# design 1

Figure 1. Floorplan with the power grid (design 1).
Pins as bars on the die edge. Tap cells in grey.
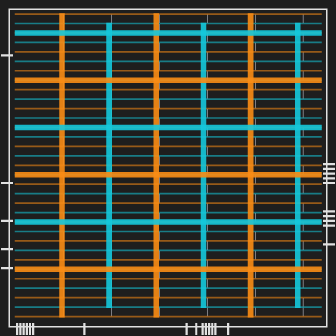
Figure 2. Cells coloured by class (design 1).
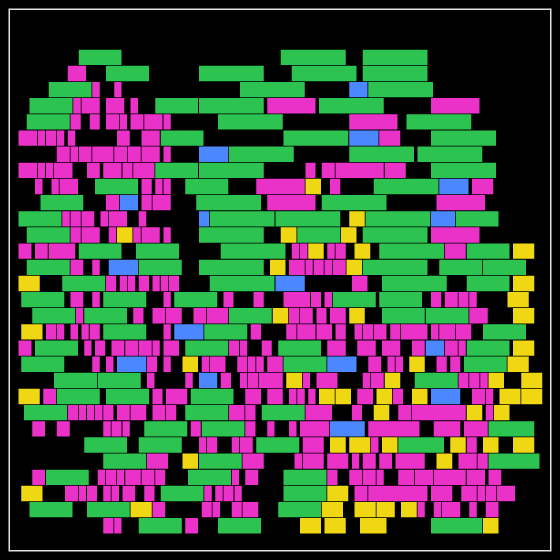
Figure 3. Clock distribution (design 1).
Bar = 20 um.
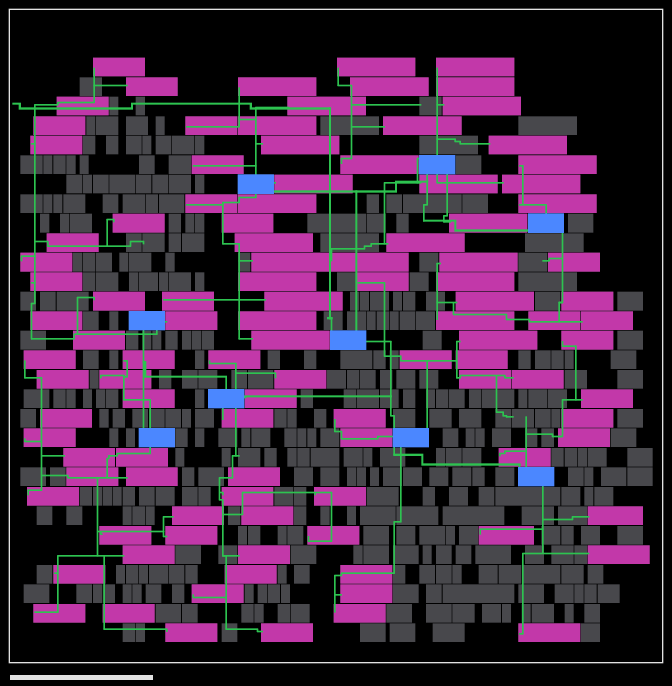
**config.mk**
```make
export PLATFORM = sky130hd
export DESIGN_NAME = qmtech_button_input
export DESIGN_NICKNAME = d
export VERILOG_FILES = /design/src/rtl/qmtech_board_pkg.sv /design/src/rtl/btn_event_fifo.sv /design/src/rtl/qmtech_button_input.sv
export SDC_FILE = /design/constraint.sdc
export NUM_CORES = 1
export LEC_CHECK = 0
export CAP_MARGIN = 20
export CORE_UTILIZATION = 55
export CTS_BUF_LIST = sky130_fd_sc_hd__clkbuf_8
export DETAILED_ROUTE_END_ITERATION = 12
export PLACE_DENSITY = 0.79
export SETUP_SLACK_MARGIN = 0.15
export SLEW_MARGIN = 25
export SYNTH_ARGS = -nofsm -noshare
export SYNTH_HDL_FRONTEND = slang
export SYNTH_SLANG_ARGS = --single-unit
```
**constraint.sdc**
```tcl
create_clock -name clk -period 2.9 [get_ports clk]
set_clock_uncertainty 0.2 [all_clocks]
set_input_delay 0.435 -clock clk [delete_from_list [all_inputs] [get_ports clk]]
set_output_delay 0.435 -clock clk [all_outputs]
set_load 0.03 [all_outputs]
```
**src/rtl/qmtech_board_pkg.sv**
```systemverilog
// Shared constants for the QMTECH daughter-board register bus: register
// addresses, event byte layout and status byte layout.
package qmtech_board_pkg;

    localparam logic [3:0] REG_BTN_STATE  = 4'd0;
    localparam logic [3:0] REG_BTN_EVENT  = 4'd1;
    localparam logic [3:0] REG_BTN_STATUS = 4'd2;
    localparam logic [3:0] REG_BTN_CTRL   = 4'd3;
    localparam logic [3:0] REG_BTN_FLUSH  = 4'd4;

    localparam int EV_VALID   = 7;
    localparam int EV_PRESS   = 6;
    localparam int EV_REPEAT  = 5;
    localparam int EV_IDX_MSB = 2;
    localparam int EV_IDX_LSB = 0;

    localparam int ST_EMPTY   = 0;
    localparam int ST_FULL    = 1;
    localparam int ST_OVF     = 2;
    localparam int ST_CNT_LSB = 3;
    localparam int ST_CNT_MSB = 6;

    function automatic logic [7:0] make_event(input logic press, input logic rpt,
                                              input logic [2:0] idx);
        logic [7:0] ev;
        ev = '0;
        ev[EV_VALID] = 1'b1;
        ev[EV_PRESS] = press;
        ev[EV_REPEAT] = rpt;
        ev[EV_IDX_MSB:EV_IDX_LSB] = idx;
        return ev;
    endfunction

    function automatic logic [7:0] make_status(input logic [3:0] count, input logic ovf,
                                               input logic full, input logic empty);
        logic [7:0] st;
        st = '0;
        st[ST_CNT_MSB:ST_CNT_LSB] = count;
        st[ST_OVF] = ovf;
        st[ST_FULL] = full;
        st[ST_EMPTY] = empty;
        return st;
    endfunction

endpackage

```
**src/rtl/btn_event_fifo.sv**
```systemverilog
// Synchronous event FIFO with push/pop/flush. Flush wins over a same-cycle
// push; a push into a full FIFO is accepted only when a pop frees a slot.
module btn_event_fifo #(
    parameter int AW = 3,
    parameter int W  = 8
) (
    input  logic          clk,
    input  logic          reset_n,
    input  logic          push,
    input  logic          pop,
    input  logic          flush,
    input  logic [W-1:0]  push_data,
    output logic [W-1:0]  head,
    output logic          full,
    output logic          empty,
    output logic [AW:0]   count
);

    logic [W-1:0]  mem_q [2**AW];
    logic [AW-1:0] wr_ptr_q, wr_ptr_d;
    logic [AW-1:0] rd_ptr_q, rd_ptr_d;
    logic [AW:0]   count_q, count_d;
    logic          do_push, do_pop;

    assign full  = (count_q == (AW+1)'(2**AW));
    assign empty = (count_q == '0);
    assign count = count_q;
    assign head  = mem_q[rd_ptr_q];

    always_comb begin
        do_pop   = pop && !empty && !flush;
        do_push  = push && (!full || do_pop) && !flush;
        wr_ptr_d = wr_ptr_q;
        rd_ptr_d = rd_ptr_q;
        count_d  = count_q;
        if (flush) begin
            wr_ptr_d = '0;
            rd_ptr_d = '0;
            count_d  = '0;
        end else begin
            if (do_push) wr_ptr_d = wr_ptr_q + AW'(1);
            if (do_pop)  rd_ptr_d = rd_ptr_q + AW'(1);
            case ({do_push, do_pop})
                2'b10:   count_d = count_q + (AW+1)'(1);
                2'b01:   count_d = count_q - (AW+1)'(1);
                default: count_d = count_q;
            endcase
        end
    end

    always_ff @(posedge clk) begin
        if (!reset_n) begin
            wr_ptr_q <= '0;
            rd_ptr_q <= '0;
            count_q  <= '0;
        end else begin
            wr_ptr_q <= wr_ptr_d;
            rd_ptr_q <= rd_ptr_d;
            count_q  <= count_d;
        end
    end

    // Storage needs no reset: empty/count gate every read of it.
    always_ff @(posedge clk) begin
        if (do_push) mem_q[wr_ptr_q] <= push_data;
    end

endmodule

```
**src/rtl/qmtech_button_input.sv**
```systemverilog
// Button synchroniser/debouncer, edge-event FIFO and register bus for the
// QMTECH board. Define QMTECH_BTN_AUTOREPEAT_EN to add held-button auto-repeat.
module qmtech_button_input
    import qmtech_board_pkg::*;
#(
    parameter int          NUM_BUTTONS  = 5,
    parameter logic [15:0] TICK_CYCLES  = 16'd49999,
    parameter int          DEBOUNCE_LEN = 4,
    parameter int          FIFO_AW      = 3
`ifdef QMTECH_BTN_AUTOREPEAT_EN
    ,
    parameter int          REPEAT_DELAY = 500,
    parameter int          REPEAT_RATE  = 100
`endif
) (
    input  logic                   clk,
    input  logic                   reset_n,
    input  logic [NUM_BUTTONS-1:0] buttons,
    input  logic [3:0]             addr,
    input  logic [7:0]             wr_data,
    input  logic                   wr_en,
    input  logic                   rd_en,
    output logic [7:0]             rd_data,
    output logic                   irq
);

    logic [15:0]             tick_cnt_q, tick_cnt_d;
    logic [NUM_BUTTONS-1:0]  sync1_q, sync2_q;
    logic [DEBOUNCE_LEN-1:0] hist_q [NUM_BUTTONS];
    logic [DEBOUNCE_LEN-1:0] hist_d [NUM_BUTTONS];
    logic [NUM_BUTTONS-1:0]  state_q, state_d, pending_q, pending_d;
    logic [NUM_BUTTONS-1:0]  changed, ev_sel, rep_fire;
    logic                    ovf_q, ovf_d, irq_en_q, irq_en_d;
    logic [7:0]              rd_data_q, rd_data_d, ev_data;
    logic                    tick, ev_found, rep_bit, pop, flush;
    logic [2:0]              ev_idx;
    logic [7:0]              fifo_head;
    logic                    fifo_full, fifo_empty;
    logic [FIFO_AW:0]        fifo_count;
    logic                    unused_wr_bits;

`ifdef QMTECH_BTN_AUTOREPEAT_EN
    logic [15:0]            rep_cnt_q, rep_cnt_d;
    logic                   rep_run_q, rep_run_d;
    logic [NUM_BUTTONS-1:0] rep_flag_q, rep_flag_d, rep_sel;
`endif

    assign tick           = (tick_cnt_q == TICK_CYCLES);
    assign pop            = rd_en && (addr == REG_BTN_EVENT);
    assign flush          = wr_en && (addr == REG_BTN_FLUSH);
    assign rd_data        = rd_data_q;
    assign irq            = irq_en_q && !fifo_empty;
    assign unused_wr_bits = ^{wr_data[7:3], wr_data[1]};

    always_comb begin
        tick_cnt_d = tick ? 16'd0 : tick_cnt_q + 16'd1;
        state_d    = state_q;
        // History holds raw pin samples, so all-zero means a stable press.
        for (int i = 0; i < NUM_BUTTONS; i++) begin
            hist_d[i] = hist_q[i];
            if (tick) begin
                hist_d[i] = {hist_q[i][DEBOUNCE_LEN-2:0], sync2_q[i]};
                if (hist_d[i] == '0)   state_d[i] = 1'b1;
                else if (&hist_d[i])   state_d[i] = 1'b0;
            end
        end
        changed = state_d ^ state_q;

        ev_found = 1'b0;
        ev_idx   = 3'd0;
        ev_sel   = '0;
        for (int i = NUM_BUTTONS - 1; i >= 0; i--) begin
            if (pending_q[i]) begin
                ev_found  = 1'b1;
                ev_idx    = 3'(i);
                ev_sel    = '0;
                ev_sel[i] = 1'b1;
            end
        end

`ifdef QMTECH_BTN_AUTOREPEAT_EN
        rep_sel = '0;
        for (int i = NUM_BUTTONS - 1; i >= 0; i--) begin
            if (state_q[i]) begin
                rep_sel    = '0;
                rep_sel[i] = 1'b1;
            end
        end
        rep_cnt_d = rep_cnt_q;
        rep_run_d = rep_run_q;
        rep_fire  = '0;
        if (tick) begin
            if (changed != '0 || state_q == '0) begin
                rep_cnt_d = 16'd0;
                rep_run_d = 1'b0;
            end else if (rep_cnt_q == (rep_run_q ? 16'(REPEAT_RATE - 1)
                                                 : 16'(REPEAT_DELAY - 1))) begin
                rep_cnt_d = 16'd0;
                rep_run_d = 1'b1;
                rep_fire  = rep_sel;
            end else begin
                rep_cnt_d = rep_cnt_q + 16'd1;
            end
        end
        rep_flag_d = (rep_flag_q & ~ev_sel & ~changed) | rep_fire;
        rep_bit    = |(rep_flag_q & ev_sel);
`else
        rep_fire = '0;
        rep_bit  = 1'b0;
`endif

        ev_data   = make_event(|(state_q & ev_sel), rep_bit, ev_idx);
        pending_d = (pending_q & ~ev_sel) | changed | rep_fire;

        ovf_d = ovf_q;
        if (wr_en && addr == REG_BTN_STATUS && wr_data[ST_OVF]) ovf_d = 1'b0;
        if (ev_found && fifo_full && !pop && !flush)            ovf_d = 1'b1;

        irq_en_d = irq_en_q;
        if (wr_en && addr == REG_BTN_CTRL) irq_en_d = wr_data[0];

        rd_data_d = '0;
        case (addr)
            REG_BTN_STATE:  rd_data_d[NUM_BUTTONS-1:0] = state_q;
            REG_BTN_EVENT:  rd_data_d = fifo_empty ? 8'h00 : fifo_head;
            REG_BTN_STATUS: rd_data_d = make_status(4'(fifo_count), ovf_q, fifo_full, fifo_empty);
            REG_BTN_CTRL:   rd_data_d = {7'b0, irq_en_q};
            default:        rd_data_d = '0;
        endcase
    end

    always_ff @(posedge clk) begin
        if (!reset_n) begin
            tick_cnt_q <= '0;
            sync1_q    <= '1;
            sync2_q    <= '1;
            for (int i = 0; i < NUM_BUTTONS; i++) hist_q[i] <= '1;
            state_q    <= '0;
            pending_q  <= '0;
            ovf_q      <= 1'b0;
            irq_en_q   <= 1'b0;
            rd_data_q  <= '0;
        end else begin
            tick_cnt_q <= tick_cnt_d;
            sync1_q    <= buttons;
            sync2_q    <= sync1_q;
            hist_q     <= hist_d;
            state_q    <= state_d;
            pending_q  <= pending_d;
            ovf_q      <= ovf_d;
            irq_en_q   <= irq_en_d;
            rd_data_q  <= rd_data_d;
        end
    end

`ifdef QMTECH_BTN_AUTOREPEAT_EN
    always_ff @(posedge clk) begin
        if (!reset_n) begin
            rep_cnt_q  <= '0;
            rep_run_q  <= 1'b0;
            rep_flag_q <= '0;
        end else begin
            rep_cnt_q  <= rep_cnt_d;
            rep_run_q  <= rep_run_d;
            rep_flag_q <= rep_flag_d;
        end
    end
`endif

    btn_event_fifo #(.AW(FIFO_AW), .W(8)) u_fifo (
        .clk       (clk),
        .reset_n   (reset_n),
        .push      (ev_found),
        .pop       (pop),
        .flush     (flush),
        .push_data (ev_data),
        .head      (fifo_head),
        .full      (fifo_full),
        .empty     (fifo_empty),
        .count     (fifo_count)
    );

endmodule
```
==> impl_metrics.tcl <==
# metrics dict for downstream scripts
set metrics [dict create \
    status "finished, final reports clean" \
    clock-sinks 106 \
    comb-power_uw 77.4 \
    ys_cells 413 \
    p_seq_uw 1530 \
    htreeDepth 3 \
    grt-ovfl-total 0 \
    port-buffer-count 23 \
    largest_area_cell "dfxtp_1" \
    syn_to_final_growth_pct 17.9 \
    top_cell "dfxtp_1" \
    fp_util_pct 56.6 \
    met3_length_um 285 \
    cts_tree "done" \
    totalWireLength_mm 8.19 \
    gp_routability_congestion 0.843 \
    yosys_area_sq_um 4350 \
    final-hold-violation-count 0 \
    endpoint "u_fifo.count[3]" \
    dp_hpwl_mm 5.67 \
    worstMarginPinSlew_ns 0.871 \
    ys_seq_share_pct 56.2 \
    fin_crit_ns 2.62 \
    critPathLaunchType "input pin" \
    fin_cells 568 \
    antenna_left 0 \
]
About Figure 1:
Key: cyan = VDD; orange = VSS
30 signal pins sit on the boundary. The core has 32 rows.
VDD IR max: 0.000410 V
width of the chip: 90.9 um

About Figure 2:
Key: magenta = combinational and other logic [cells 290, share of their area 38%]; yellow = remaining buffers and delay cells [cells 54, share of their area 9.3%]; blue = clock drivers and dummy loads [cells 16, share of their area 3.8%]; green = sequential cells [cells 106, share of their area 49%]
Finished Core Util: 66.7%
core box area: 7690 sq um

About Figure 3:
Key: blue = clock drivers [count 9]; magenta = flip-flops [count 106]; green = clock wires [length 1060 um]
There are 10 routed clock nets.

-- layout make-up --
| type | count | area share, % |
|---|---|---|
| clock buffers | 9 | 2.42 |
| flip-flops and latches | 106 | 47.8 |
| inverters | 15 | 1.10 |
| repair buffers | 54 | 9.05 |
| multi-input cells | 275 | 35.8 |
| well taps | 102 | 2.49 |
| clock inverters | 7 | 1.32 |
-- critical path: cells and delay by family --
kind | cells | cell delay [ns]
and+or+nand+nor | 4 | 0.74
AOI/OAI and AO/OA | 2 | 0.29
buffers and inverters | 2 | 0.69
muxes | 1 | 0.37
adders and majority gates | 1 | 0.17
-- placed cells by master, fill, tap and decap left out, drive strengths merged, types with 12 or more instances in the layout --
cell type and instances:
dfxtp 74, nand2 45, nor2 37, edfxtp 32, buf 31, a21oi 22
clkdlybuf4s50 21, nand3 20, inv 20, o21ai 15, mux2i 13, xnor2 12
-- through the flow --
| step | setup TNS [ns] | power [uW] | area, sq um |
|---|---|---|---|
| after CTS | 0 | 2500 | 5040 |
| after floorplan | 0 | 1600 | 4350 |
| after detailed placement | -0.320 | 1640 | 4840 |
| final | 0 | 2480 | 5130 |
| after global routing | 0 | 2570 | 5130 |
| after global placement | -0.202 | 1640 | 4840 |

# design 2

Figure 4. Floorplan with the power grid (design 2).
Pins as bars on the die edge. Tap cells in grey.
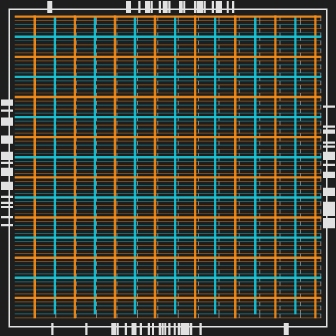
Figure 5. Cells coloured by class (design 2).
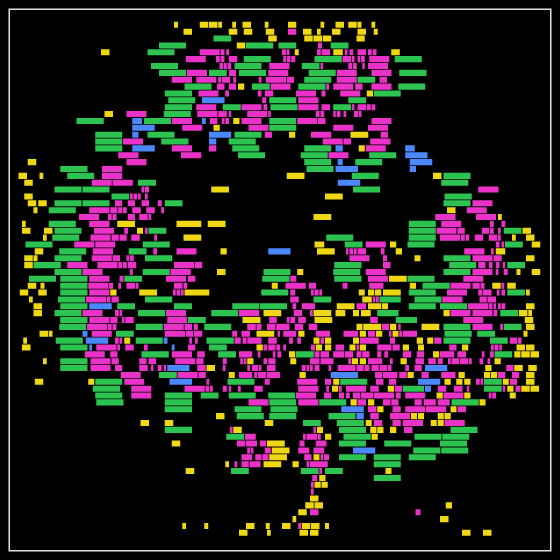
Figure 6. Clock distribution (design 2).
Bar = 50 um.
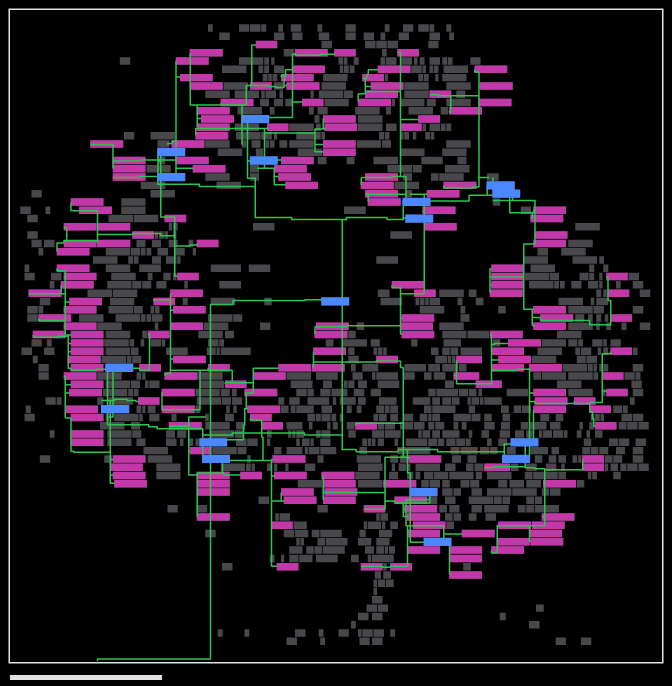
==> config.mk <==
export PLATFORM = sky130hd
export DESIGN_NAME = regfile_write_queue
export DESIGN_NICKNAME = d
export VERILOG_FILES = /design/src/rtl/mips_pkg.sv /design/src/rtl/wb_fifo.sv /design/src/rtl/regfile_write_queue.sv
export SDC_FILE = /design/constraint.sdc
export NUM_CORES = 1
export LEC_CHECK = 0
export CAP_MARGIN = 10
export CORE_MARGIN = 3
export CORE_UTILIZATION = 26
export DETAILED_ROUTE_END_ITERATION = 10
export MAX_ROUTING_LAYER = met4
export SLEW_MARGIN = 10
export SYNTH_ARGS = -nofsm -noshare
export SYNTH_HDL_FRONTEND = slang
export SYNTH_SLANG_ARGS = --single-unit
==> constraint.sdc <==
create_clock -name clk -period 2.7 [get_ports clk]
set_input_delay 0.27 -clock clk [delete_from_list [all_inputs] [get_ports clk]]
set_output_delay 0.27 -clock clk [all_outputs]
set_load 0.005 [all_outputs]
==> src/rtl/mips_pkg.sv <==
// Shared MIPS register-file types and constants.
// Used by the writeback queue and its FIFO storage.
package mips_pkg;
   localparam int REG_ADDR_W = 5;
   localparam int REG_DATA_W = 32;
   localparam logic [REG_ADDR_W-1:0] REG_ZERO = 5'd0;

   typedef struct packed {
      logic [REG_ADDR_W-1:0] idx;
      logic [REG_DATA_W-1:0] data;
   } wb_entry_t;
endpackage

==> src/rtl/wb_fifo.sv <==
// Writeback entry FIFO: storage, head/tail pointers and occupancy count.
// Exposes every slot in age order (index 0 = oldest) with valid bits.
module wb_fifo
   import mips_pkg::*;
#(
   parameter  int DEPTH = 4,
   localparam int PTR_W = $clog2(DEPTH),
   localparam int CNT_W = $clog2(DEPTH + 1)
) (
   input  logic             clk,
   input  logic             reset,
   input  logic             push_i,
   input  wb_entry_t        push_ent_i,
   input  logic             pop_i,
   output wb_entry_t        pop_ent_o,
   output logic             full_o,
   output logic             empty_o,
   output logic [CNT_W-1:0] count_o,
   output wb_entry_t        ent_o [DEPTH],
   output logic [DEPTH-1:0] vld_o
);

   wb_entry_t        mem_q [DEPTH];
   logic [PTR_W-1:0] head_q, head_d;
   logic [PTR_W-1:0] tail_q, tail_d;
   logic [CNT_W-1:0] count_q, count_d;
   logic             do_push;
   logic             do_pop;

   assign full_o    = (count_q == CNT_W'(DEPTH));
   assign empty_o   = (count_q == '0);
   assign count_o   = count_q;
   assign pop_ent_o = mem_q[head_q];

   always_comb begin
      do_push = push_i && !full_o;
      do_pop  = pop_i && !empty_o;
      head_d  = do_pop  ? head_q + 1'b1 : head_q;
      tail_d  = do_push ? tail_q + 1'b1 : tail_q;
      count_d = count_q + CNT_W'(do_push) - CNT_W'(do_pop);
   end

   always_ff @(posedge clk) begin
      if (reset) begin
         head_q  <= '0;
         tail_q  <= '0;
         count_q <= '0;
      end else begin
         head_q  <= head_d;
         tail_q  <= tail_d;
         count_q <= count_d;
      end
   end

   // Storage needs no reset: validity is tracked by the count alone.
   always_ff @(posedge clk) begin
      if (do_push) begin
         mem_q[tail_q] <= push_ent_i;
      end
   end

   always_comb begin
      for (int k = 0; k < DEPTH; k++) begin
         ent_o[k] = mem_q[head_q + PTR_W'(k)];
         vld_o[k] = (CNT_W'(k) < count_q);
      end
   end

endmodule

==> src/rtl/regfile_write_queue.sv <==
// Register-file writeback queue: $zero filter, registered write port
// and a youngest-first forwarding lookup over pending writes.
module regfile_write_queue
   import mips_pkg::*;
#(
   parameter  int DEPTH  = 4,
   parameter  int DATA_W = REG_DATA_W,
   parameter  int ADDR_W = REG_ADDR_W,
   localparam int CNT_W  = $clog2(DEPTH + 1)
) (
   input  logic              clk,
   input  logic              reset,
   input  logic              req_valid,
   output logic              req_ready,
   input  logic [ADDR_W-1:0] req_reg,
   input  logic [DATA_W-1:0] req_data,
   output logic [ADDR_W-1:0] write_reg,
   output logic [DATA_W-1:0] write_data,
   output logic              RegWrite,
   input  logic [ADDR_W-1:0] lookup_reg,
   output logic              lookup_hit,
   output logic [DATA_W-1:0] lookup_data,
   output logic [CNT_W-1:0]  pending_count,
   output logic              empty,
   output logic              full
);

   wb_entry_t        push_ent;
   wb_entry_t        head_ent;
   wb_entry_t        ent [DEPTH];
   logic [DEPTH-1:0] vld;
   logic             push;

   logic [ADDR_W-1:0] wreg_q, wreg_d;
   logic [DATA_W-1:0] wdata_q, wdata_d;
   logic              we_q, we_d;

   assign req_ready = !full;
   assign push      = req_valid && req_ready && (req_reg != REG_ZERO);

   always_comb begin
      push_ent.idx  = req_reg;
      push_ent.data = req_data;
   end

   wb_fifo #(.DEPTH(DEPTH)) u_fifo (
      .clk        (clk),
      .reset      (reset),
      .push_i     (push),
      .push_ent_i (push_ent),
      .pop_i      (!empty),
      .pop_ent_o  (head_ent),
      .full_o     (full),
      .empty_o    (empty),
      .count_o    (pending_count),
      .ent_o      (ent),
      .vld_o      (vld)
   );

   always_comb begin
      we_d    = !empty;
      wreg_d  = wreg_q;
      wdata_d = wdata_q;
      if (!empty) begin
         wreg_d  = head_ent.idx;
         wdata_d = head_ent.data;
      end
   end

   always_ff @(posedge clk) begin
      if (reset) begin
         we_q    <= 1'b0;
         wreg_q  <= '0;
         wdata_q <= '0;
      end else begin
         we_q    <= we_d;
         wreg_q  <= wreg_d;
         wdata_q <= wdata_d;
      end
   end

   assign RegWrite   = we_q;
   assign write_reg  = wreg_q;
   assign write_data = wdata_q;

   // Scan oldest to youngest so the newest match wins.
   always_comb begin
      lookup_hit  = 1'b0;
      lookup_data = '0;
      if (lookup_reg != REG_ZERO) begin
         if (we_q && (wreg_q == lookup_reg)) begin
            lookup_hit  = 1'b1;
            lookup_data = wdata_q;
         end
         for (int k = 0; k < DEPTH; k++) begin
            if (vld[k] && (ent[k].idx == lookup_reg)) begin
               lookup_hit  = 1'b1;
               lookup_data = ent[k].data;
            end
         end
      end
   end

endmodule
==> impl_metrics.tcl <==
# metrics dict for downstream scripts
set metrics [dict create \
    violations "negative setup slack" \
    largest_register_ffs 148 \
    netlist.area_leader.share_pct 39.5 \
    cts-buffers-inserted 17 \
    status "finished, violations left" \
    cap_violations 0 \
    holdCritStartpoint "reset" \
    crit_buf_inv 3 \
    clk_pin_slew_worst_paths_ns 0.08 \
    lay_top_count "edfxtp_1" \
    fin_ws_ns -0.637 \
    setup_violations 33 \
    row_count 75 \
    gp_routability_congestion 0.870 \
    htreeDepth 4 \
]
## Picture notes: Figure 4
Key: orange = VSS; cyan = VDD
76 met1 rails follow the rows. 122 signal pins sit on the boundary. 15 straps on met4. 15 straps on met5. The core has 75 rows.

## Picture notes: Figure 5
Key: yellow = remaining buffers and delay cells [cells 247, share of their area 17%]; magenta = combinational and other logic [cells 531, share of their area 41%]; blue = clock drivers and dummy loads [cells 32, share of their area 4.0%]; green = sequential cells [cells 195, share of their area 38%]

## Picture notes: Figure 6
Key: green = clock wires [length 2600 um]; magenta = flip-flops [count 195]; blue = clock drivers [count 17]
There are 18 routed clock nets.

[area by class of cell]
type | instances | area [sq um]
fill | 4097 | 27600
multi-input combinational | 519 | 5680
sequential | 195 | 5400
timing repair buffer | 247 | 2360
tap | 577 | 722
clock buffer | 18 | 429
clock inverter | 14 | 128
inverter | 12 | 47.5
antenna | 1 | 2.50
[per-layer routing]
| layer | up-vias | routed length [um] |
|---|---|---|
| met5 | - | 0 |
| met4 | 0 | 622 |
| met2 | 354 | 17600 |
| met3 | 36 | 2160 |
| li1 | 3657 | - |
| met1 | 4394 | 14900 |
[synthesized netlist by cell type (6+ instances only)]
cell type / n
edfxtp_1: 148
mux4_2: 128
nand2_1: 86
o21ai_1: 58
dfxtp_1: 47
a21oi_1: 45
clkbuf_1: 41
a221o_1: 29
a32oi_1: 28
mux2i_1: 26
buf_2: 18
xnor2_1: 18
xor2_1: 16
nor2_1: 14
inv_1: 10
buf_1: 8
ha_1: 8
nor2b_1: 8
a2111oi_0: 6
nor3_1: 6
[power by group]
| part | internal, uW | switching (uW) |
|---|---|---|
| Sequential | 3820 | 516 |
| Clock | 1290 | 1190 |
| Combinational | 3460 | 3160 |
| Total | 8560 | 4870 |

# design 3

Figure 7. Floorplan with the power grid (design 3).
Pins as bars on the die edge. Tap cells in grey.
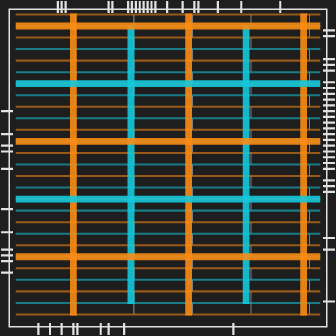
Figure 8. Cells coloured by class (design 3).
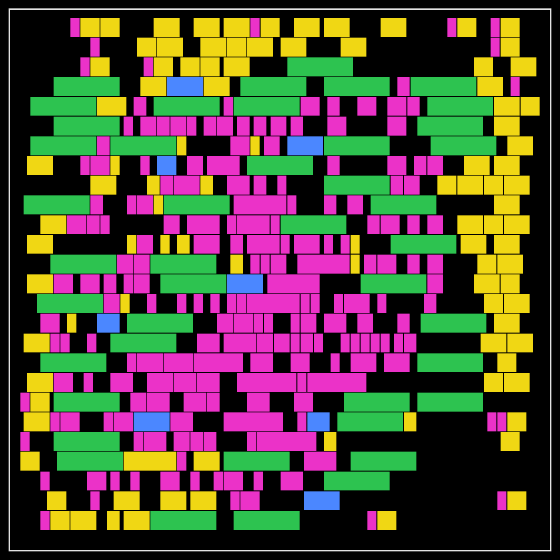
===== config.mk =====
export PLATFORM = sky130hd
export DESIGN_NAME = lights_out_solver
export DESIGN_NICKNAME = d
export VERILOG_FILES = /design/src/rtl/lights_out_solver.sv
export SDC_FILE = /design/constraint.sdc
export NUM_CORES = 1
export LEC_CHECK = 0
export CAP_MARGIN = 20
export CORE_MARGIN = 1
export CORE_UTILIZATION = 49
export DETAILED_ROUTE_END_ITERATION = 8
export GPL_TIMING_DRIVEN = 0
export PLACE_DENSITY = 0.8
export SLEW_MARGIN = 25
export SYNTH_ARGS = -nofsm -noshare
export SYNTH_HDL_FRONTEND = slang
export SYNTH_SLANG_ARGS = --single-unit

===== constraint.sdc =====
create_clock -name clk -period 4.4 [get_ports clk]
set_clock_uncertainty 0.15 [all_clocks]
set_input_delay 0.44 -clock clk [delete_from_list [all_inputs] [get_ports clk]]
set_output_delay 0.44 -clock clk [all_outputs]
set_load 0.005 [all_outputs]

===== src/rtl/lights_out_solver.sv =====
// Lights-Out hint engine: exhaustively searches the 256 switch subsets for one whose XOR mask equals the LED pattern.
// Optional `LOS_MIN_WEIGHT_EN` scans all candidates and keeps the lowest-popcount solution instead of the first hit.
module lights_out_solver #(
   parameter logic [63:0] MASKS = 64'hA4D2EDB55AAD164B
) (
   input  logic        clk,
   input  logic        rst_n,
   input  logic        enable_i,
   input  logic        start_i,
   input  logic [7:0]  pattern_in_i,
   output logic        busy_o,
   output logic        done_o,
   output logic        found_o,
   output logic [7:0]  solution_o,
   output logic [3:0]  weight_o,
   output logic [7:0]  hint_led_o,
   output logic [31:0] seg_data_o
);

   typedef enum logic [1:0] {
      ST_IDLE   = 2'd0,
      ST_SEARCH = 2'd1,
      ST_RESULT = 2'd2
   } state_e;

   function automatic logic [7:0] mask_xor(input logic [7:0] sel);
      logic [7:0] acc;
      acc = 8'h00;
      for (int i = 0; i < 8; i++) begin
         acc = acc ^ (MASKS[8*i +: 8] & {8{sel[i]}});
      end
      return acc;
   endfunction

   function automatic logic [3:0] popcount8(input logic [7:0] v);
      logic [3:0] cnt;
      cnt = 4'd0;
      for (int i = 0; i < 8; i++) begin
         cnt = cnt + {3'b000, v[i]};
      end
      return cnt;
   endfunction

   state_e      state_q, state_d;
   logic [7:0]  pat_q, pat_d;
   logic [7:0]  cand_q, cand_d;
   logic        busy_q, busy_d;
   logic        done_q, done_d;
   logic        found_q, found_d;
   logic [7:0]  sol_q, sol_d;
   logic [3:0]  weight_q, weight_d;
   logic [7:0]  hint_q, hint_d;
   logic [31:0] seg_q, seg_d;

   logic        match;
   logic        last_cand;
   logic        accept;
   logic        term;
   logic [3:0]  cand_w;
   logic        res_found;
   logic [7:0]  res_c;
   logic [3:0]  res_w;

   // Candidate evaluation shared by both builds
   always_comb begin
      match     = (mask_xor(cand_q) == pat_q);
      cand_w    = popcount8(cand_q);
      last_cand = (cand_q == 8'hFF);
      accept    = enable_i && start_i && ((state_q == ST_IDLE) || (state_q == ST_RESULT));
   end

`ifdef LOS_MIN_WEIGHT_EN
   logic       any_q, any_d;
   logic [7:0] best_c_q, best_c_d;
   logic [3:0] best_w_q, best_w_d;
   logic       take_cur;

   // Best-so-far selection; strict less-than keeps the lower candidate on ties
   always_comb begin
      take_cur = match && (!any_q || (cand_w < best_w_q));
      term     = last_cand;
      res_found = any_q || match;
      if (take_cur) begin
         res_c = cand_q;
         res_w = cand_w;
      end else begin
         res_c = best_c_q;
         res_w = best_w_q;
      end
   end

   // Best-tracking next state
   always_comb begin
      any_d    = any_q;
      best_c_d = best_c_q;
      best_w_d = best_w_q;
      if (!enable_i || accept) begin
         any_d    = 1'b0;
         best_c_d = 8'h00;
         best_w_d = 4'd0;
      end else if ((state_q == ST_SEARCH) && take_cur) begin
         any_d    = 1'b1;
         best_c_d = cand_q;
         best_w_d = cand_w;
      end else begin
         any_d    = any_q;
      end
   end

   // Best-tracking registers
   always_ff @(posedge clk or negedge rst_n) begin
      if (!rst_n) begin
         any_q    <= 1'b0;
         best_c_q <= 8'h00;
         best_w_q <= 4'd0;
      end else begin
         any_q    <= any_d;
         best_c_q <= best_c_d;
         best_w_q <= best_w_d;
      end
   end
`else
   // First hit wins, which is also the lowest candidate value
   always_comb begin
      term      = match || last_cand;
      res_found = match;
      res_c     = cand_q;
      res_w     = cand_w;
   end
`endif

   // State register
   always_ff @(posedge clk or negedge rst_n) begin
      if (!rst_n) begin
         state_q <= ST_IDLE;
      end else begin
         state_q <= state_d;
      end
   end

   // Next-state logic
   always_comb begin
      state_d = state_q;
      if (!enable_i) begin
         state_d = ST_IDLE;
      end else begin
         case (state_q)
            ST_IDLE:   state_d = start_i ? ST_SEARCH : ST_IDLE;
            ST_SEARCH: state_d = term ? ST_RESULT : ST_SEARCH;
            ST_RESULT: state_d = start_i ? ST_SEARCH : ST_RESULT;
            default:   state_d = ST_IDLE;
         endcase
      end
   end

   // Datapath and registered-output next values
   always_comb begin
      pat_d    = pat_q;
      cand_d   = cand_q;
      busy_d   = busy_q;
      done_d   = 1'b0;
      found_d  = found_q;
      sol_d    = sol_q;
      weight_d = weight_q;
      hint_d   = hint_q;
      seg_d    = seg_q;
      if (!enable_i) begin
         pat_d    = 8'h00;
         cand_d   = 8'h00;
         busy_d   = 1'b0;
         found_d  = 1'b0;
         sol_d    = 8'h00;
         weight_d = 4'd0;
         hint_d   = 8'h00;
         seg_d    = 32'h0000_0000;
      end else if (accept) begin
         pat_d    = pattern_in_i;
         cand_d   = 8'h00;
         busy_d   = 1'b1;
         found_d  = 1'b0;
         sol_d    = 8'h00;
         weight_d = 4'd0;
         hint_d   = 8'h00;
         seg_d    = 32'h0000_0000;
      end else if (state_q == ST_SEARCH) begin
         if (term) begin
            busy_d   = 1'b0;
            done_d   = 1'b1;
            found_d  = res_found;
            sol_d    = res_found ? res_c : 8'h00;
            weight_d = res_found ? res_w : 4'd0;
            hint_d   = res_found ? res_c : 8'h00;
            seg_d    = res_found ? {16'h0000, 4'h0, res_w, res_c} : 32'h0000_EEEE;
         end else begin
            cand_d   = cand_q + 8'd1;
         end
      end else begin
         busy_d = busy_q;
      end
   end

   // Datapath and output registers
   always_ff @(posedge clk or negedge rst_n) begin
      if (!rst_n) begin
         pat_q    <= 8'h00;
         cand_q   <= 8'h00;
         busy_q   <= 1'b0;
         done_q   <= 1'b0;
         found_q  <= 1'b0;
         sol_q    <= 8'h00;
         weight_q <= 4'd0;
         hint_q   <= 8'h00;
         seg_q    <= 32'h0000_0000;
      end else begin
         pat_q    <= pat_d;
         cand_q   <= cand_d;
         busy_q   <= busy_d;
         done_q   <= done_d;
         found_q  <= found_d;
         sol_q    <= sol_d;
         weight_q <= weight_d;
         hint_q   <= hint_d;
         seg_q    <= seg_d;
      end
   end

   assign busy_o     = busy_q;
   assign done_o     = done_q;
   assign found_o    = found_q;
   assign solution_o = sol_q;
   assign weight_o   = weight_q;
   assign hint_led_o = hint_q;
   assign seg_data_o = seg_q;

endmodule

==> impl_metrics.tcl <==
# metrics dict for downstream scripts
set metrics [dict create \
    status "finished, final reports clean" \
    syn_inst 268 \
    topCombFamilyByArea "simple AND/OR/NAND/NOR gates" \
    totalWireLength_mm 5.50 \
    layout_top_cells "48 x clkdlybuf4s50_1, 43 x dfrtp_1, 38 x nand2_1" \
    clkCellAreaFrac_pct 2.82 \
    seqCellArea_sq_um 1080 \
    clk_pin_slew_worst_paths_ns 0.08 \
    ys_sh_mux_pct 3.11 \
    slew_headroom_pct 66.2 \
    whs_ns 0.390 \
    setup_violations 0 \
    synthAdderAreaFrac_pct 6.03 \
    swShare_pct 28.9 \
    nNonClkBuffers 98 \
    io_pins 67 \
    final-comb-area_sq_um 1210 \
    fin_crit_ns 3.55 \
    layout.nonclk_buf_share_pct 24.6 \
    worstMarginPinSlew_ns 0.505 \
    lay_top_count "clkdlybuf4s50_1" \
    vias 2077 \
    ys.flop_type "dfrtp_1" \
    setup_tns_ns 0 \
    placed_area_sq_um 3230 \
    fmax_mhz 282 \
    drt_drc_violations_left 0 \
    dp_hpwl_mm 4.30 \
    crit_buf_inv 2 \
    final-hold-violation-count 0 \
    via_per_inst 5.03 \
    stdcell_area_sq_um 3330 \
    powerDensity_nw_per_um2 247 \
]
Notes on Figure 7 above:
Key: cyan = VDD; orange = VSS
70 tap cells. 5 straps on met5.
VDD IR max: 0.000180 V
Die H: 74.5 um
core box area: 5070 sq um
width of the chip: 74.5 um

Notes on Figure 8 above:
Key: magenta = combinational and other logic [cells 194, share of their area 39%]; yellow = remaining buffers and delay cells [cells 98, share of their area 25%]; blue = clock drivers and dummy loads [cells 8, share of their area 2.9%]; green = sequential cells [cells 43, share of their area 33%]

==> metal layers <==
layer / track usage (%) / share of wire, % / wire length [um]
met1: 27.2 / 42 / 2300
met4: 9.01 / 1.8 / 101
met5: 0 / 0 / 0
met2: 38.1 / 49 / 2720
met3: 4.34 / 6.9 / 379
==> cells in the mapped netlist (2+ instances only) <==
cell,count
o211ai_1,8
a21oi_1,5
buf_1,2
xnor3_1,4
dfrtp_1,43
mux2i_1,8
nand2b_1,3
buf_2,5
inv_1,12
o21a_1,2
fa_1,4
a21boi_0,10
nand3_1,5
nor2b_1,2
clkbuf_1,8
nor2_1,8
nor4_1,3
xnor2_1,9
buf_4,30
o21ai_0,21
xor2_1,3
nand2_1,38
nand4_1,14
and2_1,2
ha_1,6
==> worst min-delay path by stage <==
stage | to | slack [ns] | cells after the start | startpoint
global route | seg_data_o[2] | 0.41 | 2 | seg_data_o[2]
detailed placement | pat_q[2] | 0.22 | 1 | rst_n
CTS | weight_o[1] | 0.39 | 2 | weight_o[1]
global placement | weight_o[1] | 0.36 | 2 | weight_o[1]
floorplan | busy_o | -0.006 | 0 | rst_n
finish | found_o | 0.39 | 2 | found_o

# design 4

[src/rtl/ifb_pkg.sv]
// Shared types and default geometry for the instruction fetch buffer.
package ifb_pkg;

  typedef enum logic {
    IDLE   = 1'b0,
    REFILL = 1'b1
  } state_e;

  // Default geometry: 4 lines of 4 words each.
  localparam int DEF_LINES = 4;
  localparam int DEF_WORDS = 4;

  // Address field widths for the default geometry.
  // The two low byte-offset bits are never part of the tag.
  localparam int OFF_W = $clog2(DEF_WORDS);
  localparam int IDX_W = $clog2(DEF_LINES);
  localparam int TAG_W = 30 - OFF_W - IDX_W;

endpackage

[src/rtl/ifb_line_ram.sv]
// Data storage for the fetch buffer.
// One synchronous write port and one combinational read port.
module ifb_line_ram
  import ifb_pkg::*;
#(
  parameter int LINES = DEF_LINES,
  parameter int WORDS = DEF_WORDS
) (
  input  logic                     clk,
  input  logic                     we_i,
  input  logic [$clog2(LINES)-1:0] wr_idx_i,
  input  logic [$clog2(WORDS)-1:0] wr_off_i,
  input  logic [31:0]              wr_data_i,
  input  logic [$clog2(LINES)-1:0] rd_idx_i,
  input  logic [$clog2(WORDS)-1:0] rd_off_i,
  output logic [31:0]              rd_data_o
);

  logic [31:0] mem_q [LINES][WORDS];

  // Refill words land here one at a time.
  // Contents need no reset because the valid bits in the top gate every use.
  always_ff @(posedge clk) begin
    if (we_i) begin
      mem_q[wr_idx_i][wr_off_i] <= wr_data_i;
    end
  end

  assign rd_data_o = mem_q[rd_idx_i][rd_off_i];

endmodule

[src/rtl/inst_fetch_buf.sv]
// Direct-mapped instruction line buffer.
// It behaves as a one-cycle synchronous SRAM on hits.
// On a miss it stalls the fetch stage and refills the whole line
// from backing memory, in word order.
module inst_fetch_buf
  import ifb_pkg::*;
#(
  parameter int LINES = DEF_LINES,
  parameter int WORDS = DEF_WORDS
) (
  input  logic        clk,
  input  logic        rst,
  input  logic        inst_sram_en,
  input  logic [31:0] inst_sram_addr,
  output logic [31:0] inst_sram_rdata,
  output logic        inst_stall,
  input  logic        inv,
  output logic        mem_req,
  output logic [31:0] mem_addr,
  input  logic        mem_ack,
  input  logic [31:0] mem_rdata
);

  localparam int offW = $clog2(WORDS);
  localparam int idxW = $clog2(LINES);
  localparam int tagW = 30 - offW - idxW;

  state_e            state_q, state_d;
  logic [31:2]       addr_q, addr_d;
  logic [offW-1:0]   cnt_q, cnt_d;
  logic              invPend_q, invPend_d;
  logic [31:0]       rdata_q, rdata_d;
  logic [LINES-1:0]  valid_q, valid_d;
  logic [tagW-1:0]   tag_q [LINES];

  logic [idxW-1:0]   reqIdx, fillIdx, rdIdx;
  logic [offW-1:0]   reqOff, fillOff, rdOff;
  logic [tagW-1:0]   reqTag, fillTag;
  logic [31:0]       rdData;
  logic              hit, ramWe, lastAck;

  assign reqOff  = inst_sram_addr[offW+1:2];
  assign reqIdx  = inst_sram_addr[idxW+offW+1:offW+2];
  assign reqTag  = inst_sram_addr[31:idxW+offW+2];
  assign fillOff = addr_q[offW+1:2];
  assign fillIdx = addr_q[idxW+offW+1:offW+2];
  assign fillTag = addr_q[31:idxW+offW+2];

  // A same-cycle invalidate forces a lookup to miss.
  assign hit     = valid_q[reqIdx] && (tag_q[reqIdx] == reqTag) && !inv;
  assign ramWe   = (state_q == REFILL) && mem_ack;
  assign lastAck = ramWe && (cnt_q == offW'(WORDS - 1));

  // During a refill the read port points at the word originally requested.
  // This lets the final ack return it without a second lookup.
  assign rdIdx = (state_q == REFILL) ? fillIdx : reqIdx;
  assign rdOff = (state_q == REFILL) ? fillOff : reqOff;

  ifb_line_ram #(
    .LINES (LINES),
    .WORDS (WORDS)
  ) u_line_ram (
    .clk       (clk),
    .we_i      (ramWe),
    .wr_idx_i  (fillIdx),
    .wr_off_i  (cnt_q),
    .wr_data_i (mem_rdata),
    .rd_idx_i  (rdIdx),
    .rd_off_i  (rdOff),
    .rd_data_o (rdData)
  );

  // Next-state logic: lookups in IDLE, word-by-word fill in REFILL.
  always_comb begin
    state_d   = state_q;
    addr_d    = addr_q;
    cnt_d     = cnt_q;
    invPend_d = invPend_q;
    rdata_d   = rdata_q;
    valid_d   = valid_q;
    case (state_q)
      IDLE: begin
        if (inv) begin
          valid_d = '0;
        end
        if (inst_sram_en) begin
          if (inst_sram_addr[1:0] != 2'b00) begin
            rdata_d = '0;
          end else if (hit) begin
            rdata_d = rdData;
          end else begin
            addr_d  = inst_sram_addr[31:2];
            cnt_d   = '0;
            state_d = REFILL;
          end
        end
      end
      REFILL: begin
        if (inv) begin
          valid_d   = '0;
          invPend_d = 1'b1;
        end
        if (mem_ack) begin
          cnt_d = cnt_q + 1'b1;
          if (lastAck) begin
            valid_d[fillIdx] = !(invPend_q || inv);
            invPend_d        = 1'b0;
            // The last word is being written this edge, so the RAM does not hold it yet.
            rdata_d = (fillOff == offW'(WORDS - 1)) ? mem_rdata : rdData;
            state_d = IDLE;
          end
        end
      end
      default: state_d = IDLE;
    endcase
  end

  // State and control registers.
  // Reset abandons any refill that is in flight.
  always_ff @(posedge clk) begin
    if (rst) begin
      state_q   <= IDLE;
      addr_q    <= '0;
      cnt_q     <= '0;
      invPend_q <= 1'b0;
      rdata_q   <= '0;
      valid_q   <= '0;
    end else begin
      state_q   <= state_d;
      addr_q    <= addr_d;
      cnt_q     <= cnt_d;
      invPend_q <= invPend_d;
      rdata_q   <= rdata_d;
      valid_q   <= valid_d;
    end
  end

  // The tag is written once, when the line completes.
  // It is meaningful only while the line's valid bit is set.
  always_ff @(posedge clk) begin
    if (lastAck) begin
      tag_q[fillIdx] <= fillTag;
    end
  end

  assign inst_sram_rdata = rdata_q;
  assign inst_stall      = (state_q == REFILL);
  assign mem_req         = (state_q == REFILL);
  assign mem_addr        = (state_q == REFILL) ? {addr_q[31:offW+2], cnt_q, 2'b00} : 32'h0;

endmodule

[config.mk]
export PLATFORM = sky130hd
export DESIGN_NAME = inst_fetch_buf
export DESIGN_NICKNAME = d
export VERILOG_FILES = /design/src/rtl/ifb_pkg.sv /design/src/rtl/ifb_line_ram.sv /design/src/rtl/inst_fetch_buf.sv
export SDC_FILE = /design/constraint.sdc
export NUM_CORES = 1
export LEC_CHECK = 0
export CAP_MARGIN = 5
export CORE_ASPECT_RATIO = 0.5
export CORE_MARGIN = 5
export CORE_UTILIZATION = 50
export DETAILED_ROUTE_END_ITERATION = 12
export GPL_TIMING_DRIVEN = 0
export PLACE_DENSITY_LB_ADDON = 0.08
export SLEW_MARGIN = 10
export SYNTH_ARGS = -nofsm -noshare
export SYNTH_HDL_FRONTEND = slang
export SYNTH_SLANG_ARGS = --single-unit
export TNS_END_PERCENT = 10
[constraint.sdc]
create_clock -name clk -period 5.5 [get_ports clk]
set_input_delay 0.825 -clock clk [delete_from_list [all_inputs] [get_ports clk]]
set_output_delay 0.825 -clock clk [all_outputs]
set_load 0.01 [all_outputs]
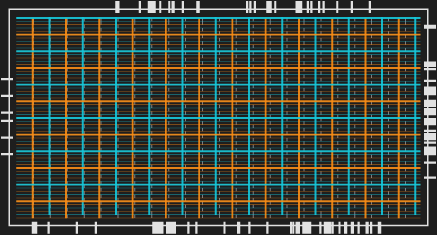
Figure 9: design 4, floorplan with the power grid.
Pins as bars on the die edge. Tap cells in grey.
Key: orange = VSS; cyan = VDD
12 straps on met5. The core has 60 rows.

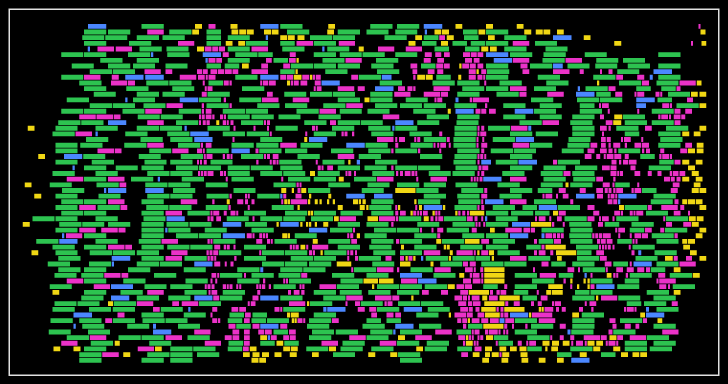
Figure 10: design 4, cells coloured by class.
Key: magenta = combinational and other logic [cells 805, share of their area 22%]; blue = clock drivers and dummy loads [cells 107, share of their area 6.0%]; green = sequential cells [cells 686, share of their area 64%]; yellow = remaining buffers and delay cells [cells 267, share of their area 7.9%]

==> impl_metrics.tcl <==
# metrics dict for downstream scripts
set metrics [dict create \
    status "finished, final reports clean" \
    crit_arrival_ns 4.54 \
    min_path_cells 2 \
    cap_violations 0 \
    final-hold-violation-count 0 \
    fin_crit_sh_pct 73.6 \
    endpoint "inst_sram_rdata[7]" \
    comb-power_uw 758 \
    clk_pin_slew_worst_paths_ns 0.06 \
    cp_max_fo 10 \
    lay_top_count "edfxtp_1" \
    fmax_mhz 247 \
    slew_violations 0 \
    cts_root_buffer "clkbuf_16" \
    synthArstFlopShare_pct 0 \
    met3_length_mm 4.94 \
    rsz0062_at_grt "no" \
    grt_pass1_wl_mm 102 \
    slew_headroom_pct 13.2 \
    antenna_left 0 \
    placed_area_sq_um 30200 \
    cts_max_path_buffers 3 \
    dp_hpwl_mm 46.1 \
    ys_sh_mux_pct 12.6 \
    crit_start "inst_sram_addr[5]" \
    gr-usage-met3_pct 3.92 \
    ys_ff 686 \
]
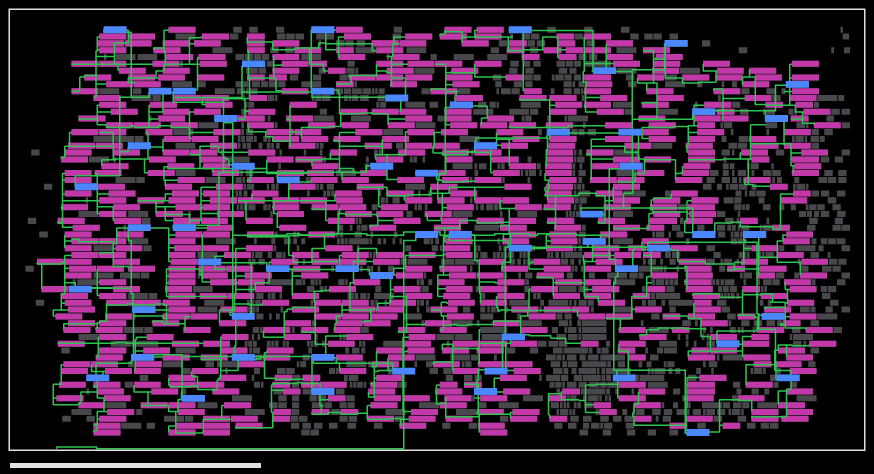
Figure 11: design 4, clock distribution.
Bar = 100 um.
Key: blue = clock drivers [count 58]; green = clock wires [length 7680 um]; magenta = flip-flops [count 686]
There are 59 routed clock nets.

-- cell usage after synthesis (all sizes together), types with 2 or more instances --
cell / instances / area share, %
nand3b: 2 / 0.055
a211oi: 5 / 0.16
a221oi: 2 / 0.064
nor2: 19 / 0.26
mux4: 106 / 8.8
a211o: 32 / 1.0
ha: 4 / 0.18
o2111a: 2 / 0.083
nand2b: 3 / 0.069
nand4: 2 / 0.046
a2111oi: 3 / 0.17
nor2b: 2 / 0.046
o21ai: 11 / 0.20
nor3: 10 / 0.18
dfxtp: 70 / 5.1
xor2: 10 / 0.32
inv: 16 / 0.22
nand3: 72 / 1.3
o32ai: 2 / 0.064
o211a: 32 / 1.2
clkbuf: 54 / 0.74
o2111ai: 34 / 1.1
a21oi: 8 / 0.16
and2: 30 / 0.69
mux2i: 101 / 3.7
nand2: 233 / 3.2
o211ai: 34 / 0.94
mux2: 3 / 0.12
xnor2: 6 / 0.19
edfxtp: 616 / 68
buf: 50 / 1.3
o22ai: 5 / 0.11
-- critical path, delay by kind of cell --
family | cells | cell delay, ns
AND-OR/OR-AND | 3 | 1.65
AND/OR/NAND/NOR | 2 | 0.63
XOR/XNOR | 1 | 0.16
buffers and inverters | 4 | 0.88
multiplexers | 1 | 0.35

# design 5

--- config.mk ---
export PLATFORM = sky130hd
export DESIGN_NAME = timer_arbiter
export DESIGN_NICKNAME = d
export VERILOG_FILES = /design/src/rtl/timer_arbiter.sv
export SDC_FILE = /design/constraint.sdc
export NUM_CORES = 1
export LEC_CHECK = 0
export ABC_AREA = 1
export CAP_MARGIN = 40
export CORE_MARGIN = 3
export CORE_UTILIZATION = 35
export DETAILED_ROUTE_END_ITERATION = 8
export PLACE_DENSITY = 0.63
export SYNTH_ARGS = -nofsm -noshare
export SYNTH_HDL_FRONTEND = slang
export SYNTH_SLANG_ARGS = --single-unit
--- constraint.sdc ---
create_clock -name Pclk -period 2.8 [get_ports Pclk]
set_input_delay 0.7 -clock Pclk [delete_from_list [all_inputs] [get_ports Pclk]]
set_output_delay 0.7 -clock Pclk [all_outputs]
set_load 0.03 [all_outputs]
--- src/rtl/timer_arbiter.sv ---
// timer_arbiter: four requesters share one interval timer; a round-robin FSM
// lends it to one owner at a time and reports expiry, cancellation and bad codes.

module timer_arbiter_slot (
  input  logic       Pclk,
  input  logic       Reset,
  input  logic       req_valid,
  input  logic [2:0] req_code,
  input  logic       cancel,
  input  logic       clr,
  output logic       pending,
  output logic [2:0] code,
  output logic       err
);
  logic illegal;

  assign illegal = (req_code[2:1] == 2'b11);

  // Cancel beats a same-cycle request; a repeat request while pending is dropped silently.
  always_ff @(posedge Pclk) begin
    if (!Reset) begin
      pending <= 1'b0;
      code    <= 3'd0;
      err     <= 1'b0;
    end else begin
      err <= req_valid & ~cancel & ~pending & illegal;
      if (cancel | clr)
        pending <= 1'b0;
      else if (req_valid & ~pending & ~illegal) begin
        pending <= 1'b1;
        code    <= req_code;
      end
    end
  end
endmodule

module timer_arbiter (
  input  logic        Pclk,
  input  logic        Reset,
  input  logic [3:0]  ReqValid,
  input  logic [11:0] ReqCode,
  input  logic [3:0]  Cancel,
  output logic [3:0]  Grant,
  output logic [3:0]  Done,
  output logic [3:0]  Err,
  output logic        Busy,
  output logic        TmrStart,
  output logic        TmrEnable,
  output logic [2:0]  TmrCode,
  input  logic        TmrTimeOut
);
  localparam int NUM_REQ = 4;

  typedef enum logic [1:0] {IDLE, LOAD, RUN, DONE} state_t;

  state_t                   state;
  logic [1:0]               ptr, owner, sel;
  logic                     found, own_cancel;
  logic [NUM_REQ-1:0]       pending, avail, clr;
  logic [NUM_REQ-1:0][2:0]  codes;

  genvar g;
  generate
    for (g = 0; g < NUM_REQ; g++) begin : g_slot
      timer_arbiter_slot u_slot (
        .Pclk      (Pclk),
        .Reset     (Reset),
        .req_valid (ReqValid[g]),
        .req_code  (ReqCode[3*g +: 3]),
        .cancel    (Cancel[g]),
        .clr       (clr[g]),
        .pending   (pending[g]),
        .code      (codes[g]),
        .err       (Err[g])
      );
    end
  endgenerate

  // First set bit at or above base, wrapping; MSB of the result flags a hit.
  function automatic logic [2:0] rr_pick(input logic [NUM_REQ-1:0] req, input logic [1:0] base);
    logic [1:0] idx;
    rr_pick = 3'b000;
    for (int k = NUM_REQ - 1; k >= 0; k--) begin
      idx = base + 2'(k);
      if (req[idx]) rr_pick = {1'b1, idx};
    end
  endfunction

  // A requester cancelling in the selection cycle is not eligible.
  assign avail      = pending & ~Cancel;
  assign own_cancel = Cancel[owner];
  assign {found, sel} = rr_pick(avail, ptr);

  always_comb begin
    clr = '0;
    if (state == RUN && TmrTimeOut && !own_cancel)
      clr = 4'b0001 << owner;
  end

  always_ff @(posedge Pclk) begin
    if (!Reset) begin
      state     <= IDLE;
      ptr       <= 2'd0;
      owner     <= 2'd0;
      Grant     <= 4'b0000;
      Done      <= 4'b0000;
      Busy      <= 1'b0;
      TmrStart  <= 1'b0;
      TmrEnable <= 1'b0;
      TmrCode   <= 3'd0;
    end else begin
      Done     <= 4'b0000;
      TmrStart <= 1'b0;
      case (state)
        IDLE: if (found) begin
          state    <= LOAD;
          owner    <= sel;
          Grant    <= 4'b0001 << sel;
          TmrStart <= 1'b1;
          TmrCode  <= codes[sel];
          Busy     <= 1'b1;
        end
        LOAD, RUN: begin
          if (own_cancel) begin
            state     <= IDLE;
            Grant     <= 4'b0000;
            TmrEnable <= 1'b0;
            Busy      <= 1'b0;
            ptr       <= owner + 2'd1;
          end else if (state == LOAD) begin
            state     <= RUN;
            TmrEnable <= 1'b1;
          end else if (TmrTimeOut) begin
            state     <= DONE;
            Done      <= Grant;
            Grant     <= 4'b0000;
            TmrEnable <= 1'b0;
            ptr       <= owner + 2'd1;
          end
        end
        DONE: begin
          state <= IDLE;
          Busy  <= 1'b0;
        end
        default: state <= IDLE;
      endcase
    end
  end
endmodule

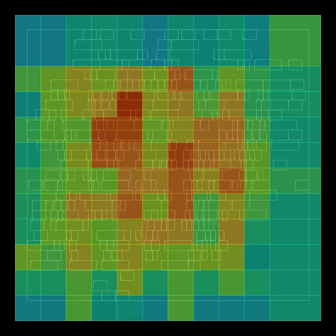
Figure 12: design 5, congestion heat map.
gr busiest metal: met2
DR WL/cell: 11.9 um

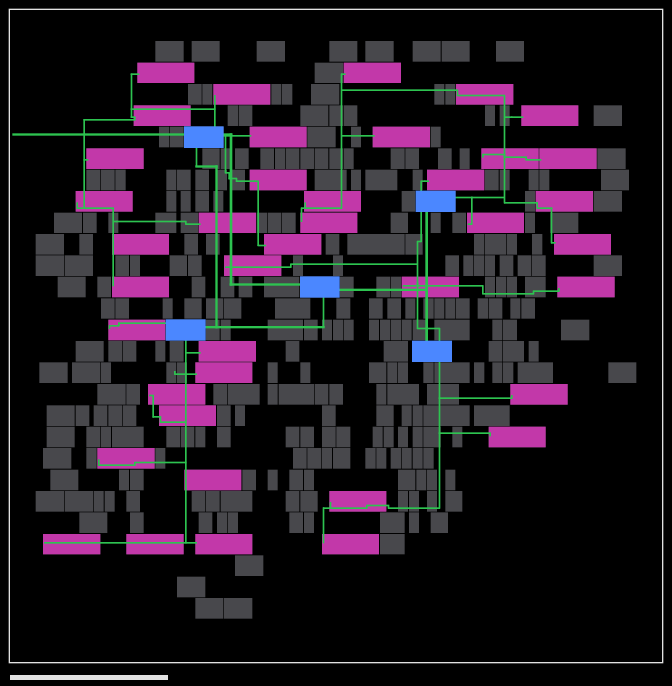
Figure 13: design 5, clock distribution.
Bar = 20 um.
Key: magenta = flip-flops [count 40]; green = clock wires [length 547 um]; blue = clock drivers [count 5]
Position of the flops: widely spread. There are 6 routed clock nets.

==> impl_metrics.tcl <==
# metrics dict for downstream scripts
set metrics [dict create \
    holdCritStartpoint "Grant[0]" \
    syn_to_final_growth_pct 25.3 \
    leakagePower_uw 0.00107 \
    row_count 27 \
    status "finished, final reports clean" \
    placed_area_sq_um 2510 \
    grt_pass1_wl_mm 8.03 \
    pwr-share-comb_pct 39.1 \
    crit_start "Cancel[3]" \
    netlist_area_sq_um 2060 \
    synthTopCellsByArea "dfxtp_1 39%, inv_1 8.0%, nand2_1 7.8%, a21oi_1 7.0%, nand3_1 6.8%" \
    critPathTopFamily "simple AND/OR/NAND/NOR gates" \
    fin_crit_sh_pct 83.8 \
    netlist.area_leader.share_pct 38.8 \
    totalWireLength_mm 4.69 \
    seqPwrFrac_pct 40.3 \
    hold_path_end "Done[0]" \
    utilization_pct 46.1 \
    yosys_area_sq_um 2060 \
    grt_util_met1_pct 19.5 \
    diodes 0 \
    drt-initial-drc-count 126 \
    grt_max_degree 25 \
    antenna_found_initial 0 \
    p_seq_uw 722 \
    clock_latency_ns 0.30 \
    top_cell "inv_1" \
    final-hold-violation-count 0 \
    clock-sinks 40 \
    dr.pass1.iters 4 \
    drive_gt1_share_pct 7.43 \
    largest_register_ffs 12 \
    r2r_slack_ns 0.80 \
    dp_hpwl_mm 3.63 \
    ys_ff 40 \
    grt-ovfl-total 0 \
    hold_class "flop to flop" \
    worst_path_largest_cell_delay_ns 0.53 \
]
==> cell usage in the layout, fill, tap and decap left out, types with 6 or more instances in the layout <==
| cell | count |
|---|---|
| inv_1 | 44 |
| nand2_1 | 43 |
| dfxtp_1 | 40 |
| clkdlybuf4s50_1 | 40 |
| a21oi_1 | 29 |
| nand3_1 | 28 |
| o21ai_0 | 23 |
| nor2_1 | 19 |
| ha_1 | 8 |
| nand2_2 | 6 |
| nand4_1 | 6 |
| nor3_1 | 6 |
==> cell type report <==
cell class,instances,area (sq um),area share (%)
Clock buffer,6,72.6,2.81
Clock inverter,1,5.00,0.194
Inverter,47,179,6.92
Multi-Input combinational cell,188,1030,39.9
Sequential cell,40,801,31.0
Tap cell,72,90.1,3.48
Timing Repair Buffer,41,408,15.8
==> cell families (layout without fill, tap and decap cells) <==
group	Yosys count	after routing	synth area share [%]
AND-OR/OR-AND	63	63	17.6
XOR/XNOR	2	2	0.849
adder cells (fa/ha/maj)	8	8	4.85
buffers and inverters	55	95	11.2
flip-flops	40	40	38.8
AND/OR/NAND/NOR	115	115	26.7

# design 6

Figure 14. Floorplan with the power grid (design 6).
Pins as bars on the die edge. Tap cells in grey.
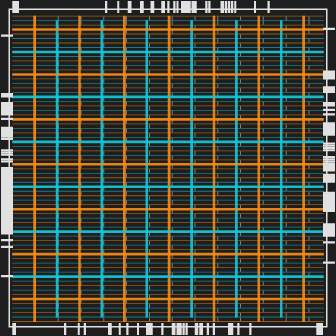
Figure 15. Cells coloured by class (design 6).
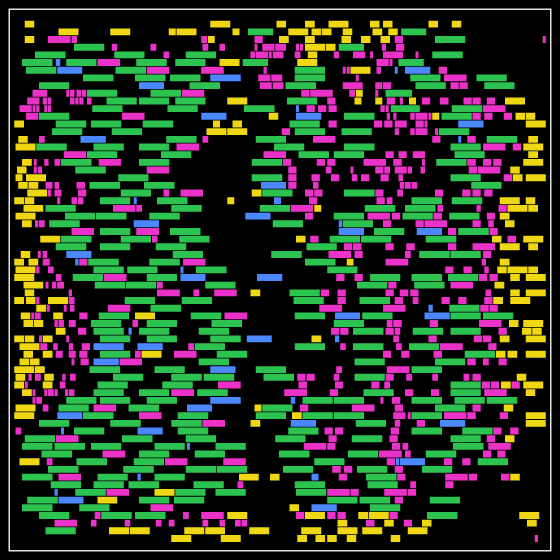
$ cat src/rtl/store_buffer_if.sv
// rtl/store_buffer_if.sv - MEM-stage store buffer bus: store/load requests and data-memory port
interface store_buffer_if #(parameter int AW = 2);
  logic          st_valid;
  logic [1:0]    st_type;
  logic [31:0]   st_addr;
  logic [31:0]   st_data;
  logic          ld_valid;
  logic [31:0]   ld_addr;
  logic          stall;
  logic          misalign;
  logic          dm_we;
  logic [31:0]   dm_addr;
  logic [3:0]    dm_bsel;
  logic [31:0]   dm_wdata;
  logic          empty;
  logic [AW:0]   count;

  modport master (
    output st_valid, st_type, st_addr, st_data, ld_valid, ld_addr,
    input  stall, misalign, dm_we, dm_addr, dm_bsel, dm_wdata, empty, count
  );
  modport slave (
    input  st_valid, st_type, st_addr, st_data, ld_valid, ld_addr,
    output stall, misalign, dm_we, dm_addr, dm_bsel, dm_wdata, empty, count
  );
endinterface

$ cat src/rtl/store_buffer.sv
// rtl/store_buffer.sv - store FIFO in front of the single data-memory port
// Loads take the port when safe; otherwise the oldest store drains.
module store_buffer #(
  parameter int DEPTH = 4,
  parameter int AW    = 2
) (
  input  logic           clk,
  input  logic           reset,
  store_buffer_if.slave  bus
);
  logic [29:0]   addr_q [DEPTH];
  logic [3:0]    bsel_q [DEPTH];
  logic [31:0]   data_q [DEPTH];
  logic [AW-1:0] wr_ptr, rd_ptr;
  logic [AW:0]   count_q;

  logic [3:0]    st_bsel;
  logic [31:0]   st_wdata;
  logic          misalign_c, enq, ld_eff, hazard, full, grant, drain, empty_c;
  logic [AW-1:0] offs;

  always_comb begin
    st_bsel  = 4'b1111;
    st_wdata = bus.st_data;
    case (bus.st_type)
      2'b01: begin
        st_bsel  = bus.st_addr[1] ? 4'b1100 : 4'b0011;
        st_wdata = {2{bus.st_data[15:0]}};
      end
      2'b10: begin
        st_bsel  = 4'b0001 << bus.st_addr[1:0];
        st_wdata = {4{bus.st_data[7:0]}};
      end
      default: ;
    endcase
  end

  assign misalign_c = bus.st_valid & ((bus.st_type == 2'b11) |
                      ((bus.st_type == 2'b00) & (bus.st_addr[1:0] != 2'b00)) |
                      ((bus.st_type == 2'b01) & bus.st_addr[0]));
  assign enq     = bus.st_valid & ~misalign_c;
  // A store in the same cycle wins; the load request is ignored.
  assign ld_eff  = bus.ld_valid & ~bus.st_valid;
  assign empty_c = (count_q == '0);
  assign full    = (count_q == (AW+1)'(DEPTH));

  // A slot is live when its distance from the read pointer is below count.
  always_comb begin
    hazard = 1'b0;
    offs   = '0;
    for (int i = 0; i < DEPTH; i++) begin
      offs = AW'(i) - rd_ptr;
      if (({1'b0, offs} < count_q) && (addr_q[i] == bus.ld_addr[31:2]))
        hazard = ld_eff;
    end
  end

  assign grant = ld_eff & ~hazard & ~full;
  assign drain = ~empty_c & ~grant;

  always_comb begin
    bus.dm_we    = 1'b0;
    bus.dm_addr  = 32'h0;
    bus.dm_bsel  = 4'h0;
    bus.dm_wdata = 32'h0;
    if (reset) begin
      if (grant) begin
        bus.dm_addr = {bus.ld_addr[31:2], 2'b00};
      end else if (drain) begin
        bus.dm_we    = 1'b1;
        bus.dm_addr  = {addr_q[rd_ptr], 2'b00};
        bus.dm_bsel  = bsel_q[rd_ptr];
        bus.dm_wdata = data_q[rd_ptr];
      end
    end
  end

  assign bus.stall    = reset & ld_eff & (hazard | full);
  assign bus.misalign = reset & misalign_c;
  assign bus.empty    = empty_c;
  assign bus.count    = count_q;

  always_ff @(posedge clk or negedge reset) begin
    if (!reset) begin
      wr_ptr  <= '0;
      rd_ptr  <= '0;
      count_q <= '0;
    end else begin
      if (enq)   wr_ptr <= wr_ptr + AW'(1);
      if (drain) rd_ptr <= rd_ptr + AW'(1);
      count_q <= count_q + {{AW{1'b0}}, enq} - {{AW{1'b0}}, drain};
    end
  end

  // When full, the write lands on the head slot that is draining this same edge.
  always_ff @(posedge clk) begin
    if (enq) begin
      addr_q[wr_ptr] <= bus.st_addr[31:2];
      bsel_q[wr_ptr] <= st_bsel;
      data_q[wr_ptr] <= st_wdata;
    end
  end
endmodule

$ cat src/flat_wrapper.sv
// flat-port wrapper written by rule: the top's interface ports become plain ports
module store_buffer_flat 
#(
  parameter int DEPTH = 4,
  parameter int AW    = 2
)
  (clk, reset, bus_st_valid, bus_st_type, bus_st_addr, bus_st_data, bus_ld_valid, bus_ld_addr, bus_stall, bus_misalign, bus_dm_we, bus_dm_addr, bus_dm_bsel, bus_dm_wdata, bus_empty, bus_count);
  store_buffer_if #(.AW(AW)) bus_i ();
  input  logic clk;
  input  logic reset;
  input wire logic [$bits(bus_i.st_valid)-1:0] bus_st_valid;
  input wire logic [$bits(bus_i.st_type)-1:0] bus_st_type;
  input wire logic [$bits(bus_i.st_addr)-1:0] bus_st_addr;
  input wire logic [$bits(bus_i.st_data)-1:0] bus_st_data;
  input wire logic [$bits(bus_i.ld_valid)-1:0] bus_ld_valid;
  input wire logic [$bits(bus_i.ld_addr)-1:0] bus_ld_addr;
  output wire logic [$bits(bus_i.stall)-1:0] bus_stall;
  output wire logic [$bits(bus_i.misalign)-1:0] bus_misalign;
  output wire logic [$bits(bus_i.dm_we)-1:0] bus_dm_we;
  output wire logic [$bits(bus_i.dm_addr)-1:0] bus_dm_addr;
  output wire logic [$bits(bus_i.dm_bsel)-1:0] bus_dm_bsel;
  output wire logic [$bits(bus_i.dm_wdata)-1:0] bus_dm_wdata;
  output wire logic [$bits(bus_i.empty)-1:0] bus_empty;
  output wire logic [$bits(bus_i.count)-1:0] bus_count;
  assign bus_i.st_valid = bus_st_valid;
  assign bus_i.st_type = bus_st_type;
  assign bus_i.st_addr = bus_st_addr;
  assign bus_i.st_data = bus_st_data;
  assign bus_i.ld_valid = bus_ld_valid;
  assign bus_i.ld_addr = bus_ld_addr;
  assign bus_stall = bus_i.stall;
  assign bus_misalign = bus_i.misalign;
  assign bus_dm_we = bus_i.dm_we;
  assign bus_dm_addr = bus_i.dm_addr;
  assign bus_dm_bsel = bus_i.dm_bsel;
  assign bus_dm_wdata = bus_i.dm_wdata;
  assign bus_empty = bus_i.empty;
  assign bus_count = bus_i.count;
  store_buffer #(.DEPTH(DEPTH), .AW(AW)) u_core (.clk(clk), .reset(reset), .bus(bus_i));
endmodule
$ cat config.mk
export PLATFORM = sky130hd
export DESIGN_NAME = store_buffer_flat
export DESIGN_NICKNAME = d
export VERILOG_FILES = /design/src/rtl/store_buffer_if.sv /design/src/rtl/store_buffer.sv /design/src/flat_wrapper.sv
export SDC_FILE = /design/constraint.sdc
export NUM_CORES = 1
export LEC_CHECK = 0
export CAP_MARGIN = 10
export CORE_UTILIZATION = 35
export DETAILED_ROUTE_END_ITERATION = 6
export MAX_ROUTING_LAYER = met4
export PLACE_DENSITY_LB_ADDON = 0.1
export SLEW_MARGIN = 20
export SYNTH_ARGS = -nofsm -noshare
export SYNTH_HDL_FRONTEND = slang
export SYNTH_SLANG_ARGS = --single-unit
$ cat constraint.sdc
create_clock -name clk -period 4.87 [get_ports clk]
set_input_delay 0.487 -clock clk [delete_from_list [all_inputs] [get_ports clk]]
set_output_delay 0.487 -clock clk [all_outputs]
set_load 0.05 [all_outputs]
==> impl_metrics.tcl <==
# metrics dict for downstream scripts
set metrics [dict create \
    status "finished, final reports clean" \
    p_switching_uw 2960 \
    place_ws_ns 0.610 \
    topCombFamilyByArea "multiplexers" \
    wl_met2_mm 15.8 \
    critPathKind "input pin to output pin" \
    die_area_sq_um 36600 \
    path_depth 10 \
    dp_hpwl_mm 21.9 \
    xor_share_pct 8.65 \
    clk_pin_slew_worst_paths_ns 0.06 \
    cts_resized 0 \
    pwr.group.clock_uw 2110 \
    setup_violations 0 \
    seqPwrFrac_pct 34.9 \
    power_leader "combinational cells" \
    crit_buf_inv 3 \
    grt_max_degree 68 \
    ys.flop_type "edfxtp_1" \
    top_register "u_core.data_q" \
    netlist.area_leader.share_pct 63.2 \
    ys_sh_simple_pct 4.98 \
    swShare_pct 33.9 \
    final-hold-violation-count 0 \
    crit_path_cell_trace "clkdlybuf4s50_1, xnor2_1, o221ai_1, nor4_2, a41oi_1, o2111a_2, a211oi_4, buf_12, a22o_1, buf_12" \
    cp.required_ns 4.38 \
    fin_ws_ns 0.676 \
    clock_latency_ns 0.53 \
    met3_length_mm 1.61 \
    ys_cells 768 \
    post-place-cells 1343 \
    netlist_area_sq_um 12500 \
    grt_use_total_pct 18.4 \
    fmax_mhz 238 \
    end_kind "output pin" \
    wl_met1_mm 14.1 \
    warnings 35 \
    cts-buffers-inserted 29 \
]
About Figure 14:
Key: cyan = VDD; orange = VSS
455 tap cells. The core has 68 rows.
width of the chip: 191 um
VDD IR max: 0.000367 V
Die H: 191 um

About Figure 15:
Key: yellow = remaining buffers and delay cells [cells 186, share of their area 16%]; magenta = combinational and other logic [cells 431, share of their area 27%]; green = sequential cells [cells 271, share of their area 52%]; blue = clock drivers and dummy loads [cells 51, share of their area 5.7%]
sequential share of cell area: 49.9%
core box area: 34900 sq um
row count: 68
post-route cell area: 16300 sq um

-- final cells by class --
class | instances | area (sq um) | area share, %
Antenna cell | 1 | 2.50 | 0.0154
Sequential cell | 271 | 8110 | 49.9
Multi-Input combinational cell | 404 | 4080 | 25.1
Tap cell | 455 | 569 | 3.50
Clock inverter | 16 | 151 | 0.931
Clock buffer | 35 | 748 | 4.60
Timing Repair Buffer | 186 | 2500 | 15.4
Inverter | 27 | 101 | 0.624
-- worst min path at each step --
stage                               end  slack (ns)  cells after the start
floorplan           u_core.bus.count[0]        0.19                      0
global placement       u_core.rd_ptr[1]        0.56                      2
finish              u_core.bus.count[2]        0.30                      1
detailed placement     u_core.rd_ptr[1]        0.56                      2
CTS                 u_core.bus.count[2]        0.28                      1
global route           u_core.wr_ptr[0]        0.29                      1
-- cells by family (layout without fill, tap and decap cells) --
kind of cell | Yosys count | after routing
other | 1 | 3
AND-OR/OR-AND | 86 | 86
multiplexers | 66 | 66
adder cells (fa/ha/maj) | 15 | 15
buffers and inverters | 94 | 264
XOR/XNOR | 124 | 124
flip-flops | 271 | 271
AND/OR/NAND/NOR | 111 | 111

# design 7

Figure 16. Floorplan with the power grid (design 7).
Pins as bars on the die edge. Tap cells in grey.
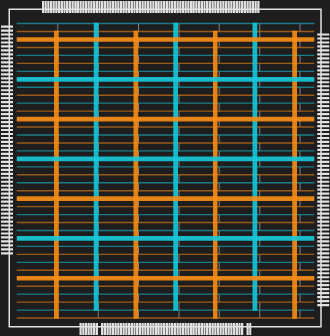
Figure 17. Cells coloured by class (design 7).
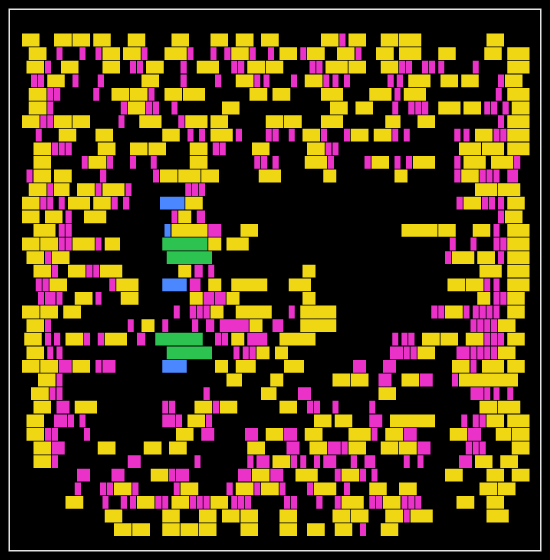
File: config.mk
export PLATFORM = sky130hd
export DESIGN_NAME = mem_arb
export DESIGN_NICKNAME = d
export VERILOG_FILES = /design/src/rtl/mem_arb_pkg.sv /design/src/rtl/mem_arb_rr_pick.sv /design/src/rtl/mem_arb.sv
export SDC_FILE = /design/constraint.sdc
export NUM_CORES = 1
export LEC_CHECK = 0
export ABC_AREA = 1
export CAP_MARGIN = 20
export CORE_AREA = 2 2 104 106
export DETAILED_ROUTE_END_ITERATION = 10
export DIE_AREA = 0 0 106 108
export PLACE_DENSITY_LB_ADDON = 0.08
export SLEW_MARGIN = 20
export SYNTH_ARGS = -nofsm -noshare
export SYNTH_HDL_FRONTEND = slang
export SYNTH_SLANG_ARGS = --single-unit
File: constraint.sdc
create_clock -name clk -period 2.05 [get_ports clk]
set_input_delay 0.205 -clock clk [delete_from_list [all_inputs] [get_ports clk]]
set_output_delay 0.205 -clock clk [all_outputs]
set_load 0.005 [all_outputs]
File: src/rtl/mem_arb_pkg.sv
// Shared types for the two-port memory arbiter: FSM state, grant owner and
// request type encodings.
package mem_arb_pkg;

    typedef enum logic {
        IDLE = 1'b0,
        BUSY = 1'b1
    } state_t;

    typedef enum logic {
        OWNER_IMEM = 1'b0,
        OWNER_DMEM = 1'b1
    } owner_t;

    localparam logic MEM_READ  = 1'b0;
    localparam logic MEM_WRITE = 1'b1;

    function automatic owner_t other_owner(input owner_t o);
        return (o == OWNER_IMEM) ? OWNER_DMEM : OWNER_IMEM;
    endfunction

endpackage

File: src/rtl/mem_arb_rr_pick.sv
// Two-way round-robin pick: a lone requester always wins, a tie goes to the
// side that was not granted last.
module mem_arb_rr_pick
    import mem_arb_pkg::*;
(
    input  logic   ival,
    input  logic   dval,
    input  owner_t last_grant,
    output owner_t winner,
    output logic   any
);

    always_comb begin
        any    = ival | dval;
        winner = OWNER_IMEM;
        if (ival && dval)
            winner = other_owner(last_grant);
        else if (dval)
            winner = OWNER_DMEM;
    end

endmodule

File: src/rtl/mem_arb.sv
// Arbitrates instruction-fetch and data ports onto one shared memory port,
// one transaction outstanding at a time, round-robin on ties.
module mem_arb
    import mem_arb_pkg::*;
#(
    parameter int ADDR_W = 32,
    parameter int DATA_W = 32
) (
    input  logic              clk,
    input  logic              rst,
    input  logic              imemreq_val,
    output logic              imemreq_rdy,
    input  logic [ADDR_W-1:0] imemreq_addr,
    output logic              imemresp_val,
    output logic [DATA_W-1:0] imemresp_data,
    input  logic              dmemreq_val,
    output logic              dmemreq_rdy,
    input  logic              dmemreq_type,
    input  logic [ADDR_W-1:0] dmemreq_addr,
    input  logic [DATA_W-1:0] dmemreq_wdata,
    output logic              dmemresp_val,
    output logic [DATA_W-1:0] dmemresp_rdata,
    output logic              memreq_val,
    input  logic              memreq_rdy,
    output logic              memreq_type,
    output logic [ADDR_W-1:0] memreq_addr,
    output logic [DATA_W-1:0] memreq_wdata,
    input  logic              memresp_val,
    input  logic [DATA_W-1:0] memresp_data,
    output logic              err
);

    state_t state;
    owner_t owner;
    owner_t last_grant;
    owner_t winner;
    logic   any;
    logic   issue;
    logic   fire;
    logic   resp_hit;

    mem_arb_rr_pick u_pick (
        .ival       (imemreq_val),
        .dval       (dmemreq_val),
        .last_grant (last_grant),
        .winner     (winner),
        .any        (any)
    );

    // Reset gates every handshake output so they drop the moment rst falls,
    // not at the next edge.
    assign issue    = rst && (state == IDLE) && any;
    assign fire     = issue && memreq_rdy;
    assign resp_hit = rst && (state == BUSY) && memresp_val;

    always_comb begin
        memreq_val   = issue;
        memreq_type  = MEM_READ;
        memreq_addr  = '0;
        memreq_wdata = '0;
        if (issue) begin
            if (winner == OWNER_DMEM) begin
                memreq_type  = dmemreq_type;
                memreq_addr  = dmemreq_addr;
                memreq_wdata = dmemreq_wdata;
            end else begin
                memreq_addr  = imemreq_addr;
            end
        end
    end

    assign imemreq_rdy = fire && (winner == OWNER_IMEM);
    assign dmemreq_rdy = fire && (winner == OWNER_DMEM);

    assign imemresp_val   = resp_hit && (owner == OWNER_IMEM);
    assign dmemresp_val   = resp_hit && (owner == OWNER_DMEM);
    assign imemresp_data  = imemresp_val ? memresp_data : '0;
    assign dmemresp_rdata = dmemresp_val ? memresp_data : '0;

    always_ff @(posedge clk or negedge rst) begin
        if (!rst) begin
            state      <= IDLE;
            owner      <= OWNER_IMEM;
            last_grant <= OWNER_DMEM;
            err        <= 1'b0;
        end else begin
            // A response with nothing outstanding is dropped but remembered.
            if (state == IDLE && memresp_val)
                err <= 1'b1;
            case (state)
                IDLE: begin
                    if (fire) begin
                        state      <= BUSY;
                        owner      <= winner;
                        last_grant <= winner;
                    end
                end
                BUSY: begin
                    if (memresp_val)
                        state <= IDLE;
                end
                default: state <= IDLE;
            endcase
        end
    end

endmodule
==> impl_metrics.tcl <==
# metrics dict for downstream scripts
set metrics [dict create \
    flops 4 \
    synthAdderAreaFrac_pct 0 \
    slew_headroom_pct 77.9 \
    clk_pin_slew_worst_paths_ns 0.03 \
    cts_hold_buf 0 \
    stdcell_area_sq_um 4870 \
    setup_tns_ns -0.0150 \
    lay_top_count "clkdlybuf4s50_1" \
    fin_cells 760 \
    setup_violations 1 \
    violations "negative setup slack" \
    status "finished, violations left" \
    grt_pass1_wl_mm 14.7 \
    wl_met2_mm 5.48 \
    dp_hpwl_mm 7.96 \
    pwr-share-comb_pct 76.6 \
    use_met2_pct 32.5 \
    fin_ws_ns -0.0150 \
    xor_share_pct 0 \
    yosys_area_sq_um 1590 \
    sh_seq_area_pct 2.08 \
]
About Figure 16:
Key: orange = VSS; cyan = VDD
136 tap cells. 270 signal pins sit on the boundary. 7 straps on met4.
width of the chip: 106 um
VDD IR max: 0.000141 V
Die H: 108 um

About Figure 17:
Key: yellow = remaining buffers and delay cells [cells 299, share of their area 68%]; blue = clock drivers and dummy loads [cells 4, share of their area 0.96%]; green = sequential cells [cells 4, share of their area 2.2%]; magenta = combinational and other logic [cells 317, share of their area 29%]

==> power groups by stage <==
stage / Clock [uW] / Sequential (uW) / Combinational [uW]
5_1_grt: 181 / 106 / 997
4_1_cts: 180 / 106 / 907
3_3_place_gp: 0 / 106 / 864
2_1_floorplan: 0 / 102 / 320
6_report: 172 / 106 / 911
3_5_place_dp: 0 / 106 / 868
==> timing repair <==
item | in CTS | in global routing
endpoints found under the setup margin | 130 | 95
cloned | 1 | 1
gates resized | 13 | 63
setup buffers | 4 | 3
==> path summary, 6_finish.rpt <==
path                                        end  slack, ns  depth (start not counted)
worst max-delay path            memreq_addr[26]      -0.01                          6
max in group asynchronous            last_grant       1.74                          2
worst max register to register            owner       0.73                          6
worst min register to register              err       0.46                          1
worst min-delay path                      state       0.11                          2
min in group clk                          state       0.30                          2
==> synthesized netlist by cell type <==
library cell and n:
inv_1 38, a21oi_2 1, buf_4 5, nand4_1 1, nand3_1 3, inv_2 2
dfrtp_1 3, nand3b_1 32, o21ai_0 1, buf_2 4, dfstp_2 1, buf_6 5
clkbuf_1 9, nor2_1 165, nand2_1 72, a21o_1 1, nor2_4 1, buf_1 3

# design 8

`src/rtl/div_ratio_sched.sv`:
```
// Run-time controller for a programmable integer clock divider; ratio changes and stops land
// only on period boundaries. Define DIV_SCHED_CLAMP_EN to clamp short ratios to MIN_DIV.
module div_ratio_sched #(
  parameter int unsigned CNT_W       = 26,
  parameter int unsigned DEFAULT_DIV = 4,
  parameter int unsigned MIN_DIV     = 2
) (
  input  logic             clk_i,
  input  logic             rst_i,
  input  logic             en_i,
  input  logic             cfg_valid_i,
  input  logic [CNT_W-1:0] cfg_div_i,
  output logic             cfg_ready_o,
  output logic             div_o,
  output logic             tick_o,
  output logic             busy_o,
  output logic [CNT_W-1:0] cur_div_o,
  output logic             err_o
);

  localparam logic [CNT_W-1:0] DefDiv = CNT_W'(DEFAULT_DIV);
  localparam logic [CNT_W-1:0] MinDiv = CNT_W'(MIN_DIV);

  typedef enum logic [1:0] {StIdle, StRun, StStop} state_e;

  state_e           r_state, w_state_d;
  logic [CNT_W-1:0] r_cnt, w_cnt_d;
  logic [CNT_W-1:0] r_cur_div, w_cur_div_d;
  logic [CNT_W-1:0] r_pend_div, w_pend_div_d;
  logic             r_pend_vld, w_pend_vld_d;
  logic             r_div, r_tick, r_err;
  logic             w_div_d, w_tick_d;
  logic             w_xfer, w_bad, w_cfg_ok, w_boundary;
  logic [CNT_W-1:0] w_cfg_val;

  assign w_xfer     = cfg_valid_i & ~r_pend_vld;
  assign w_bad      = cfg_div_i < MinDiv;
  assign w_boundary = (r_state != StIdle) && (r_cnt == r_cur_div - CNT_W'(1));

`ifdef DIV_SCHED_CLAMP_EN
  assign w_cfg_val = w_bad ? MinDiv : cfg_div_i;
  assign w_cfg_ok  = 1'b1;
`else
  assign w_cfg_val = cfg_div_i;
  assign w_cfg_ok  = ~w_bad;
`endif

  always_ff @(posedge clk_i) begin
    if (rst_i) begin
      r_state    <= StIdle;
      r_cnt      <= '0;
      r_cur_div  <= DefDiv;
      r_pend_div <= '0;
      r_pend_vld <= 1'b0;
      r_div      <= 1'b0;
      r_tick     <= 1'b0;
      r_err      <= 1'b0;
    end else begin
      r_state    <= w_state_d;
      r_cnt      <= w_cnt_d;
      r_cur_div  <= w_cur_div_d;
      r_pend_div <= w_pend_div_d;
      r_pend_vld <= w_pend_vld_d;
      r_div      <= w_div_d;
      r_tick     <= w_tick_d;
      r_err      <= w_xfer & w_bad;
    end
  end

  always_comb begin
    w_state_d    = r_state;
    w_cnt_d      = r_cnt;
    w_cur_div_d  = r_cur_div;
    w_pend_div_d = r_pend_div;
    w_pend_vld_d = r_pend_vld;
    unique case (r_state)
      StIdle: begin
        w_cnt_d = '0;
        if (w_xfer && w_cfg_ok) w_cur_div_d = w_cfg_val;
        if (en_i) w_state_d = StRun;
      end
      StRun, StStop: begin
        // Pending ratio is consumed before a same-cycle transfer could refill it.
        if (w_boundary) begin
          w_cnt_d = '0;
          if (r_pend_vld) begin
            w_cur_div_d  = r_pend_div;
            w_pend_vld_d = 1'b0;
          end
        end else begin
          w_cnt_d = r_cnt + CNT_W'(1);
        end
        if (en_i) w_state_d = StRun;
        else if ((r_state == StStop) && w_boundary) w_state_d = StIdle;
        else w_state_d = StStop;
        if (w_xfer && w_cfg_ok) begin
          w_pend_vld_d = 1'b1;
          w_pend_div_d = w_cfg_val;
        end
      end
      default: w_state_d = StIdle;
    endcase
  end

  always_comb begin
    // Outputs are registered from next-state values so they are glitch-free.
    w_div_d     = (w_state_d != StIdle) && (w_cnt_d < (w_cur_div_d >> 1));
    w_tick_d    = (w_state_d != StIdle) && (w_cnt_d == '0);
    busy_o      = r_state != StIdle;
    cfg_ready_o = ~r_pend_vld;
    div_o       = r_div;
    tick_o      = r_tick;
    cur_div_o   = r_cur_div;
    err_o       = r_err;
  end

endmodule

```
`config.mk`:
```
export PLATFORM = sky130hd
export DESIGN_NAME = div_ratio_sched
export DESIGN_NICKNAME = d
export VERILOG_FILES = /design/src/rtl/div_ratio_sched.sv
export SDC_FILE = /design/constraint.sdc
export NUM_CORES = 1
export LEC_CHECK = 0
export CAP_MARGIN = 0
export CORE_MARGIN = 2
export CORE_UTILIZATION = 40
export DETAILED_ROUTE_END_ITERATION = 12
export SETUP_SLACK_MARGIN = 0.1
export SLEW_MARGIN = 10
export SYNTH_ARGS = -nofsm -noshare
export SYNTH_HDL_FRONTEND = slang
export SYNTH_SLANG_ARGS = --single-unit
```
`constraint.sdc`:
```
create_clock -name clk_i -period 7.6 [get_ports clk_i]
set_input_delay 1.9 -clock clk_i [delete_from_list [all_inputs] [get_ports clk_i]]
set_output_delay 1.9 -clock clk_i [all_outputs]
set_load 0.01 [all_outputs]
```
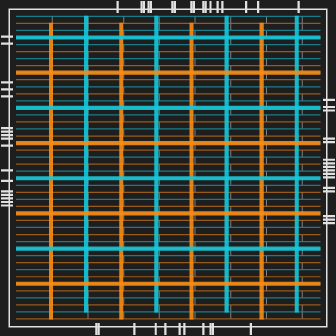
Figure 18: design 8, floorplan with the power grid.
Pins as bars on the die edge. Tap cells in grey.
Key: orange = VSS; cyan = VDD
180 tap cells. 8 straps on met5. 61 signal pins sit on the boundary. 44 met1 rails follow the rows. 8 straps on met4.

==> impl_metrics.tcl <==
# metrics dict for downstream scripts
set metrics [dict create \
    fin_crit_sh_pct 86.2 \
    pwr-share-comb_pct 31.9 \
    top_cell "nor2_1" \
    grt_max_degree 46 \
    r2r_slack_ns 1.05 \
    diodes 0 \
    critPathTopFamily "simple AND/OR/NAND/NOR gates" \
    pwr.group.clock_uw 477 \
    layout_top_cells "127 x nor2_1, 84 x dfxtp_1, 59 x clkdlybuf4s50_1" \
    synthAdderAreaFrac_pct 6.50 \
    swShare_pct 33.7 \
    status "finished, final reports clean" \
    wl_met2_mm 7.76 \
    crit_path_top_delay_cell "or4b_2" \
    clk_pin_slew_worst_paths_ns 0.06 \
    yosysUniqueCellTypes 64 \
    ys_warn_count 0 \
    topCombFamilyByArea "simple AND/OR/NAND/NOR gates" \
    vias 5209 \
    p_switching_uw 498 \
]
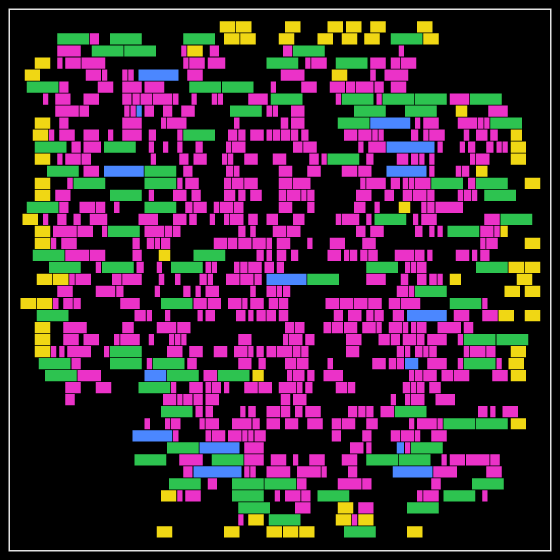
Figure 19: design 8, cells coloured by class.
Key: yellow = remaining buffers and delay cells [cells 67, share of their area 10%]; magenta = combinational and other logic [cells 544, share of their area 58%]; blue = clock drivers and dummy loads [cells 15, share of their area 5.0%]; green = sequential cells [cells 84, share of their area 26%]
sequential share of cell area: 25.5%
core box area: 13800 sq um
row count: 43
post-route cell area: 6600 sq um
Finished Core Util: 47.9%

==> metrics by stage <==
stage               utilization, %  total power (uW)  setup WS, ns
finish                        47.9              1480          1.05
global placement              45.6               999          1.06
CTS                           47.9              1490         0.990
floorplan                        -               838          2.58
global route                  47.9              1560         0.628
detailed placement            45.6              1010         0.910
==> worst min path at each step <==
stage                   startpoint              to  slack, ns
floorplan            r_pend_div[2]   r_pend_div[2]       0.45
global placement    r_pend_div[11]  r_pend_div[11]       0.47
detailed placement  r_pend_div[10]  r_pend_div[10]       0.48
CTS                 r_pend_div[10]  r_pend_div[10]       0.49
global route        r_pend_div[22]  r_pend_div[22]       0.51
finish              r_pend_div[21]  r_pend_div[21]       0.49
==> layout make-up <==
class / count / area [sq um] / share of cell area (%)
sequential: 84 / 1680 / 25.5
timing repair buffer: 67 / 648 / 9.82
inverter: 13 / 48.8 / 0.739
multi-input combinational: 531 / 3680 / 55.8
clock buffer: 11 / 243 / 3.68
clock inverter: 4 / 73.8 / 1.12
tap: 180 / 225 / 3.41
==> sequential cells by signal, indices dropped and copies added (netlist names) <==
name	flops
cur_div_o	26
div_o	1
err_o	1
r_cnt	26
r_pend_div	26
r_pend_vld	1
r_state	2
tick_o	1

# design 9

File: config.mk
export PLATFORM = sky130hd
export DESIGN_NAME = prog_loader
export DESIGN_NICKNAME = d
export VERILOG_FILES = /design/src/rtl/prog_loader.sv
export SDC_FILE = /design/constraint.sdc
export NUM_CORES = 2
export LEC_CHECK = 0
export ABC_CLOCK_PERIOD_IN_PS = 7270
export CAP_MARGIN = 20
export CELL_PAD_IN_SITES_DETAIL_PLACEMENT = 1
export CELL_PAD_IN_SITES_GLOBAL_PLACEMENT = 2
export CORE_UTILIZATION = 54
export DETAILED_ROUTE_END_ITERATION = 6
export PLACE_DENSITY_LB_ADDON = 0.3
export SLEW_MARGIN = 20
export SYNTH_ARGS = -nofsm -noshare
export SYNTH_HDL_FRONTEND = slang
export SYNTH_SLANG_ARGS = --single-unit
File: constraint.sdc
create_clock -name clk -period 7.27 [get_ports clk]
set_input_delay 1.454 -clock clk [delete_from_list [all_inputs] [get_ports clk]]
set_output_delay 1.454 -clock clk [all_outputs]
set_load 0.03 [all_outputs]
File: src/rtl/prog_loader.sv
// prog_loader: receives a program image as a little-endian byte stream and
// packs it into instruction words. It holds the core in reset until the whole
// image has arrived, then serves instruction fetches combinationally.
//
// Ports
//   clk          rising-edge clock
//   rst          synchronous active-high reset
//   s_valid      byte-stream valid
//   s_ready      byte-stream ready (high only while loading)
//   s_data[7:0]  program byte, little-endian within each instruction
//   s_last       final byte of the image
//   fetch_addr   core byte address; the low two bits are ignored
//   fetch_inst   instruction at fetch_addr, or NOP_INST if not loaded
//   core_rst     reset to the processor core, released only in RUN
//   load_done    high in RUN
//   load_err     high in ERROR
//   word_count   words written since reset, saturating at PROG_SIZE
//
// state | meaning
// LOAD  | accepting bytes, assembling and writing words
// HOLD  | image complete, core_rst held for RST_HOLD cycles
// RUN   | core released, fetches served
// ERROR | malformed or oversized image; waits for rst
module prog_loader #(
  parameter int                PROG_SIZE = 64,
  parameter int                INST_W    = 32,
  parameter int                RST_HOLD  = 4,
  parameter logic [INST_W-1:0] NOP_INST  = 32'h00000013,
  localparam int               ADDR_W    = $clog2(PROG_SIZE)
) (
  input  logic              clk,
  input  logic              rst,
  input  logic              s_valid,
  output logic              s_ready,
  input  logic [7:0]        s_data,
  input  logic              s_last,
  input  logic [31:0]       fetch_addr,
  output logic [INST_W-1:0] fetch_inst,
  output logic              core_rst,
  output logic              load_done,
  output logic              load_err,
  output logic [ADDR_W:0]   word_count
);

  localparam int BYTES = INST_W / 8;
  localparam int BC_W  = (BYTES > 1) ? $clog2(BYTES) : 1;
  localparam logic [BC_W-1:0] LAST_LANE = BC_W'(BYTES - 1);
  localparam logic [ADDR_W:0] SIZE_CNT  = (ADDR_W + 1)'(PROG_SIZE);
  localparam logic [7:0]      HOLD_INIT = 8'(RST_HOLD);

  localparam logic [1:0] ST_LOAD  = 2'd0;
  localparam logic [1:0] ST_HOLD  = 2'd1;
  localparam logic [1:0] ST_RUN   = 2'd2;
  localparam logic [1:0] ST_ERROR = 2'd3;

  logic [1:0]        state;
  logic [BC_W-1:0]   byte_cnt;
  logic [7:0]        hold_cnt;
  logic [INST_W-1:0] asm_word;
  logic [INST_W-1:0] asm_next;
  logic [ADDR_W:0]   wc;
  logic [INST_W-1:0] mem [PROG_SIZE];

  logic accept;
  logic lane_last;
  logic mem_full;
  logic word_done;

  assign accept    = s_valid && (state == ST_LOAD);
  assign lane_last = (byte_cnt == LAST_LANE);
  assign mem_full  = (wc == SIZE_CNT);
  assign word_done = accept && lane_last;

  // Assembly register with the incoming byte merged in, so the completing
  // byte lands in memory on the same edge it is accepted.
  always_comb begin
    asm_next = asm_word;
    for (int i = 0; i < BYTES; i++) begin
      if (int'(byte_cnt) == i) asm_next[8*i +: 8] = s_data;
    end
  end

  always_ff @(posedge clk) begin
    if (rst) begin
      state    <= ST_LOAD;
      byte_cnt <= '0;
      wc       <= '0;
      hold_cnt <= HOLD_INIT;
      asm_word <= '0;
    end else begin
      case (state)
        ST_LOAD: begin
          if (accept) begin
            asm_word <= asm_next;
            byte_cnt <= lane_last ? '0 : byte_cnt + 1'b1;
            if (lane_last) begin
              // A full word with no room left is an oversized image.
              if (mem_full) begin
                state <= ST_ERROR;
              end else begin
                wc <= wc + 1'b1;
                if (s_last) begin
                  state    <= ST_HOLD;
                  hold_cnt <= HOLD_INIT;
                end
              end
            end else if (s_last) begin
              state <= ST_ERROR;
            end
          end
        end
        ST_HOLD: begin
          if (hold_cnt <= 8'd1) state <= ST_RUN;
          else hold_cnt <= hold_cnt - 1'b1;
        end
        default: ;
      endcase
    end
  end

  // Memory is never cleared; word_count gates what fetches can see.
  always_ff @(posedge clk) begin
    if (!rst && word_done && !mem_full) mem[wc[ADDR_W-1:0]] <= asm_next;
  end

  logic [ADDR_W-1:0] fetch_idx;
  logic              upper_zero;
  logic              unused_addr_lo;

  assign fetch_idx      = fetch_addr[ADDR_W+1:2];
  assign upper_zero     = (fetch_addr[31:ADDR_W+2] == '0);
  assign unused_addr_lo = ^fetch_addr[1:0];
  assign fetch_inst     = (upper_zero && ({1'b0, fetch_idx} < wc)) ? mem[fetch_idx] : NOP_INST;

  assign s_ready    = (state == ST_LOAD);
  assign core_rst   = (state != ST_RUN);
  assign load_done  = (state == ST_RUN);
  assign load_err   = (state == ST_ERROR);
  assign word_count = wc;

endmodule

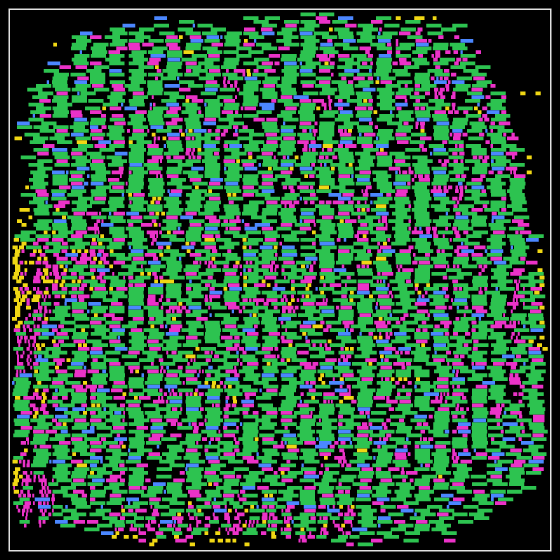
Figure 20: design 9, cells coloured by class.
Key: green = sequential cells [cells 2099, share of their area 69%]; blue = clock drivers and dummy loads [cells 372, share of their area 7.3%]; magenta = combinational and other logic [cells 1503, share of their area 20%]; yellow = remaining buffers and delay cells [cells 306, share of their area 3.0%]
Finished Core Util: 61.8%
post-route cell area: 92700 sq um

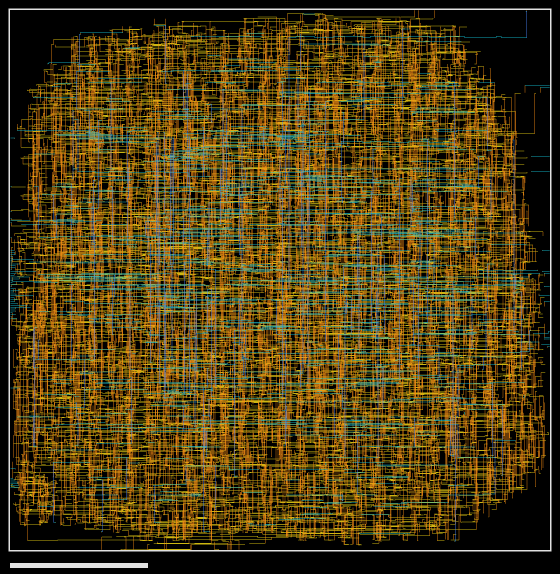
Figure 21: design 9, routed metal, one colour a layer.
Bar = 100 um.
Key: cyan = metal 3 [wire length 19900 um]; orange = metal 2 [wire length 113 mm]; blue = metal 4 [wire length 7900 um]; yellow = metal 1 [wire length 90.5 mm]
DR vias: 42148
Routed WL: 231 mm
DR WL/cell: 36.7 um
total track usage: 30.7%

==> impl_metrics.tcl <==
# metrics dict for downstream scripts
set metrics [dict create \
    vdd_ir_drop_max_v 0.000199 \
    cts-buffers-inserted 204 \
    netlist_area_sq_um 81600 \
    status "finished, final reports clean" \
    diodes 0 \
    cts_resized 0 \
    edf_count 2048 \
    cts_root_buffer "clkbuf_16" \
    netlist.area_leader.share_pct 75.3 \
    warnings 34 \
    setup_violations 0 \
    place_ws_ns 0.738 \
    whs_ns 0.477 \
    clock-sinks 2099 \
    synthTopCellsByArea "edfxtp_1 75%, mux4_2 13%, mux2i_1 2.8%, dfxtp_1 1.3%, nor2_1 0.72%" \
    hold_class "flop to flop" \
    powerDensity_nw_per_um2 272 \
    fp_nets 3867 \
    crit_arrival_ns 5.06 \
    fin_crit_ns 6.51 \
    yosysUniqueCellTypes 69 \
    top_cell "edfxtp_1" \
    die_area_sq_um 153000 \
    holdCritStartpoint "hold_cnt[1]" \
    end_kind "output pin" \
    cp.required_ns 5.82 \
    leakagePower_uw 0.0291 \
    drt-initial-drc-count 5202 \
    min_path_cells 2 \
    nets 4171 \
]
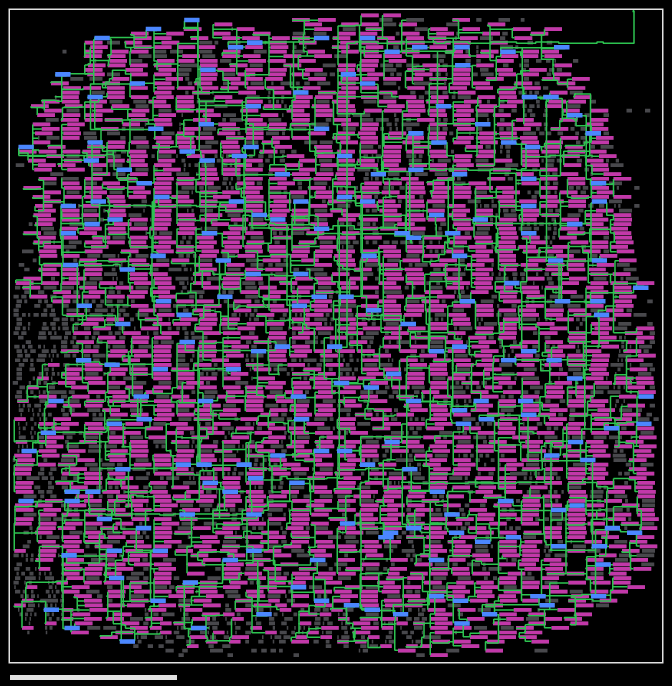
Figure 22: design 9, clock distribution.
Bar = 100 um.
Key: green = clock wires [length 23.3 mm]; blue = clock drivers [count 204]; magenta = flip-flops [count 2099]
There are 205 routed clock nets. Position of the flops: widely spread.
Clk pwr share: 41.8%
clk latency late pin: 0.84 ns
Worst Clk Skew: 0.0299 ns
Clk. pwr: 10500 uW

-- kinds of logic (layout without fill, tap and decap cells) --
| kind of cell | after synthesis | after routing | share of synthesized area (%) |
|---|---|---|---|
| buf+inv | 228 | 698 | 1.76 |
| mux | 740 | 740 | 16.2 |
| fa+ha+maj | 13 | 13 | 0.199 |
| compound gates | 343 | 343 | 3.05 |
| simple gates | 384 | 384 | 2.16 |
| xor+xnor | 3 | 3 | 0.0322 |
| flops | 2099 | 2099 | 76.6 |
-- metal layers --
layer	track usage [%]	up-vias	wire length (um)
met4	10.2	0	7900
li1	-	16618	-
met2	49.6	2285	113000
met5	0	-	0
met1	43.0	22877	90500
met3	4.83	368	19900
-- worst max-delay path, stage by stage --
cell,delay (ns)
buf_8,0.33
buf_12,0.36
buf_4,0.42
mux4_2,0.37
mux4_2,0.49
a211oi_1,0.38
buf_4,0.23
nand3_1,0.23
clkdlybuf4s50_1,0.67
-- sequential cells by signal (all words and copies together), names as in the netlist --
register and count:
mem 2048, asm_word 32, hold_cnt 8, word_count 7, byte_cnt 2, state 2
-- power by group --
part	leakage, uW	internal, uW	switching [uW]	total, uW
registers	0.0186	13400	9.04	13400
clock network	0.00324	6030	4510	10500
logic	0.00730	446	866	1310

# design 10

File: src/rtl/wam_scan_dis.sv
// wam_scan_dis: score-to-BCD converter (sequential double dabble) and
// NDIG-digit common-anode multiplexer with leading-zero blanking, score
// saturation, optional difficulty digit, pause blink and last-hit dot.
module wam_scan_dis #(
  parameter int unsigned NDIG        = 4,
  parameter int unsigned SCORE_W     = 12,
  parameter int unsigned HRD_DIGIT   = 1,
  parameter int unsigned REFRESH_DIV = 16,
  parameter int unsigned BLINK_DIV   = 24
) (
  input  logic               i_clk,
  input  logic               i_clr_n,
  input  logic [SCORE_W-1:0] i_score,
  input  logic               i_score_vld,
  input  logic [1:0]         i_hrdn,
  input  logic               i_pause,
  input  logic               i_lstn,
  output logic               o_busy,
  output logic [NDIG-1:0]    o_an,
  output logic [6:0]         o_a2g,
  output logic               o_dp
);

  localparam int unsigned NSD = NDIG - HRD_DIGIT;
  localparam int unsigned BW  = 4 * NSD;
  localparam int unsigned IW  = $clog2(NDIG);
  localparam int unsigned CW  = $clog2(SCORE_W + 1);

  function automatic logic [31:0] pow10_m1(input int unsigned n);
    logic [31:0] v;
    v = 32'd1;
    for (int unsigned i = 0; i < n; i++) v = v * 32'd10;
    return v - 32'd1;
  endfunction

  localparam logic [31:0] MAXV = pow10_m1(NSD);

  // Clamp to the largest value the score digits can show.
  function automatic logic [SCORE_W-1:0] sat(input logic [SCORE_W-1:0] s);
    if (32'(s) > MAXV) return SCORE_W'(MAXV);
    return s;
  endfunction

  function automatic logic [6:0] glyph(input logic [3:0] d);
    logic [6:0] g;
    unique case (d)
      4'd0:    g = 7'b1000000;
      4'd1:    g = 7'b1111001;
      4'd2:    g = 7'b0100100;
      4'd3:    g = 7'b0110000;
      4'd4:    g = 7'b0011001;
      4'd5:    g = 7'b0010010;
      4'd6:    g = 7'b0000010;
      4'd7:    g = 7'b1111000;
      4'd8:    g = 7'b0000000;
      4'd9:    g = 7'b0010000;
      default: g = 7'h7F;
    endcase
    return g;
  endfunction

  typedef enum logic {StIdle, StShift} state_e;

  state_e             r_state, w_state_d;
  logic [SCORE_W-1:0] r_shf, w_shf_d;
  logic [BW-1:0]      r_bcd, w_bcd_d;
  logic [CW-1:0]      r_cnt, w_cnt_d;
  logic [BW-1:0]      r_disp, w_disp_d;
  logic [SCORE_W-1:0] r_pend, w_pend_d;
  logic               r_pend_vld, w_pend_vld_d;
  logic [BW-1:0]      w_adj, w_bcd_sh;

  logic [REFRESH_DIV-1:0] r_ref;
  logic [BLINK_DIV-1:0]   r_blk;
  logic [IW-1:0]          r_idx;
  logic                   r_run;
  logic                   w_wrap;

  logic [3:0]      w_nib;
  logic            w_upz;
  logic [6:0]      w_seg;
  logic [NDIG-1:0] w_an;
  logic            w_dp;
  logic            w_blank;

  assign o_busy = (r_state == StShift);

  // Double-dabble step: add 3 to nibbles >= 5, then shift in the next score bit.
  always_comb begin
    w_adj = r_bcd;
    for (int unsigned k = 0; k < NSD; k++) begin
      if (r_bcd[4*k +: 4] >= 4'd5) w_adj[4*k +: 4] = r_bcd[4*k +: 4] + 4'd3;
    end
    w_bcd_sh = BW'({w_adj, r_shf[SCORE_W-1]});
  end

  // Converter next state, pending slot and display register update.
  always_comb begin
    w_state_d    = r_state;
    w_shf_d      = r_shf;
    w_bcd_d      = r_bcd;
    w_cnt_d      = r_cnt;
    w_disp_d     = r_disp;
    w_pend_d     = r_pend;
    w_pend_vld_d = r_pend_vld;
    unique case (r_state)
      StIdle: begin
        if (i_score_vld) begin
          w_state_d = StShift;
          w_shf_d   = sat(i_score);
          w_bcd_d   = '0;
          w_cnt_d   = CW'(SCORE_W);
        end
      end
      StShift: begin
        w_shf_d = {r_shf[SCORE_W-2:0], 1'b0};
        w_bcd_d = w_bcd_sh;
        w_cnt_d = r_cnt - CW'(1);
        if (i_score_vld) begin
          w_pend_d     = i_score;
          w_pend_vld_d = 1'b1;
        end
        if (r_cnt == CW'(1)) begin
          w_disp_d = w_bcd_sh;
          // A request seen this cycle is newer than anything already pending.
          if (i_score_vld || r_pend_vld) begin
            w_shf_d      = sat(i_score_vld ? i_score : r_pend);
            w_bcd_d      = '0;
            w_cnt_d      = CW'(SCORE_W);
            w_pend_vld_d = 1'b0;
          end else begin
            w_state_d = StIdle;
          end
        end
      end
      default: w_state_d = StIdle;
    endcase
  end

  // Converter state registers.
  always_ff @(posedge i_clk or negedge i_clr_n) begin
    if (!i_clr_n) begin
      r_state    <= StIdle;
      r_shf      <= '0;
      r_bcd      <= '0;
      r_cnt      <= '0;
      r_disp     <= '0;
      r_pend     <= '0;
      r_pend_vld <= 1'b0;
    end else begin
      r_state    <= w_state_d;
      r_shf      <= w_shf_d;
      r_bcd      <= w_bcd_d;
      r_cnt      <= w_cnt_d;
      r_disp     <= w_disp_d;
      r_pend     <= w_pend_d;
      r_pend_vld <= w_pend_vld_d;
    end
  end

  assign w_wrap = &r_ref;

  // Free-running refresh/blink counters; digit index steps on refresh wrap.
  always_ff @(posedge i_clk or negedge i_clr_n) begin
    if (!i_clr_n) begin
      r_ref <= '0;
      r_blk <= '0;
      r_idx <= '0;
      r_run <= 1'b0;
    end else begin
      r_ref <= r_ref + REFRESH_DIV'(1);
      r_blk <= r_blk + BLINK_DIV'(1);
      if (w_wrap) begin
        r_run <= 1'b1;
        r_idx <= (r_idx == IW'(NDIG - 1)) ? '0 : r_idx + IW'(1);
      end
    end
  end

  // Digit content for the current index.
  always_comb begin
    w_nib = 4'd0;
    w_upz = 1'b1;
    for (int unsigned k = 0; k < NSD; k++) begin
      if (32'(r_idx) == k) w_nib = r_disp[4*k +: 4];
      if (k >= 32'(r_idx) && r_disp[4*k +: 4] != 4'd0) w_upz = 1'b0;
    end
    if (HRD_DIGIT == 1 && r_idx == IW'(NDIG - 1)) begin
      w_seg = (i_hrdn == 2'd3) ? 7'b0111111 : glyph({2'b00, i_hrdn} + 4'd1);
    end else if (r_idx != '0 && w_upz) begin
      w_seg = 7'h7F;
    end else begin
      w_seg = glyph(w_nib);
    end
    w_an    = ~(NDIG'(1) << r_idx);
    w_dp    = ~((r_idx == '0) && i_lstn);
    w_blank = i_pause && r_blk[BLINK_DIV-1];
  end

  // Registered pin drivers; dark until the first refresh wrap or while blinking off.
  always_ff @(posedge i_clk or negedge i_clr_n) begin
    if (!i_clr_n) begin
      o_an  <= '1;
      o_a2g <= 7'h7F;
      o_dp  <= 1'b1;
    end else if (!r_run || w_blank) begin
      o_an  <= '1;
      o_a2g <= 7'h7F;
      o_dp  <= 1'b1;
    end else begin
      o_an  <= w_an;
      o_a2g <= w_seg;
      o_dp  <= w_dp;
    end
  end

endmodule

File: config.mk
export PLATFORM = sky130hd
export DESIGN_NAME = wam_scan_dis
export DESIGN_NICKNAME = d
export VERILOG_FILES = /design/src/rtl/wam_scan_dis.sv
export SDC_FILE = /design/constraint.sdc
export NUM_CORES = 1
export LEC_CHECK = 0
export CAP_MARGIN = 20
export CELL_PAD_IN_SITES_DETAIL_PLACEMENT = 1
export CELL_PAD_IN_SITES_GLOBAL_PLACEMENT = 1
export CORE_MARGIN = 3
export CORE_UTILIZATION = 34
export CTS_CLUSTER_SIZE = 8
export DETAILED_ROUTE_END_ITERATION = 12
export PLACE_DENSITY_LB_ADDON = 0.1
export SETUP_SLACK_MARGIN = 0.5
export SYNTH_ARGS = -nofsm -noshare
export SYNTH_HDL_FRONTEND = slang
export SYNTH_SLANG_ARGS = --single-unit
export TNS_END_PERCENT = 100
File: constraint.sdc
create_clock -name i_clk -period 4.5 [get_ports i_clk]
set_input_delay 0.675 -clock i_clk [delete_from_list [all_inputs] [get_ports i_clk]]
set_output_delay 0.675 -clock i_clk [all_outputs]
set_load 0.02 [all_outputs]
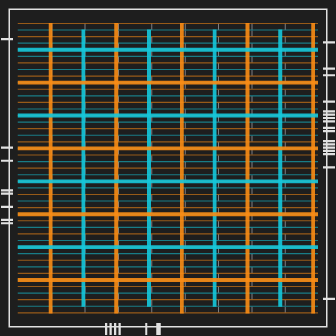
Figure 23: design 10, floorplan with the power grid.
Pins as bars on the die edge. Tap cells in grey.
Key: cyan = VDD; orange = VSS
8 straps on met5. The core has 44 rows. 32 signal pins sit on the boundary. 9 straps on met4.

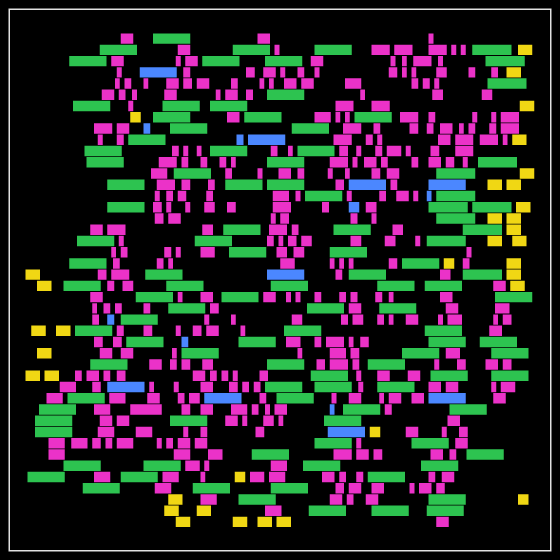
Figure 24: design 10, cells coloured by class.
Key: green = sequential cells [cells 109, share of their area 47%]; yellow = remaining buffers and delay cells [cells 35, share of their area 5.8%]; blue = clock drivers and dummy loads [cells 16, share of their area 4.5%]; magenta = combinational and other logic [cells 360, share of their area 42%]

==> impl_metrics.tcl <==
# metrics dict for downstream scripts
set metrics [dict create \
    hold_class "input pin to asynchronous set/reset pin" \
    r2r_slack_ns 2.08 \
    row_count 44 \
    port-buffer-count 31 \
    dp_hpwl_mm 8.22 \
    htreeDepth 3 \
    utilization_pct 40.6 \
    nets 559 \
    die_h_um 131 \
    drt_drc_violations_left 0 \
    placed_area_sq_um 5770 \
    endpoint "r_shf[1]" \
    first_global_vias 3939 \
    fmax_mhz 366 \
    critPathLaunchType "input pin" \
    stdcell_area_sq_um 6030 \
    synthTopCellsByCount "97 x dfrtp_1, 47 x nand2_1, 32 x xnor2_1" \
    die_x_um 131 \
    ys_seq_share_pct 51.9 \
    slew_violations 0 \
    totalWireLength_mm 11.5 \
    top_register "r_blk" \
    finalPower_uw 2820 \
    path_depth 6 \
    final-hold-violation-count 0 \
    worst_path_largest_cell_delay_ns 1.02 \
    netlist.area_leader.share_pct 45.9 \
    ys_ff 109 \
    place_ws_ns 1.41 \
    critPathKind "input pin to flop" \
    status "finished, final reports clean" \
    finalClockSkew_ns 0.00589 \
    yosys_area_sq_um 5290 \
    wl_per_cell_um 16.4 \
    fin_ws_ns 1.77 \
    grt_max_degree 52 \
    io_pins 32 \
]
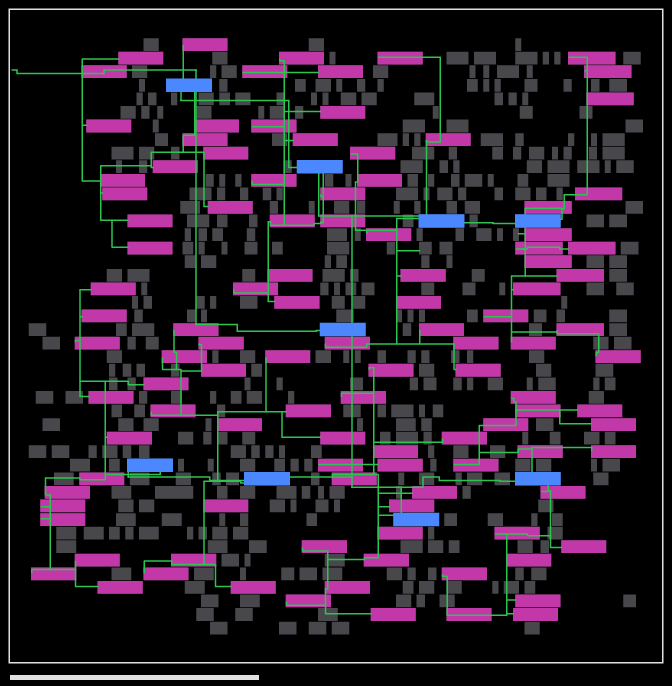
Figure 25: design 10, clock distribution.
Bar = 50 um.
Key: magenta = flip-flops [count 109]; blue = clock drivers [count 9]; green = clock wires [length 1470 um]
Position of the flops: widely spread.

[cells by family after synthesis]
kind of cell | count (synthesis) | share of synthesized area, %
AOI/OAI and AO/OA | 101 | 12.6
buffers and inverters | 42 | 3.36
and+or+nand+nor | 143 | 14.1
adders and majority gates | 25 | 5.92
muxes | 27 | 5.68
DFF | 109 | 51.9
xor gates and xnor gates | 39 | 6.46
[power by group through the flow]
stage	registers, uW	clock network (uW)	logic (uW)
4_1_cts	1310	758	804
5_1_grt	1350	794	915
3_3_place_gp	1320	0	767
3_5_place_dp	1330	0	799
2_1_floorplan	1280	0	601
6_report	1310	725	785
[routing by layer]
layer  up-vias  global-route usage (%)  routed length (um)
met3         8                    3.66                 342
met4         0                    4.05                 133
met2        47                    24.6                5540
met1      1835                    18.9                5530
met5         -                       0                   0
li1       1779                       -                   -
[layout make-up]
class	count	area, sq um	area share (%)
multi-input combinational	335	2370	39.2
clock buffer	11	233	3.86
inverter	25	93.8	1.56
sequential	109	2740	45.5
clock inverter	5	27.5	0.456
timing repair buffer	35	338	5.60
tap	184	230	3.82

# design 11

[src/rtl/psum_line_buffer_pkg.sv]
// Shared defaults and pointer arithmetic for the psum line buffer.
// Optional in-buffer accumulation is enabled by defining PSUM_LB_ACC_EN.
package psum_line_buffer_pkg;

   localparam int DATA_WIDTH_DEF  = 16;
   localparam int NUM_CH_DEF      = 3;
   localparam int FIFO_SIZE_DEF   = 10;
   localparam int INDEX_WIDTH_DEF = 4;

   // Wrap: FIFO_SIZE-1 (or a stranded FIFO_SIZE) returns to 0. Saturate: stop at FIFO_SIZE.
   function automatic int unsigned ptr_next(input int unsigned ptr,
                                            input logic        wrap,
                                            input int unsigned size);
      if (wrap) return (ptr >= size - 1) ? 32'd0 : ptr + 32'd1;
      return (ptr >= size) ? size : ptr + 32'd1;
   endfunction

endpackage

[src/rtl/psum_line_buffer_if.sv]
// Bus bundle between the PE-row controller (master) and the line buffer (slave).
// acc_en exists only when PSUM_LB_ACC_EN is defined.
interface psum_line_buffer_if
   import psum_line_buffer_pkg::*;
#(
   parameter int NUM_CH      = NUM_CH_DEF,
   parameter int DATA_WIDTH  = DATA_WIDTH_DEF,
   parameter int INDEX_WIDTH = INDEX_WIDTH_DEF
);

   logic                          wrap_en;
   logic [NUM_CH-1:0]             wr_clr;
   logic [NUM_CH-1:0]             rd_clr;
   logic [NUM_CH-1:0]             wr_en;
   logic [NUM_CH-1:0]             rd_en;
`ifdef PSUM_LB_ACC_EN
   logic [NUM_CH-1:0]             acc_en;
`endif
   logic [NUM_CH*DATA_WIDTH-1:0]  din;
   logic [NUM_CH*DATA_WIDTH-1:0]  dout;
   logic [NUM_CH-1:0]             dout_valid;
   logic [NUM_CH*INDEX_WIDTH-1:0] wr_ptr;
   logic [NUM_CH*INDEX_WIDTH-1:0] rd_ptr;
   logic [NUM_CH-1:0]             wr_done;
   logic [NUM_CH-1:0]             rd_done;
   logic [NUM_CH-1:0]             err_ovf;
   logic [NUM_CH-1:0]             err_udf;

   modport master (
      output wrap_en, wr_clr, rd_clr, wr_en, rd_en,
`ifdef PSUM_LB_ACC_EN
      output acc_en,
`endif
      output din,
      input  dout, dout_valid, wr_ptr, rd_ptr, wr_done, rd_done, err_ovf, err_udf
   );

   modport slave (
      input  wrap_en, wr_clr, rd_clr, wr_en, rd_en,
`ifdef PSUM_LB_ACC_EN
      input  acc_en,
`endif
      input  din,
      output dout, dout_valid, wr_ptr, rd_ptr, wr_done, rd_done, err_ovf, err_udf
   );

endinterface

[src/rtl/psum_line_buffer_chan.sv]
// One psum line channel: storage, independent write/read pointers, sticky error flags.
// Accumulate-on-write is added when PSUM_LB_ACC_EN is defined.
module psum_line_chan
   import psum_line_buffer_pkg::*;
#(
   parameter int DATA_WIDTH  = DATA_WIDTH_DEF,
   parameter int FIFO_SIZE   = FIFO_SIZE_DEF,
   parameter int INDEX_WIDTH = INDEX_WIDTH_DEF
) (
   input  logic                   clk,
   input  logic                   rst,
   input  logic                   wrap_en_i,
   input  logic                   wr_clr_i,
   input  logic                   rd_clr_i,
   input  logic                   wr_en_i,
   input  logic                   rd_en_i,
`ifdef PSUM_LB_ACC_EN
   input  logic                   acc_en_i,
`endif
   input  logic [DATA_WIDTH-1:0]  din_i,
   output logic [DATA_WIDTH-1:0]  dout_o,
   output logic                   dout_valid_o,
   output logic [INDEX_WIDTH-1:0] wr_ptr_o,
   output logic [INDEX_WIDTH-1:0] rd_ptr_o,
   output logic                   wr_done_o,
   output logic                   rd_done_o,
   output logic                   err_ovf_o,
   output logic                   err_udf_o
);

   localparam int                     AW      = $clog2(FIFO_SIZE);
   localparam logic [INDEX_WIDTH-1:0] END_PTR = INDEX_WIDTH'(FIFO_SIZE);

   logic [DATA_WIDTH-1:0]  mem_q [FIFO_SIZE];
   logic [INDEX_WIDTH-1:0] wp_q, wp_d, rp_q, rp_d;
   logic [DATA_WIDTH-1:0]  dout_q, dout_d;
   logic                   valid_q, valid_d, ovf_q, ovf_d, udf_q, udf_d;
   logic                   wr_done, rd_done, wr_fire, rd_fire;
   logic [DATA_WIDTH-1:0]  rd_word, wr_word;

   assign wr_done = !wrap_en_i && (wp_q == END_PTR);
   assign rd_done = !wrap_en_i && (rp_q == END_PTR);
   assign wr_fire = wr_en_i && !wr_clr_i && !wr_done;
   assign rd_fire = rd_en_i && !rd_clr_i && !rd_done;

   // A pointer sits at FIFO_SIZE in wrap mode only after an illegal wrap_en change.
   assign rd_word = (rp_q < END_PTR) ? mem_q[AW'(rp_q)] : '0;

`ifdef PSUM_LB_ACC_EN
   assign wr_word = acc_en_i ? (mem_q[AW'(wp_q)] + din_i) : din_i;
`else
   assign wr_word = din_i;
`endif

   always_comb begin
      // NOTE: every next-state value gets a default first so no path infers a latch.
      wp_d    = wp_q;
      ovf_d   = ovf_q;
      rp_d    = rp_q;
      dout_d  = dout_q;
      valid_d = 1'b0;
      udf_d   = udf_q;

      if (wr_clr_i)     wp_d  = '0;
      else if (wr_fire) wp_d  = INDEX_WIDTH'(ptr_next(32'(wp_q), wrap_en_i, FIFO_SIZE));
      else if (wr_en_i) ovf_d = 1'b1;

      if (rd_clr_i) begin
         rp_d = '0;
      end else if (rd_fire) begin
         dout_d  = rd_word;
         valid_d = 1'b1;
         rp_d    = INDEX_WIDTH'(ptr_next(32'(rp_q), wrap_en_i, FIFO_SIZE));
      end else if (rd_en_i) begin
         udf_d = 1'b1;
      end
   end

   // NOTE: state registers use non-blocking assignments so every flop samples pre-edge values.
   always_ff @(posedge clk or posedge rst) begin
      if (rst) begin
         wp_q    <= '0;
         rp_q    <= '0;
         dout_q  <= '0;
         valid_q <= 1'b0;
         ovf_q   <= 1'b0;
         udf_q   <= 1'b0;
      end else begin
         wp_q    <= wp_d;
         rp_q    <= rp_d;
         dout_q  <= dout_d;
         valid_q <= valid_d;
         ovf_q   <= ovf_d;
         udf_q   <= udf_d;
      end
   end

   // NOTE: storage is deliberately left out of reset; the line is always rewritten before use.
   always_ff @(posedge clk) begin
      if (wr_fire && (wp_q < END_PTR)) mem_q[AW'(wp_q)] <= wr_word;
   end

   assign dout_o       = dout_q;
   assign dout_valid_o = valid_q;
   assign wr_ptr_o     = wp_q;
   assign rd_ptr_o     = rp_q;
   assign wr_done_o    = wr_done;
   assign rd_done_o    = rd_done;
   assign err_ovf_o    = ovf_q;
   assign err_udf_o    = udf_q;

endmodule

[src/rtl/psum_line_buffer.sv]
// Multi-channel psum line buffer top: NUM_CH independent channels plus bus packing.
// Define PSUM_LB_ACC_EN to add per-channel accumulate-on-write.
module psum_line_buffer
   import psum_line_buffer_pkg::*;
#(
   parameter int DATA_WIDTH  = DATA_WIDTH_DEF,
   parameter int NUM_CH      = NUM_CH_DEF,
   parameter int FIFO_SIZE   = FIFO_SIZE_DEF,
   parameter int INDEX_WIDTH = INDEX_WIDTH_DEF
) (
   input logic               clk,
   input logic               rst,
   psum_line_buffer_if.slave bus
);

   for (genvar c = 0; c < NUM_CH; c++) begin : g_ch
      psum_line_chan #(
         .DATA_WIDTH  (DATA_WIDTH),
         .FIFO_SIZE   (FIFO_SIZE),
         .INDEX_WIDTH (INDEX_WIDTH)
      ) u_chan (
         .clk          (clk),
         .rst          (rst),
         .wrap_en_i    (bus.wrap_en),
         .wr_clr_i     (bus.wr_clr[c]),
         .rd_clr_i     (bus.rd_clr[c]),
         .wr_en_i      (bus.wr_en[c]),
         .rd_en_i      (bus.rd_en[c]),
`ifdef PSUM_LB_ACC_EN
         .acc_en_i     (bus.acc_en[c]),
`endif
         .din_i        (bus.din[c*DATA_WIDTH +: DATA_WIDTH]),
         .dout_o       (bus.dout[c*DATA_WIDTH +: DATA_WIDTH]),
         .dout_valid_o (bus.dout_valid[c]),
         .wr_ptr_o     (bus.wr_ptr[c*INDEX_WIDTH +: INDEX_WIDTH]),
         .rd_ptr_o     (bus.rd_ptr[c*INDEX_WIDTH +: INDEX_WIDTH]),
         .wr_done_o    (bus.wr_done[c]),
         .rd_done_o    (bus.rd_done[c]),
         .err_ovf_o    (bus.err_ovf[c]),
         .err_udf_o    (bus.err_udf[c])
      );
   end

endmodule

[src/flat_wrapper.sv]
// flat-port wrapper written by rule: the top's interface ports become plain ports
module psum_line_buffer_flat import psum_line_buffer_pkg::*;
#(
   parameter int DATA_WIDTH  = DATA_WIDTH_DEF,
   parameter int NUM_CH      = NUM_CH_DEF,
   parameter int FIFO_SIZE   = FIFO_SIZE_DEF,
   parameter int INDEX_WIDTH = INDEX_WIDTH_DEF
)
  (clk, rst, bus_wrap_en, bus_wr_clr, bus_rd_clr, bus_wr_en, bus_rd_en, bus_din, bus_dout, bus_dout_valid, bus_wr_ptr, bus_rd_ptr, bus_wr_done, bus_rd_done, bus_err_ovf, bus_err_udf);
  psum_line_buffer_if #(.NUM_CH(NUM_CH), .DATA_WIDTH(DATA_WIDTH), .INDEX_WIDTH(INDEX_WIDTH)) bus_i ();
  input logic clk;
  input logic rst;
  input wire logic [$bits(bus_i.wrap_en)-1:0] bus_wrap_en;
  input wire logic [$bits(bus_i.wr_clr)-1:0] bus_wr_clr;
  input wire logic [$bits(bus_i.rd_clr)-1:0] bus_rd_clr;
  input wire logic [$bits(bus_i.wr_en)-1:0] bus_wr_en;
  input wire logic [$bits(bus_i.rd_en)-1:0] bus_rd_en;
  input wire logic [$bits(bus_i.din)-1:0] bus_din;
  output wire logic [$bits(bus_i.dout)-1:0] bus_dout;
  output wire logic [$bits(bus_i.dout_valid)-1:0] bus_dout_valid;
  output wire logic [$bits(bus_i.wr_ptr)-1:0] bus_wr_ptr;
  output wire logic [$bits(bus_i.rd_ptr)-1:0] bus_rd_ptr;
  output wire logic [$bits(bus_i.wr_done)-1:0] bus_wr_done;
  output wire logic [$bits(bus_i.rd_done)-1:0] bus_rd_done;
  output wire logic [$bits(bus_i.err_ovf)-1:0] bus_err_ovf;
  output wire logic [$bits(bus_i.err_udf)-1:0] bus_err_udf;
  assign bus_i.wrap_en = bus_wrap_en;
  assign bus_i.wr_clr = bus_wr_clr;
  assign bus_i.rd_clr = bus_rd_clr;
  assign bus_i.wr_en = bus_wr_en;
  assign bus_i.rd_en = bus_rd_en;
  assign bus_i.din = bus_din;
  assign bus_dout = bus_i.dout;
  assign bus_dout_valid = bus_i.dout_valid;
  assign bus_wr_ptr = bus_i.wr_ptr;
  assign bus_rd_ptr = bus_i.rd_ptr;
  assign bus_wr_done = bus_i.wr_done;
  assign bus_rd_done = bus_i.rd_done;
  assign bus_err_ovf = bus_i.err_ovf;
  assign bus_err_udf = bus_i.err_udf;
  psum_line_buffer #(.DATA_WIDTH(DATA_WIDTH), .NUM_CH(NUM_CH), .FIFO_SIZE(FIFO_SIZE), .INDEX_WIDTH(INDEX_WIDTH)) u_core (.clk(clk), .rst(rst), .bus(bus_i));
endmodule
[config.mk]
export PLATFORM = sky130hd
export DESIGN_NAME = psum_line_buffer_flat
export DESIGN_NICKNAME = d
export VERILOG_FILES = /design/src/rtl/psum_line_buffer_pkg.sv /design/src/rtl/psum_line_buffer_if.sv /design/src/rtl/psum_line_buffer_chan.sv /design/src/rtl/psum_line_buffer.sv /design/src/flat_wrapper.sv
export SDC_FILE = /design/constraint.sdc
export NUM_CORES = 1
export LEC_CHECK = 0
export CAP_MARGIN = 10
export CORE_ASPECT_RATIO = 0.75
export CORE_MARGIN = 4
export CORE_UTILIZATION = 50
export CTS_CLUSTER_SIZE = 16
export DETAILED_ROUTE_END_ITERATION = 16
export PLACE_DENSITY = 0.73
export SYNTH_ARGS = -nofsm -noshare
export SYNTH_HDL_FRONTEND = slang
export SYNTH_SLANG_ARGS = --single-unit
[constraint.sdc]
create_clock -name clk -period 4.1 [get_ports clk]
set_input_delay 1.025 -clock clk [delete_from_list [all_inputs] [get_ports clk]]
set_output_delay 1.025 -clock clk [all_outputs]
set_load 0.02 [all_outputs]
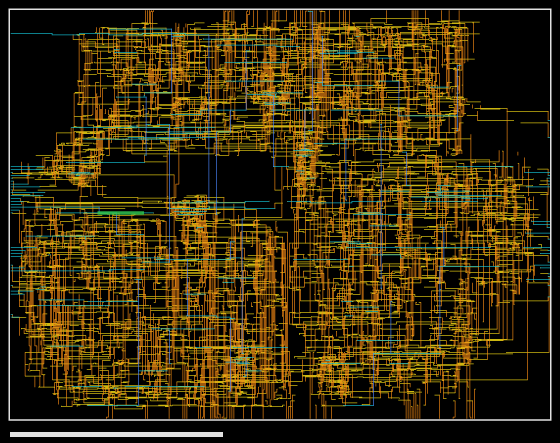
Figure 26: design 11, routed metal, one colour a layer.
Bar = 100 um.
Key: blue = metal 4 [wire length 909 um]; cyan = metal 3 [wire length 2530 um]; orange = metal 2 [wire length 23.8 mm]; yellow = metal 1 [wire length 21.1 mm]; green = metal 5 [wire length 20.2 um]
Routed WL: 48.4 mm
DR WL/cell: 23.9 um
total track usage: 20.2%

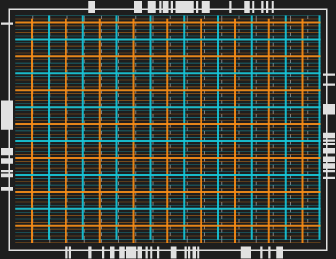
Figure 27: design 11, floorplan with the power grid.
Pins as bars on the die edge. Tap cells in grey.
Key: cyan = VDD; orange = VSS
586 tap cells. The core has 67 rows. 150 signal pins sit on the boundary.

==> impl_metrics.tcl <==
# metrics dict for downstream scripts
set metrics [dict create \
    status "finished, final reports clean" \
    top_usage_layer "met2" \
    cp_common_cell "clkdlybuf4s50_1" \
    clock_latency_ns 0.61 \
    gr-usage-met3_pct 3.59 \
    largest_area_cell "edfxtp_1" \
    comb.multi_input.count 537 \
    clock-sinks 561 \
    dp_hpwl_mm 28.5 \
    met3_length_mm 2.53 \
    reg2reg_depth 7 \
    leakagePower_uw 0.00895 \
    netlist.area_leader.share_pct 63.7 \
    wl_met1_mm 21.1 \
    top_cell "edfxtp_1" \
    htreeDepth 2 \
    ys_seq_share_pct 72.7 \
    clk_pin_slew_worst_paths_ns 0.06 \
    layout.nonclk_buf_share_pct 7.35 \
    cts_resized 0 \
    holdCritStartpoint "u_core.g_ch[2].u_chan.err_udf_o" \
    end_kind "output pin" \
    yosys_area_sq_um 22600 \
    ys_warn_count 0 \
    critPathKind "input pin to output pin" \
    tap_cells 586 \
    r2r_start "u_core.g_ch[1].u_chan.wr_ptr_o[0]" \
    min_path_cells 1 \
    syn_to_final_growth_pct 18.1 \
    cts_hold_buf 0 \
    synthTopCellsByArea "edfxtp_1 64%, mux4_2 9.6%, dfrtp_1 9.0%, mux2_2 2.4%, mux2i_1 2.1%" \
    antenna_found_initial 1 \
    fin_ws_ns 0.262 \
    nFillCells 3218 \
    crit_path_cell_trace "clkdlybuf4s50_1, buf_12, nor4bb_2, clkdlybuf4s50_1" \
    port-buffer-count 149 \
    crit_start "bus_wrap_en" \
    dr.pass1.iters 4 \
    fin_cells 2021 \
    slew_violations 0 \
    cts_setup_buffers 0 \
    maxUsedRoutingLayer "met5" \
]
[flip-flops by register name (all words and copies together) (netlist names)]
name	count
u_core.g_ch.u_chan.mem_q	480
u_core.g_ch.u_chan.rd_ptr_o	12
u_core.g_ch.u_chan.dout_o	48
u_core.g_ch.u_chan.err_udf_o	3
u_core.g_ch.u_chan.err_ovf_o	3
u_core.g_ch.u_chan.wr_ptr_o	12
u_core.g_ch.u_chan.dout_valid_o	3
[worst register-to-register path, stage by stage, from the launching register on]
cell and delay, ns:
dfrtp_1 0.44, inv_1 0.14, ha_1 0.29, and4bb_2 0.32
nor3b_4 0.37, nor3b_2 0.29, and2_1 0.36, buf_12 0.21
[logic make-up after synthesis]
logic type               Yosys count  synth area share [%]
AND-OR/OR-AND                    168                  5.47
adder cells (fa/ha/maj)           27                  1.49
buffers and inverters            111                  2.47
flip-flops                       561                  72.7
multiplexers                     192                  14.1
AND/OR/NAND/NOR                  150                  3.84
[power breakdown]
group          total (uW)  leakage (uW)  internal [uW]  switching [uW]
Clock                5110      0.000881           3000            2110
Combinational        1500       0.00277            702             796
Sequential           6520       0.00530           6410             115

# design 12

Figure 28. Floorplan with the power grid (design 12).
Pins as bars on the die edge. Tap cells in grey.
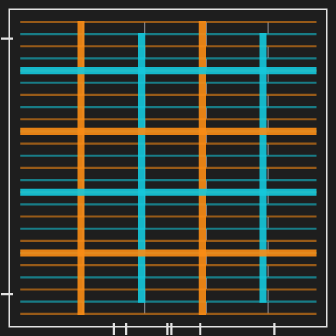
Figure 29. Cells coloured by class (design 12).
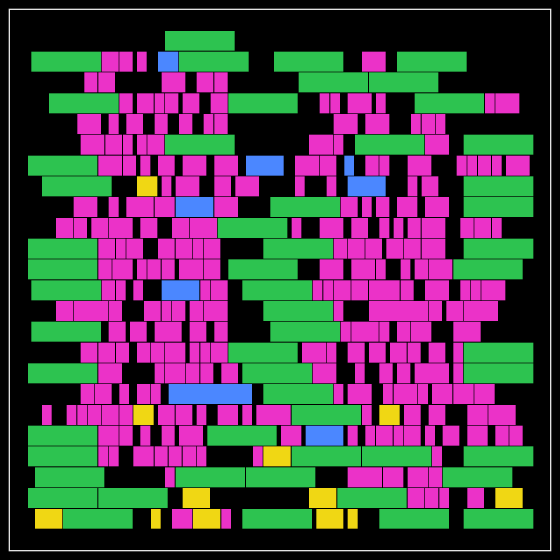
Figure 30. Clock distribution (design 12).
Bar = 20 um.
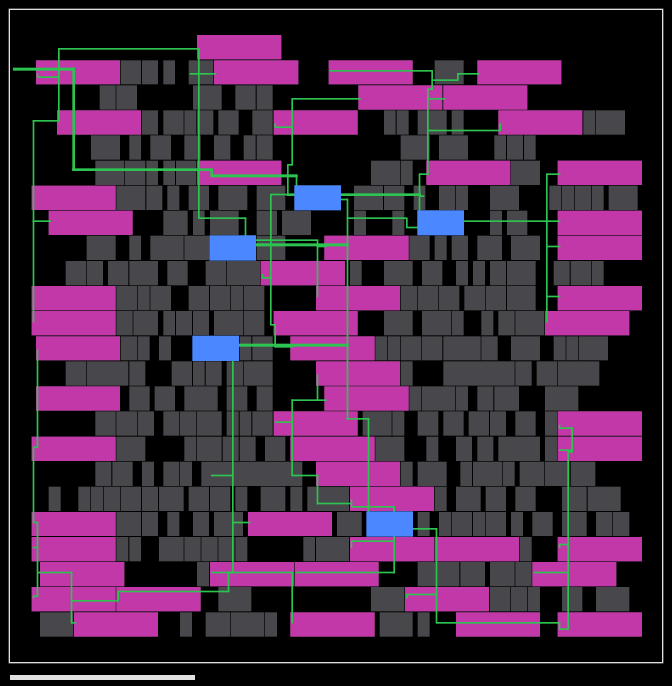
<file path="config.mk">
export PLATFORM = sky130hd
export DESIGN_NAME = coin_input_conditioner
export DESIGN_NICKNAME = d
export VERILOG_FILES = /design/src/rtl/coin_input_conditioner.sv
export SDC_FILE = /design/constraint.sdc
export NUM_CORES = 1
export LEC_CHECK = 0
export CAP_MARGIN = 10
export CORE_MARGIN = 2
export CORE_UTILIZATION = 66
export CTS_CLUSTER_SIZE = 30
export DETAILED_ROUTE_END_ITERATION = 10
export PLACE_DENSITY = 0.84
export RECOVER_POWER = 50
export SLEW_MARGIN = 20
export SYNTH_ARGS = -nofsm -noshare
export SYNTH_HDL_FRONTEND = slang
export SYNTH_SLANG_ARGS = --single-unit
</file>
<file path="constraint.sdc">
create_clock -name clk -period 2.96 [get_ports clk]
set_input_delay 0.296 -clock clk [delete_from_list [all_inputs] [get_ports clk]]
set_output_delay 0.296 -clock clk [all_outputs]
set_load 0.02 [all_outputs]
</file>
<file path="src/rtl/coin_input_conditioner.sv">
// -----------------------------------------------------------------------------
// coin_input_conditioner
//
// Front-end for the coin counter. Each raw, bouncing, asynchronous coin button
// goes through a polarity fix, a 2-flop synchroniser and a debounce FSM. Every
// accepted press produces exactly one single-cycle pulse on coin_100 or
// coin_500. The two pulses are never high in the same cycle. When both
// channels accept together, 100 goes first and 500 follows one cycle later.
//
// Parameters:
//   DEBOUNCE_CYCLES : consecutive stable samples needed to accept a press or a
//                     release (legal 2 .. 2^20-1)
//   ACTIVE_LOW      : 1 = raw button reads 0 when pressed, 0 = reads 1
//
// Ports:
//   clk            in   system clock; all state changes on the rising edge
//   reset          in   asynchronous, active-high; clears all state
//   btn_100_raw    in   raw 100-coin button, asynchronous to clk
//   btn_500_raw    in   raw 500-coin button, asynchronous to clk
//   coin_100       out  one-cycle pulse per accepted 100 press (registered)
//   coin_500       out  one-cycle pulse per accepted 500 press (registered)
//   btn_100_level  out  debounced level, 1 = pressed (registered)
//   btn_500_level  out  debounced level, 1 = pressed (registered)
//
// Handshake: coin_100 and coin_500 are fire-and-forget strobes with no ready
// signal. The consumer must take each strobe in the cycle it is high, and at
// most one of the two strobes is high in any cycle.
//
// Channel index 0 is the 100 channel and index 1 is the 500 channel. The
// per-channel FSM state lives in state_q[ch] so that checkers can bind to it.
// -----------------------------------------------------------------------------
module coin_input_conditioner #(
  parameter int unsigned DEBOUNCE_CYCLES = 500000,
  parameter bit          ACTIVE_LOW      = 1'b1
) (
  input  logic clk,
  input  logic reset,
  input  logic btn_100_raw,
  input  logic btn_500_raw,
  output logic coin_100,
  output logic coin_500,
  output logic btn_100_level,
  output logic btn_500_level
);

  localparam int unsigned CNT_W = $clog2(DEBOUNCE_CYCLES);
  localparam logic [CNT_W-1:0] CNT_LAST = CNT_W'(DEBOUNCE_CYCLES - 1);

  typedef enum logic [2:0] {
    ST_LOCKOUT      = 3'd0,
    ST_IDLE         = 3'd1,
    ST_PRESS_WAIT   = 3'd2,
    ST_PRESSED      = 3'd3,
    ST_RELEASE_WAIT = 3'd4
  } state_e;

  // Logical "pressed" = 1 regardless of board polarity.
  logic [1:0] pressed_raw;
  assign pressed_raw = {btn_500_raw, btn_100_raw} ^ {2{ACTIVE_LOW}};

  logic [1:0]       sync1_q, sync1_d;
  logic [1:0]       sync2_q, sync2_d;
  state_e           state_q [2];
  state_e           state_d [2];
  logic [CNT_W-1:0] cnt_q   [2];
  logic [CNT_W-1:0] cnt_d   [2];
  logic [1:0]       level_q, level_d;
  logic [1:0]       accept;

  logic pend_100_q, pend_100_d;
  logic pend_500_q, pend_500_d;
  logic coin_100_q, coin_100_d;
  logic coin_500_q, coin_500_d;
  logic issue_100, issue_500;

  // ---------------------------------------------------------------------------
  // Synchroniser
  // ---------------------------------------------------------------------------
  always_comb begin
    sync1_d = pressed_raw;
    sync2_d = sync1_q;
  end

  // ---------------------------------------------------------------------------
  // Per-channel debounce FSM. accept[ch] is high for the single cycle in which
  // PRESS_WAIT has seen its last required sample and moves to PRESSED.
  // ---------------------------------------------------------------------------
  always_comb begin
    for (int ch = 0; ch < 2; ch++) begin
      state_d[ch] = state_q[ch];
      cnt_d[ch]   = cnt_q[ch];
      accept[ch]  = 1'b0;
      case (state_q[ch])
        // A button held through reset must be released for N samples before
        // it can count, so it never yields a phantom coin.
        ST_LOCKOUT: begin
          if (sync2_q[ch]) begin
            cnt_d[ch] = '0;
          end else if (cnt_q[ch] == CNT_LAST) begin
            state_d[ch] = ST_IDLE;
            cnt_d[ch]   = '0;
          end else begin
            cnt_d[ch] = cnt_q[ch] + 1'b1;
          end
        end
        ST_IDLE: begin
          if (sync2_q[ch]) begin
            state_d[ch] = ST_PRESS_WAIT;
            cnt_d[ch]   = CNT_W'(1);
          end
        end
        ST_PRESS_WAIT: begin
          if (!sync2_q[ch]) begin
            state_d[ch] = ST_IDLE;
            cnt_d[ch]   = '0;
          end else if (cnt_q[ch] == CNT_LAST) begin
            state_d[ch] = ST_PRESSED;
            cnt_d[ch]   = '0;
            accept[ch]  = 1'b1;
          end else begin
            cnt_d[ch] = cnt_q[ch] + 1'b1;
          end
        end
        ST_PRESSED: begin
          if (!sync2_q[ch]) begin
            state_d[ch] = ST_RELEASE_WAIT;
            cnt_d[ch]   = CNT_W'(1);
          end
        end
        // A bounce back to pressed returns to PRESSED without a new pulse.
        ST_RELEASE_WAIT: begin
          if (sync2_q[ch]) begin
            state_d[ch] = ST_PRESSED;
            cnt_d[ch]   = '0;
          end else if (cnt_q[ch] == CNT_LAST) begin
            state_d[ch] = ST_IDLE;
            cnt_d[ch]   = '0;
          end else begin
            cnt_d[ch] = cnt_q[ch] + 1'b1;
          end
        end
        default: begin
          state_d[ch] = ST_LOCKOUT;
          cnt_d[ch]   = '0;
        end
      endcase
      level_d[ch] = (state_d[ch] == ST_PRESSED) ||
                    (state_d[ch] == ST_RELEASE_WAIT);
    end
  end

  // ---------------------------------------------------------------------------
  // Arbitration. A pending 500 beats a new 100 accept, and any 100 (accept or
  // pending) beats a new 500 accept. The loser is parked in its pending flag
  // for one cycle. One slot per channel is enough because N >= 2 keeps two
  // accepts on the same channel far apart.
  // ---------------------------------------------------------------------------
  always_comb begin
    issue_100  = (accept[0] || pend_100_q) && !pend_500_q;
    issue_500  = pend_500_q || (accept[1] && !accept[0] && !pend_100_q);
    coin_100_d = issue_100;
    coin_500_d = issue_500;
    pend_100_d = (accept[0] || pend_100_q) && !issue_100;
    pend_500_d = (accept[1] || pend_500_q) && !issue_500;
  end

  // ---------------------------------------------------------------------------
  // State registers
  // ---------------------------------------------------------------------------
  always_ff @(posedge clk or posedge reset) begin
    if (reset) begin
      sync1_q    <= 2'b00;
      sync2_q    <= 2'b00;
      state_q[0] <= ST_LOCKOUT;
      state_q[1] <= ST_LOCKOUT;
      cnt_q[0]   <= '0;
      cnt_q[1]   <= '0;
      level_q    <= 2'b00;
      pend_100_q <= 1'b0;
      pend_500_q <= 1'b0;
      coin_100_q <= 1'b0;
      coin_500_q <= 1'b0;
    end else begin
      sync1_q    <= sync1_d;
      sync2_q    <= sync2_d;
      state_q[0] <= state_d[0];
      state_q[1] <= state_d[1];
      cnt_q[0]   <= cnt_d[0];
      cnt_q[1]   <= cnt_d[1];
      level_q    <= level_d;
      pend_100_q <= pend_100_d;
      pend_500_q <= pend_500_d;
      coin_100_q <= coin_100_d;
      coin_500_q <= coin_500_d;
    end
  end

  assign coin_100      = coin_100_q;
  assign coin_500      = coin_500_q;
  assign btn_100_level = level_q[0];
  assign btn_500_level = level_q[1];

endmodule

</file>
==> impl_metrics.tcl <==
# metrics dict for downstream scripts
set metrics [dict create \
    fin_cells 378 \
    seqPwrFrac_pct 48.3 \
    cts_root_buffer "clkbuf_8" \
    synthArstFlopShare_pct 100 \
    finalPower_uw 1970 \
    setup_tns_ns 0 \
    pwr-share-comb_pct 27.2 \
    placed_area_sq_um 3040 \
    critPathLaunchType "flop" \
    largest_area_cell "dfrtp_1" \
    antenna_found_initial 0 \
    nNonClkBuffers 12 \
    r2r_start "cnt_q[0]" \
    ys_warn_count 0 \
    drive_gt1_share_pct 6.13 \
    cts_resized 0 \
    comb.multi_input.count 241 \
    cts_setup_buffers 0 \
    top_regs "cnt_q x38, state_q x6" \
    fp_util_pct 67.9 \
    ys_sh_mux_pct 0 \
    aoi_share_pct 15.0 \
    ys_seq_share_pct 46.1 \
    comb-power_uw 536 \
    warnings 26 \
    yosysUniqueCellTypes 51 \
    io_pins 8 \
    netlist_area_sq_um 2930 \
    lay_top_count "dfrtp_1" \
    cts_hold_buf 0 \
    nets 331 \
    setup_violations 0 \
    synthTopCellsByArea "dfrtp_1 46%, nor2_1 4.9%, xnor2_1 3.6%, nand2_1 3.3%, a31oi_1 2.6%" \
    leakagePower_uw 0.00131 \
    ys.flop_type "dfrtp_1" \
    swShare_pct 35.2 \
    slew_headroom_pct 35.0 \
    post-place-cells 370 \
    pwr.group.clock_uw 483 \
    status "finished, final reports clean" \
    grt_pass1_wl_mm 10.5 \
    rsz0062_at_grt "no" \
]
Notes on Figure 28 above:
Key: cyan = VDD; orange = VSS
4 straps on met5. 4 straps on met4. 52 tap cells. 25 met1 rails follow the rows.
core box area: 4320 sq um
width of the chip: 70.7 um
Die H: 70.7 um
VDD IR max: 0.000472 V

Notes on Figure 29 above:
Key: magenta = combinational and other logic [cells 252, share of their area 49%]; blue = clock drivers and dummy loads [cells 8, share of their area 3.6%]; green = sequential cells [cells 54, share of their area 44%]; yellow = remaining buffers and delay cells [cells 12, share of their area 3.3%]
post-route cell area: 3140 sq um
row count: 24
Finished Core Util: 72.7%
sequential share of cell area: 43.0%

Notes on Figure 30 above:
Key: green = clock wires [length 576 um]; magenta = flip-flops [count 54]; blue = clock drivers [count 5]
There are 6 routed clock nets. Position of the flops: widely spread.

Yosys cell counts (all sizes together), types with 2 or more instances:
master,instances
a211oi,3
and2,4
or2,2
ha,2
o31ai,2
inv,11
dfrtp,54
nor2b,5
nand3,15
o211ai,3
and3,9
a22oi,2
nor4b,4
or3,2
buf,4
or4,3
nand2b,7
o21ai,11
a21oi,14
and4,4
nor2,38
a22o,4
nand2,26
nor4,8
a31oi,13
nand4,10
clkbuf,12
a41oi,3
nor3,11
xor2,8
nor3b,3
xnor2,12
metal layers:
metal	global-route usage [%]	up-vias	part of all wire, %
li1	-	1169	-
met1	34.0	1158	45
met2	43.3	55	51
met3	4.70	7	3.5
met4	8.39	0	0.58
met5	0	-	0
worst max-delay path by stage:
stage / end / slack, ns / cells after the start
finish: cnt_q[11] / 0.70 / 7
global route: cnt_q[11] / 0.44 / 6
CTS: cnt_q[11] / 0.70 / 7
detailed placement: cnt_q[11] / 0.71 / 7
global placement: cnt_q[8] / 0.81 / 7
floorplan: cnt_q[17] / 0.99 / 8
critical path: stages (launching register included):
cell and delay, ns:
dfrtp_1 0.40, ha_1 0.23, nand3_1 0.15, or2_2 0.35
o211a_1 0.44, buf_4 0.29, a41oi_1 0.20, a31oi_1 0.07

# design 13

Figure 31. Cells coloured by class (design 13).
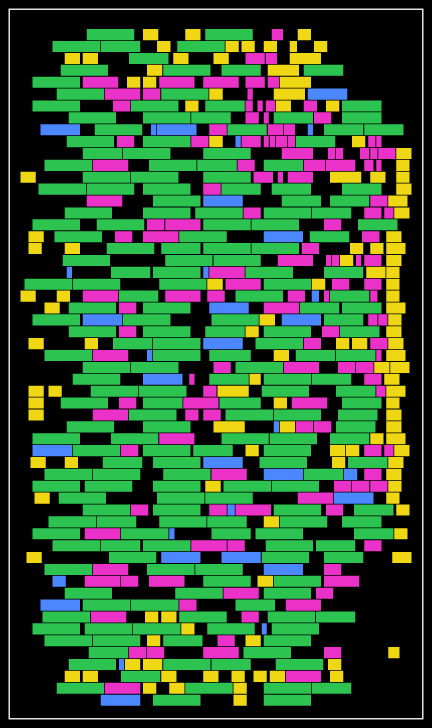
`src/rtl/alu_op_sequencer.sv`:
```
// alu_op_sequencer: buffers {A,B,sel} commands, drives them one at a time into the ALU and
// returns each captured result on a valid/ready port with zero and illegal-opcode flags.
module alu_op_sequencer #(
  parameter int DATA_W     = 16,
  parameter int FIFO_DEPTH = 4
) (
  input  logic                          clk,
  input  logic                          rst_n,
  input  logic                          in_valid,
  output logic                          in_ready,
  input  logic [DATA_W-1:0]             in_a,
  input  logic [DATA_W-1:0]             in_b,
  input  logic [2:0]                    in_sel,
  output logic [DATA_W-1:0]             alu_a,
  output logic [DATA_W-1:0]             alu_b,
  output logic [2:0]                    alu_sel,
  input  logic [DATA_W-1:0]             alu_c,
  output logic                          out_valid,
  input  logic                          out_ready,
  output logic [DATA_W-1:0]             out_result,
  output logic [2:0]                    out_sel,
  output logic                          out_zero,
  output logic                          out_illegal,
  output logic [$clog2(FIFO_DEPTH):0]   fifo_count
);
  localparam int PW = $clog2(FIFO_DEPTH);
  localparam int CW = PW + 1;
  localparam int OW = 2 * DATA_W + 3;
  typedef enum logic [1:0] {IDLE, DRIVE, HOLD} state_t;
  state_t        r_state;
  logic [OW-1:0] r_mem [FIFO_DEPTH];
  logic [PW-1:0] r_wptr;
  logic [PW-1:0] r_rptr;
  logic [PW:0]   r_count;
  logic          r_rdy_en;
  logic          w_push;
  logic          w_pop;
  // r_rdy_en keeps in_ready low through reset and the first edge after release
  assign in_ready   = r_rdy_en && (r_count < CW'(FIFO_DEPTH));
  assign w_push     = in_valid && in_ready;
  assign w_pop      = (r_count != '0) && (r_state == IDLE || (r_state == HOLD && out_ready));
  assign fifo_count = r_count;
  always_ff @(posedge clk)
    if (w_push) r_mem[r_wptr] <= {in_a, in_b, in_sel};
  always_ff @(posedge clk or negedge rst_n)
    if (!rst_n) begin
      r_state     <= IDLE;
      r_wptr      <= '0;
      r_rptr      <= '0;
      r_count     <= '0;
      r_rdy_en    <= 1'b0;
      alu_a       <= '0;
      alu_b       <= '0;
      alu_sel     <= '0;
      out_valid   <= 1'b0;
      out_result  <= '0;
      out_sel     <= '0;
      out_zero    <= 1'b0;
      out_illegal <= 1'b0;
    end else begin
      r_rdy_en <= 1'b1;
      if (w_push) r_wptr <= r_wptr + 1'b1;
      if (w_pop) r_rptr <= r_rptr + 1'b1;
      if (w_push != w_pop) r_count <= w_push ? r_count + 1'b1 : r_count - 1'b1;
      if (w_pop) {alu_a, alu_b, alu_sel} <= r_mem[r_rptr];
      case (r_state)
        IDLE: if (w_pop) r_state <= DRIVE;
        DRIVE: begin
          out_result  <= alu_c;
          out_sel     <= alu_sel;
          out_zero    <= (alu_c == '0);
          out_illegal <= alu_sel[2] && (alu_sel != 3'b111);
          out_valid   <= 1'b1;
          r_state     <= HOLD;
        end
        HOLD: if (out_ready) begin
          out_valid <= 1'b0;
          r_state   <= w_pop ? DRIVE : IDLE;
        end
        default: r_state <= IDLE;
      endcase
    end
endmodule

```
`config.mk`:
```
export PLATFORM = sky130hd
export DESIGN_NAME = alu_op_sequencer
export DESIGN_NICKNAME = d
export VERILOG_FILES = /design/src/rtl/alu_op_sequencer.sv
export SDC_FILE = /design/constraint.sdc
export NUM_CORES = 1
export LEC_CHECK = 0
export CORE_ASPECT_RATIO = 1.75
export CORE_MARGIN = 2
export CORE_UTILIZATION = 54
export DETAILED_ROUTE_END_ITERATION = 16
export HOLD_SLACK_MARGIN = 0.15
export PLACE_DENSITY = 0.8
export SETUP_SLACK_MARGIN = 0.5
export SLEW_MARGIN = 5
export SYNTH_ARGS = -nofsm -noshare
export SYNTH_HDL_FRONTEND = slang
export SYNTH_SLANG_ARGS = --single-unit
```
`constraint.sdc`:
```
create_clock -name clk -period 2.5 [get_ports clk]
set_input_delay 0.5 -clock clk [delete_from_list [all_inputs] [get_ports clk]]
set_output_delay 0.5 -clock clk [all_outputs]
set_load 0.03 [all_outputs]
```
==> impl_metrics.tcl <==
# metrics dict for downstream scripts
set metrics [dict create \
    via_per_inst 5.56 \
    diodes 0 \
    status "finished, final reports clean" \
    ys_warn_count 0 \
    fp_util_pct 55.4 \
    critPathTopFamily "flip-flops" \
    cp_max_fo 6 \
    cap_violations 0 \
    cts-buffers-inserted 19 \
    fin_ws_ns 0.629 \
    gp_routability_congestion 0.747 \
    p_clk_share_pct 21.8 \
    vdd_ir_drop_max_v 0.000822 \
    seqPwrFrac_pct 41.2 \
    first_global_vias 4239 \
    grt_util_met1_pct 21.5 \
    clock-sinks 207 \
    cts_setup_buffers 0 \
    rsz0062_at_grt "no" \
    synthTopCellsByCount "140 x edfxtp_1, 67 x dfrtp_1, 54 x mux2_2" \
    layout_top_cells "140 x edfxtp_1, 65 x dfrtp_1, 54 x mux2_2" \
    wl_met2_mm 7.94 \
    largest_area_cell "edfxtp_1" \
]
## Picture notes: Figure 31
Key: green = sequential cells [cells 207, share of their area 62%]; blue = clock drivers and dummy loads [cells 33, share of their area 5.7%]; yellow = remaining buffers and delay cells [cells 123, share of their area 13%]; magenta = combinational and other logic [cells 137, share of their area 19%]
row count: 57
sequential share of cell area: 61.0%
core box area: 13900 sq um
Finished Core Util: 69.4%
post-route cell area: 9650 sq um

per-stage QoR:
| step | power [uW] | hold slack (ns) |
|---|---|---|
| 2_1_floorplan | 7840 | 0.204 |
| 3_3_place_gp | 9400 | 0.473 |
| 3_5_place_dp | 9580 | 0.473 |
| 4_1_cts | 11800 | 0.178 |
| 5_1_grt | 12300 | 0.216 |
| 6_report | 11700 | 0.146 |
registers in the layout, indices dropped and copies added (netlist names):
register / count
r_mem: 140
alu_a: 16
alu_b: 16
out_result: 16
alu_sel: 3
fifo_count: 3
out_sel: 3
r_rptr: 2
r_state: 2
r_wptr: 2
out_illegal: 1
out_valid: 1
out_zero: 1
r_rdy_en: 1
area by class of cell:
type	count	area [sq um]
Inverter	5	18.8
Fill cell	915	4260
Clock inverter	9	46.3
Clock buffer	24	494
Timing Repair Buffer	123	1250
Sequential cell	207	5880
Tap cell	177	221
Multi-Input combinational cell	132	1730
kinds of logic after synthesis:
family,Yosys count,share of synthesized area (%)
AND-OR/OR-AND,8,0.552
XOR/XNOR,5,0.666
adder cells (fa/ha/maj),5,0.909
buffers and inverters,20,1.48
flip-flops,207,76.3
multiplexers,91,18.4
other,1,0.0487
AND/OR/NAND/NOR,22,1.66

# design 14

### src/rtl/tnoc_axi_pkg.sv
// Shared AXI-side definitions for the tnoc slave path.
//   tnoc_packet_config          : AXI ID / address / data widths carried by tnoc_axi_if
//   tnoc_axi_outstanding_limits : per-direction outstanding caps for wrappers
//   tnoc_count_width()          : width of a counter that must hold 0..max_value
package tnoc_axi_pkg;

    typedef struct packed {
        int id_width;
        int address_width;
        int data_width;
    } tnoc_packet_config;

    localparam tnoc_packet_config TNOC_DEFAULT_PACKET_CONFIG = '{
        id_width:      4,
        address_width: 32,
        data_width:    32
    };

    typedef struct packed {
        logic [7:0] writes;
        logic [7:0] reads;
        logic [7:0] w_bursts;
    } tnoc_axi_outstanding_limits;

    localparam tnoc_axi_outstanding_limits TNOC_DEFAULT_OUTSTANDING_LIMITS = '{
        writes:   8'd4,
        reads:    8'd4,
        w_bursts: 8'd4
    };

    function automatic int tnoc_count_width(int max_value);
        return $clog2(max_value + 1);
    endfunction

endpackage

### src/rtl/tnoc_axi_if.sv
// AXI4 bundle used between the upstream master, the outstanding limiter and
// tnoc_axi_slave_adapter. Widths come from PACKET_CONFIG.
//   master modport : drives AW/W/AR and B/R ready
//   slave  modport : drives AW/W/AR ready and B/R
interface tnoc_axi_if
    import tnoc_axi_pkg::*;
#(
    parameter tnoc_packet_config PACKET_CONFIG = TNOC_DEFAULT_PACKET_CONFIG
);
    localparam int ID_W   = PACKET_CONFIG.id_width;
    localparam int ADDR_W = PACKET_CONFIG.address_width;
    localparam int DATA_W = PACKET_CONFIG.data_width;

    logic              awvalid;
    logic              awready;
    logic [ID_W-1:0]   awid;
    logic [ADDR_W-1:0] awaddr;
    logic [7:0]        awlen;
    logic [2:0]        awsize;
    logic [1:0]        awburst;

    logic                wvalid;
    logic                wready;
    logic [DATA_W-1:0]   wdata;
    logic [DATA_W/8-1:0] wstrb;
    logic                wlast;

    logic            bvalid;
    logic            bready;
    logic [ID_W-1:0] bid;
    logic [1:0]      bresp;

    logic              arvalid;
    logic              arready;
    logic [ID_W-1:0]   arid;
    logic [ADDR_W-1:0] araddr;
    logic [7:0]        arlen;
    logic [2:0]        arsize;
    logic [1:0]        arburst;

    logic              rvalid;
    logic              rready;
    logic [ID_W-1:0]   rid;
    logic [DATA_W-1:0] rdata;
    logic [1:0]        rresp;
    logic              rlast;

    modport master (
        output awvalid, awid, awaddr, awlen, awsize, awburst, input awready,
        output wvalid, wdata, wstrb, wlast, input wready,
        input  bvalid, bid, bresp, output bready,
        output arvalid, arid, araddr, arlen, arsize, arburst, input arready,
        input  rvalid, rid, rdata, rresp, rlast, output rready
    );

    modport slave (
        input  awvalid, awid, awaddr, awlen, awsize, awburst, output awready,
        input  wvalid, wdata, wstrb, wlast, output wready,
        output bvalid, bid, bresp, input bready,
        input  arvalid, arid, araddr, arlen, arsize, arburst, output arready,
        output rvalid, rid, rdata, rresp, rlast, input rready
    );

endinterface

### src/rtl/tnoc_up_down_counter.sv
// Saturating up/down counter, range 0..MAX.
//   i_clk       : clock
//   i_clear     : synchronous clear (highest priority)
//   i_up        : increment request (ignored at MAX)
//   i_down      : decrement request (holds at 0)
//   o_count     : registered count
//   o_at_max    : o_count == MAX
//   o_underflow : i_down while o_count == 0 (combinational)
module tnoc_up_down_counter
    import tnoc_axi_pkg::*;
#(
    parameter int MAX = 4
)(
    input  logic                            i_clk,
    input  logic                            i_clear,
    input  logic                            i_up,
    input  logic                            i_down,
    output logic [tnoc_count_width(MAX)-1:0] o_count,
    output logic                            o_at_max,
    output logic                            o_underflow
);
    localparam int            CW        = tnoc_count_width(MAX);
    localparam logic [CW-1:0] MAX_COUNT = CW'(MAX);

    logic [CW-1:0] r_count;
    logic          w_is_zero;

    assign w_is_zero   = (r_count == '0);
    assign o_count     = r_count;
    assign o_at_max    = (r_count == MAX_COUNT);
    assign o_underflow = i_down && w_is_zero;

    // Simultaneous up and down is a net-zero update.
    always_ff @(posedge i_clk) begin
        if (i_clear) begin
            r_count <= '0;
        end else if (i_up && !i_down && !o_at_max) begin
            r_count <= r_count + CW'(1);
        end else if (i_down && !i_up && !w_is_zero) begin
            r_count <= r_count - CW'(1);
        end
    end

endmodule

### src/rtl/tnoc_axi_outstanding_limiter.sv
// Caps outstanding AXI writes, reads and un-finished W bursts between an
// upstream master and tnoc_axi_slave_adapter; holds W until its AW has been
// accepted. Payload passes straight through; only valid/ready are gated, and
// the gating uses registered counts only, so no valid->ready loop is formed.
//   i_clk, i_rst        : clock, synchronous active-high reset
//   slave_if            : from the upstream master
//   master_if           : towards tnoc_axi_slave_adapter
//   o_write_outstanding : AW accepted, B not yet accepted
//   o_read_outstanding  : AR accepted, last R not yet accepted
//   o_protocol_error    : sticky, set by a B or last R with nothing outstanding
module tnoc_axi_outstanding_limiter
    import tnoc_axi_pkg::*;
#(
    parameter tnoc_packet_config PACKET_CONFIG = TNOC_DEFAULT_PACKET_CONFIG,
    parameter int MAX_WRITES   = int'(TNOC_DEFAULT_OUTSTANDING_LIMITS.writes),
    parameter int MAX_READS    = int'(TNOC_DEFAULT_OUTSTANDING_LIMITS.reads),
    parameter int MAX_W_BURSTS = int'(TNOC_DEFAULT_OUTSTANDING_LIMITS.w_bursts)
)(
    input  logic                                   i_clk,
    input  logic                                   i_rst,
    tnoc_axi_if.slave                              slave_if,
    tnoc_axi_if.master                             master_if,
    output logic [tnoc_count_width(MAX_WRITES)-1:0] o_write_outstanding,
    output logic [tnoc_count_width(MAX_READS)-1:0]  o_read_outstanding,
    output logic                                   o_protocol_error
);
    localparam int WR_W = tnoc_count_width(MAX_WRITES);
    localparam int RD_W = tnoc_count_width(MAX_READS);
    localparam int WB_W = tnoc_count_width(MAX_W_BURSTS);

    logic [WR_W-1:0] w_wr_cnt;
    logic [RD_W-1:0] w_rd_cnt;
    logic [WB_W-1:0] w_wb_cnt;
    logic            w_wr_at_max, w_rd_at_max, w_wb_at_max;
    logic            w_wr_underflow, w_rd_underflow, w_wb_underflow;
    logic            w_aw_allow, w_w_allow, w_ar_allow;
    logic            w_aw_hs, w_w_last_hs, w_b_hs, w_ar_hs, w_r_last_hs;
    logic            r_protocol_error;

    // Sized from PACKET_CONFIG so an interface built with another config shows up as a width mismatch.
    logic [PACKET_CONFIG.data_width-1:0] w_wdata;

    // Reset is folded into every gate so nothing can handshake while counters clear.
    assign w_aw_allow = !i_rst && !w_wr_at_max && !w_wb_at_max;
    assign w_w_allow  = !i_rst && (w_wb_cnt != '0);
    assign w_ar_allow = !i_rst && !w_rd_at_max;

    // AW
    assign master_if.awvalid = slave_if.awvalid && w_aw_allow;
    assign slave_if.awready  = master_if.awready && w_aw_allow;
    assign master_if.awid    = slave_if.awid;
    assign master_if.awaddr  = slave_if.awaddr;
    assign master_if.awlen   = slave_if.awlen;
    assign master_if.awsize  = slave_if.awsize;
    assign master_if.awburst = slave_if.awburst;

    // W
    assign w_wdata           = slave_if.wdata;
    assign master_if.wvalid  = slave_if.wvalid && w_w_allow;
    assign slave_if.wready   = master_if.wready && w_w_allow;
    assign master_if.wdata   = w_wdata;
    assign master_if.wstrb   = slave_if.wstrb;
    assign master_if.wlast   = slave_if.wlast;

    // B
    assign slave_if.bvalid   = master_if.bvalid && !i_rst;
    assign master_if.bready  = slave_if.bready && !i_rst;
    assign slave_if.bid      = master_if.bid;
    assign slave_if.bresp    = master_if.bresp;

    // AR
    assign master_if.arvalid = slave_if.arvalid && w_ar_allow;
    assign slave_if.arready  = master_if.arready && w_ar_allow;
    assign master_if.arid    = slave_if.arid;
    assign master_if.araddr  = slave_if.araddr;
    assign master_if.arlen   = slave_if.arlen;
    assign master_if.arsize  = slave_if.arsize;
    assign master_if.arburst = slave_if.arburst;

    // R
    assign slave_if.rvalid   = master_if.rvalid && !i_rst;
    assign master_if.rready  = slave_if.rready && !i_rst;
    assign slave_if.rid      = master_if.rid;
    assign slave_if.rdata    = master_if.rdata;
    assign slave_if.rresp    = master_if.rresp;
    assign slave_if.rlast    = master_if.rlast;

    // Handshakes observed on the adapter side
    assign w_aw_hs     = master_if.awvalid && master_if.awready;
    assign w_w_last_hs = master_if.wvalid && master_if.wready && master_if.wlast;
    assign w_b_hs      = master_if.bvalid && master_if.bready;
    assign w_ar_hs     = master_if.arvalid && master_if.arready;
    assign w_r_last_hs = master_if.rvalid && master_if.rready && master_if.rlast;

    tnoc_up_down_counter #(.MAX(MAX_WRITES)) u_wr_counter (
        .i_clk(i_clk), .i_clear(i_rst), .i_up(w_aw_hs), .i_down(w_b_hs),
        .o_count(w_wr_cnt), .o_at_max(w_wr_at_max), .o_underflow(w_wr_underflow)
    );

    tnoc_up_down_counter #(.MAX(MAX_W_BURSTS)) u_w_burst_counter (
        .i_clk(i_clk), .i_clear(i_rst), .i_up(w_aw_hs), .i_down(w_w_last_hs),
        .o_count(w_wb_cnt), .o_at_max(w_wb_at_max), .o_underflow(w_wb_underflow)
    );

    tnoc_up_down_counter #(.MAX(MAX_READS)) u_rd_counter (
        .i_clk(i_clk), .i_clear(i_rst), .i_up(w_ar_hs), .i_down(w_r_last_hs),
        .o_count(w_rd_cnt), .o_at_max(w_rd_at_max), .o_underflow(w_rd_underflow)
    );

    // The W-burst term cannot fire while W is gated on a non-zero count; it is
    // kept so a broken gate is reported rather than silently absorbed.
    always_ff @(posedge i_clk) begin
        if (i_rst) begin
            r_protocol_error <= 1'b0;
        end else if (w_wr_underflow || w_rd_underflow || w_wb_underflow) begin
            r_protocol_error <= 1'b1;
        end
    end

    assign o_write_outstanding = w_wr_cnt;
    assign o_read_outstanding  = w_rd_cnt;
    assign o_protocol_error    = r_protocol_error;

    a_no_w_without_aw: assert property (@(posedge i_clk) disable iff (i_rst)
        !(master_if.wvalid && master_if.wready && (w_wb_cnt == '0)));

    a_no_aw_at_write_limit: assert property (@(posedge i_clk) disable iff (i_rst)
        !(w_aw_hs && (w_wr_cnt == WR_W'(MAX_WRITES))));

endmodule

### src/flat_wrapper.sv
// flat-port wrapper written by rule: the top's interface ports become plain ports
module tnoc_axi_outstanding_limiter_flat import tnoc_axi_pkg::*;
#(
    parameter tnoc_packet_config PACKET_CONFIG = TNOC_DEFAULT_PACKET_CONFIG,
    parameter int MAX_WRITES   = int'(TNOC_DEFAULT_OUTSTANDING_LIMITS.writes),
    parameter int MAX_READS    = int'(TNOC_DEFAULT_OUTSTANDING_LIMITS.reads),
    parameter int MAX_W_BURSTS = int'(TNOC_DEFAULT_OUTSTANDING_LIMITS.w_bursts)
)
  (i_clk, i_rst, o_write_outstanding, o_read_outstanding, o_protocol_error, slave_if_awvalid, slave_if_awid, slave_if_awaddr, slave_if_awlen, slave_if_awsize, slave_if_awburst, slave_if_awready, slave_if_wvalid, slave_if_wdata, slave_if_wstrb, slave_if_wlast, slave_if_wready, slave_if_bvalid, slave_if_bid, slave_if_bresp, slave_if_bready, slave_if_arvalid, slave_if_arid, slave_if_araddr, slave_if_arlen, slave_if_arsize, slave_if_arburst, slave_if_arready, slave_if_rvalid, slave_if_rid, slave_if_rdata, slave_if_rresp, slave_if_rlast, slave_if_rready, master_if_awvalid, master_if_awid, master_if_awaddr, master_if_awlen, master_if_awsize, master_if_awburst, master_if_awready, master_if_wvalid, master_if_wdata, master_if_wstrb, master_if_wlast, master_if_wready, master_if_bvalid, master_if_bid, master_if_bresp, master_if_bready, master_if_arvalid, master_if_arid, master_if_araddr, master_if_arlen, master_if_arsize, master_if_arburst, master_if_arready, master_if_rvalid, master_if_rid, master_if_rdata, master_if_rresp, master_if_rlast, master_if_rready);
  tnoc_axi_if #(.PACKET_CONFIG(PACKET_CONFIG)) slave_if_i ();
  tnoc_axi_if #(.PACKET_CONFIG(PACKET_CONFIG)) master_if_i ();
  input  logic i_clk;
  input  logic i_rst;
  output logic [tnoc_count_width(MAX_WRITES)-1:0] o_write_outstanding;
  output logic [tnoc_count_width(MAX_READS)-1:0] o_read_outstanding;
  output logic o_protocol_error;
  input wire logic [$bits(slave_if_i.awvalid)-1:0] slave_if_awvalid;
  input wire logic [$bits(slave_if_i.awid)-1:0] slave_if_awid;
  input wire logic [$bits(slave_if_i.awaddr)-1:0] slave_if_awaddr;
  input wire logic [$bits(slave_if_i.awlen)-1:0] slave_if_awlen;
  input wire logic [$bits(slave_if_i.awsize)-1:0] slave_if_awsize;
  input wire logic [$bits(slave_if_i.awburst)-1:0] slave_if_awburst;
  output wire logic [$bits(slave_if_i.awready)-1:0] slave_if_awready;
  input wire logic [$bits(slave_if_i.wvalid)-1:0] slave_if_wvalid;
  input wire logic [$bits(slave_if_i.wdata)-1:0] slave_if_wdata;
  input wire logic [$bits(slave_if_i.wstrb)-1:0] slave_if_wstrb;
  input wire logic [$bits(slave_if_i.wlast)-1:0] slave_if_wlast;
  output wire logic [$bits(slave_if_i.wready)-1:0] slave_if_wready;
  output wire logic [$bits(slave_if_i.bvalid)-1:0] slave_if_bvalid;
  output wire logic [$bits(slave_if_i.bid)-1:0] slave_if_bid;
  output wire logic [$bits(slave_if_i.bresp)-1:0] slave_if_bresp;
  input wire logic [$bits(slave_if_i.bready)-1:0] slave_if_bready;
  input wire logic [$bits(slave_if_i.arvalid)-1:0] slave_if_arvalid;
  input wire logic [$bits(slave_if_i.arid)-1:0] slave_if_arid;
  input wire logic [$bits(slave_if_i.araddr)-1:0] slave_if_araddr;
  input wire logic [$bits(slave_if_i.arlen)-1:0] slave_if_arlen;
  input wire logic [$bits(slave_if_i.arsize)-1:0] slave_if_arsize;
  input wire logic [$bits(slave_if_i.arburst)-1:0] slave_if_arburst;
  output wire logic [$bits(slave_if_i.arready)-1:0] slave_if_arready;
  output wire logic [$bits(slave_if_i.rvalid)-1:0] slave_if_rvalid;
  output wire logic [$bits(slave_if_i.rid)-1:0] slave_if_rid;
  output wire logic [$bits(slave_if_i.rdata)-1:0] slave_if_rdata;
  output wire logic [$bits(slave_if_i.rresp)-1:0] slave_if_rresp;
  output wire logic [$bits(slave_if_i.rlast)-1:0] slave_if_rlast;
  input wire logic [$bits(slave_if_i.rready)-1:0] slave_if_rready;
  output wire logic [$bits(master_if_i.awvalid)-1:0] master_if_awvalid;
  output wire logic [$bits(master_if_i.awid)-1:0] master_if_awid;
  output wire logic [$bits(master_if_i.awaddr)-1:0] master_if_awaddr;
  output wire logic [$bits(master_if_i.awlen)-1:0] master_if_awlen;
  output wire logic [$bits(master_if_i.awsize)-1:0] master_if_awsize;
  output wire logic [$bits(master_if_i.awburst)-1:0] master_if_awburst;
  input wire logic [$bits(master_if_i.awready)-1:0] master_if_awready;
  output wire logic [$bits(master_if_i.wvalid)-1:0] master_if_wvalid;
  output wire logic [$bits(master_if_i.wdata)-1:0] master_if_wdata;
  output wire logic [$bits(master_if_i.wstrb)-1:0] master_if_wstrb;
  output wire logic [$bits(master_if_i.wlast)-1:0] master_if_wlast;
  input wire logic [$bits(master_if_i.wready)-1:0] master_if_wready;
  input wire logic [$bits(master_if_i.bvalid)-1:0] master_if_bvalid;
  input wire logic [$bits(master_if_i.bid)-1:0] master_if_bid;
  input wire logic [$bits(master_if_i.bresp)-1:0] master_if_bresp;
  output wire logic [$bits(master_if_i.bready)-1:0] master_if_bready;
  output wire logic [$bits(master_if_i.arvalid)-1:0] master_if_arvalid;
  output wire logic [$bits(master_if_i.arid)-1:0] master_if_arid;
  output wire logic [$bits(master_if_i.araddr)-1:0] master_if_araddr;
  output wire logic [$bits(master_if_i.arlen)-1:0] master_if_arlen;
  output wire logic [$bits(master_if_i.arsize)-1:0] master_if_arsize;
  output wire logic [$bits(master_if_i.arburst)-1:0] master_if_arburst;
  input wire logic [$bits(master_if_i.arready)-1:0] master_if_arready;
  input wire logic [$bits(master_if_i.rvalid)-1:0] master_if_rvalid;
  input wire logic [$bits(master_if_i.rid)-1:0] master_if_rid;
  input wire logic [$bits(master_if_i.rdata)-1:0] master_if_rdata;
  input wire logic [$bits(master_if_i.rresp)-1:0] master_if_rresp;
  input wire logic [$bits(master_if_i.rlast)-1:0] master_if_rlast;
  output wire logic [$bits(master_if_i.rready)-1:0] master_if_rready;
  assign slave_if_i.awvalid = slave_if_awvalid;
  assign slave_if_i.awid = slave_if_awid;
  assign slave_if_i.awaddr = slave_if_awaddr;
  assign slave_if_i.awlen = slave_if_awlen;
  assign slave_if_i.awsize = slave_if_awsize;
  assign slave_if_i.awburst = slave_if_awburst;
  assign slave_if_awready = slave_if_i.awready;
  assign slave_if_i.wvalid = slave_if_wvalid;
  assign slave_if_i.wdata = slave_if_wdata;
  assign slave_if_i.wstrb = slave_if_wstrb;
  assign slave_if_i.wlast = slave_if_wlast;
  assign slave_if_wready = slave_if_i.wready;
  assign slave_if_bvalid = slave_if_i.bvalid;
  assign slave_if_bid = slave_if_i.bid;
  assign slave_if_bresp = slave_if_i.bresp;
  assign slave_if_i.bready = slave_if_bready;
  assign slave_if_i.arvalid = slave_if_arvalid;
  assign slave_if_i.arid = slave_if_arid;
  assign slave_if_i.araddr = slave_if_araddr;
  assign slave_if_i.arlen = slave_if_arlen;
  assign slave_if_i.arsize = slave_if_arsize;
  assign slave_if_i.arburst = slave_if_arburst;
  assign slave_if_arready = slave_if_i.arready;
  assign slave_if_rvalid = slave_if_i.rvalid;
  assign slave_if_rid = slave_if_i.rid;
  assign slave_if_rdata = slave_if_i.rdata;
  assign slave_if_rresp = slave_if_i.rresp;
  assign slave_if_rlast = slave_if_i.rlast;
  assign slave_if_i.rready = slave_if_rready;
  assign master_if_awvalid = master_if_i.awvalid;
  assign master_if_awid = master_if_i.awid;
  assign master_if_awaddr = master_if_i.awaddr;
  assign master_if_awlen = master_if_i.awlen;
  assign master_if_awsize = master_if_i.awsize;
  assign master_if_awburst = master_if_i.awburst;
  assign master_if_i.awready = master_if_awready;
  assign master_if_wvalid = master_if_i.wvalid;
  assign master_if_wdata = master_if_i.wdata;
  assign master_if_wstrb = master_if_i.wstrb;
  assign master_if_wlast = master_if_i.wlast;
  assign master_if_i.wready = master_if_wready;
  assign master_if_i.bvalid = master_if_bvalid;
  assign master_if_i.bid = master_if_bid;
  assign master_if_i.bresp = master_if_bresp;
  assign master_if_bready = master_if_i.bready;
  assign master_if_arvalid = master_if_i.arvalid;
  assign master_if_arid = master_if_i.arid;
  assign master_if_araddr = master_if_i.araddr;
  assign master_if_arlen = master_if_i.arlen;
  assign master_if_arsize = master_if_i.arsize;
  assign master_if_arburst = master_if_i.arburst;
  assign master_if_i.arready = master_if_arready;
  assign master_if_i.rvalid = master_if_rvalid;
  assign master_if_i.rid = master_if_rid;
  assign master_if_i.rdata = master_if_rdata;
  assign master_if_i.rresp = master_if_rresp;
  assign master_if_i.rlast = master_if_rlast;
  assign master_if_rready = master_if_i.rready;
  tnoc_axi_outstanding_limiter #(.PACKET_CONFIG(PACKET_CONFIG), .MAX_WRITES(MAX_WRITES), .MAX_READS(MAX_READS), .MAX_W_BURSTS(MAX_W_BURSTS)) u_core (.i_clk(i_clk), .i_rst(i_rst), .slave_if(slave_if_i), .master_if(master_if_i), .o_write_outstanding(o_write_outstanding), .o_read_outstanding(o_read_outstanding), .o_protocol_error(o_protocol_error));
endmodule
### config.mk
export PLATFORM = sky130hd
export DESIGN_NAME = tnoc_axi_outstanding_limiter_flat
export DESIGN_NICKNAME = d
export VERILOG_FILES = /design/src/rtl/tnoc_axi_pkg.sv /design/src/rtl/tnoc_axi_if.sv /design/src/rtl/tnoc_up_down_counter.sv /design/src/rtl/tnoc_axi_outstanding_limiter.sv /design/src/flat_wrapper.sv
export SDC_FILE = /design/constraint.sdc
export NUM_CORES = 1
export LEC_CHECK = 0
export CORE_AREA = 5 5 148 150
export DETAILED_ROUTE_END_ITERATION = 16
export DIE_AREA = 0 0 153 155
export SYNTH_ARGS = -nofsm -noshare
export SYNTH_HDL_FRONTEND = slang
export SYNTH_HIERARCHICAL = 1
export SYNTH_SLANG_ARGS = --single-unit
### constraint.sdc
create_clock -name i_clk -period 3.5 [get_ports i_clk]
set_input_delay 0.7 -clock i_clk [delete_from_list [all_inputs] [get_ports i_clk]]
set_output_delay 0.7 -clock i_clk [all_outputs]
set_load 0.01 [all_outputs]
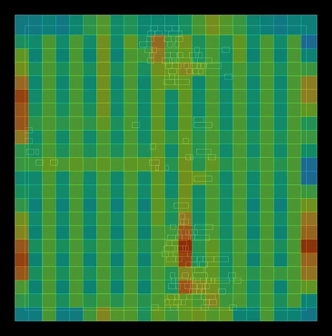
Figure 32: design 14, congestion heat map.
M2 GR Usage: 7.40%
gr busiest metal: met4
M1 GR Usage: 3.48%

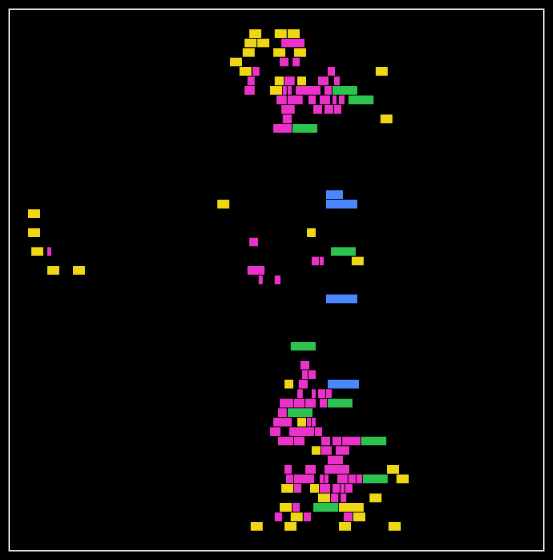
Figure 33: design 14, cells coloured by class.
Key: magenta = combinational and other logic [cells 81, share of their area 49%]; blue = clock drivers and dummy loads [cells 4, share of their area 6.7%]; green = sequential cells [cells 10, share of their area 15%]; yellow = remaining buffers and delay cells [cells 40, share of their area 30%]

-- per-layer routing --
layer  track usage, %  vias up  part of all wire [%]
met5                0        -                     0
met4             8.02        0                    14
met3             4.23      102                    20
met2             7.40      168                    44
met1             3.48      430                    23
li1                 -      418                     -
-- power by group through the flow --
| stage | combinational [uW] | clock (uW) | sequential, uW |
|---|---|---|---|
| floorplan | 277 | 0 | 139 |
| global placement | 138 | 0 | 139 |
| detailed placement | 139 | 0 | 138 |
| CTS | 140 | 251 | 136 |
| global route | 152 | 249 | 138 |
| finish | 136 | 234 | 136 |
-- through the flow --
| step | util (%) | instances | power [uW] | hold slack, ns | area, sq um |
|---|---|---|---|---|---|
| after global placement | 7.69 | 406 | 277 | 0.464 | 1580 |
| after CTS | 8.13 | 410 | 527 | 0.502 | 1670 |
| after global routing | 8.13 | 410 | 539 | 0.576 | 1670 |
| after floorplan | - | 272 | 416 | 0.518 | 2210 |
| after detailed placement | 7.69 | 406 | 278 | 0.491 | 1580 |
| final | 8.13 | 410 | 506 | 0.497 | 1670 |
-- tightest hold or removal path, stage by stage, from the launching register on --
cell,delay [ns]
dfxtp_1,0.32
nor4_1,0.05
nor2_1,0.08
==> impl_metrics.tcl <==
# metrics dict for downstream scripts
set metrics [dict create \
    hold_path_end "u_core/o_protocol_error" \
    grt_use_total_pct 5.25 \
    yosys_area_sq_um 2210 \
    warnings 26 \
    clock-sinks 10 \
    sh_seq_area_pct 12.0 \
    swShare_pct 26.7 \
    ys_sh_simple_pct 19.0 \
    p_switching_uw 135 \
    aoi_share_pct 4.59 \
    nets 331 \
    fin_crit_sh_pct 90.3 \
    ys.flop_type "dfxtp_1" \
    nFillCells 2422 \
    fp_util_pct 10.7 \
    path_depth 9 \
    status "finished, final reports clean" \
    diodes 0 \
    cap_violations 0 \
    slew_headroom_pct 69.3 \
    first_global_vias 1234 \
    wl_per_cell_um 16.1 \
    nNonClkBuffers 40 \
    grt-ovfl-total 0 \
    clk_pin_slew_worst_paths_ns 0.04 \
    endpoint "u_core/u_w_burst_counter/o_count[2]" \
    grt_pass1_wl_mm 8.78 \
    ys_ff 10 \
    critPathLaunchType "input pin" \
    layout.nonclk_buf_share_pct 23.5 \
    cts_setup_buffers 0 \
]

# design 15

Figure 34. Floorplan with the power grid (design 15).
Pins as bars on the die edge. Tap cells in grey.
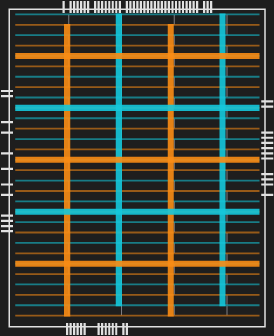
Figure 35. Cells coloured by class (design 15).
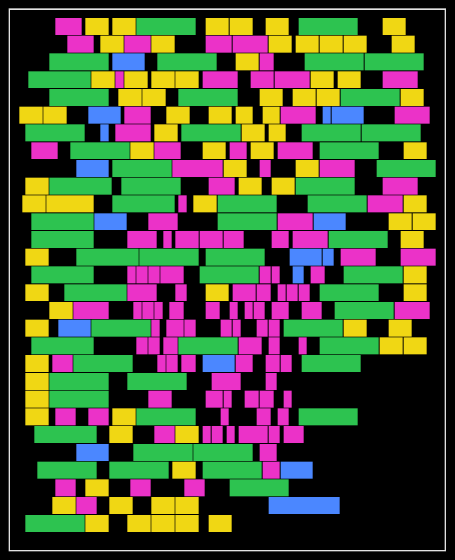
Figure 36. Clock distribution (design 15).
Bar = 20 um.
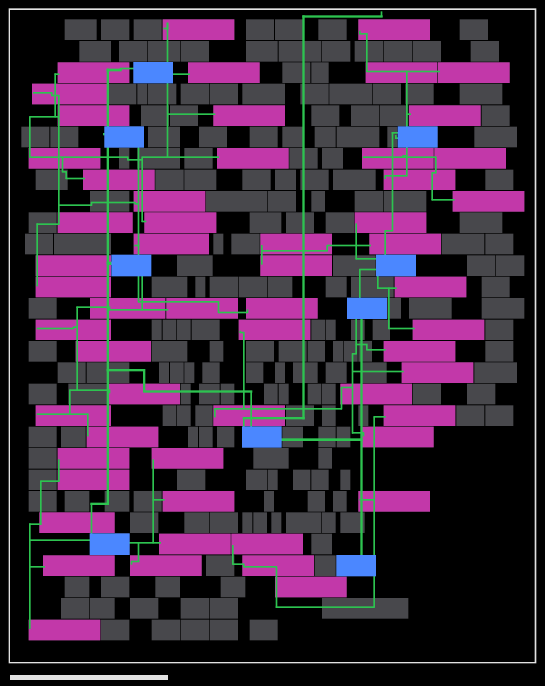
$ cat src/rtl/rc2014_bus_cycle_sync.sv
// RC2014 Z80 bus front-end: synchronises the strobes, decodes memory/I/O cycles and
// issues one valid/ack request per bus cycle, driving read data back until strobe release.
module rc2014_bus_cycle_sync #(
   parameter logic [15:0] MEM_BASE    = 16'h0000,
   parameter logic [16:0] MEM_SIZE    = 17'h02000,
   parameter logic [7:0]  IO_BASE     = 8'h40,
   parameter int unsigned SYNC_STAGES = 2,
   parameter logic [7:0]  TIMEOUT     = 8'd255
) (
   input  logic        CLK,
   input  logic        RST,
   input  logic [15:0] A,
   input  logic [7:0]  D_IN,
   output logic [7:0]  D_OUT,
   output logic        D_OE,
   input  logic        MRQ,
   input  logic        IORQ,
   input  logic        RD,
   input  logic        WR,
   input  logic        M1,
   output logic        req_valid,
   output logic        req_write,
   output logic        req_io,
   output logic [15:0] req_addr,
   output logic [7:0]  req_wdata,
   input  logic        req_ack,
   input  logic [7:0]  rsp_rdata,
   output logic        err_timeout
);

   typedef enum logic [1:0] {IDLE, REQ, HOLD, IGNORE} state_t;

   state_t      state_q, state_d;
   logic [4:0]  sync_q [SYNC_STAGES];
   logic        valid_q, valid_d;
   logic        write_q, write_d;
   logic        io_q, io_d;
   logic [15:0] addr_q, addr_d;
   logic [7:0]  wdata_q, wdata_d;
   logic [7:0]  dout_q, dout_d;
   logic        doe_q, doe_d;
   logic        err_q, err_d;
   logic [7:0]  cnt_q, cnt_d;

   logic s_mrq, s_iorq, s_rd, s_wr, s_m1;
   logic start, both_cmd, both_rw, released, hit, rd_active;
   logic [16:0] a_ext, win_lo, win_hi;

   // Strobe vector packed as {M1, WR, RD, IORQ, MRQ}; last stage feeds the FSM.
   always_ff @(posedge CLK or posedge RST) begin
      if (RST) begin
         for (int unsigned i = 0; i < SYNC_STAGES; i++) sync_q[i] <= '1;
      end else begin
         sync_q[0] <= {M1, WR, RD, IORQ, MRQ};
         for (int unsigned i = 1; i < SYNC_STAGES; i++) sync_q[i] <= sync_q[i-1];
      end
   end

   assign s_mrq  = sync_q[SYNC_STAGES-1][0];
   assign s_iorq = sync_q[SYNC_STAGES-1][1];
   assign s_rd   = sync_q[SYNC_STAGES-1][2];
   assign s_wr   = sync_q[SYNC_STAGES-1][3];
   assign s_m1   = sync_q[SYNC_STAGES-1][4];

   assign both_cmd = !s_mrq && !s_iorq;
   assign both_rw  = !s_rd && !s_wr;
   assign released = s_mrq && s_iorq && s_rd && s_wr;
   assign start    = (s_mrq ^ s_iorq) && (s_rd ^ s_wr) && s_m1;

   assign a_ext  = {1'b0, A};
   assign win_lo = {1'b0, MEM_BASE};
   assign win_hi = win_lo + MEM_SIZE;
   assign hit    = !s_iorq ? (A[7:0] == IO_BASE) : ((a_ext >= win_lo) && (a_ext < win_hi));

   assign rd_active = !s_rd && (io_q ? !s_iorq : !s_mrq);

   always_comb begin
      state_d = state_q;
      valid_d = valid_q;
      write_d = write_q;
      io_d    = io_q;
      addr_d  = addr_q;
      wdata_d = wdata_q;
      dout_d  = dout_q;
      doe_d   = doe_q;
      err_d   = 1'b0;
      cnt_d   = cnt_q;
      case (state_q)
         IDLE: begin
            if (start && hit) begin
               state_d = REQ;
               addr_d  = A;
               wdata_d = D_IN;
               write_d = !s_wr;
               io_d    = !s_iorq;
               valid_d = 1'b1;
            end else if (start || both_cmd || both_rw) begin
               state_d = IGNORE;
            end
         end
         REQ: begin
            if (req_ack) begin
               state_d = HOLD;
               valid_d = 1'b0;
               cnt_d   = '0;
               if (!write_q && rd_active) begin
                  dout_d = rsp_rdata;
                  doe_d  = 1'b1;
               end
            end else if (cnt_q == TIMEOUT - 8'd1) begin
               // This cycle is the TIMEOUT-th one without ack.
               state_d = HOLD;
               valid_d = 1'b0;
               err_d   = 1'b1;
               cnt_d   = '0;
               if (!write_q && rd_active) begin
                  dout_d = 8'hFF;
                  doe_d  = 1'b1;
               end
            end else begin
               cnt_d = cnt_q + 8'd1;
            end
         end
         HOLD: begin
            if (released) begin
               state_d = IDLE;
               doe_d   = 1'b0;
            end
         end
         IGNORE: begin
            if (released) state_d = IDLE;
         end
         default: state_d = IDLE;
      endcase
   end

   always_ff @(posedge CLK or posedge RST) begin
      if (RST) begin
         state_q <= IDLE;
         valid_q <= 1'b0;
         write_q <= 1'b0;
         io_q    <= 1'b0;
         addr_q  <= '0;
         wdata_q <= '0;
         dout_q  <= '0;
         doe_q   <= 1'b0;
         err_q   <= 1'b0;
         cnt_q   <= '0;
      end else begin
         state_q <= state_d;
         valid_q <= valid_d;
         write_q <= write_d;
         io_q    <= io_d;
         addr_q  <= addr_d;
         wdata_q <= wdata_d;
         dout_q  <= dout_d;
         doe_q   <= doe_d;
         err_q   <= err_d;
         cnt_q   <= cnt_d;
      end
   end

   assign req_valid   = valid_q;
   assign req_write   = write_q;
   assign req_io      = io_q;
   assign req_addr    = addr_q;
   assign req_wdata   = wdata_q;
   assign D_OUT       = dout_q;
   assign D_OE        = doe_q;
   assign err_timeout = err_q;

endmodule

$ cat config.mk
export PLATFORM = sky130hd
export DESIGN_NAME = rc2014_bus_cycle_sync
export DESIGN_NICKNAME = d
export VERILOG_FILES = /design/src/rtl/rc2014_bus_cycle_sync.sv
export SDC_FILE = /design/constraint.sdc
export NUM_CORES = 1
export LEC_CHECK = 0
export CORE_ASPECT_RATIO = 1.25
export CORE_UTILIZATION = 46
export CTS_CLUSTER_DIAMETER = 60
export DETAILED_ROUTE_END_ITERATION = 8
export PLACE_DENSITY = 0.8
export SKIP_CTS_REPAIR_TIMING = 1
export SLEW_MARGIN = 20
export SYNTH_ARGS = -nofsm -noshare
export SYNTH_HDL_FRONTEND = slang
export SYNTH_SLANG_ARGS = --single-unit
$ cat constraint.sdc
create_clock -name CLK -period 2.4 [get_ports CLK]
set_clock_uncertainty 0.1 [all_clocks]
set_input_delay 0.48 -clock CLK [delete_from_list [all_inputs] [get_ports CLK]]
set_output_delay 0.48 -clock CLK [all_outputs]
set_load 0.05 [all_outputs]
==> impl_metrics.tcl <==
# metrics dict for downstream scripts
set metrics [dict create \
    crit_path_cell_trace "inv_1, ha_1, nand3_1, nor3_2, o21a_1, buf_4, mux2_4" \
    netlist.area_leader.share_pct 49.0 \
    hold_class "flop to flop" \
    status "finished, final reports clean" \
    ys_warn_count 0 \
    flops 57 \
    wl_met1_mm 1.92 \
    clock_latency_ns 0.33 \
    stdcell_area_sq_um 3420 \
    comb.multi_input.count 101 \
    p_switching_uw 1030 \
    ys_sh_mux_pct 15.2 \
    sh_seq_area_pct 42.0 \
    htreeDepth 3 \
    vdd_ir_drop_max_v 0.000700 \
    cts_max_path_buffers 2 \
    placed_area_sq_um 3220 \
    ys_cells 171 \
    synth_area_per_cell_sq_um 14.0 \
    fin_crit_sh_pct 93.4 \
    power_leader "sequential cells" \
    nNonClkBuffers 80 \
    end_kind "flop" \
    setup_violations 0 \
    ys_ff 57 \
    critPathLaunchType "flop" \
]
Notes on Figure 34 above:
Key: cyan = VDD; orange = VSS
77 signal pins sit on the boundary. 62 tap cells. 4 straps on met4. The core has 29 rows.

Notes on Figure 35 above:
Key: yellow = remaining buffers and delay cells [cells 80, share of their area 24%]; blue = clock drivers and dummy loads [cells 16, share of their area 5.9%]; magenta = combinational and other logic [cells 109, share of their area 27%]; green = sequential cells [cells 57, share of their area 43%]

Notes on Figure 36 above:
Key: magenta = flip-flops [count 57]; blue = clock drivers [count 9]; green = clock wires [length 726 um]
There are 10 routed clock nets. Position of the flops: widely spread.

Yosys cell counts (2+ instances only):
cell and n:
and3_1 2, buf_12 2, nand3_1 7, inv_1 8
dfstp_2 10, mux2_2 8, a21oi_1 6, mux2_4 17
nor4_1 2, nand4_1 2, o21ai_0 7, ha_1 5
a22o_1 2, nand2_1 7, nand2b_1 3, o22a_1 8
nor2_1 4, mux2i_1 2, dfrtp_1 47, nor3_1 3
flip-flops by register name, indices dropped and copies added (netlist names):
name / cells
s_mrq: 1
s_iorq: 1
D_OE: 1
D_OUT: 8
state_q: 2
sync_q: 5
req_io: 1
cnt_q: 8
err_timeout: 1
req_wdata: 8
req_valid: 1
s_rd: 1
s_m1: 1
req_write: 1
req_addr: 16
s_wr: 1
final timing paths:
check                           startpoint      endpoint  slack, ns  cells past startpoint
max in group asynchronous              RST     sync_q[7]       1.22                      3
min in group asynchronous              RST   req_addr[8]       0.37                      2
worst max register to register      s_iorq  req_wdata[7]       0.16                      7
worst min register to register   sync_q[8]          s_wr       0.26                      0
worst min-delay path             sync_q[8]          s_wr       0.26                      0
worst max-delay path                s_iorq  req_wdata[7]       0.16                      7

# design 16

==> config.mk <==
export PLATFORM = sky130hd
export DESIGN_NAME = stat_display
export DESIGN_NICKNAME = d
export VERILOG_FILES = /design/src/rtl/stat_display_pkg.sv /design/src/rtl/stat_display_bin2bcd.sv /design/src/rtl/stat_display.sv
export SDC_FILE = /design/constraint.sdc
export NUM_CORES = 1
export LEC_CHECK = 0
export ABC_AREA = 1
export CORE_MARGIN = 1
export CORE_UTILIZATION = 35
export DETAILED_ROUTE_END_ITERATION = 6
export HOLD_SLACK_MARGIN = 0.08
export PLACE_DENSITY = 0.71
export SLEW_MARGIN = 20
export SYNTH_ARGS = -nofsm -noshare
export SYNTH_HDL_FRONTEND = slang
export SYNTH_HIERARCHICAL = 1
export SYNTH_SLANG_ARGS = --single-unit
export TNS_END_PERCENT = 50
==> constraint.sdc <==
create_clock -name clk -period 2.03 [get_ports clk]
set_input_delay 0.406 -clock clk [delete_from_list [all_inputs] [get_ports clk]]
set_output_delay 0.406 -clock clk [all_outputs]
set_load 0.01 [all_outputs]
==> src/rtl/stat_display_pkg.sv <==
// Shared definitions for the statistics display: source selects, segment
// constants, the hex glyph table and the converter state type.
package stat_display_pkg;

    typedef enum logic [2:0] {
        SEL_SYSCALL = 3'd0,
        SEL_TOTAL   = 3'd1,
        SEL_UNCOND  = 3'd2,
        SEL_COND    = 3'd3,
        SEL_CONDSUC = 3'd4
    } sel_t;

    typedef enum logic {
        CONV_IDLE,
        CONV_RUN
    } conv_state_t;

    localparam logic [7:0] SEG_BLANK = 8'hFF;
    localparam logic [7:0] SEG_DASH  = 8'hBF;
    localparam logic [7:0] SEG_ZERO  = 8'hC0;

    // Active-low segments, bit 7 = dp (always off), bits 6:0 = g..a.
    function automatic logic [7:0] hex_glyph(input logic [3:0] nib);
        logic [7:0] g;
        case (nib)
            4'h0: g = 8'hC0;
            4'h1: g = 8'hF9;
            4'h2: g = 8'hA4;
            4'h3: g = 8'hB0;
            4'h4: g = 8'h99;
            4'h5: g = 8'h92;
            4'h6: g = 8'h82;
            4'h7: g = 8'hF8;
            4'h8: g = 8'h80;
            4'h9: g = 8'h90;
            4'hA: g = 8'h88;
            4'hB: g = 8'h83;
            4'hC: g = 8'hC6;
            4'hD: g = 8'hA1;
            4'hE: g = 8'h86;
            default: g = 8'h8E;
        endcase
        return g;
    endfunction

endpackage

==> src/rtl/stat_display_bin2bcd.sv <==
// Sequential shift-add-3 binary to BCD converter: one input bit per cycle,
// 32 busy cycles, result and overflow flag published on the final step.
module bin2bcd_seq
    import stat_display_pkg::*;
(
    input  logic        clk,
    input  logic        rst,
    input  logic        start,
    input  logic [31:0] value,
    output logic        busy,
    output logic [31:0] bcd,
    output logic        overflow
);

    conv_state_t state, state_next;
    logic [31:0] shreg;
    logic [31:0] work;
    logic [31:0] adj;
    logic [31:0] work_next;
    logic [4:0]  bit_cnt;
    logic        ovf_work;

    // Only the low eight digits are kept; larger values are flagged as overflow.
    always_comb begin
        adj = work;
        for (int unsigned i = 0; i < 8; i++) begin
            if (work[4*i +: 4] >= 4'd5) adj[4*i +: 4] = work[4*i +: 4] + 4'd3;
        end
        work_next = 32'({adj, shreg[31]});
    end

    always_comb begin
        state_next = state;
        case (state)
            CONV_IDLE: if (start) state_next = CONV_RUN;
            CONV_RUN:  if (bit_cnt == 5'd31) state_next = CONV_IDLE;
            default:   state_next = CONV_IDLE;
        endcase
    end

    always_ff @(posedge clk) begin
        if (rst) state <= CONV_IDLE;
        else     state <= state_next;
    end

    assign busy = (state == CONV_RUN);

    always_ff @(posedge clk) begin
        if (rst) begin
            shreg    <= '0;
            work     <= '0;
            bit_cnt  <= '0;
            ovf_work <= 1'b0;
            bcd      <= '0;
            overflow <= 1'b0;
        end else if (state == CONV_IDLE) begin
            if (start) begin
                shreg    <= value;
                work     <= '0;
                bit_cnt  <= '0;
                ovf_work <= (value > 32'd99_999_999);
            end
        end else begin
            shreg   <= shreg << 1;
            work    <= work_next;
            bit_cnt <= bit_cnt + 5'd1;
            if (bit_cnt == 5'd31) begin
                bcd      <= work_next;
                overflow <= ovf_work;
            end
        end
    end

endmodule

==> src/rtl/stat_display.sv <==
// Multiplexed 8-digit statistics display with snapshot, freeze and halt hold.
// Define STAT_DISPLAY_DEC_EN for decimal output through bin2bcd_seq.
module stat_display
    import stat_display_pkg::*;
#(
    parameter int unsigned SCAN_DIV = 50000
) (
    input  logic        clk,
    input  logic        rst,
    input  logic [31:0] total_cycles,
    input  logic [31:0] uncondi_num,
    input  logic [31:0] condi_num,
    input  logic [31:0] condi_suc_num,
    input  logic [31:0] SyscallOut,
    input  logic        halt,
    input  logic [2:0]  sel,
    input  logic        freeze,
    output logic [7:0]  an,
    output logic [7:0]  seg,
    output logic        busy
);

    localparam int unsigned CW = (SCAN_DIV > 1) ? $clog2(SCAN_DIV) : 1;
    localparam logic [CW-1:0] SCAN_LAST = CW'(SCAN_DIV - 1);

    logic          halt_seen;
    logic [31:0]   snap;
    logic          blank;
    logic [CW-1:0] scan_cnt;
    logic [2:0]    idx;
    logic [31:0]   sel_val;
    logic          sel_blank;
    logic [7:0]    seg_next;

    always_comb begin
        sel_val   = '0;
        sel_blank = 1'b0;
        case (sel)
            SEL_SYSCALL: sel_val = SyscallOut;
            SEL_TOTAL:   sel_val = total_cycles;
            SEL_UNCOND:  sel_val = uncondi_num;
            SEL_COND:    sel_val = condi_num;
            SEL_CONDSUC: sel_val = condi_suc_num;
            default:     sel_blank = 1'b1;
        endcase
    end

    // halt_seen is registered, so the halting cycle itself still loads snap.
    always_ff @(posedge clk) begin
        if (rst) begin
            halt_seen <= 1'b0;
            snap      <= '0;
            blank     <= 1'b0;
        end else begin
            if (halt) halt_seen <= 1'b1;
            if (!freeze && !halt_seen) begin
                snap  <= sel_val;
                blank <= sel_blank;
            end
        end
    end

    always_ff @(posedge clk) begin
        if (rst) begin
            scan_cnt <= '0;
            idx      <= '0;
        end else if (scan_cnt == SCAN_LAST) begin
            scan_cnt <= '0;
            idx      <= idx + 3'd1;
        end else begin
            scan_cnt <= scan_cnt + CW'(1);
        end
    end

`ifdef STAT_DISPLAY_DEC_EN
    logic [31:0] last_val;
    logic [31:0] bcd;
    logic        ovf;
    logic        conv_start;

    assign conv_start = !busy && (snap != last_val);

    always_ff @(posedge clk) begin
        if (rst)             last_val <= '0;
        else if (conv_start) last_val <= snap;
    end

    bin2bcd_seq u_bin2bcd (
        .clk      (clk),
        .rst      (rst),
        .start    (conv_start),
        .value    (snap),
        .busy     (busy),
        .bcd      (bcd),
        .overflow (ovf)
    );

    always_comb begin
        seg_next = hex_glyph(bcd[{idx, 2'b00} +: 4]);
        if (ovf)   seg_next = SEG_DASH;
        if (blank) seg_next = SEG_BLANK;
    end
`else
    assign busy = 1'b0;

    always_comb begin
        seg_next = hex_glyph(snap[{idx, 2'b00} +: 4]);
        if (blank) seg_next = SEG_BLANK;
    end
`endif

    always_ff @(posedge clk) begin
        if (rst) begin
            an  <= 8'hFE;
            seg <= SEG_ZERO;
        end else begin
            an  <= ~(8'h01 << idx);
            seg <= seg_next;
        end
    end

endmodule

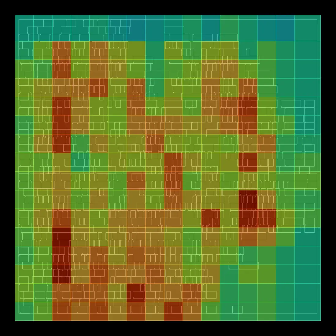
Figure 37: design 16, congestion heat map.
gr busiest metal: met2
total track usage: 22.1%

==> impl_metrics.tcl <==
# metrics dict for downstream scripts
set metrics [dict create \
    status "finished, final reports clean" \
    totalWireLength_mm 13.8 \
    ys_cells 716 \
    layout_top_cells "223 x nand2_1, 181 x clkdlybuf4s50_1, 108 x nand3_1" \
    synth_area_per_cell_sq_um 6.04 \
    port-buffer-count 181 \
    cts_resized 0 \
    top_cell "nand2_1" \
    min_path_cells 1 \
    fmax_mhz 556 \
    slew_violations 0 \
    grt-ovfl-total 0 \
    syn_to_final_growth_pct 54.4 \
    ys_warn_count 6 \
    wl_per_cell_um 13.2 \
    post-place-cells 1029 \
    cts_max_path_buffers 2 \
    die_h_um 113 \
    swShare_pct 24.4 \
    critPathKind "flop to flop" \
    powerDensity_nw_per_um2 525 \
    antenna_found_initial 0 \
    place_ws_ns -0.0412 \
    cts_hold_buf 0 \
    pwr-share-comb_pct 20.1 \
    cp.required_ns 2.26 \
    ys.flop_type "dfxtp_1" \
    dp_hpwl_mm 11.2 \
    htreeDepth 3 \
    crit_start "idx[0]" \
    fin_cells 1045 \
    r2r_start "idx[0]" \
]
## final cells by class
class | count | area, sq um
fillers | 1171 | 5340
multi-input cells | 516 | 2420
repair buffers | 206 | 2090
flip-flops and latches | 68 | 1360
inverters | 92 | 348
clock buffers | 12 | 246
well taps | 147 | 184
clock inverters | 4 | 25.0
## per-layer routing
layer / part of all wire (%) / global-route usage (%) / up-vias
li1: - / - / 2633
met2: 48 / 38.9 / 180
met3: 5.4 / 3.80 / 19
met5: 0 / 0 / -
met4: 2.1 / 7.98 / 0
met1: 44 / 26.8 / 2182
## how the worst max path moves through the flow
stage / cells past startpoint / slack, ns / end
final: 13 / 0.23 / seg[3]
after global placement: 9 / 0.02 / snap[18]
after detailed placement: 9 / -0.04 / snap[18]
after floorplan: 16 / 0.31 / seg[3]
after CTS: 12 / 0.10 / seg[3]
after global routing: 14 / 0.02 / seg[3]
## cell families after synthesis
kind of cell	after synthesis	share of synthesized area [%]
buf+inv	132	12.8
flops	68	31.5
other cells	2	0.174
compound gates	115	13.5
xor+xnor	3	0.608
simple gates	383	37.7
fa+ha+maj	13	3.76
## state kept, by name (all words and copies together) (netlist names)
signal and flops:
snap 32, an 8, idx 3, scan_cnt 16
seg 7, halt_seen 1, blank 1

# design 17

$ cat src/rtl/flash_read_arbiter_pkg.sv
// Shared definitions for the flash read arbiter and the CPU bus bridge that
// reuses its timing defaults.
package flash_read_arbiter_pkg;

  localparam int READ_WAIT_DEFAULT    = 6;
  localparam int SUCCESS_HOLD_DEFAULT = 2;

  typedef logic [2:0] state_t;
  typedef logic       client_t;

  localparam state_t ST_IDLE     = 3'd0;
  localparam state_t ST_READ     = 3'd1;
  localparam state_t ST_VGA_RESP = 3'd2;
  localparam state_t ST_CPU_RESP = 3'd3;
  localparam state_t ST_GAP      = 3'd4;

  localparam client_t GRANT_VGA = 1'b0;
  localparam client_t GRANT_CPU = 1'b1;

endpackage

$ cat src/rtl/flash_rr_arbiter.sv
// Two-requester round-robin grant; last_grant only moves when the grant is
// actually accepted, so an unaccepted offer does not rotate priority.
module flash_rr_arbiter
  import flash_read_arbiter_pkg::*;
(
  input  logic clk,
  input  logic rst,
  input  logic vga_req,
  input  logic cpu_req,
  input  logic accept,
  output logic grant_valid,
  output logic grant_id
);

  logic last_grant;

  always_comb begin
    grant_valid = vga_req | cpu_req;
    grant_id    = GRANT_VGA;
    if (vga_req && cpu_req)
      grant_id = (last_grant == GRANT_VGA) ? GRANT_CPU : GRANT_VGA;
    else if (cpu_req)
      grant_id = GRANT_CPU;
  end

  // Reset to CPU so that VGA wins the first contended grant.
  always_ff @(posedge clk or posedge rst) begin
    if (rst)
      last_grant <= GRANT_CPU;
    else if (accept && grant_valid)
      last_grant <= grant_id;
  end

endmodule

$ cat src/rtl/flash_read_arbiter.sv
// Arbitrates the VGA loader and CPU read ports onto a 16-bit asynchronous
// NOR flash read cycle with programmable wait states.
module flash_read_arbiter
  import flash_read_arbiter_pkg::*;
#(
  parameter int READ_WAIT    = READ_WAIT_DEFAULT,
  parameter int SUCCESS_HOLD = SUCCESS_HOLD_DEFAULT,
  parameter int ADDR_W       = 23
) (
  input  logic              clk,
  input  logic              rst,
  input  logic              vga_re,
  input  logic [ADDR_W-1:0] vga_addr,
  output logic [15:0]       vga_data,
  output logic              vga_success,
  input  logic              cpu_re,
  input  logic [ADDR_W-1:0] cpu_addr,
  output logic [15:0]       cpu_data,
  output logic              cpu_ack,
  output logic [ADDR_W-1:0] flash_a,
  input  logic [15:0]       flash_d,
  output logic              flash_ce_n,
  output logic              flash_oe_n,
  output logic              flash_we_n,
  output logic              flash_rp_n,
  output logic              flash_byte_n
);

  localparam int HOLD_W = (SUCCESS_HOLD > 1) ? $clog2(SUCCESS_HOLD) : 1;

  state_t            state;
  logic [3:0]        wait_cnt;
  logic [HOLD_W-1:0] hold_cnt;
  logic              cur_client;
  logic              grant_valid;
  logic              grant_id;
  logic              accept;
  logic [ADDR_W-1:0] req_addr;

  assign flash_we_n   = 1'b1;
  assign flash_rp_n   = 1'b1;
  assign flash_byte_n = 1'b1;

  assign accept   = (state == ST_IDLE) && grant_valid;
  assign req_addr = (grant_id == GRANT_CPU) ? cpu_addr : vga_addr;

  flash_rr_arbiter u_arb (
    .clk         (clk),
    .rst         (rst),
    .vga_req     (vga_re),
    .cpu_req     (cpu_re),
    .accept      (accept),
    .grant_valid (grant_valid),
    .grant_id    (grant_id)
  );

  // Strobes stay low for READ_WAIT cycles; data is captured on the edge that
  // ends the last one, while the flash is still driving the bus.
  always_ff @(posedge clk or posedge rst) begin
    if (rst) begin
      state       <= ST_IDLE;
      wait_cnt    <= '0;
      hold_cnt    <= '0;
      cur_client  <= GRANT_CPU;
      flash_a     <= '0;
      flash_ce_n  <= 1'b1;
      flash_oe_n  <= 1'b1;
      vga_data    <= '0;
      vga_success <= 1'b0;
      cpu_data    <= '0;
      cpu_ack     <= 1'b0;
    end else begin
      case (state)
        ST_IDLE: begin
          if (grant_valid) begin
            flash_a    <= req_addr & ~ADDR_W'(1);
            flash_ce_n <= 1'b0;
            flash_oe_n <= 1'b0;
            wait_cnt   <= 4'(READ_WAIT - 1);
            cur_client <= grant_id;
            state      <= ST_READ;
          end
        end
        ST_READ: begin
          if (wait_cnt == 4'd0) begin
            flash_ce_n <= 1'b1;
            flash_oe_n <= 1'b1;
            if (cur_client == GRANT_VGA) begin
              vga_data    <= flash_d;
              vga_success <= 1'b1;
              hold_cnt    <= HOLD_W'(SUCCESS_HOLD - 1);
              state       <= ST_VGA_RESP;
            end else begin
              cpu_data <= flash_d;
              cpu_ack  <= 1'b1;
              state    <= ST_CPU_RESP;
            end
          end else begin
            wait_cnt <= wait_cnt - 4'd1;
          end
        end
        ST_VGA_RESP: begin
          if (hold_cnt == '0) begin
            vga_success <= 1'b0;
            state       <= ST_GAP;
          end else begin
            hold_cnt <= hold_cnt - HOLD_W'(1);
          end
        end
        ST_CPU_RESP: begin
          cpu_ack <= 1'b0;
          state   <= ST_GAP;
        end
        // Gives the flash its CE high time and the loader a low success cycle.
        ST_GAP: begin
          state <= ST_IDLE;
        end
        default: begin
          state <= ST_IDLE;
        end
      endcase
    end
  end

endmodule
$ cat config.mk
export PLATFORM = sky130hd
export DESIGN_NAME = flash_read_arbiter
export DESIGN_NICKNAME = d
export VERILOG_FILES = /design/src/rtl/flash_read_arbiter_pkg.sv /design/src/rtl/flash_rr_arbiter.sv /design/src/rtl/flash_read_arbiter.sv
export SDC_FILE = /design/constraint.sdc
export NUM_CORES = 1
export LEC_CHECK = 0
export CAP_MARGIN = 15
export CORE_MARGIN = 2
export CORE_UTILIZATION = 30
export DETAILED_ROUTE_END_ITERATION = 10
export GPL_TIMING_DRIVEN = 0
export PLACE_DENSITY = 0.64
export SYNTH_ARGS = -nofsm -noshare
export SYNTH_HDL_FRONTEND = slang
export SYNTH_SLANG_ARGS = --single-unit
$ cat constraint.sdc
create_clock -name clk -period 5.3 [get_ports clk]
set_input_delay 1.325 -clock clk [delete_from_list [all_inputs] [get_ports clk]]
set_output_delay 1.325 -clock clk [all_outputs]
set_load 0.005 [all_outputs]
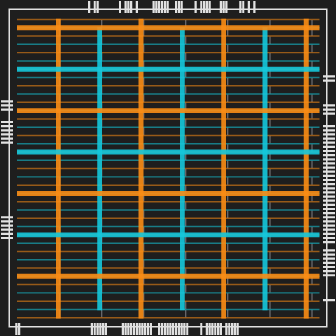
Figure 38: design 17, floorplan with the power grid.
Pins as bars on the die edge. Tap cells in grey.
Key: orange = VSS; cyan = VDD
7 straps on met4. 133 tap cells.
core box area: 9730 sq um
Die H: 104 um
VDD IR max: 0.000242 V
width of the chip: 104 um

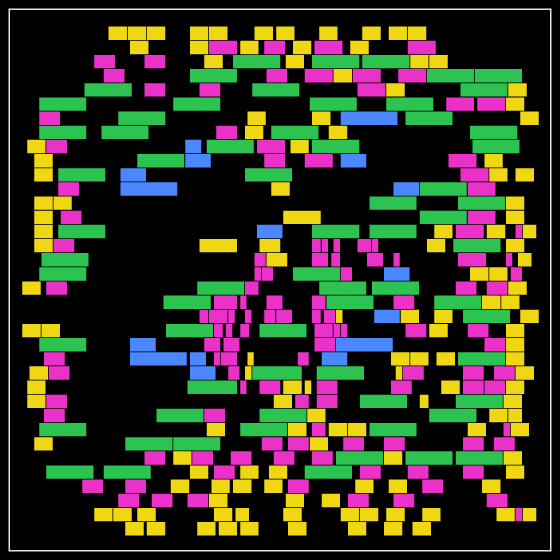
Figure 39: design 17, cells coloured by class.
Key: yellow = remaining buffers and delay cells [cells 136, share of their area 30%]; green = sequential cells [cells 66, share of their area 37%]; magenta = combinational and other logic [cells 124, share of their area 27%]; blue = clock drivers and dummy loads [cells 16, share of their area 6.1%]

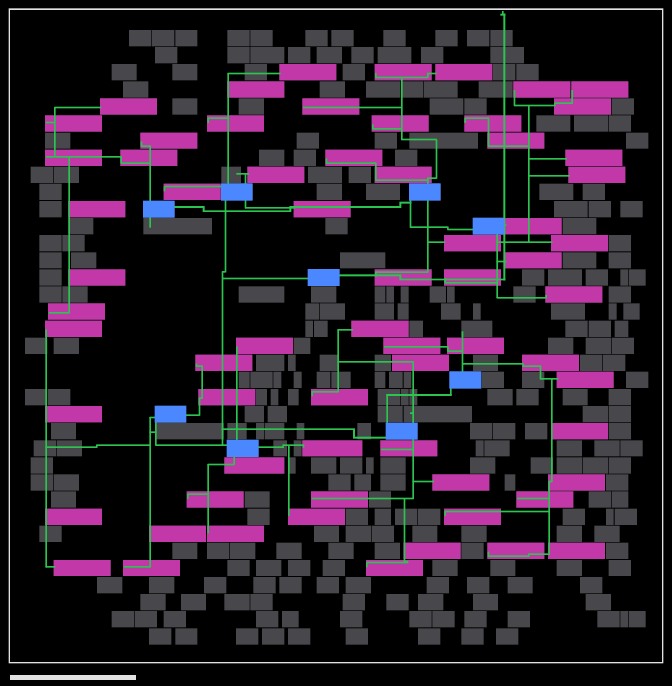
Figure 40: design 17, clock distribution.
Bar = 20 um.
Key: green = clock wires [length 955 um]; magenta = flip-flops [count 66]; blue = clock drivers [count 9]
There are 10 routed clock nets. Position of the flops: widely spread.
clk latency late pin: 0.34 ns
Clk pwr share: 21.9%
Clk. pwr: 574 uW
Worst Clk Skew: 0.0106 ns

==> area by class of cell <==
class,instances,area [sq um],area share (%)
Clock inverter,6,138,2.96
Tap cell,133,166,3.58
Inverter,8,32.5,0.700
Multi-Input combinational cell,116,1180,25.5
Timing Repair Buffer,121,1210,26.1
Buffer,15,124,2.66
Sequential cell,66,1650,35.6
Clock buffer,10,138,2.96
==> Yosys cell counts, types with 2 or more instances <==
library cell  instances  area (sq um)
mux2_2               60           676
conb_1                2          7.51
dfrtp_1              64          1600
a21oi_1               3          15.0
or3_1                 2          12.5
buf_12                2          40.0
mux2_4               17           255
inv_1                 8          30.0
nand2_1               3          11.3
buf_4                 5          37.5
nor3_1                2          10.0
nor2_1                3          11.3
buf_6                 2          22.5
a221oi_1              2          17.5
dfstp_2               2          52.6
clkbuf_1              5          18.8
==> power groups by stage <==
stage	clock network, uW	registers (uW)	logic, uW
floorplan	0	924	528
global placement	0	914	1130
detailed placement	0	925	1140
CTS	597	918	1150
global route	616	950	1210
finish	574	915	1130
==> impl_metrics.tcl <==
# metrics dict for downstream scripts
set metrics [dict create \
    whs_ns 0.488 \
    edf_count 0 \
    fp_util_pct 30.7 \
    path_depth 5 \
    p_int_uw 1920 \
    synthArstFlopShare_pct 100 \
    grt-ovfl-total 0 \
    cts_max_path_buffers 2 \
    cap_violations 0 \
    wl_per_cell_um 14.2 \
    drive_gt1_share_pct 31.9 \
    hold_path_end "state[2]" \
    syn_to_final_growth_pct 55.7 \
    aoi_share_pct 3.77 \
    setup_tns_ns 0 \
    critPathKind "input pin to flop" \
    fin_cells 475 \
    dr.pass1.iters 4 \
    status "finished, final reports clean" \
    reg2reg_to "vga_data[13]" \
    xor_share_pct 0 \
    grt_util_met1_pct 15.7 \
    cp.required_ns 5.52 \
    r2r_start "wait_cnt[0]" \
    worstMarginPinSlew_ns 0.820 \
    cts_root_buffer "clkbuf_8" \
    fin_ws_ns 2.17 \
    crit_buf_inv 2 \
    slew_violations 0 \
    synth_area_per_cell_sq_um 14.7 \
]

# design 18

Figure 41. Congestion heat map (design 18).
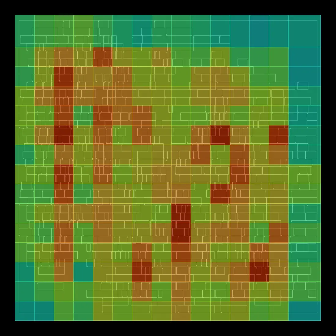
==> src/rtl/score_pkg.sv <==
// Shared widths, limits and types for the score display path.
package score_pkg;

    localparam int unsigned SCORE_W  = 17;
    localparam int unsigned N_DIGITS = 5;
    localparam int unsigned PTS_W    = 7;
    localparam int unsigned CNT_W    = $clog2(SCORE_W + 1);

    localparam logic [SCORE_W-1:0] SCORE_MAX = 17'd99999;

    typedef logic [3:0] bcd_t;
    typedef bcd_t [N_DIGITS-1:0] digits_t;

    typedef enum logic [1:0] {IDLE, LOAD, SHIFT, DONE} conv_state_t;

    // Double-dabble correction: any nibble >= 5 would overflow past 9 after the next shift.
    function automatic digits_t bcd_adjust(input digits_t d);
        digits_t res;
        for (int i = 0; i < int'(N_DIGITS); i++) begin
            res[i] = (d[i] >= 4'd5) ? d[i] + 4'd3 : d[i];
        end
        return res;
    endfunction

endpackage

==> src/rtl/bin2bcd_seq.sv <==
// Sequential double-dabble converter: one LOAD cycle, SCORE_W shift cycles, one DONE cycle.
module bin2bcd_seq
    import score_pkg::*;
(
    input  logic               clk,
    input  logic               reset_n,
    input  logic               start,
    input  logic [SCORE_W-1:0] bin_in,
    output logic               busy,
    output logic               done,
    output digits_t            bcd_out
);

    conv_state_t               state_q;
    logic [SCORE_W-1:0]        shreg_q;
    digits_t                   bcd_q;
    logic [CNT_W-1:0]          cnt_q;
    logic [4*N_DIGITS-1:0]     adj;

    assign adj     = bcd_adjust(bcd_q);
    assign bcd_out = bcd_q;

    always_ff @(posedge clk or negedge reset_n) begin
        if (!reset_n) begin
            state_q <= IDLE;
            shreg_q <= '0;
            bcd_q   <= '0;
            cnt_q   <= '0;
            busy    <= 1'b0;
            done    <= 1'b0;
        end else begin
            case (state_q)
                IDLE: begin
                    if (start) begin
                        state_q <= LOAD;
                        busy    <= 1'b1;
                    end
                end
                LOAD: begin
                    shreg_q <= bin_in;
                    bcd_q   <= '0;
                    cnt_q   <= CNT_W'(SCORE_W);
                    state_q <= SHIFT;
                end
                SHIFT: begin
                    bcd_q   <= {adj[4*N_DIGITS-2:0], shreg_q[SCORE_W-1]};
                    shreg_q <= {shreg_q[SCORE_W-2:0], 1'b0};
                    cnt_q   <= cnt_q - 1'b1;
                    if (cnt_q == CNT_W'(1)) begin
                        state_q <= DONE;
                        done    <= 1'b1;
                    end
                end
                DONE: begin
                    state_q <= IDLE;
                    busy    <= 1'b0;
                    done    <= 1'b0;
                end
                default: begin
                    state_q <= IDLE;
                    busy    <= 1'b0;
                    done    <= 1'b0;
                end
            endcase
        end
    end

endmodule

==> src/rtl/score_keeper.sv <==
// Saturating score accumulator with BCD conversion and frame-synchronous digit publishing.
module score_keeper
    import score_pkg::*;
(
    input  logic                  clk,
    input  logic                  reset_n,
    input  logic                  pts_valid,
    input  logic [PTS_W-1:0]      pts,
    input  logic                  clear,
    input  logic                  frame_start,
    output logic [SCORE_W-1:0]    score,
    output logic [4*N_DIGITS-1:0] disp_digits,
    output logic                  busy,
    output logic                  saturated
);

    logic [SCORE_W:0] sum;
    logic             write;
    logic             start;
    logic             done;
    logic             dirty_q;
    logic             pending_fresh_q;
    digits_t          pending_q;
    digits_t          conv_bcd;

    assign sum   = {1'b0, score} + {{(SCORE_W + 1 - PTS_W){1'b0}}, pts};
    assign write = clear | pts_valid;
    assign start = dirty_q & ~busy;

    always_ff @(posedge clk or negedge reset_n) begin
        if (!reset_n) begin
            score     <= '0;
            saturated <= 1'b0;
            dirty_q   <= 1'b0;
        end else begin
            if (clear) begin
                score     <= '0;
                saturated <= 1'b0;
            end else if (pts_valid) begin
                if (sum > {1'b0, SCORE_MAX}) begin
                    score     <= SCORE_MAX;
                    saturated <= 1'b1;
                end else begin
                    score <= sum[SCORE_W-1:0];
                end
            end
            // A write in the start cycle must survive so the new value gets converted too.
            if (write) begin
                dirty_q <= 1'b1;
            end else if (start) begin
                dirty_q <= 1'b0;
            end
        end
    end

    always_ff @(posedge clk or negedge reset_n) begin
        if (!reset_n) begin
            pending_q       <= '0;
            pending_fresh_q <= 1'b0;
            disp_digits     <= '0;
        end else begin
            if (frame_start && pending_fresh_q) begin
                disp_digits     <= pending_q;
                pending_fresh_q <= 1'b0;
            end
            // A result landing on a frame_start cycle waits for the following frame.
            if (done) begin
                pending_q       <= conv_bcd;
                pending_fresh_q <= 1'b1;
            end
        end
    end

    bin2bcd_seq u_bin2bcd (
        .clk     (clk),
        .reset_n (reset_n),
        .start   (start),
        .bin_in  (score),
        .busy    (busy),
        .done    (done),
        .bcd_out (conv_bcd)
    );

endmodule

==> config.mk <==
export PLATFORM = sky130hd
export DESIGN_NAME = score_keeper
export DESIGN_NICKNAME = d
export VERILOG_FILES = /design/src/rtl/score_pkg.sv /design/src/rtl/bin2bcd_seq.sv /design/src/rtl/score_keeper.sv
export SDC_FILE = /design/constraint.sdc
export NUM_CORES = 1
export LEC_CHECK = 0
export CAP_MARGIN = 5
export CORE_UTILIZATION = 50
export CTS_CLUSTER_DIAMETER = 50
export DETAILED_ROUTE_END_ITERATION = 10
export GPL_ROUTABILITY_DRIVEN = 1
export PLACE_DENSITY = 0.74
export SLEW_MARGIN = 10
export SYNTH_ARGS = -nofsm -noshare
export SYNTH_HDL_FRONTEND = slang
export SYNTH_HIERARCHICAL = 1
export SYNTH_SLANG_ARGS = --single-unit
==> constraint.sdc <==
create_clock -name clk -period 3 [get_ports clk]
set_clock_uncertainty 0.1 [all_clocks]
set_input_delay 0.6 -clock clk [delete_from_list [all_inputs] [get_ports clk]]
set_output_delay 0.6 -clock clk [all_outputs]
set_load 0.01 [all_outputs]
==> impl_metrics.tcl <==
# metrics dict for downstream scripts
set metrics [dict create \
    end_kind "flop" \
    die_x_um 108 \
    clock-sinks 106 \
    placed_area_sq_um 6590 \
    maxUsedRoutingLayer "met4" \
    aoi_share_pct 16.0 \
    cts_tree "done" \
    largest_area_cell "dfrtp_1" \
    crit_path_cell_trace "clkdlybuf4s50_1, ha_4, nand2_2, or3_4, and2_4, or4b_4, o211ai_4, o21ai_2, a31o_4, a211oi_2" \
    status "finished, final reports clean" \
    clock_latency_ns 0.37 \
    met3_length_um 394 \
    grt_pass1_wl_mm 20.4 \
    nFillCells 888 \
    cap_violations 0 \
    largest_cell_class "logic gates" \
    p_seq_uw 1910 \
    netlist_area_sq_um 5610 \
    antenna_left 0 \
    htreeDepth 3 \
    yosys_area_sq_um 5610 \
    dr.pass1.iters 4 \
    layout.nonclk_buf_share_pct 13.9 \
    critPathKind "input pin to flop" \
]
About Figure 41:
DR WL/cell: 15.9 um
M2 GR Usage: 37.8%
M1 GR Usage: 30.0%
total track usage: 22.5%
Finished Core Util: 64.2%

-- what timing repair did --
action / 4_1_cts / 5_1_grt
gates resized: 19 / 13
setup endpoints to repair: 16 / 15
pin swaps: 10 / 12
hold buffers: 0 / 0
buffers inserted: 3 / 1
-- sequential cells by signal (all words and copies together), names as in the netlist --
register,count
disp_digits,20
pending_q,20
u_bin2bcd/bcd_out,20
score,17
u_bin2bcd/shreg_q,17
u_bin2bcd/cnt_q,5
u_bin2bcd/state_q,2
dirty_q,1
pending_fresh_q,1
saturated,1
u_bin2bcd/busy,1
u_bin2bcd/done,1
-- stage by stage --
step / cells / hold slack (ns) / worst slack [ns] / setup TNS, ns / power [uW]
after floorplan: 523 / 0.204 / 0.00411 / 0 / 3160
after global placement: 745 / 0.359 / -0.525 / -8.04 / 3560
after detailed placement: 745 / 0.368 / -0.606 / -9.37 / 3650
after CTS: 764 / 0.123 / -0.00629 / -0.00629 / 4560
after global routing: 765 / 0.142 / -0.0133 / -0.0180 / 4890
final: 765 / 0.114 / 0.0583 / 0 / 4570
-- metal layers --
metal	GRT usage (%)	vias up
met5	0	-
met4	7.14	0
met3	3.25	9
met1	30.0	2102
met2	37.8	98
li1	-	2068

# design 19

Figure 42. Floorplan with the power grid (design 19).
Pins as bars on the die edge. Tap cells in grey.
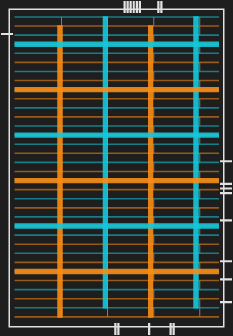
Figure 43. Cells coloured by class (design 19).
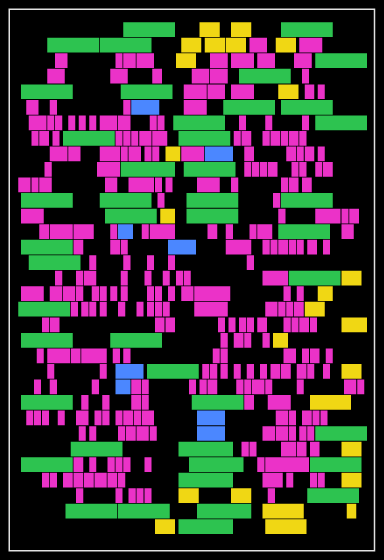
Figure 44. Clock distribution (design 19).
Bar = 20 um.
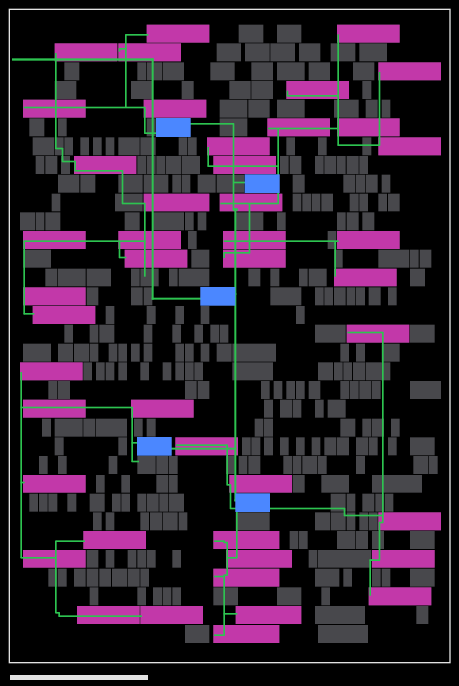
<file path="config.mk">
export PLATFORM = sky130hd
export DESIGN_NAME = mouse_transmitter
export DESIGN_NICKNAME = d
export VERILOG_FILES = /design/src/rtl/mouse_transmitter.sv
export SDC_FILE = /design/constraint.sdc
export NUM_CORES = 1
export LEC_CHECK = 0
export ABC_AREA = 1
export CAP_MARGIN = 20
export CELL_PAD_IN_SITES_DETAIL_PLACEMENT = 0
export CELL_PAD_IN_SITES_GLOBAL_PLACEMENT = 1
export CORE_ASPECT_RATIO = 1.5
export CORE_UTILIZATION = 45
export CTS_BUF_LIST = sky130_fd_sc_hd__clkbuf_4 sky130_fd_sc_hd__clkbuf_8 sky130_fd_sc_hd__clkbuf_16
export DETAILED_ROUTE_END_ITERATION = 6
export PLACE_DENSITY_LB_ADDON = 0.1
export SETUP_SLACK_MARGIN = 0.4
export SYNTH_ARGS = -nofsm -noshare
export SYNTH_HDL_FRONTEND = slang
export SYNTH_SLANG_ARGS = --single-unit
</file>
<file path="constraint.sdc">
create_clock -name CLK -period 3 [get_ports CLK]
set_input_delay 0.75 -clock CLK [delete_from_list [all_inputs] [get_ports CLK]]
set_output_delay 0.75 -clock CLK [all_outputs]
set_load 0.05 [all_outputs]
</file>
<file path="src/rtl/mouse_transmitter.sv">
// Host-to-device PS/2 byte transmitter: inhibits the bus, issues request-to-send,
// then shifts data/parity/stop out on device clock falls and checks the acknowledge.
module mouse_transmitter #(
    parameter int INHIBIT_CYCLES = 10000,
    parameter int RTS_CYCLES     = 20,
    parameter int TIMEOUT_CYCLES = 2000000
) (
    input  logic       CLK,
    input  logic       RESET,
    input  logic       CLK_MOUSE_IN,
    input  logic       DATA_MOUSE_IN,
    output logic       CLK_MOUSE_OE,
    output logic       DATA_MOUSE_OE,
    input  logic       SEND_BYTE,
    input  logic [7:0] BYTE_TO_SEND,
    output logic       BUSY,
    output logic       BYTE_SENT,
    output logic       ERR_TIMEOUT,
    output logic       ERR_NACK,
    output logic [2:0] state_dbg
);

    localparam int MAX_AB  = (INHIBIT_CYCLES > RTS_CYCLES) ? INHIBIT_CYCLES : RTS_CYCLES;
    localparam int MAX_CYC = (MAX_AB > TIMEOUT_CYCLES) ? MAX_AB : TIMEOUT_CYCLES;
    localparam int CW      = $clog2(MAX_CYC + 1);

    localparam logic [CW-1:0] INH_LAST = CW'(INHIBIT_CYCLES - 1);
    localparam logic [CW-1:0] RTS_LAST = CW'(RTS_CYCLES - 1);
    localparam logic [CW-1:0] TO_LIMIT = CW'(TIMEOUT_CYCLES);

    typedef enum logic [2:0] {
        IDLE         = 3'd0,
        INHIBIT      = 3'd1,
        RTS          = 3'd2,
        SEND         = 3'd3,
        WAIT_ACK     = 3'd4,
        WAIT_RELEASE = 3'd5
    } state_t;

    state_t state;
    state_t next_state;

    logic [1:0]    clk_sync;
    logic [1:0]    data_sync;
    logic          clk_prev;
    logic          clk_s;
    logic          data_s;
    logic          fall;
    logic [CW-1:0] cnt;
    logic [3:0]    bit_idx;
    logic [7:0]    tx_byte;
    logic          tx_parity;
    logic          in_xfer;
    logic          timeout_hit;

    assign state_dbg = state;

    // Synchronizers and the edge history reset to 1 so a released bus looks idle.
    always_ff @(posedge CLK or negedge RESET) begin
        if (!RESET) begin
            clk_sync  <= 2'b11;
            data_sync <= 2'b11;
            clk_prev  <= 1'b1;
        end else begin
            clk_sync  <= {clk_sync[0], CLK_MOUSE_IN};
            data_sync <= {data_sync[0], DATA_MOUSE_IN};
            clk_prev  <= clk_sync[1];
        end
    end

    assign clk_s  = clk_sync[1];
    assign data_s = data_sync[1];
    assign fall   = clk_prev & ~clk_s;

    assign in_xfer     = (state == SEND) || (state == WAIT_ACK) || (state == WAIT_RELEASE);
    assign timeout_hit = in_xfer && (cnt == TO_LIMIT);

    always_ff @(posedge CLK or negedge RESET) begin
        if (!RESET) begin
            state <= IDLE;
        end else begin
            state <= next_state;
        end
    end

    always_comb begin
        next_state = state;
        case (state)
            IDLE: begin
                if (SEND_BYTE) next_state = INHIBIT;
            end
            INHIBIT: begin
                if (cnt == INH_LAST) next_state = RTS;
            end
            RTS: begin
                if (cnt == RTS_LAST) next_state = SEND;
            end
            SEND: begin
                if (timeout_hit)                  next_state = IDLE;
                else if (fall && bit_idx == 4'd9) next_state = WAIT_ACK;
            end
            WAIT_ACK: begin
                if (timeout_hit) next_state = IDLE;
                else if (fall)   next_state = data_s ? IDLE : WAIT_RELEASE;
            end
            WAIT_RELEASE: begin
                if (timeout_hit)         next_state = IDLE;
                else if (clk_s && data_s) next_state = IDLE;
            end
            default: next_state = IDLE;
        endcase
    end

    // Status pulses are combinational so they sit in the last busy cycle.
    always_comb begin
        BUSY        = (state != IDLE);
        ERR_TIMEOUT = timeout_hit;
        ERR_NACK    = 1'b0;
        BYTE_SENT   = 1'b0;
        if (!timeout_hit) begin
            if (state == WAIT_ACK && fall && data_s)      ERR_NACK  = 1'b1;
            if (state == WAIT_RELEASE && clk_s && data_s) BYTE_SENT = 1'b1;
        end
    end

    // One counter serves the inhibit/RTS phase lengths and the inter-edge timeout.
    always_ff @(posedge CLK or negedge RESET) begin
        if (!RESET) begin
            cnt           <= '0;
            bit_idx       <= 4'd0;
            tx_byte       <= 8'h00;
            tx_parity     <= 1'b0;
            CLK_MOUSE_OE  <= 1'b0;
            DATA_MOUSE_OE <= 1'b0;
        end else begin
            case (state)
                IDLE: begin
                    cnt <= '0;
                    if (SEND_BYTE) begin
                        tx_byte       <= BYTE_TO_SEND;
                        tx_parity     <= ~^BYTE_TO_SEND;
                        bit_idx       <= 4'd0;
                        CLK_MOUSE_OE  <= 1'b1;
                        DATA_MOUSE_OE <= 1'b0;
                    end
                end
                INHIBIT: begin
                    if (cnt == INH_LAST) begin
                        cnt           <= '0;
                        DATA_MOUSE_OE <= 1'b1;
                    end else begin
                        cnt <= cnt + 1'b1;
                    end
                end
                RTS: begin
                    if (cnt == RTS_LAST) begin
                        cnt          <= '0;
                        bit_idx      <= 4'd0;
                        CLK_MOUSE_OE <= 1'b0;
                    end else begin
                        cnt <= cnt + 1'b1;
                    end
                end
                SEND: begin
                    if (timeout_hit) begin
                        cnt           <= '0;
                        CLK_MOUSE_OE  <= 1'b0;
                        DATA_MOUSE_OE <= 1'b0;
                    end else if (fall) begin
                        cnt     <= '0;
                        bit_idx <= bit_idx + 4'd1;
                        if (bit_idx < 4'd8) begin
                            DATA_MOUSE_OE <= ~tx_byte[bit_idx[2:0]];
                        end else if (bit_idx == 4'd8) begin
                            DATA_MOUSE_OE <= ~tx_parity;
                        end else begin
                            DATA_MOUSE_OE <= 1'b0;
                        end
                    end else begin
                        cnt <= cnt + 1'b1;
                    end
                end
                WAIT_ACK, WAIT_RELEASE: begin
                    if (timeout_hit) begin
                        cnt           <= '0;
                        CLK_MOUSE_OE  <= 1'b0;
                        DATA_MOUSE_OE <= 1'b0;
                    end else if (fall) begin
                        cnt <= '0;
                    end else begin
                        cnt <= cnt + 1'b1;
                    end
                end
                default: begin
                    cnt           <= '0;
                    CLK_MOUSE_OE  <= 1'b0;
                    DATA_MOUSE_OE <= 1'b0;
                end
            endcase
        end
    end

endmodule

</file>
==> impl_metrics.tcl <==
# metrics dict for downstream scripts
set metrics [dict create \
    status "finished, final reports clean" \
    drt-initial-drc-count 126 \
    synthArstFlopShare_pct 100 \
    syn_to_final_growth_pct 17.8 \
    ys.flop_type "dfrtp_1" \
    finalPower_uw 2340 \
    setup_violations 0 \
    cts_tree "done" \
    post-place-cells 416 \
    ys_seq_share_pct 43.1 \
    powerDensity_nw_per_um2 771 \
    drive_gt1_share_pct 16.5 \
    gp_routability_congestion 0.782 \
    finalClockSkew_ns 0.00949 \
    p_clk_share_pct 17.0 \
    warnings 30 \
    via_per_inst 4.95 \
    yosys_area_sq_um 2570 \
    power_leader "combinational cells" \
    grt_pass1_wl_mm 9.25 \
]
About Figure 42:
Key: cyan = VDD; orange = VSS
22 signal pins sit on the boundary. 34 met1 rails follow the rows. 6 straps on met5. 4 straps on met4. 70 tap cells.

About Figure 43:
Key: magenta = combinational and other logic [cells 281, share of their area 50%]; green = sequential cells [cells 44, share of their area 38%]; blue = clock drivers and dummy loads [cells 8, share of their area 3.3%]; yellow = remaining buffers and delay cells [cells 25, share of their area 9.1%]

About Figure 44:
Key: magenta = flip-flops [count 44]; green = clock wires [length 588 um]; blue = clock drivers [count 5]
There are 6 routed clock nets.

## worst register-to-register path, delay by kind of cell, from the launching register on
| family | cells | cell delay, ns |
|---|---|---|
| simple gates | 6 | 0.72 |
| buf+inv | 3 | 0.53 |
| fa+ha+maj | 1 | 0.22 |
| compound gates | 1 | 0.12 |
| flops | 1 | 0.36 |
## cell families (layout without fill, tap and decap cells)
kind of cell / after synthesis / count (layout) / synth area share [%]
muxes: 7 / 7 / 3.07
and+or+nand+nor: 189 / 189 / 34.2
AOI/OAI and AO/OA: 26 / 26 / 5.84
xor gates and xnor gates: 13 / 13 / 4.43
buffers and inverters: 44 / 74 / 6.91
DFF: 44 / 44 / 43.1
adders and majority gates: 5 / 5 / 2.43
## state kept, by name, summed over array words and instances, names as in the netlist
register	count
data_sync	2
state_dbg	3
tx_parity	1
DATA_MOUSE_OE	1
clk_sync	2
CLK_MOUSE_OE	1
cnt	21
tx_byte	8
clk_prev	1
bit_idx	4
## metal layers
layer	wire length [um]	track usage [%]
met5	0	0
met4	116	8.71
met3	118	2.90
met2	2760	35.3
met1	2330	23.3

# design 20

Figure 45. Floorplan with the power grid (design 20).
Pins as bars on the die edge. Tap cells in grey.
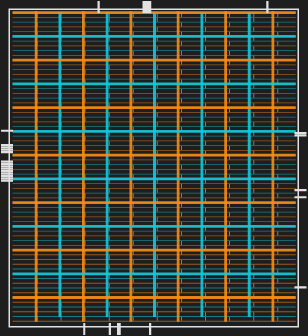
Figure 46. Cells coloured by class (design 20).
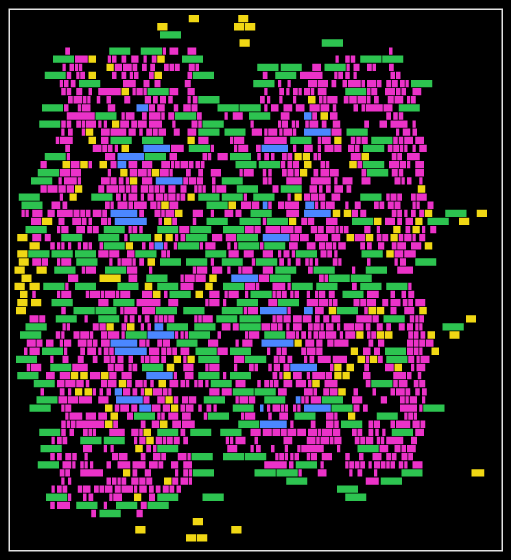
[src/rtl/multi_tick_generator_pkg.sv]
// multi_tick_generator_pkg: shared constants, helper function and types
// for the multi-channel tick generator.
package multi_tick_generator_pkg;

    // Largest channel count the generator supports.
    localparam int MAX_CHANNELS = 16;

    // Width of the channel-select field; never narrower than one bit so a
    // single-channel build still has a legal port.
    function automatic int ch_width(input int nr_channels);
        return (nr_channels > 1) ? $clog2(nr_channels) : 1;
    endfunction

    // Single-bit state carried by every channel alongside its counters.
    typedef struct packed {
        logic pending;  // shadow reload waiting to become active
        logic tick;     // registered tick pulse
    } chan_status_t;

    // What a channel's counter does in a given cycle.
    typedef enum logic [1:0] {
        ACT_HOLD,  // not advancing: count frozen
        ACT_DEC,   // advancing, count non-zero: count down
        ACT_WRAP,  // advancing, count zero: tick and reload
        ACT_SYNC   // global restart: count cleared
    } chan_action_t;

endpackage : multi_tick_generator_pkg

[src/rtl/multi_tick_generator_if.sv]
// multi_tick_generator_if: reload-write handshake. A write transfers when
// cfg_valid and cfg_ready are both high on a rising clock edge.
interface multi_tick_generator_if #(
    parameter int CH_W    = 2,
    parameter int NR_BITS = 16
);
    logic               cfg_valid;
    logic               cfg_ready;
    logic [CH_W-1:0]    cfg_channel;
    logic [NR_BITS-1:0] cfg_reload;

    // Side issuing reload writes.
    modport master (
        output cfg_valid,
        output cfg_channel,
        output cfg_reload,
        input  cfg_ready
    );

    // Side accepting reload writes (the generator).
    modport slave (
        input  cfg_valid,
        input  cfg_channel,
        input  cfg_reload,
        output cfg_ready
    );
endinterface : multi_tick_generator_if

[src/rtl/tick_channel.sv]
// tick_channel: one down-counting tick channel with a double-buffered
// reload value. A new reload sits in the shadow register (pending) until the
// channel wraps, is disabled, or is synced, so a period is never truncated.
module tick_channel
    import multi_tick_generator_pkg::*;
#(
    parameter int NR_BITS        = 16,
    parameter int DEFAULT_RELOAD = 10
) (
    input  logic               clk_i,
    input  logic               rst_i,        // synchronous, active-high
    input  logic               advance_i,    // count this cycle
    input  logic               enable_i,     // channel enable (commit when low)
    input  logic               sync_i,       // global in-phase restart
    input  logic               wr_en_i,      // accepted reload write
    input  logic [NR_BITS-1:0] wr_reload_i,
    output logic               tick_o,
    output logic               pending_o
);

    localparam logic [NR_BITS-1:0] RESET_RELOAD = NR_BITS'(DEFAULT_RELOAD);

    logic [NR_BITS-1:0] count_q,  count_d;
    logic [NR_BITS-1:0] active_q, active_d;
    logic [NR_BITS-1:0] shadow_q, shadow_d;
    chan_status_t       status_q, status_d;
    chan_action_t       action;
    logic               commit;

    // Classify the counter action; sync outranks everything but reset.
    always_comb begin
        if (sync_i) begin
            action = ACT_SYNC;
        end else if (!advance_i) begin
            action = ACT_HOLD;
        end else if (count_q == '0) begin
            action = ACT_WRAP;
        end else begin
            action = ACT_DEC;
        end
    end

    // A pending reload goes live at a wrap, on sync, or as soon as the
    // channel is disabled (no period in flight to truncate).
    assign commit = status_q.pending &&
                    (action == ACT_SYNC || action == ACT_WRAP || !enable_i);

    // Next-state for counter, reload registers and status flags.
    always_comb begin
        // NOTE: every target gets a default first, so no path leaves one
        // unassigned and no latch is inferred.
        count_d         = count_q;
        active_d        = active_q;
        shadow_d        = shadow_q;
        status_d        = status_q;
        status_d.tick   = 1'b0;

        if (commit) begin
            active_d         = shadow_q;
            status_d.pending = 1'b0;
        end

        // A write is only accepted while nothing is pending, so it never
        // collides with a commit in the same cycle.
        if (wr_en_i) begin
            shadow_d         = wr_reload_i;
            status_d.pending = 1'b1;
        end

        unique case (action)
            ACT_SYNC: count_d = '0;
            ACT_WRAP: begin
                // Reload from the value in effect after this cycle's commit;
                // a reload of 0 behaves as 1 (tick every advancing cycle).
                count_d       = (active_d == '0) ? '0 : active_d - NR_BITS'(1);
                status_d.tick = 1'b1;
            end
            ACT_DEC:  count_d = count_q - NR_BITS'(1);
            default:  count_d = count_q;
        endcase
    end

    // Channel state registers with synchronous reset.
    always_ff @(posedge clk_i) begin
        // NOTE: state is updated with non-blocking assignments so every
        // register samples the pre-edge values of the others.
        if (rst_i) begin
            count_q  <= '0;
            active_q <= RESET_RELOAD;
            shadow_q <= RESET_RELOAD;
            status_q <= '0;
        end else begin
            count_q  <= count_d;
            active_q <= active_d;
            shadow_q <= shadow_d;
            status_q <= status_d;
        end
    end

    assign tick_o    = status_q.tick;
    assign pending_o = status_q.pending;

endmodule : tick_channel

[src/rtl/multi_tick_generator.sv]
// multi_tick_generator: NR_CHANNELS independent programmable tick channels
// sharing one clock, a global sync and a reload-write handshake.
// Optional feature: define TICK_GEN_CASCADE_EN to add the cascade input,
// which lets channel i>0 count ticks of channel i-1 instead of clock cycles.
module multi_tick_generator
    import multi_tick_generator_pkg::*;
#(
    parameter int NR_BITS        = 16,
    parameter int NR_CHANNELS    = 4,
    parameter int DEFAULT_RELOAD = 10
) (
    input  logic                   FPGAClock,
    input  logic                   FPGAReset,
    input  logic [NR_CHANNELS-1:0] enable,
    input  logic                   sync,
`ifdef TICK_GEN_CASCADE_EN
    input  logic [NR_CHANNELS-1:0] cascade,
`endif
    multi_tick_generator_if.slave  cfg,
    output logic [NR_CHANNELS-1:0] FPGATick
);

    localparam int CH_W = ch_width(NR_CHANNELS);

    if (NR_CHANNELS < 1 || NR_CHANNELS > MAX_CHANNELS) begin : g_bad_channels
        $error("multi_tick_generator: NR_CHANNELS out of range 1..16");
    end

    logic [NR_CHANNELS-1:0] advance;
    logic [NR_CHANNELS-1:0] chan_pending;
    logic [NR_CHANNELS-1:0] wr_en;
    logic                   sel_pending;

    // Pending flag of the addressed channel; an out-of-range address matches
    // no channel, reads as not pending and its write is simply dropped.
    always_comb begin
        sel_pending = 1'b0;
        for (int i = 0; i < NR_CHANNELS; i++) begin
            if (int'(cfg.cfg_channel) == i) begin
                sel_pending = chan_pending[i];
            end
        end
    end

    assign cfg.cfg_ready = !FPGAReset && !sel_pending;

`ifdef TICK_GEN_CASCADE_EN
    // Channel 0 has no upstream neighbour, so its cascade bit has no effect.
    logic unused_cascade0;
    assign unused_cascade0 = cascade[0];
`endif

    for (genvar i = 0; i < NR_CHANNELS; i++) begin : g_chan
`ifdef TICK_GEN_CASCADE_EN
        if (i == 0) begin : g_head
            assign advance[i] = enable[i];
        end else begin : g_link
            assign advance[i] = enable[i] && (!cascade[i] || FPGATick[i-1]);
        end
`else
        assign advance[i] = enable[i];
`endif

        assign wr_en[i] = cfg.cfg_valid && cfg.cfg_ready &&
                          (int'(cfg.cfg_channel) == i);

        tick_channel #(
            .NR_BITS        (NR_BITS),
            .DEFAULT_RELOAD (DEFAULT_RELOAD)
        ) u_chan (
            .clk_i       (FPGAClock),
            .rst_i       (FPGAReset),
            .advance_i   (advance[i]),
            .enable_i    (enable[i]),
            .sync_i      (sync),
            .wr_en_i     (wr_en[i]),
            .wr_reload_i (cfg.cfg_reload),
            .tick_o      (FPGATick[i]),
            .pending_o   (chan_pending[i])
        );
    end

endmodule : multi_tick_generator

[src/flat_wrapper.sv]
// flat-port wrapper written by rule: the top's interface ports become plain ports
module multi_tick_generator_flat import multi_tick_generator_pkg::*;
#(
    parameter int NR_BITS        = 16,
    parameter int NR_CHANNELS    = 4,
    parameter int DEFAULT_RELOAD = 10
)
  (FPGAClock, FPGAReset, enable, sync, FPGATick, cfg_cfg_valid, cfg_cfg_channel, cfg_cfg_reload, cfg_cfg_ready);
  multi_tick_generator_if #(.CH_W((ch_width((4)))), .NR_BITS(NR_BITS)) cfg_i ();
  input  logic FPGAClock;
  input  logic FPGAReset;
  input  logic [NR_CHANNELS-1:0] enable;
  input  logic sync;
  output logic [NR_CHANNELS-1:0] FPGATick;
  input wire logic [$bits(cfg_i.cfg_valid)-1:0] cfg_cfg_valid;
  input wire logic [$bits(cfg_i.cfg_channel)-1:0] cfg_cfg_channel;
  input wire logic [$bits(cfg_i.cfg_reload)-1:0] cfg_cfg_reload;
  output wire logic [$bits(cfg_i.cfg_ready)-1:0] cfg_cfg_ready;
  assign cfg_i.cfg_valid = cfg_cfg_valid;
  assign cfg_i.cfg_channel = cfg_cfg_channel;
  assign cfg_i.cfg_reload = cfg_cfg_reload;
  assign cfg_cfg_ready = cfg_i.cfg_ready;
  multi_tick_generator #(.NR_BITS(NR_BITS), .NR_CHANNELS(NR_CHANNELS), .DEFAULT_RELOAD(DEFAULT_RELOAD)) u_core (.FPGAClock(FPGAClock), .FPGAReset(FPGAReset), .enable(enable), .sync(sync), .cfg(cfg_i), .FPGATick(FPGATick));
endmodule
[config.mk]
export PLATFORM = sky130hd
export DESIGN_NAME = multi_tick_generator_flat
export DESIGN_NICKNAME = d
export VERILOG_FILES = /design/src/rtl/multi_tick_generator_pkg.sv /design/src/rtl/multi_tick_generator_if.sv /design/src/rtl/tick_channel.sv /design/src/rtl/multi_tick_generator.sv /design/src/flat_wrapper.sv
export SDC_FILE = /design/constraint.sdc
export NUM_CORES = 1
export LEC_CHECK = 0
export CORE_ASPECT_RATIO = 1.1
export CORE_UTILIZATION = 40
export DETAILED_ROUTE_END_ITERATION = 16
export PLACE_DENSITY = 0.68
export SKIP_LAST_GASP = 1
export SYNTH_ARGS = -nofsm -noshare
export SYNTH_HDL_FRONTEND = slang
export SYNTH_HIERARCHICAL = 1
export SYNTH_SLANG_ARGS = --single-unit
[constraint.sdc]
create_clock -name FPGAClock -period 3.1 [get_ports FPGAClock]
set_input_delay 0.465 -clock FPGAClock [delete_from_list [all_inputs] [get_ports FPGAClock]]
set_output_delay 0.465 -clock FPGAClock [all_outputs]
set_load 0.02 [all_outputs]
==> impl_metrics.tcl <==
# metrics dict for downstream scripts
set metrics [dict create \
    ys_warn_count 6 \
    syn_to_final_growth_pct 16.1 \
    worst_path_largest_cell_delay_ns 0.33 \
    powerDensity_nw_per_um2 506 \
    swShare_pct 31.6 \
    vias 10881 \
    status "finished, final reports clean" \
    inverters 18 \
    synthAdderAreaFrac_pct 1.29 \
    seqCellArea_sq_um 4000 \
    synthTopCellsByCount "200 x dfxtp_1, 189 x nor2_1, 148 x nand2_1" \
    critPathLaunchType "flop" \
    cp.required_ns 3.43 \
    aoi_share_pct 16.8 \
    hold_path_end "u_core/g_chan[0].u_chan/active_q[2]" \
    totalWireLength_mm 31.6 \
    dr.pass1.iters 5 \
    largest_area_cell "dfxtp_1" \
    clock-sinks 200 \
    nFillCells 2793 \
    xor_share_pct 6.61 \
    cts_root_buffer "clkbuf_16" \
    end_kind "flop" \
    fin_cells 1903 \
    r2r_slack_ns 0.20 \
    warnings 31 \
    clk_pin_slew_worst_paths_ns 0.08 \
    drt_drc_violations_left 0 \
    seqPwrFrac_pct 40.8 \
    ys_seq_share_pct 34.3 \
    vdd_ir_drop_max_v 0.000310 \
    die_h_um 181 \
    synthTopCellsByArea "dfxtp_1 34%, mux2i_1 8.1%, nor2_1 6.1%, nand2_1 4.8%, a21oi_1 4.4%" \
    min_path_cells 2 \
]
Notes on Figure 45 above:
Key: cyan = VDD; orange = VSS
31 signal pins sit on the boundary. 11 straps on met4. The core has 65 rows. 368 tap cells.

Notes on Figure 46 above:
Key: magenta = combinational and other logic [cells 1168, share of their area 56%]; green = sequential cells [cells 200, share of their area 31%]; blue = clock drivers and dummy loads [cells 32, share of their area 4.7%]; yellow = remaining buffers and delay cells [cells 135, share of their area 8.4%]

==> kinds of logic (layout without fill, tap and decap cells) <==
| group | count (synthesis) | in the layout |
|---|---|---|
| fa+ha+maj | 12 | 12 |
| simple gates | 635 | 635 |
| buf+inv | 96 | 185 |
| xor+xnor | 88 | 88 |
| flops | 200 | 200 |
| mux | 103 | 103 |
| compound gates | 312 | 312 |
==> metal layers <==
layer,share of wire [%],up-vias
met4,2.3,0
met3,4.0,53
met5,0,-
met1,45,5191
met2,48,279
li1,-,5358
==> layout by cell type (no fill, tap or decap), types with 14 or more instances in the layout <==
master	n
dfxtp_1	200
nor2_1	189
nand2_1	148
buf_4	105
a21oi_1	102
mux2i_1	90
o21ai_0	84
nor3_1	52
nand3_1	46
xor2_1	46
xnor2_1	42
nor4_1	30
clkdlybuf4s50_1	28
nor2b_1	24
nand4_1	22
inv_1	18
o211ai_1	18
clkbuf_16	17
o22ai_1	15
or3_1	14
==> sequential cells by signal, summed over array words and instances, names as in the netlist <==
register and cells:
u_core/g_chan.u_chan/active_q 64, u_core/g_chan.u_chan/count_q 64, u_core/g_chan.u_chan/pending_o 4, u_core/g_chan.u_chan/shadow_q 64
u_core/g_chan.u_chan/tick_o 4

# design 21

[src/rtl/stack_pkg.sv]
// Shared types and default sizing for the LIFO stack.
package stack_pkg;

  localparam int STACK_DATA_W = 16;
  localparam int STACK_DEPTH  = 16;

  // Encodings match the raw {push,pop} pair so decoding is a plain cast.
  typedef enum logic [1:0] {
    OP_NOP     = 2'b00,
    OP_PUSH    = 2'b10,
    OP_POP     = 2'b01,
    OP_REPLACE = 2'b11
  } stack_op_t;

  function automatic stack_op_t decode_op(input logic push, input logic pop);
    return stack_op_t'({push, pop});
  endfunction

endpackage

[src/rtl/stack_mem.sv]
// Stack storage: one synchronous write port, one asynchronous read port.
// Contents are deliberately not reset.
module stack_mem
  import stack_pkg::*;
#(
  parameter int DATA_W = STACK_DATA_W,
  parameter int DEPTH  = STACK_DEPTH,
  parameter int AW     = (DEPTH > 1) ? $clog2(DEPTH) : 1
) (
  input  logic              clk,
  input  logic              we,
  input  logic [AW-1:0]     waddr,
  input  logic [DATA_W-1:0] wdata,
  input  logic [AW-1:0]     raddr,
  output logic [DATA_W-1:0] rdata
);

  logic [DATA_W-1:0] mem [DEPTH];

  // Registered write of one entry.
  always_ff @(posedge clk) begin
    if (we) mem[waddr] <= wdata;
  end

  assign rdata = mem[raddr];

endmodule

[src/rtl/stack_lifo.sv]
// Parametrised LIFO stack with replace-top, status and error pulses.
// Optional high-water mark output enabled by defining STACK_HWM_EN.
module stack_lifo
  import stack_pkg::*;
#(
  parameter int  DATA_W = STACK_DATA_W,
  parameter int  DEPTH  = STACK_DEPTH,
  localparam int CNT_W  = $clog2(DEPTH + 1)
) (
  input  logic              clk,
  input  logic              rst,
  input  logic              push,
  input  logic              pop,
  input  logic [DATA_W-1:0] din,
  output logic [DATA_W-1:0] dout,
  output logic              dout_valid,
  output logic [DATA_W-1:0] top,
  output logic [CNT_W-1:0]  count,
  output logic              full,
  output logic              empty,
  output logic              overflow,
  output logic              underflow
`ifdef STACK_HWM_EN
  ,
  input  logic              hwm_clr,
  output logic [CNT_W-1:0]  hwm
`endif
);

  localparam int AW = (DEPTH > 1) ? $clog2(DEPTH) : 1;

  stack_op_t         op;
  logic [CNT_W-1:0]  count_nxt;
  logic [DATA_W-1:0] dout_nxt;
  logic              dout_valid_nxt;
  logic              overflow_nxt;
  logic              underflow_nxt;
  logic              mem_we;
  logic [AW-1:0]     mem_waddr;
  logic [AW-1:0]     top_addr;
  logic [DATA_W-1:0] mem_rdata;

  assign op       = decode_op(push, pop);
  assign full     = (count == CNT_W'(DEPTH));
  assign empty    = (count == '0);
  // Index of the current top; parked at 0 when empty so the read stays in range.
  assign top_addr = empty ? '0 : AW'(count - CNT_W'(1));
  assign top      = empty ? '0 : mem_rdata;

  stack_mem #(
    .DATA_W (DATA_W),
    .DEPTH  (DEPTH),
    .AW     (AW)
  ) u_mem (
    .clk   (clk),
    .we    (mem_we && !rst),
    .waddr (mem_waddr),
    .wdata (din),
    .raddr (top_addr),
    .rdata (mem_rdata)
  );

  // Decode the operation against the pre-edge count.
  always_comb begin
    count_nxt      = count;
    dout_nxt       = dout;
    dout_valid_nxt = 1'b0;
    overflow_nxt   = 1'b0;
    underflow_nxt  = 1'b0;
    mem_we         = 1'b0;
    mem_waddr      = AW'(count);
    case (op)
      OP_PUSH: begin
        if (!full) begin
          mem_we    = 1'b1;
          count_nxt = count + CNT_W'(1);
        end else begin
          overflow_nxt = 1'b1;
        end
      end
      OP_POP: begin
        if (!empty) begin
          dout_nxt       = mem_rdata;
          dout_valid_nxt = 1'b1;
          count_nxt      = count - CNT_W'(1);
        end else begin
          underflow_nxt = 1'b1;
        end
      end
      OP_REPLACE: begin
        dout_valid_nxt = 1'b1;
        if (!empty) begin
          dout_nxt  = mem_rdata;
          mem_we    = 1'b1;
          mem_waddr = top_addr;
        end else begin
          // Empty replace: the pushed word goes straight out.
          dout_nxt = din;
        end
      end
      default: ;
    endcase
  end

  // Count, output data and single-cycle status pulses.
  always_ff @(posedge clk) begin
    if (rst) begin
      count      <= '0;
      dout       <= '0;
      dout_valid <= 1'b0;
      overflow   <= 1'b0;
      underflow  <= 1'b0;
    end else begin
      count      <= count_nxt;
      dout       <= dout_nxt;
      dout_valid <= dout_valid_nxt;
      overflow   <= overflow_nxt;
      underflow  <= underflow_nxt;
    end
  end

`ifdef STACK_HWM_EN
  // High-water mark: follows count upward, clear re-bases it to the current count.
  always_ff @(posedge clk) begin
    if (rst)                hwm <= '0;
    else if (hwm_clr)       hwm <= count;
    else if (count > hwm)   hwm <= count;
  end
`endif

endmodule

[config.mk]
export PLATFORM = sky130hd
export DESIGN_NAME = stack_lifo
export DESIGN_NICKNAME = d
export VERILOG_FILES = /design/src/rtl/stack_pkg.sv /design/src/rtl/stack_mem.sv /design/src/rtl/stack_lifo.sv
export SDC_FILE = /design/constraint.sdc
export NUM_CORES = 1
export LEC_CHECK = 0
export CAP_MARGIN = 0
export CORE_ASPECT_RATIO = 1.75
export CORE_MARGIN = 5
export CORE_UTILIZATION = 57
export DETAILED_ROUTE_END_ITERATION = 10
export GPL_ROUTABILITY_DRIVEN = 0
export PLACE_DENSITY = 0.76
export SETUP_SLACK_MARGIN = 0.2
export SLEW_MARGIN = 25
export SYNTH_ARGS = -nofsm -noshare
export SYNTH_HDL_FRONTEND = slang
export SYNTH_SLANG_ARGS = --single-unit
[constraint.sdc]
create_clock -name clk -period 4.3 [get_ports clk]
set_clock_uncertainty 0.15 [all_clocks]
set_input_delay 0.645 -clock clk [delete_from_list [all_inputs] [get_ports clk]]
set_output_delay 0.645 -clock clk [all_outputs]
set_load 0.05 [all_outputs]
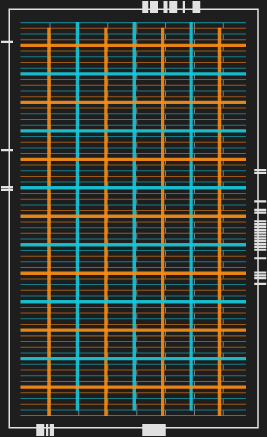
Figure 47: design 21, floorplan with the power grid.
Pins as bars on the die edge. Tap cells in grey.
Key: cyan = VDD; orange = VSS
62 signal pins sit on the boundary. 248 tap cells. 13 straps on met5. 70 met1 rails follow the rows.

==> impl_metrics.tcl <==
# metrics dict for downstream scripts
set metrics [dict create \
    cap_violations 0 \
    totalWireLength_mm 37.2 \
    grt_pass1_wl_mm 50.4 \
    clk_pin_slew_worst_paths_ns 0.07 \
    synthArstFlopShare_pct 0 \
    antenna_left 0 \
    crit_path_top_delay_cell "a2111oi_2" \
    hold_class "flop to flop" \
    synthAdderAreaFrac_pct 0.429 \
    synth_area_per_cell_sq_um 15.0 \
    worst_path_largest_cell_delay_ns 0.52 \
    synthTopCellsByArea "edfxtp_1 66%, a2111oi_0 9.6%, mux2i_1 5.5%, dfxtp_1 4.1%, nor2b_1 3.5%" \
    inverters 5 \
    r2r_start "count[1]" \
    p_clk_share_pct 23.4 \
    ys_seq_share_pct 70.1 \
    antenna_found_initial 0 \
    whs_ns 0.421 \
    vdd_ir_drop_max_v 0.000829 \
    layout.nonclk_buf_share_pct 11.5 \
    syn_inst 775 \
    first_global_vias 8173 \
    status "finished, final reports clean" \
    crit_buf_inv 5 \
    critPathKind "flop to output pin" \
    nets 916 \
    holdCritStartpoint "dout[14]" \
    cp_max_fo 20 \
    syn_to_final_growth_pct 32.1 \
    top_cell "edfxtp_1" \
    comb-power_uw 4110 \
    clkCellAreaFrac_pct 5.14 \
    p_int_uw 5920 \
    cts_max_path_buffers 3 \
]
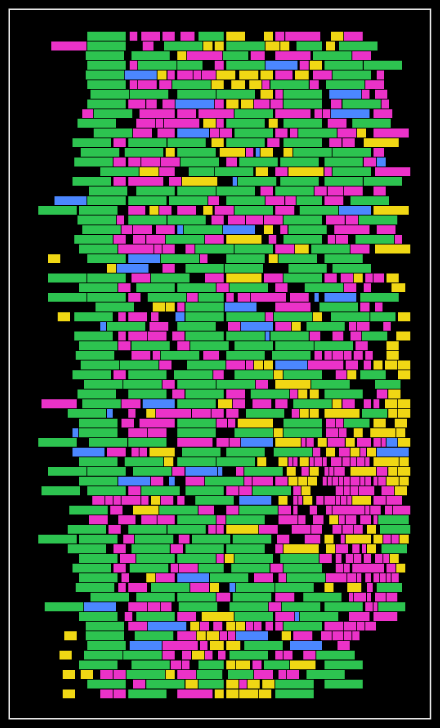
Figure 48: design 21, cells coloured by class.
Key: yellow = remaining buffers and delay cells [cells 161, share of their area 12%]; magenta = combinational and other logic [cells 425, share of their area 29%]; green = sequential cells [cells 280, share of their area 54%]; blue = clock drivers and dummy loads [cells 43, share of their area 5.3%]
post-route cell area: 15400 sq um
core box area: 20200 sq um
row count: 69
sequential share of cell area: 53.1%

stage by stage:
stage	power, uW	std cells	util (%)	setup TNS [ns]	setup WS [ns]
floorplan	4780	775	-	0	0.260
global placement	5610	1066	63.5	0	0.143
detailed placement	5680	1066	63.5	0	0.0127
CTS	8680	1140	72.6	0	0.180
global route	9650	1157	76.2	-0.153	-0.0721
finish	9420	1157	76.2	0	0.0219
cells by family (layout without fill, tap and decap cells):
kind of cell / count (synthesis) / count (layout)
XOR/XNOR: 6 / 6
flip-flops: 280 / 280
AND/OR/NAND/NOR: 155 / 155
AND-OR/OR-AND: 190 / 191
multiplexers: 64 / 64
buffers and inverters: 76 / 209
adder cells (fa/ha/maj): 4 / 4
state kept, by name, summed over array words and instances, names as in the netlist:
name        flops
overflow        1
u_mem.mem     256
count           5
dout           16
dout_valid      1
underflow       1
layer usage:
metal / wire length (um) / vias to the layer above / part of all wire, % / GRT usage [%]
li1: - / 3407 / - / -
met1: 13000 / 4283 / 35 / 32.9
met2: 19200 / 595 / 51 / 50.0
met3: 2980 / 157 / 8.0 / 5.44
met4: 2110 / 0 / 5.7 / 14.0
met5: 0 / - / 0 / 0


==> layout pictures side by side <==
Floorplan with the power grid.
Pins as bars on the die edge. Tap cells in grey.
Plate I
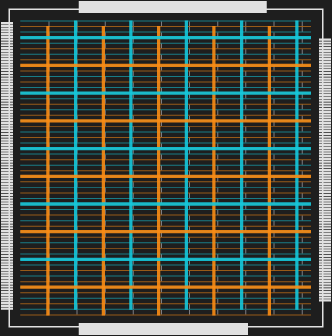
Plate II
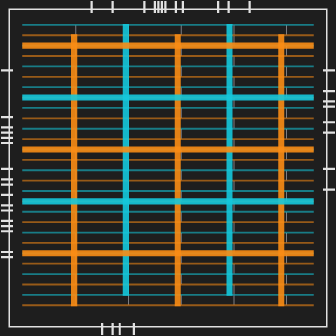
Plate III
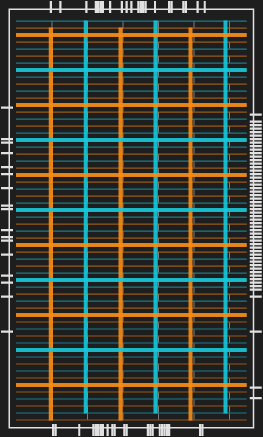
Plate IV
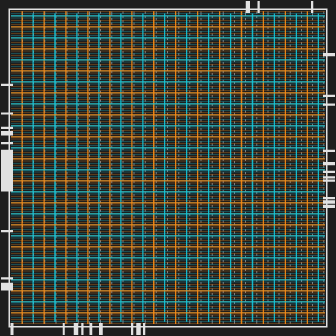
Plate V
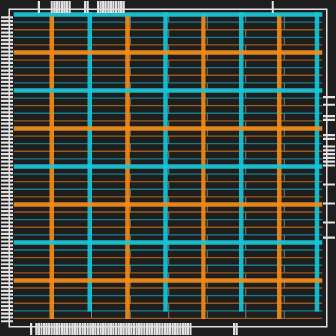
Plate VI
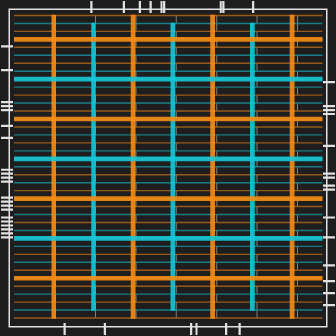
| picture | from |
|---|---|
| Plate V | design 16 |
| Plate IV | design 9 |
| Plate VI | design 18 |
| Plate II | design 5 |
| Plate III | design 13 |
| Plate I | design 14 |
Of these, most pins: Plate I
Of these, largest die: Plate IV


==> screenshots <==
Cells coloured by class.
(a)
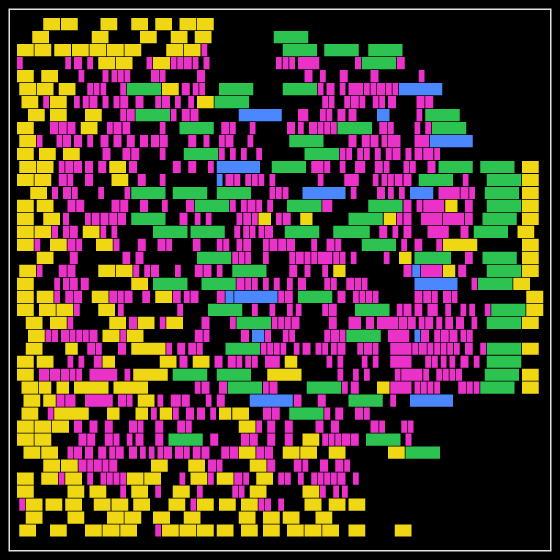
(b)
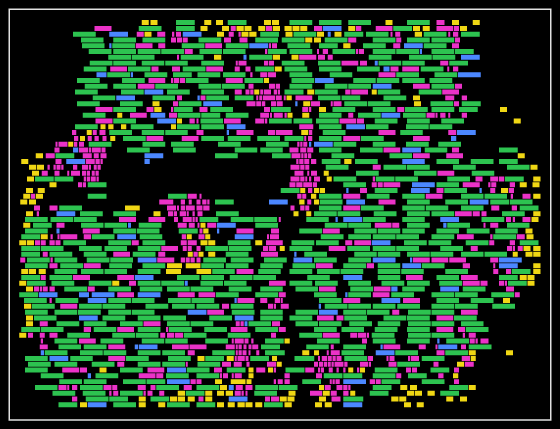
(c)
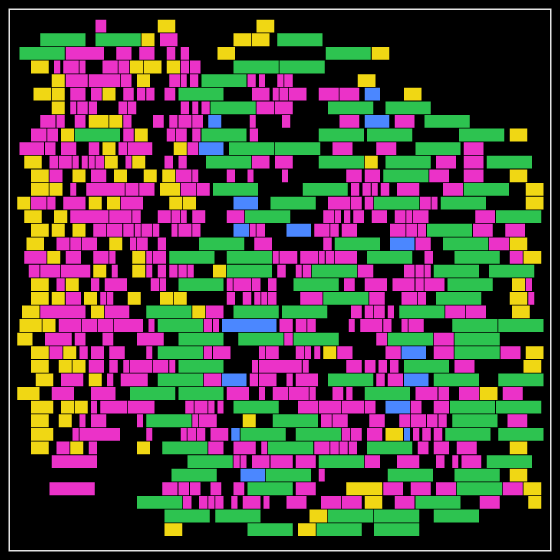
(d)
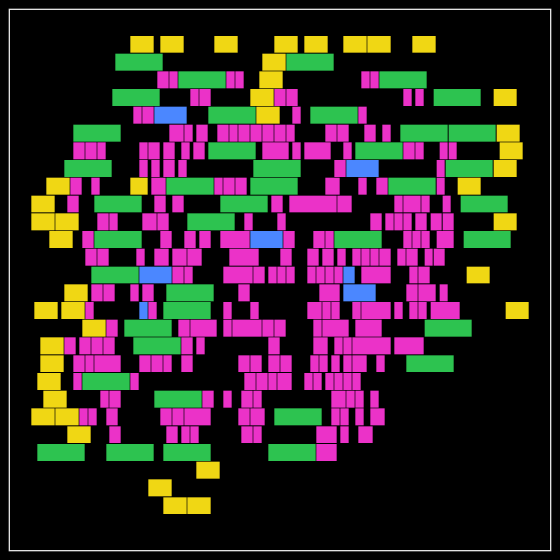
- most cells: (b)
- lowest utilization: (d)
| picture | from |
|---|---|
| (c) | design 18 |
| (b) | design 11 |
| (a) | design 16 |
| (d) | design 5 |

Key to (a):
Key: yellow = remaining buffers and delay cells [cells 206, share of their area 32%]; green = sequential cells [cells 68, share of their area 21%]; magenta = combinational and other logic [cells 608, share of their area 43%]; blue = clock drivers and dummy loads [cells 16, share of their area 4.2%]

Power is estimated from default activity; no workload was simulated.
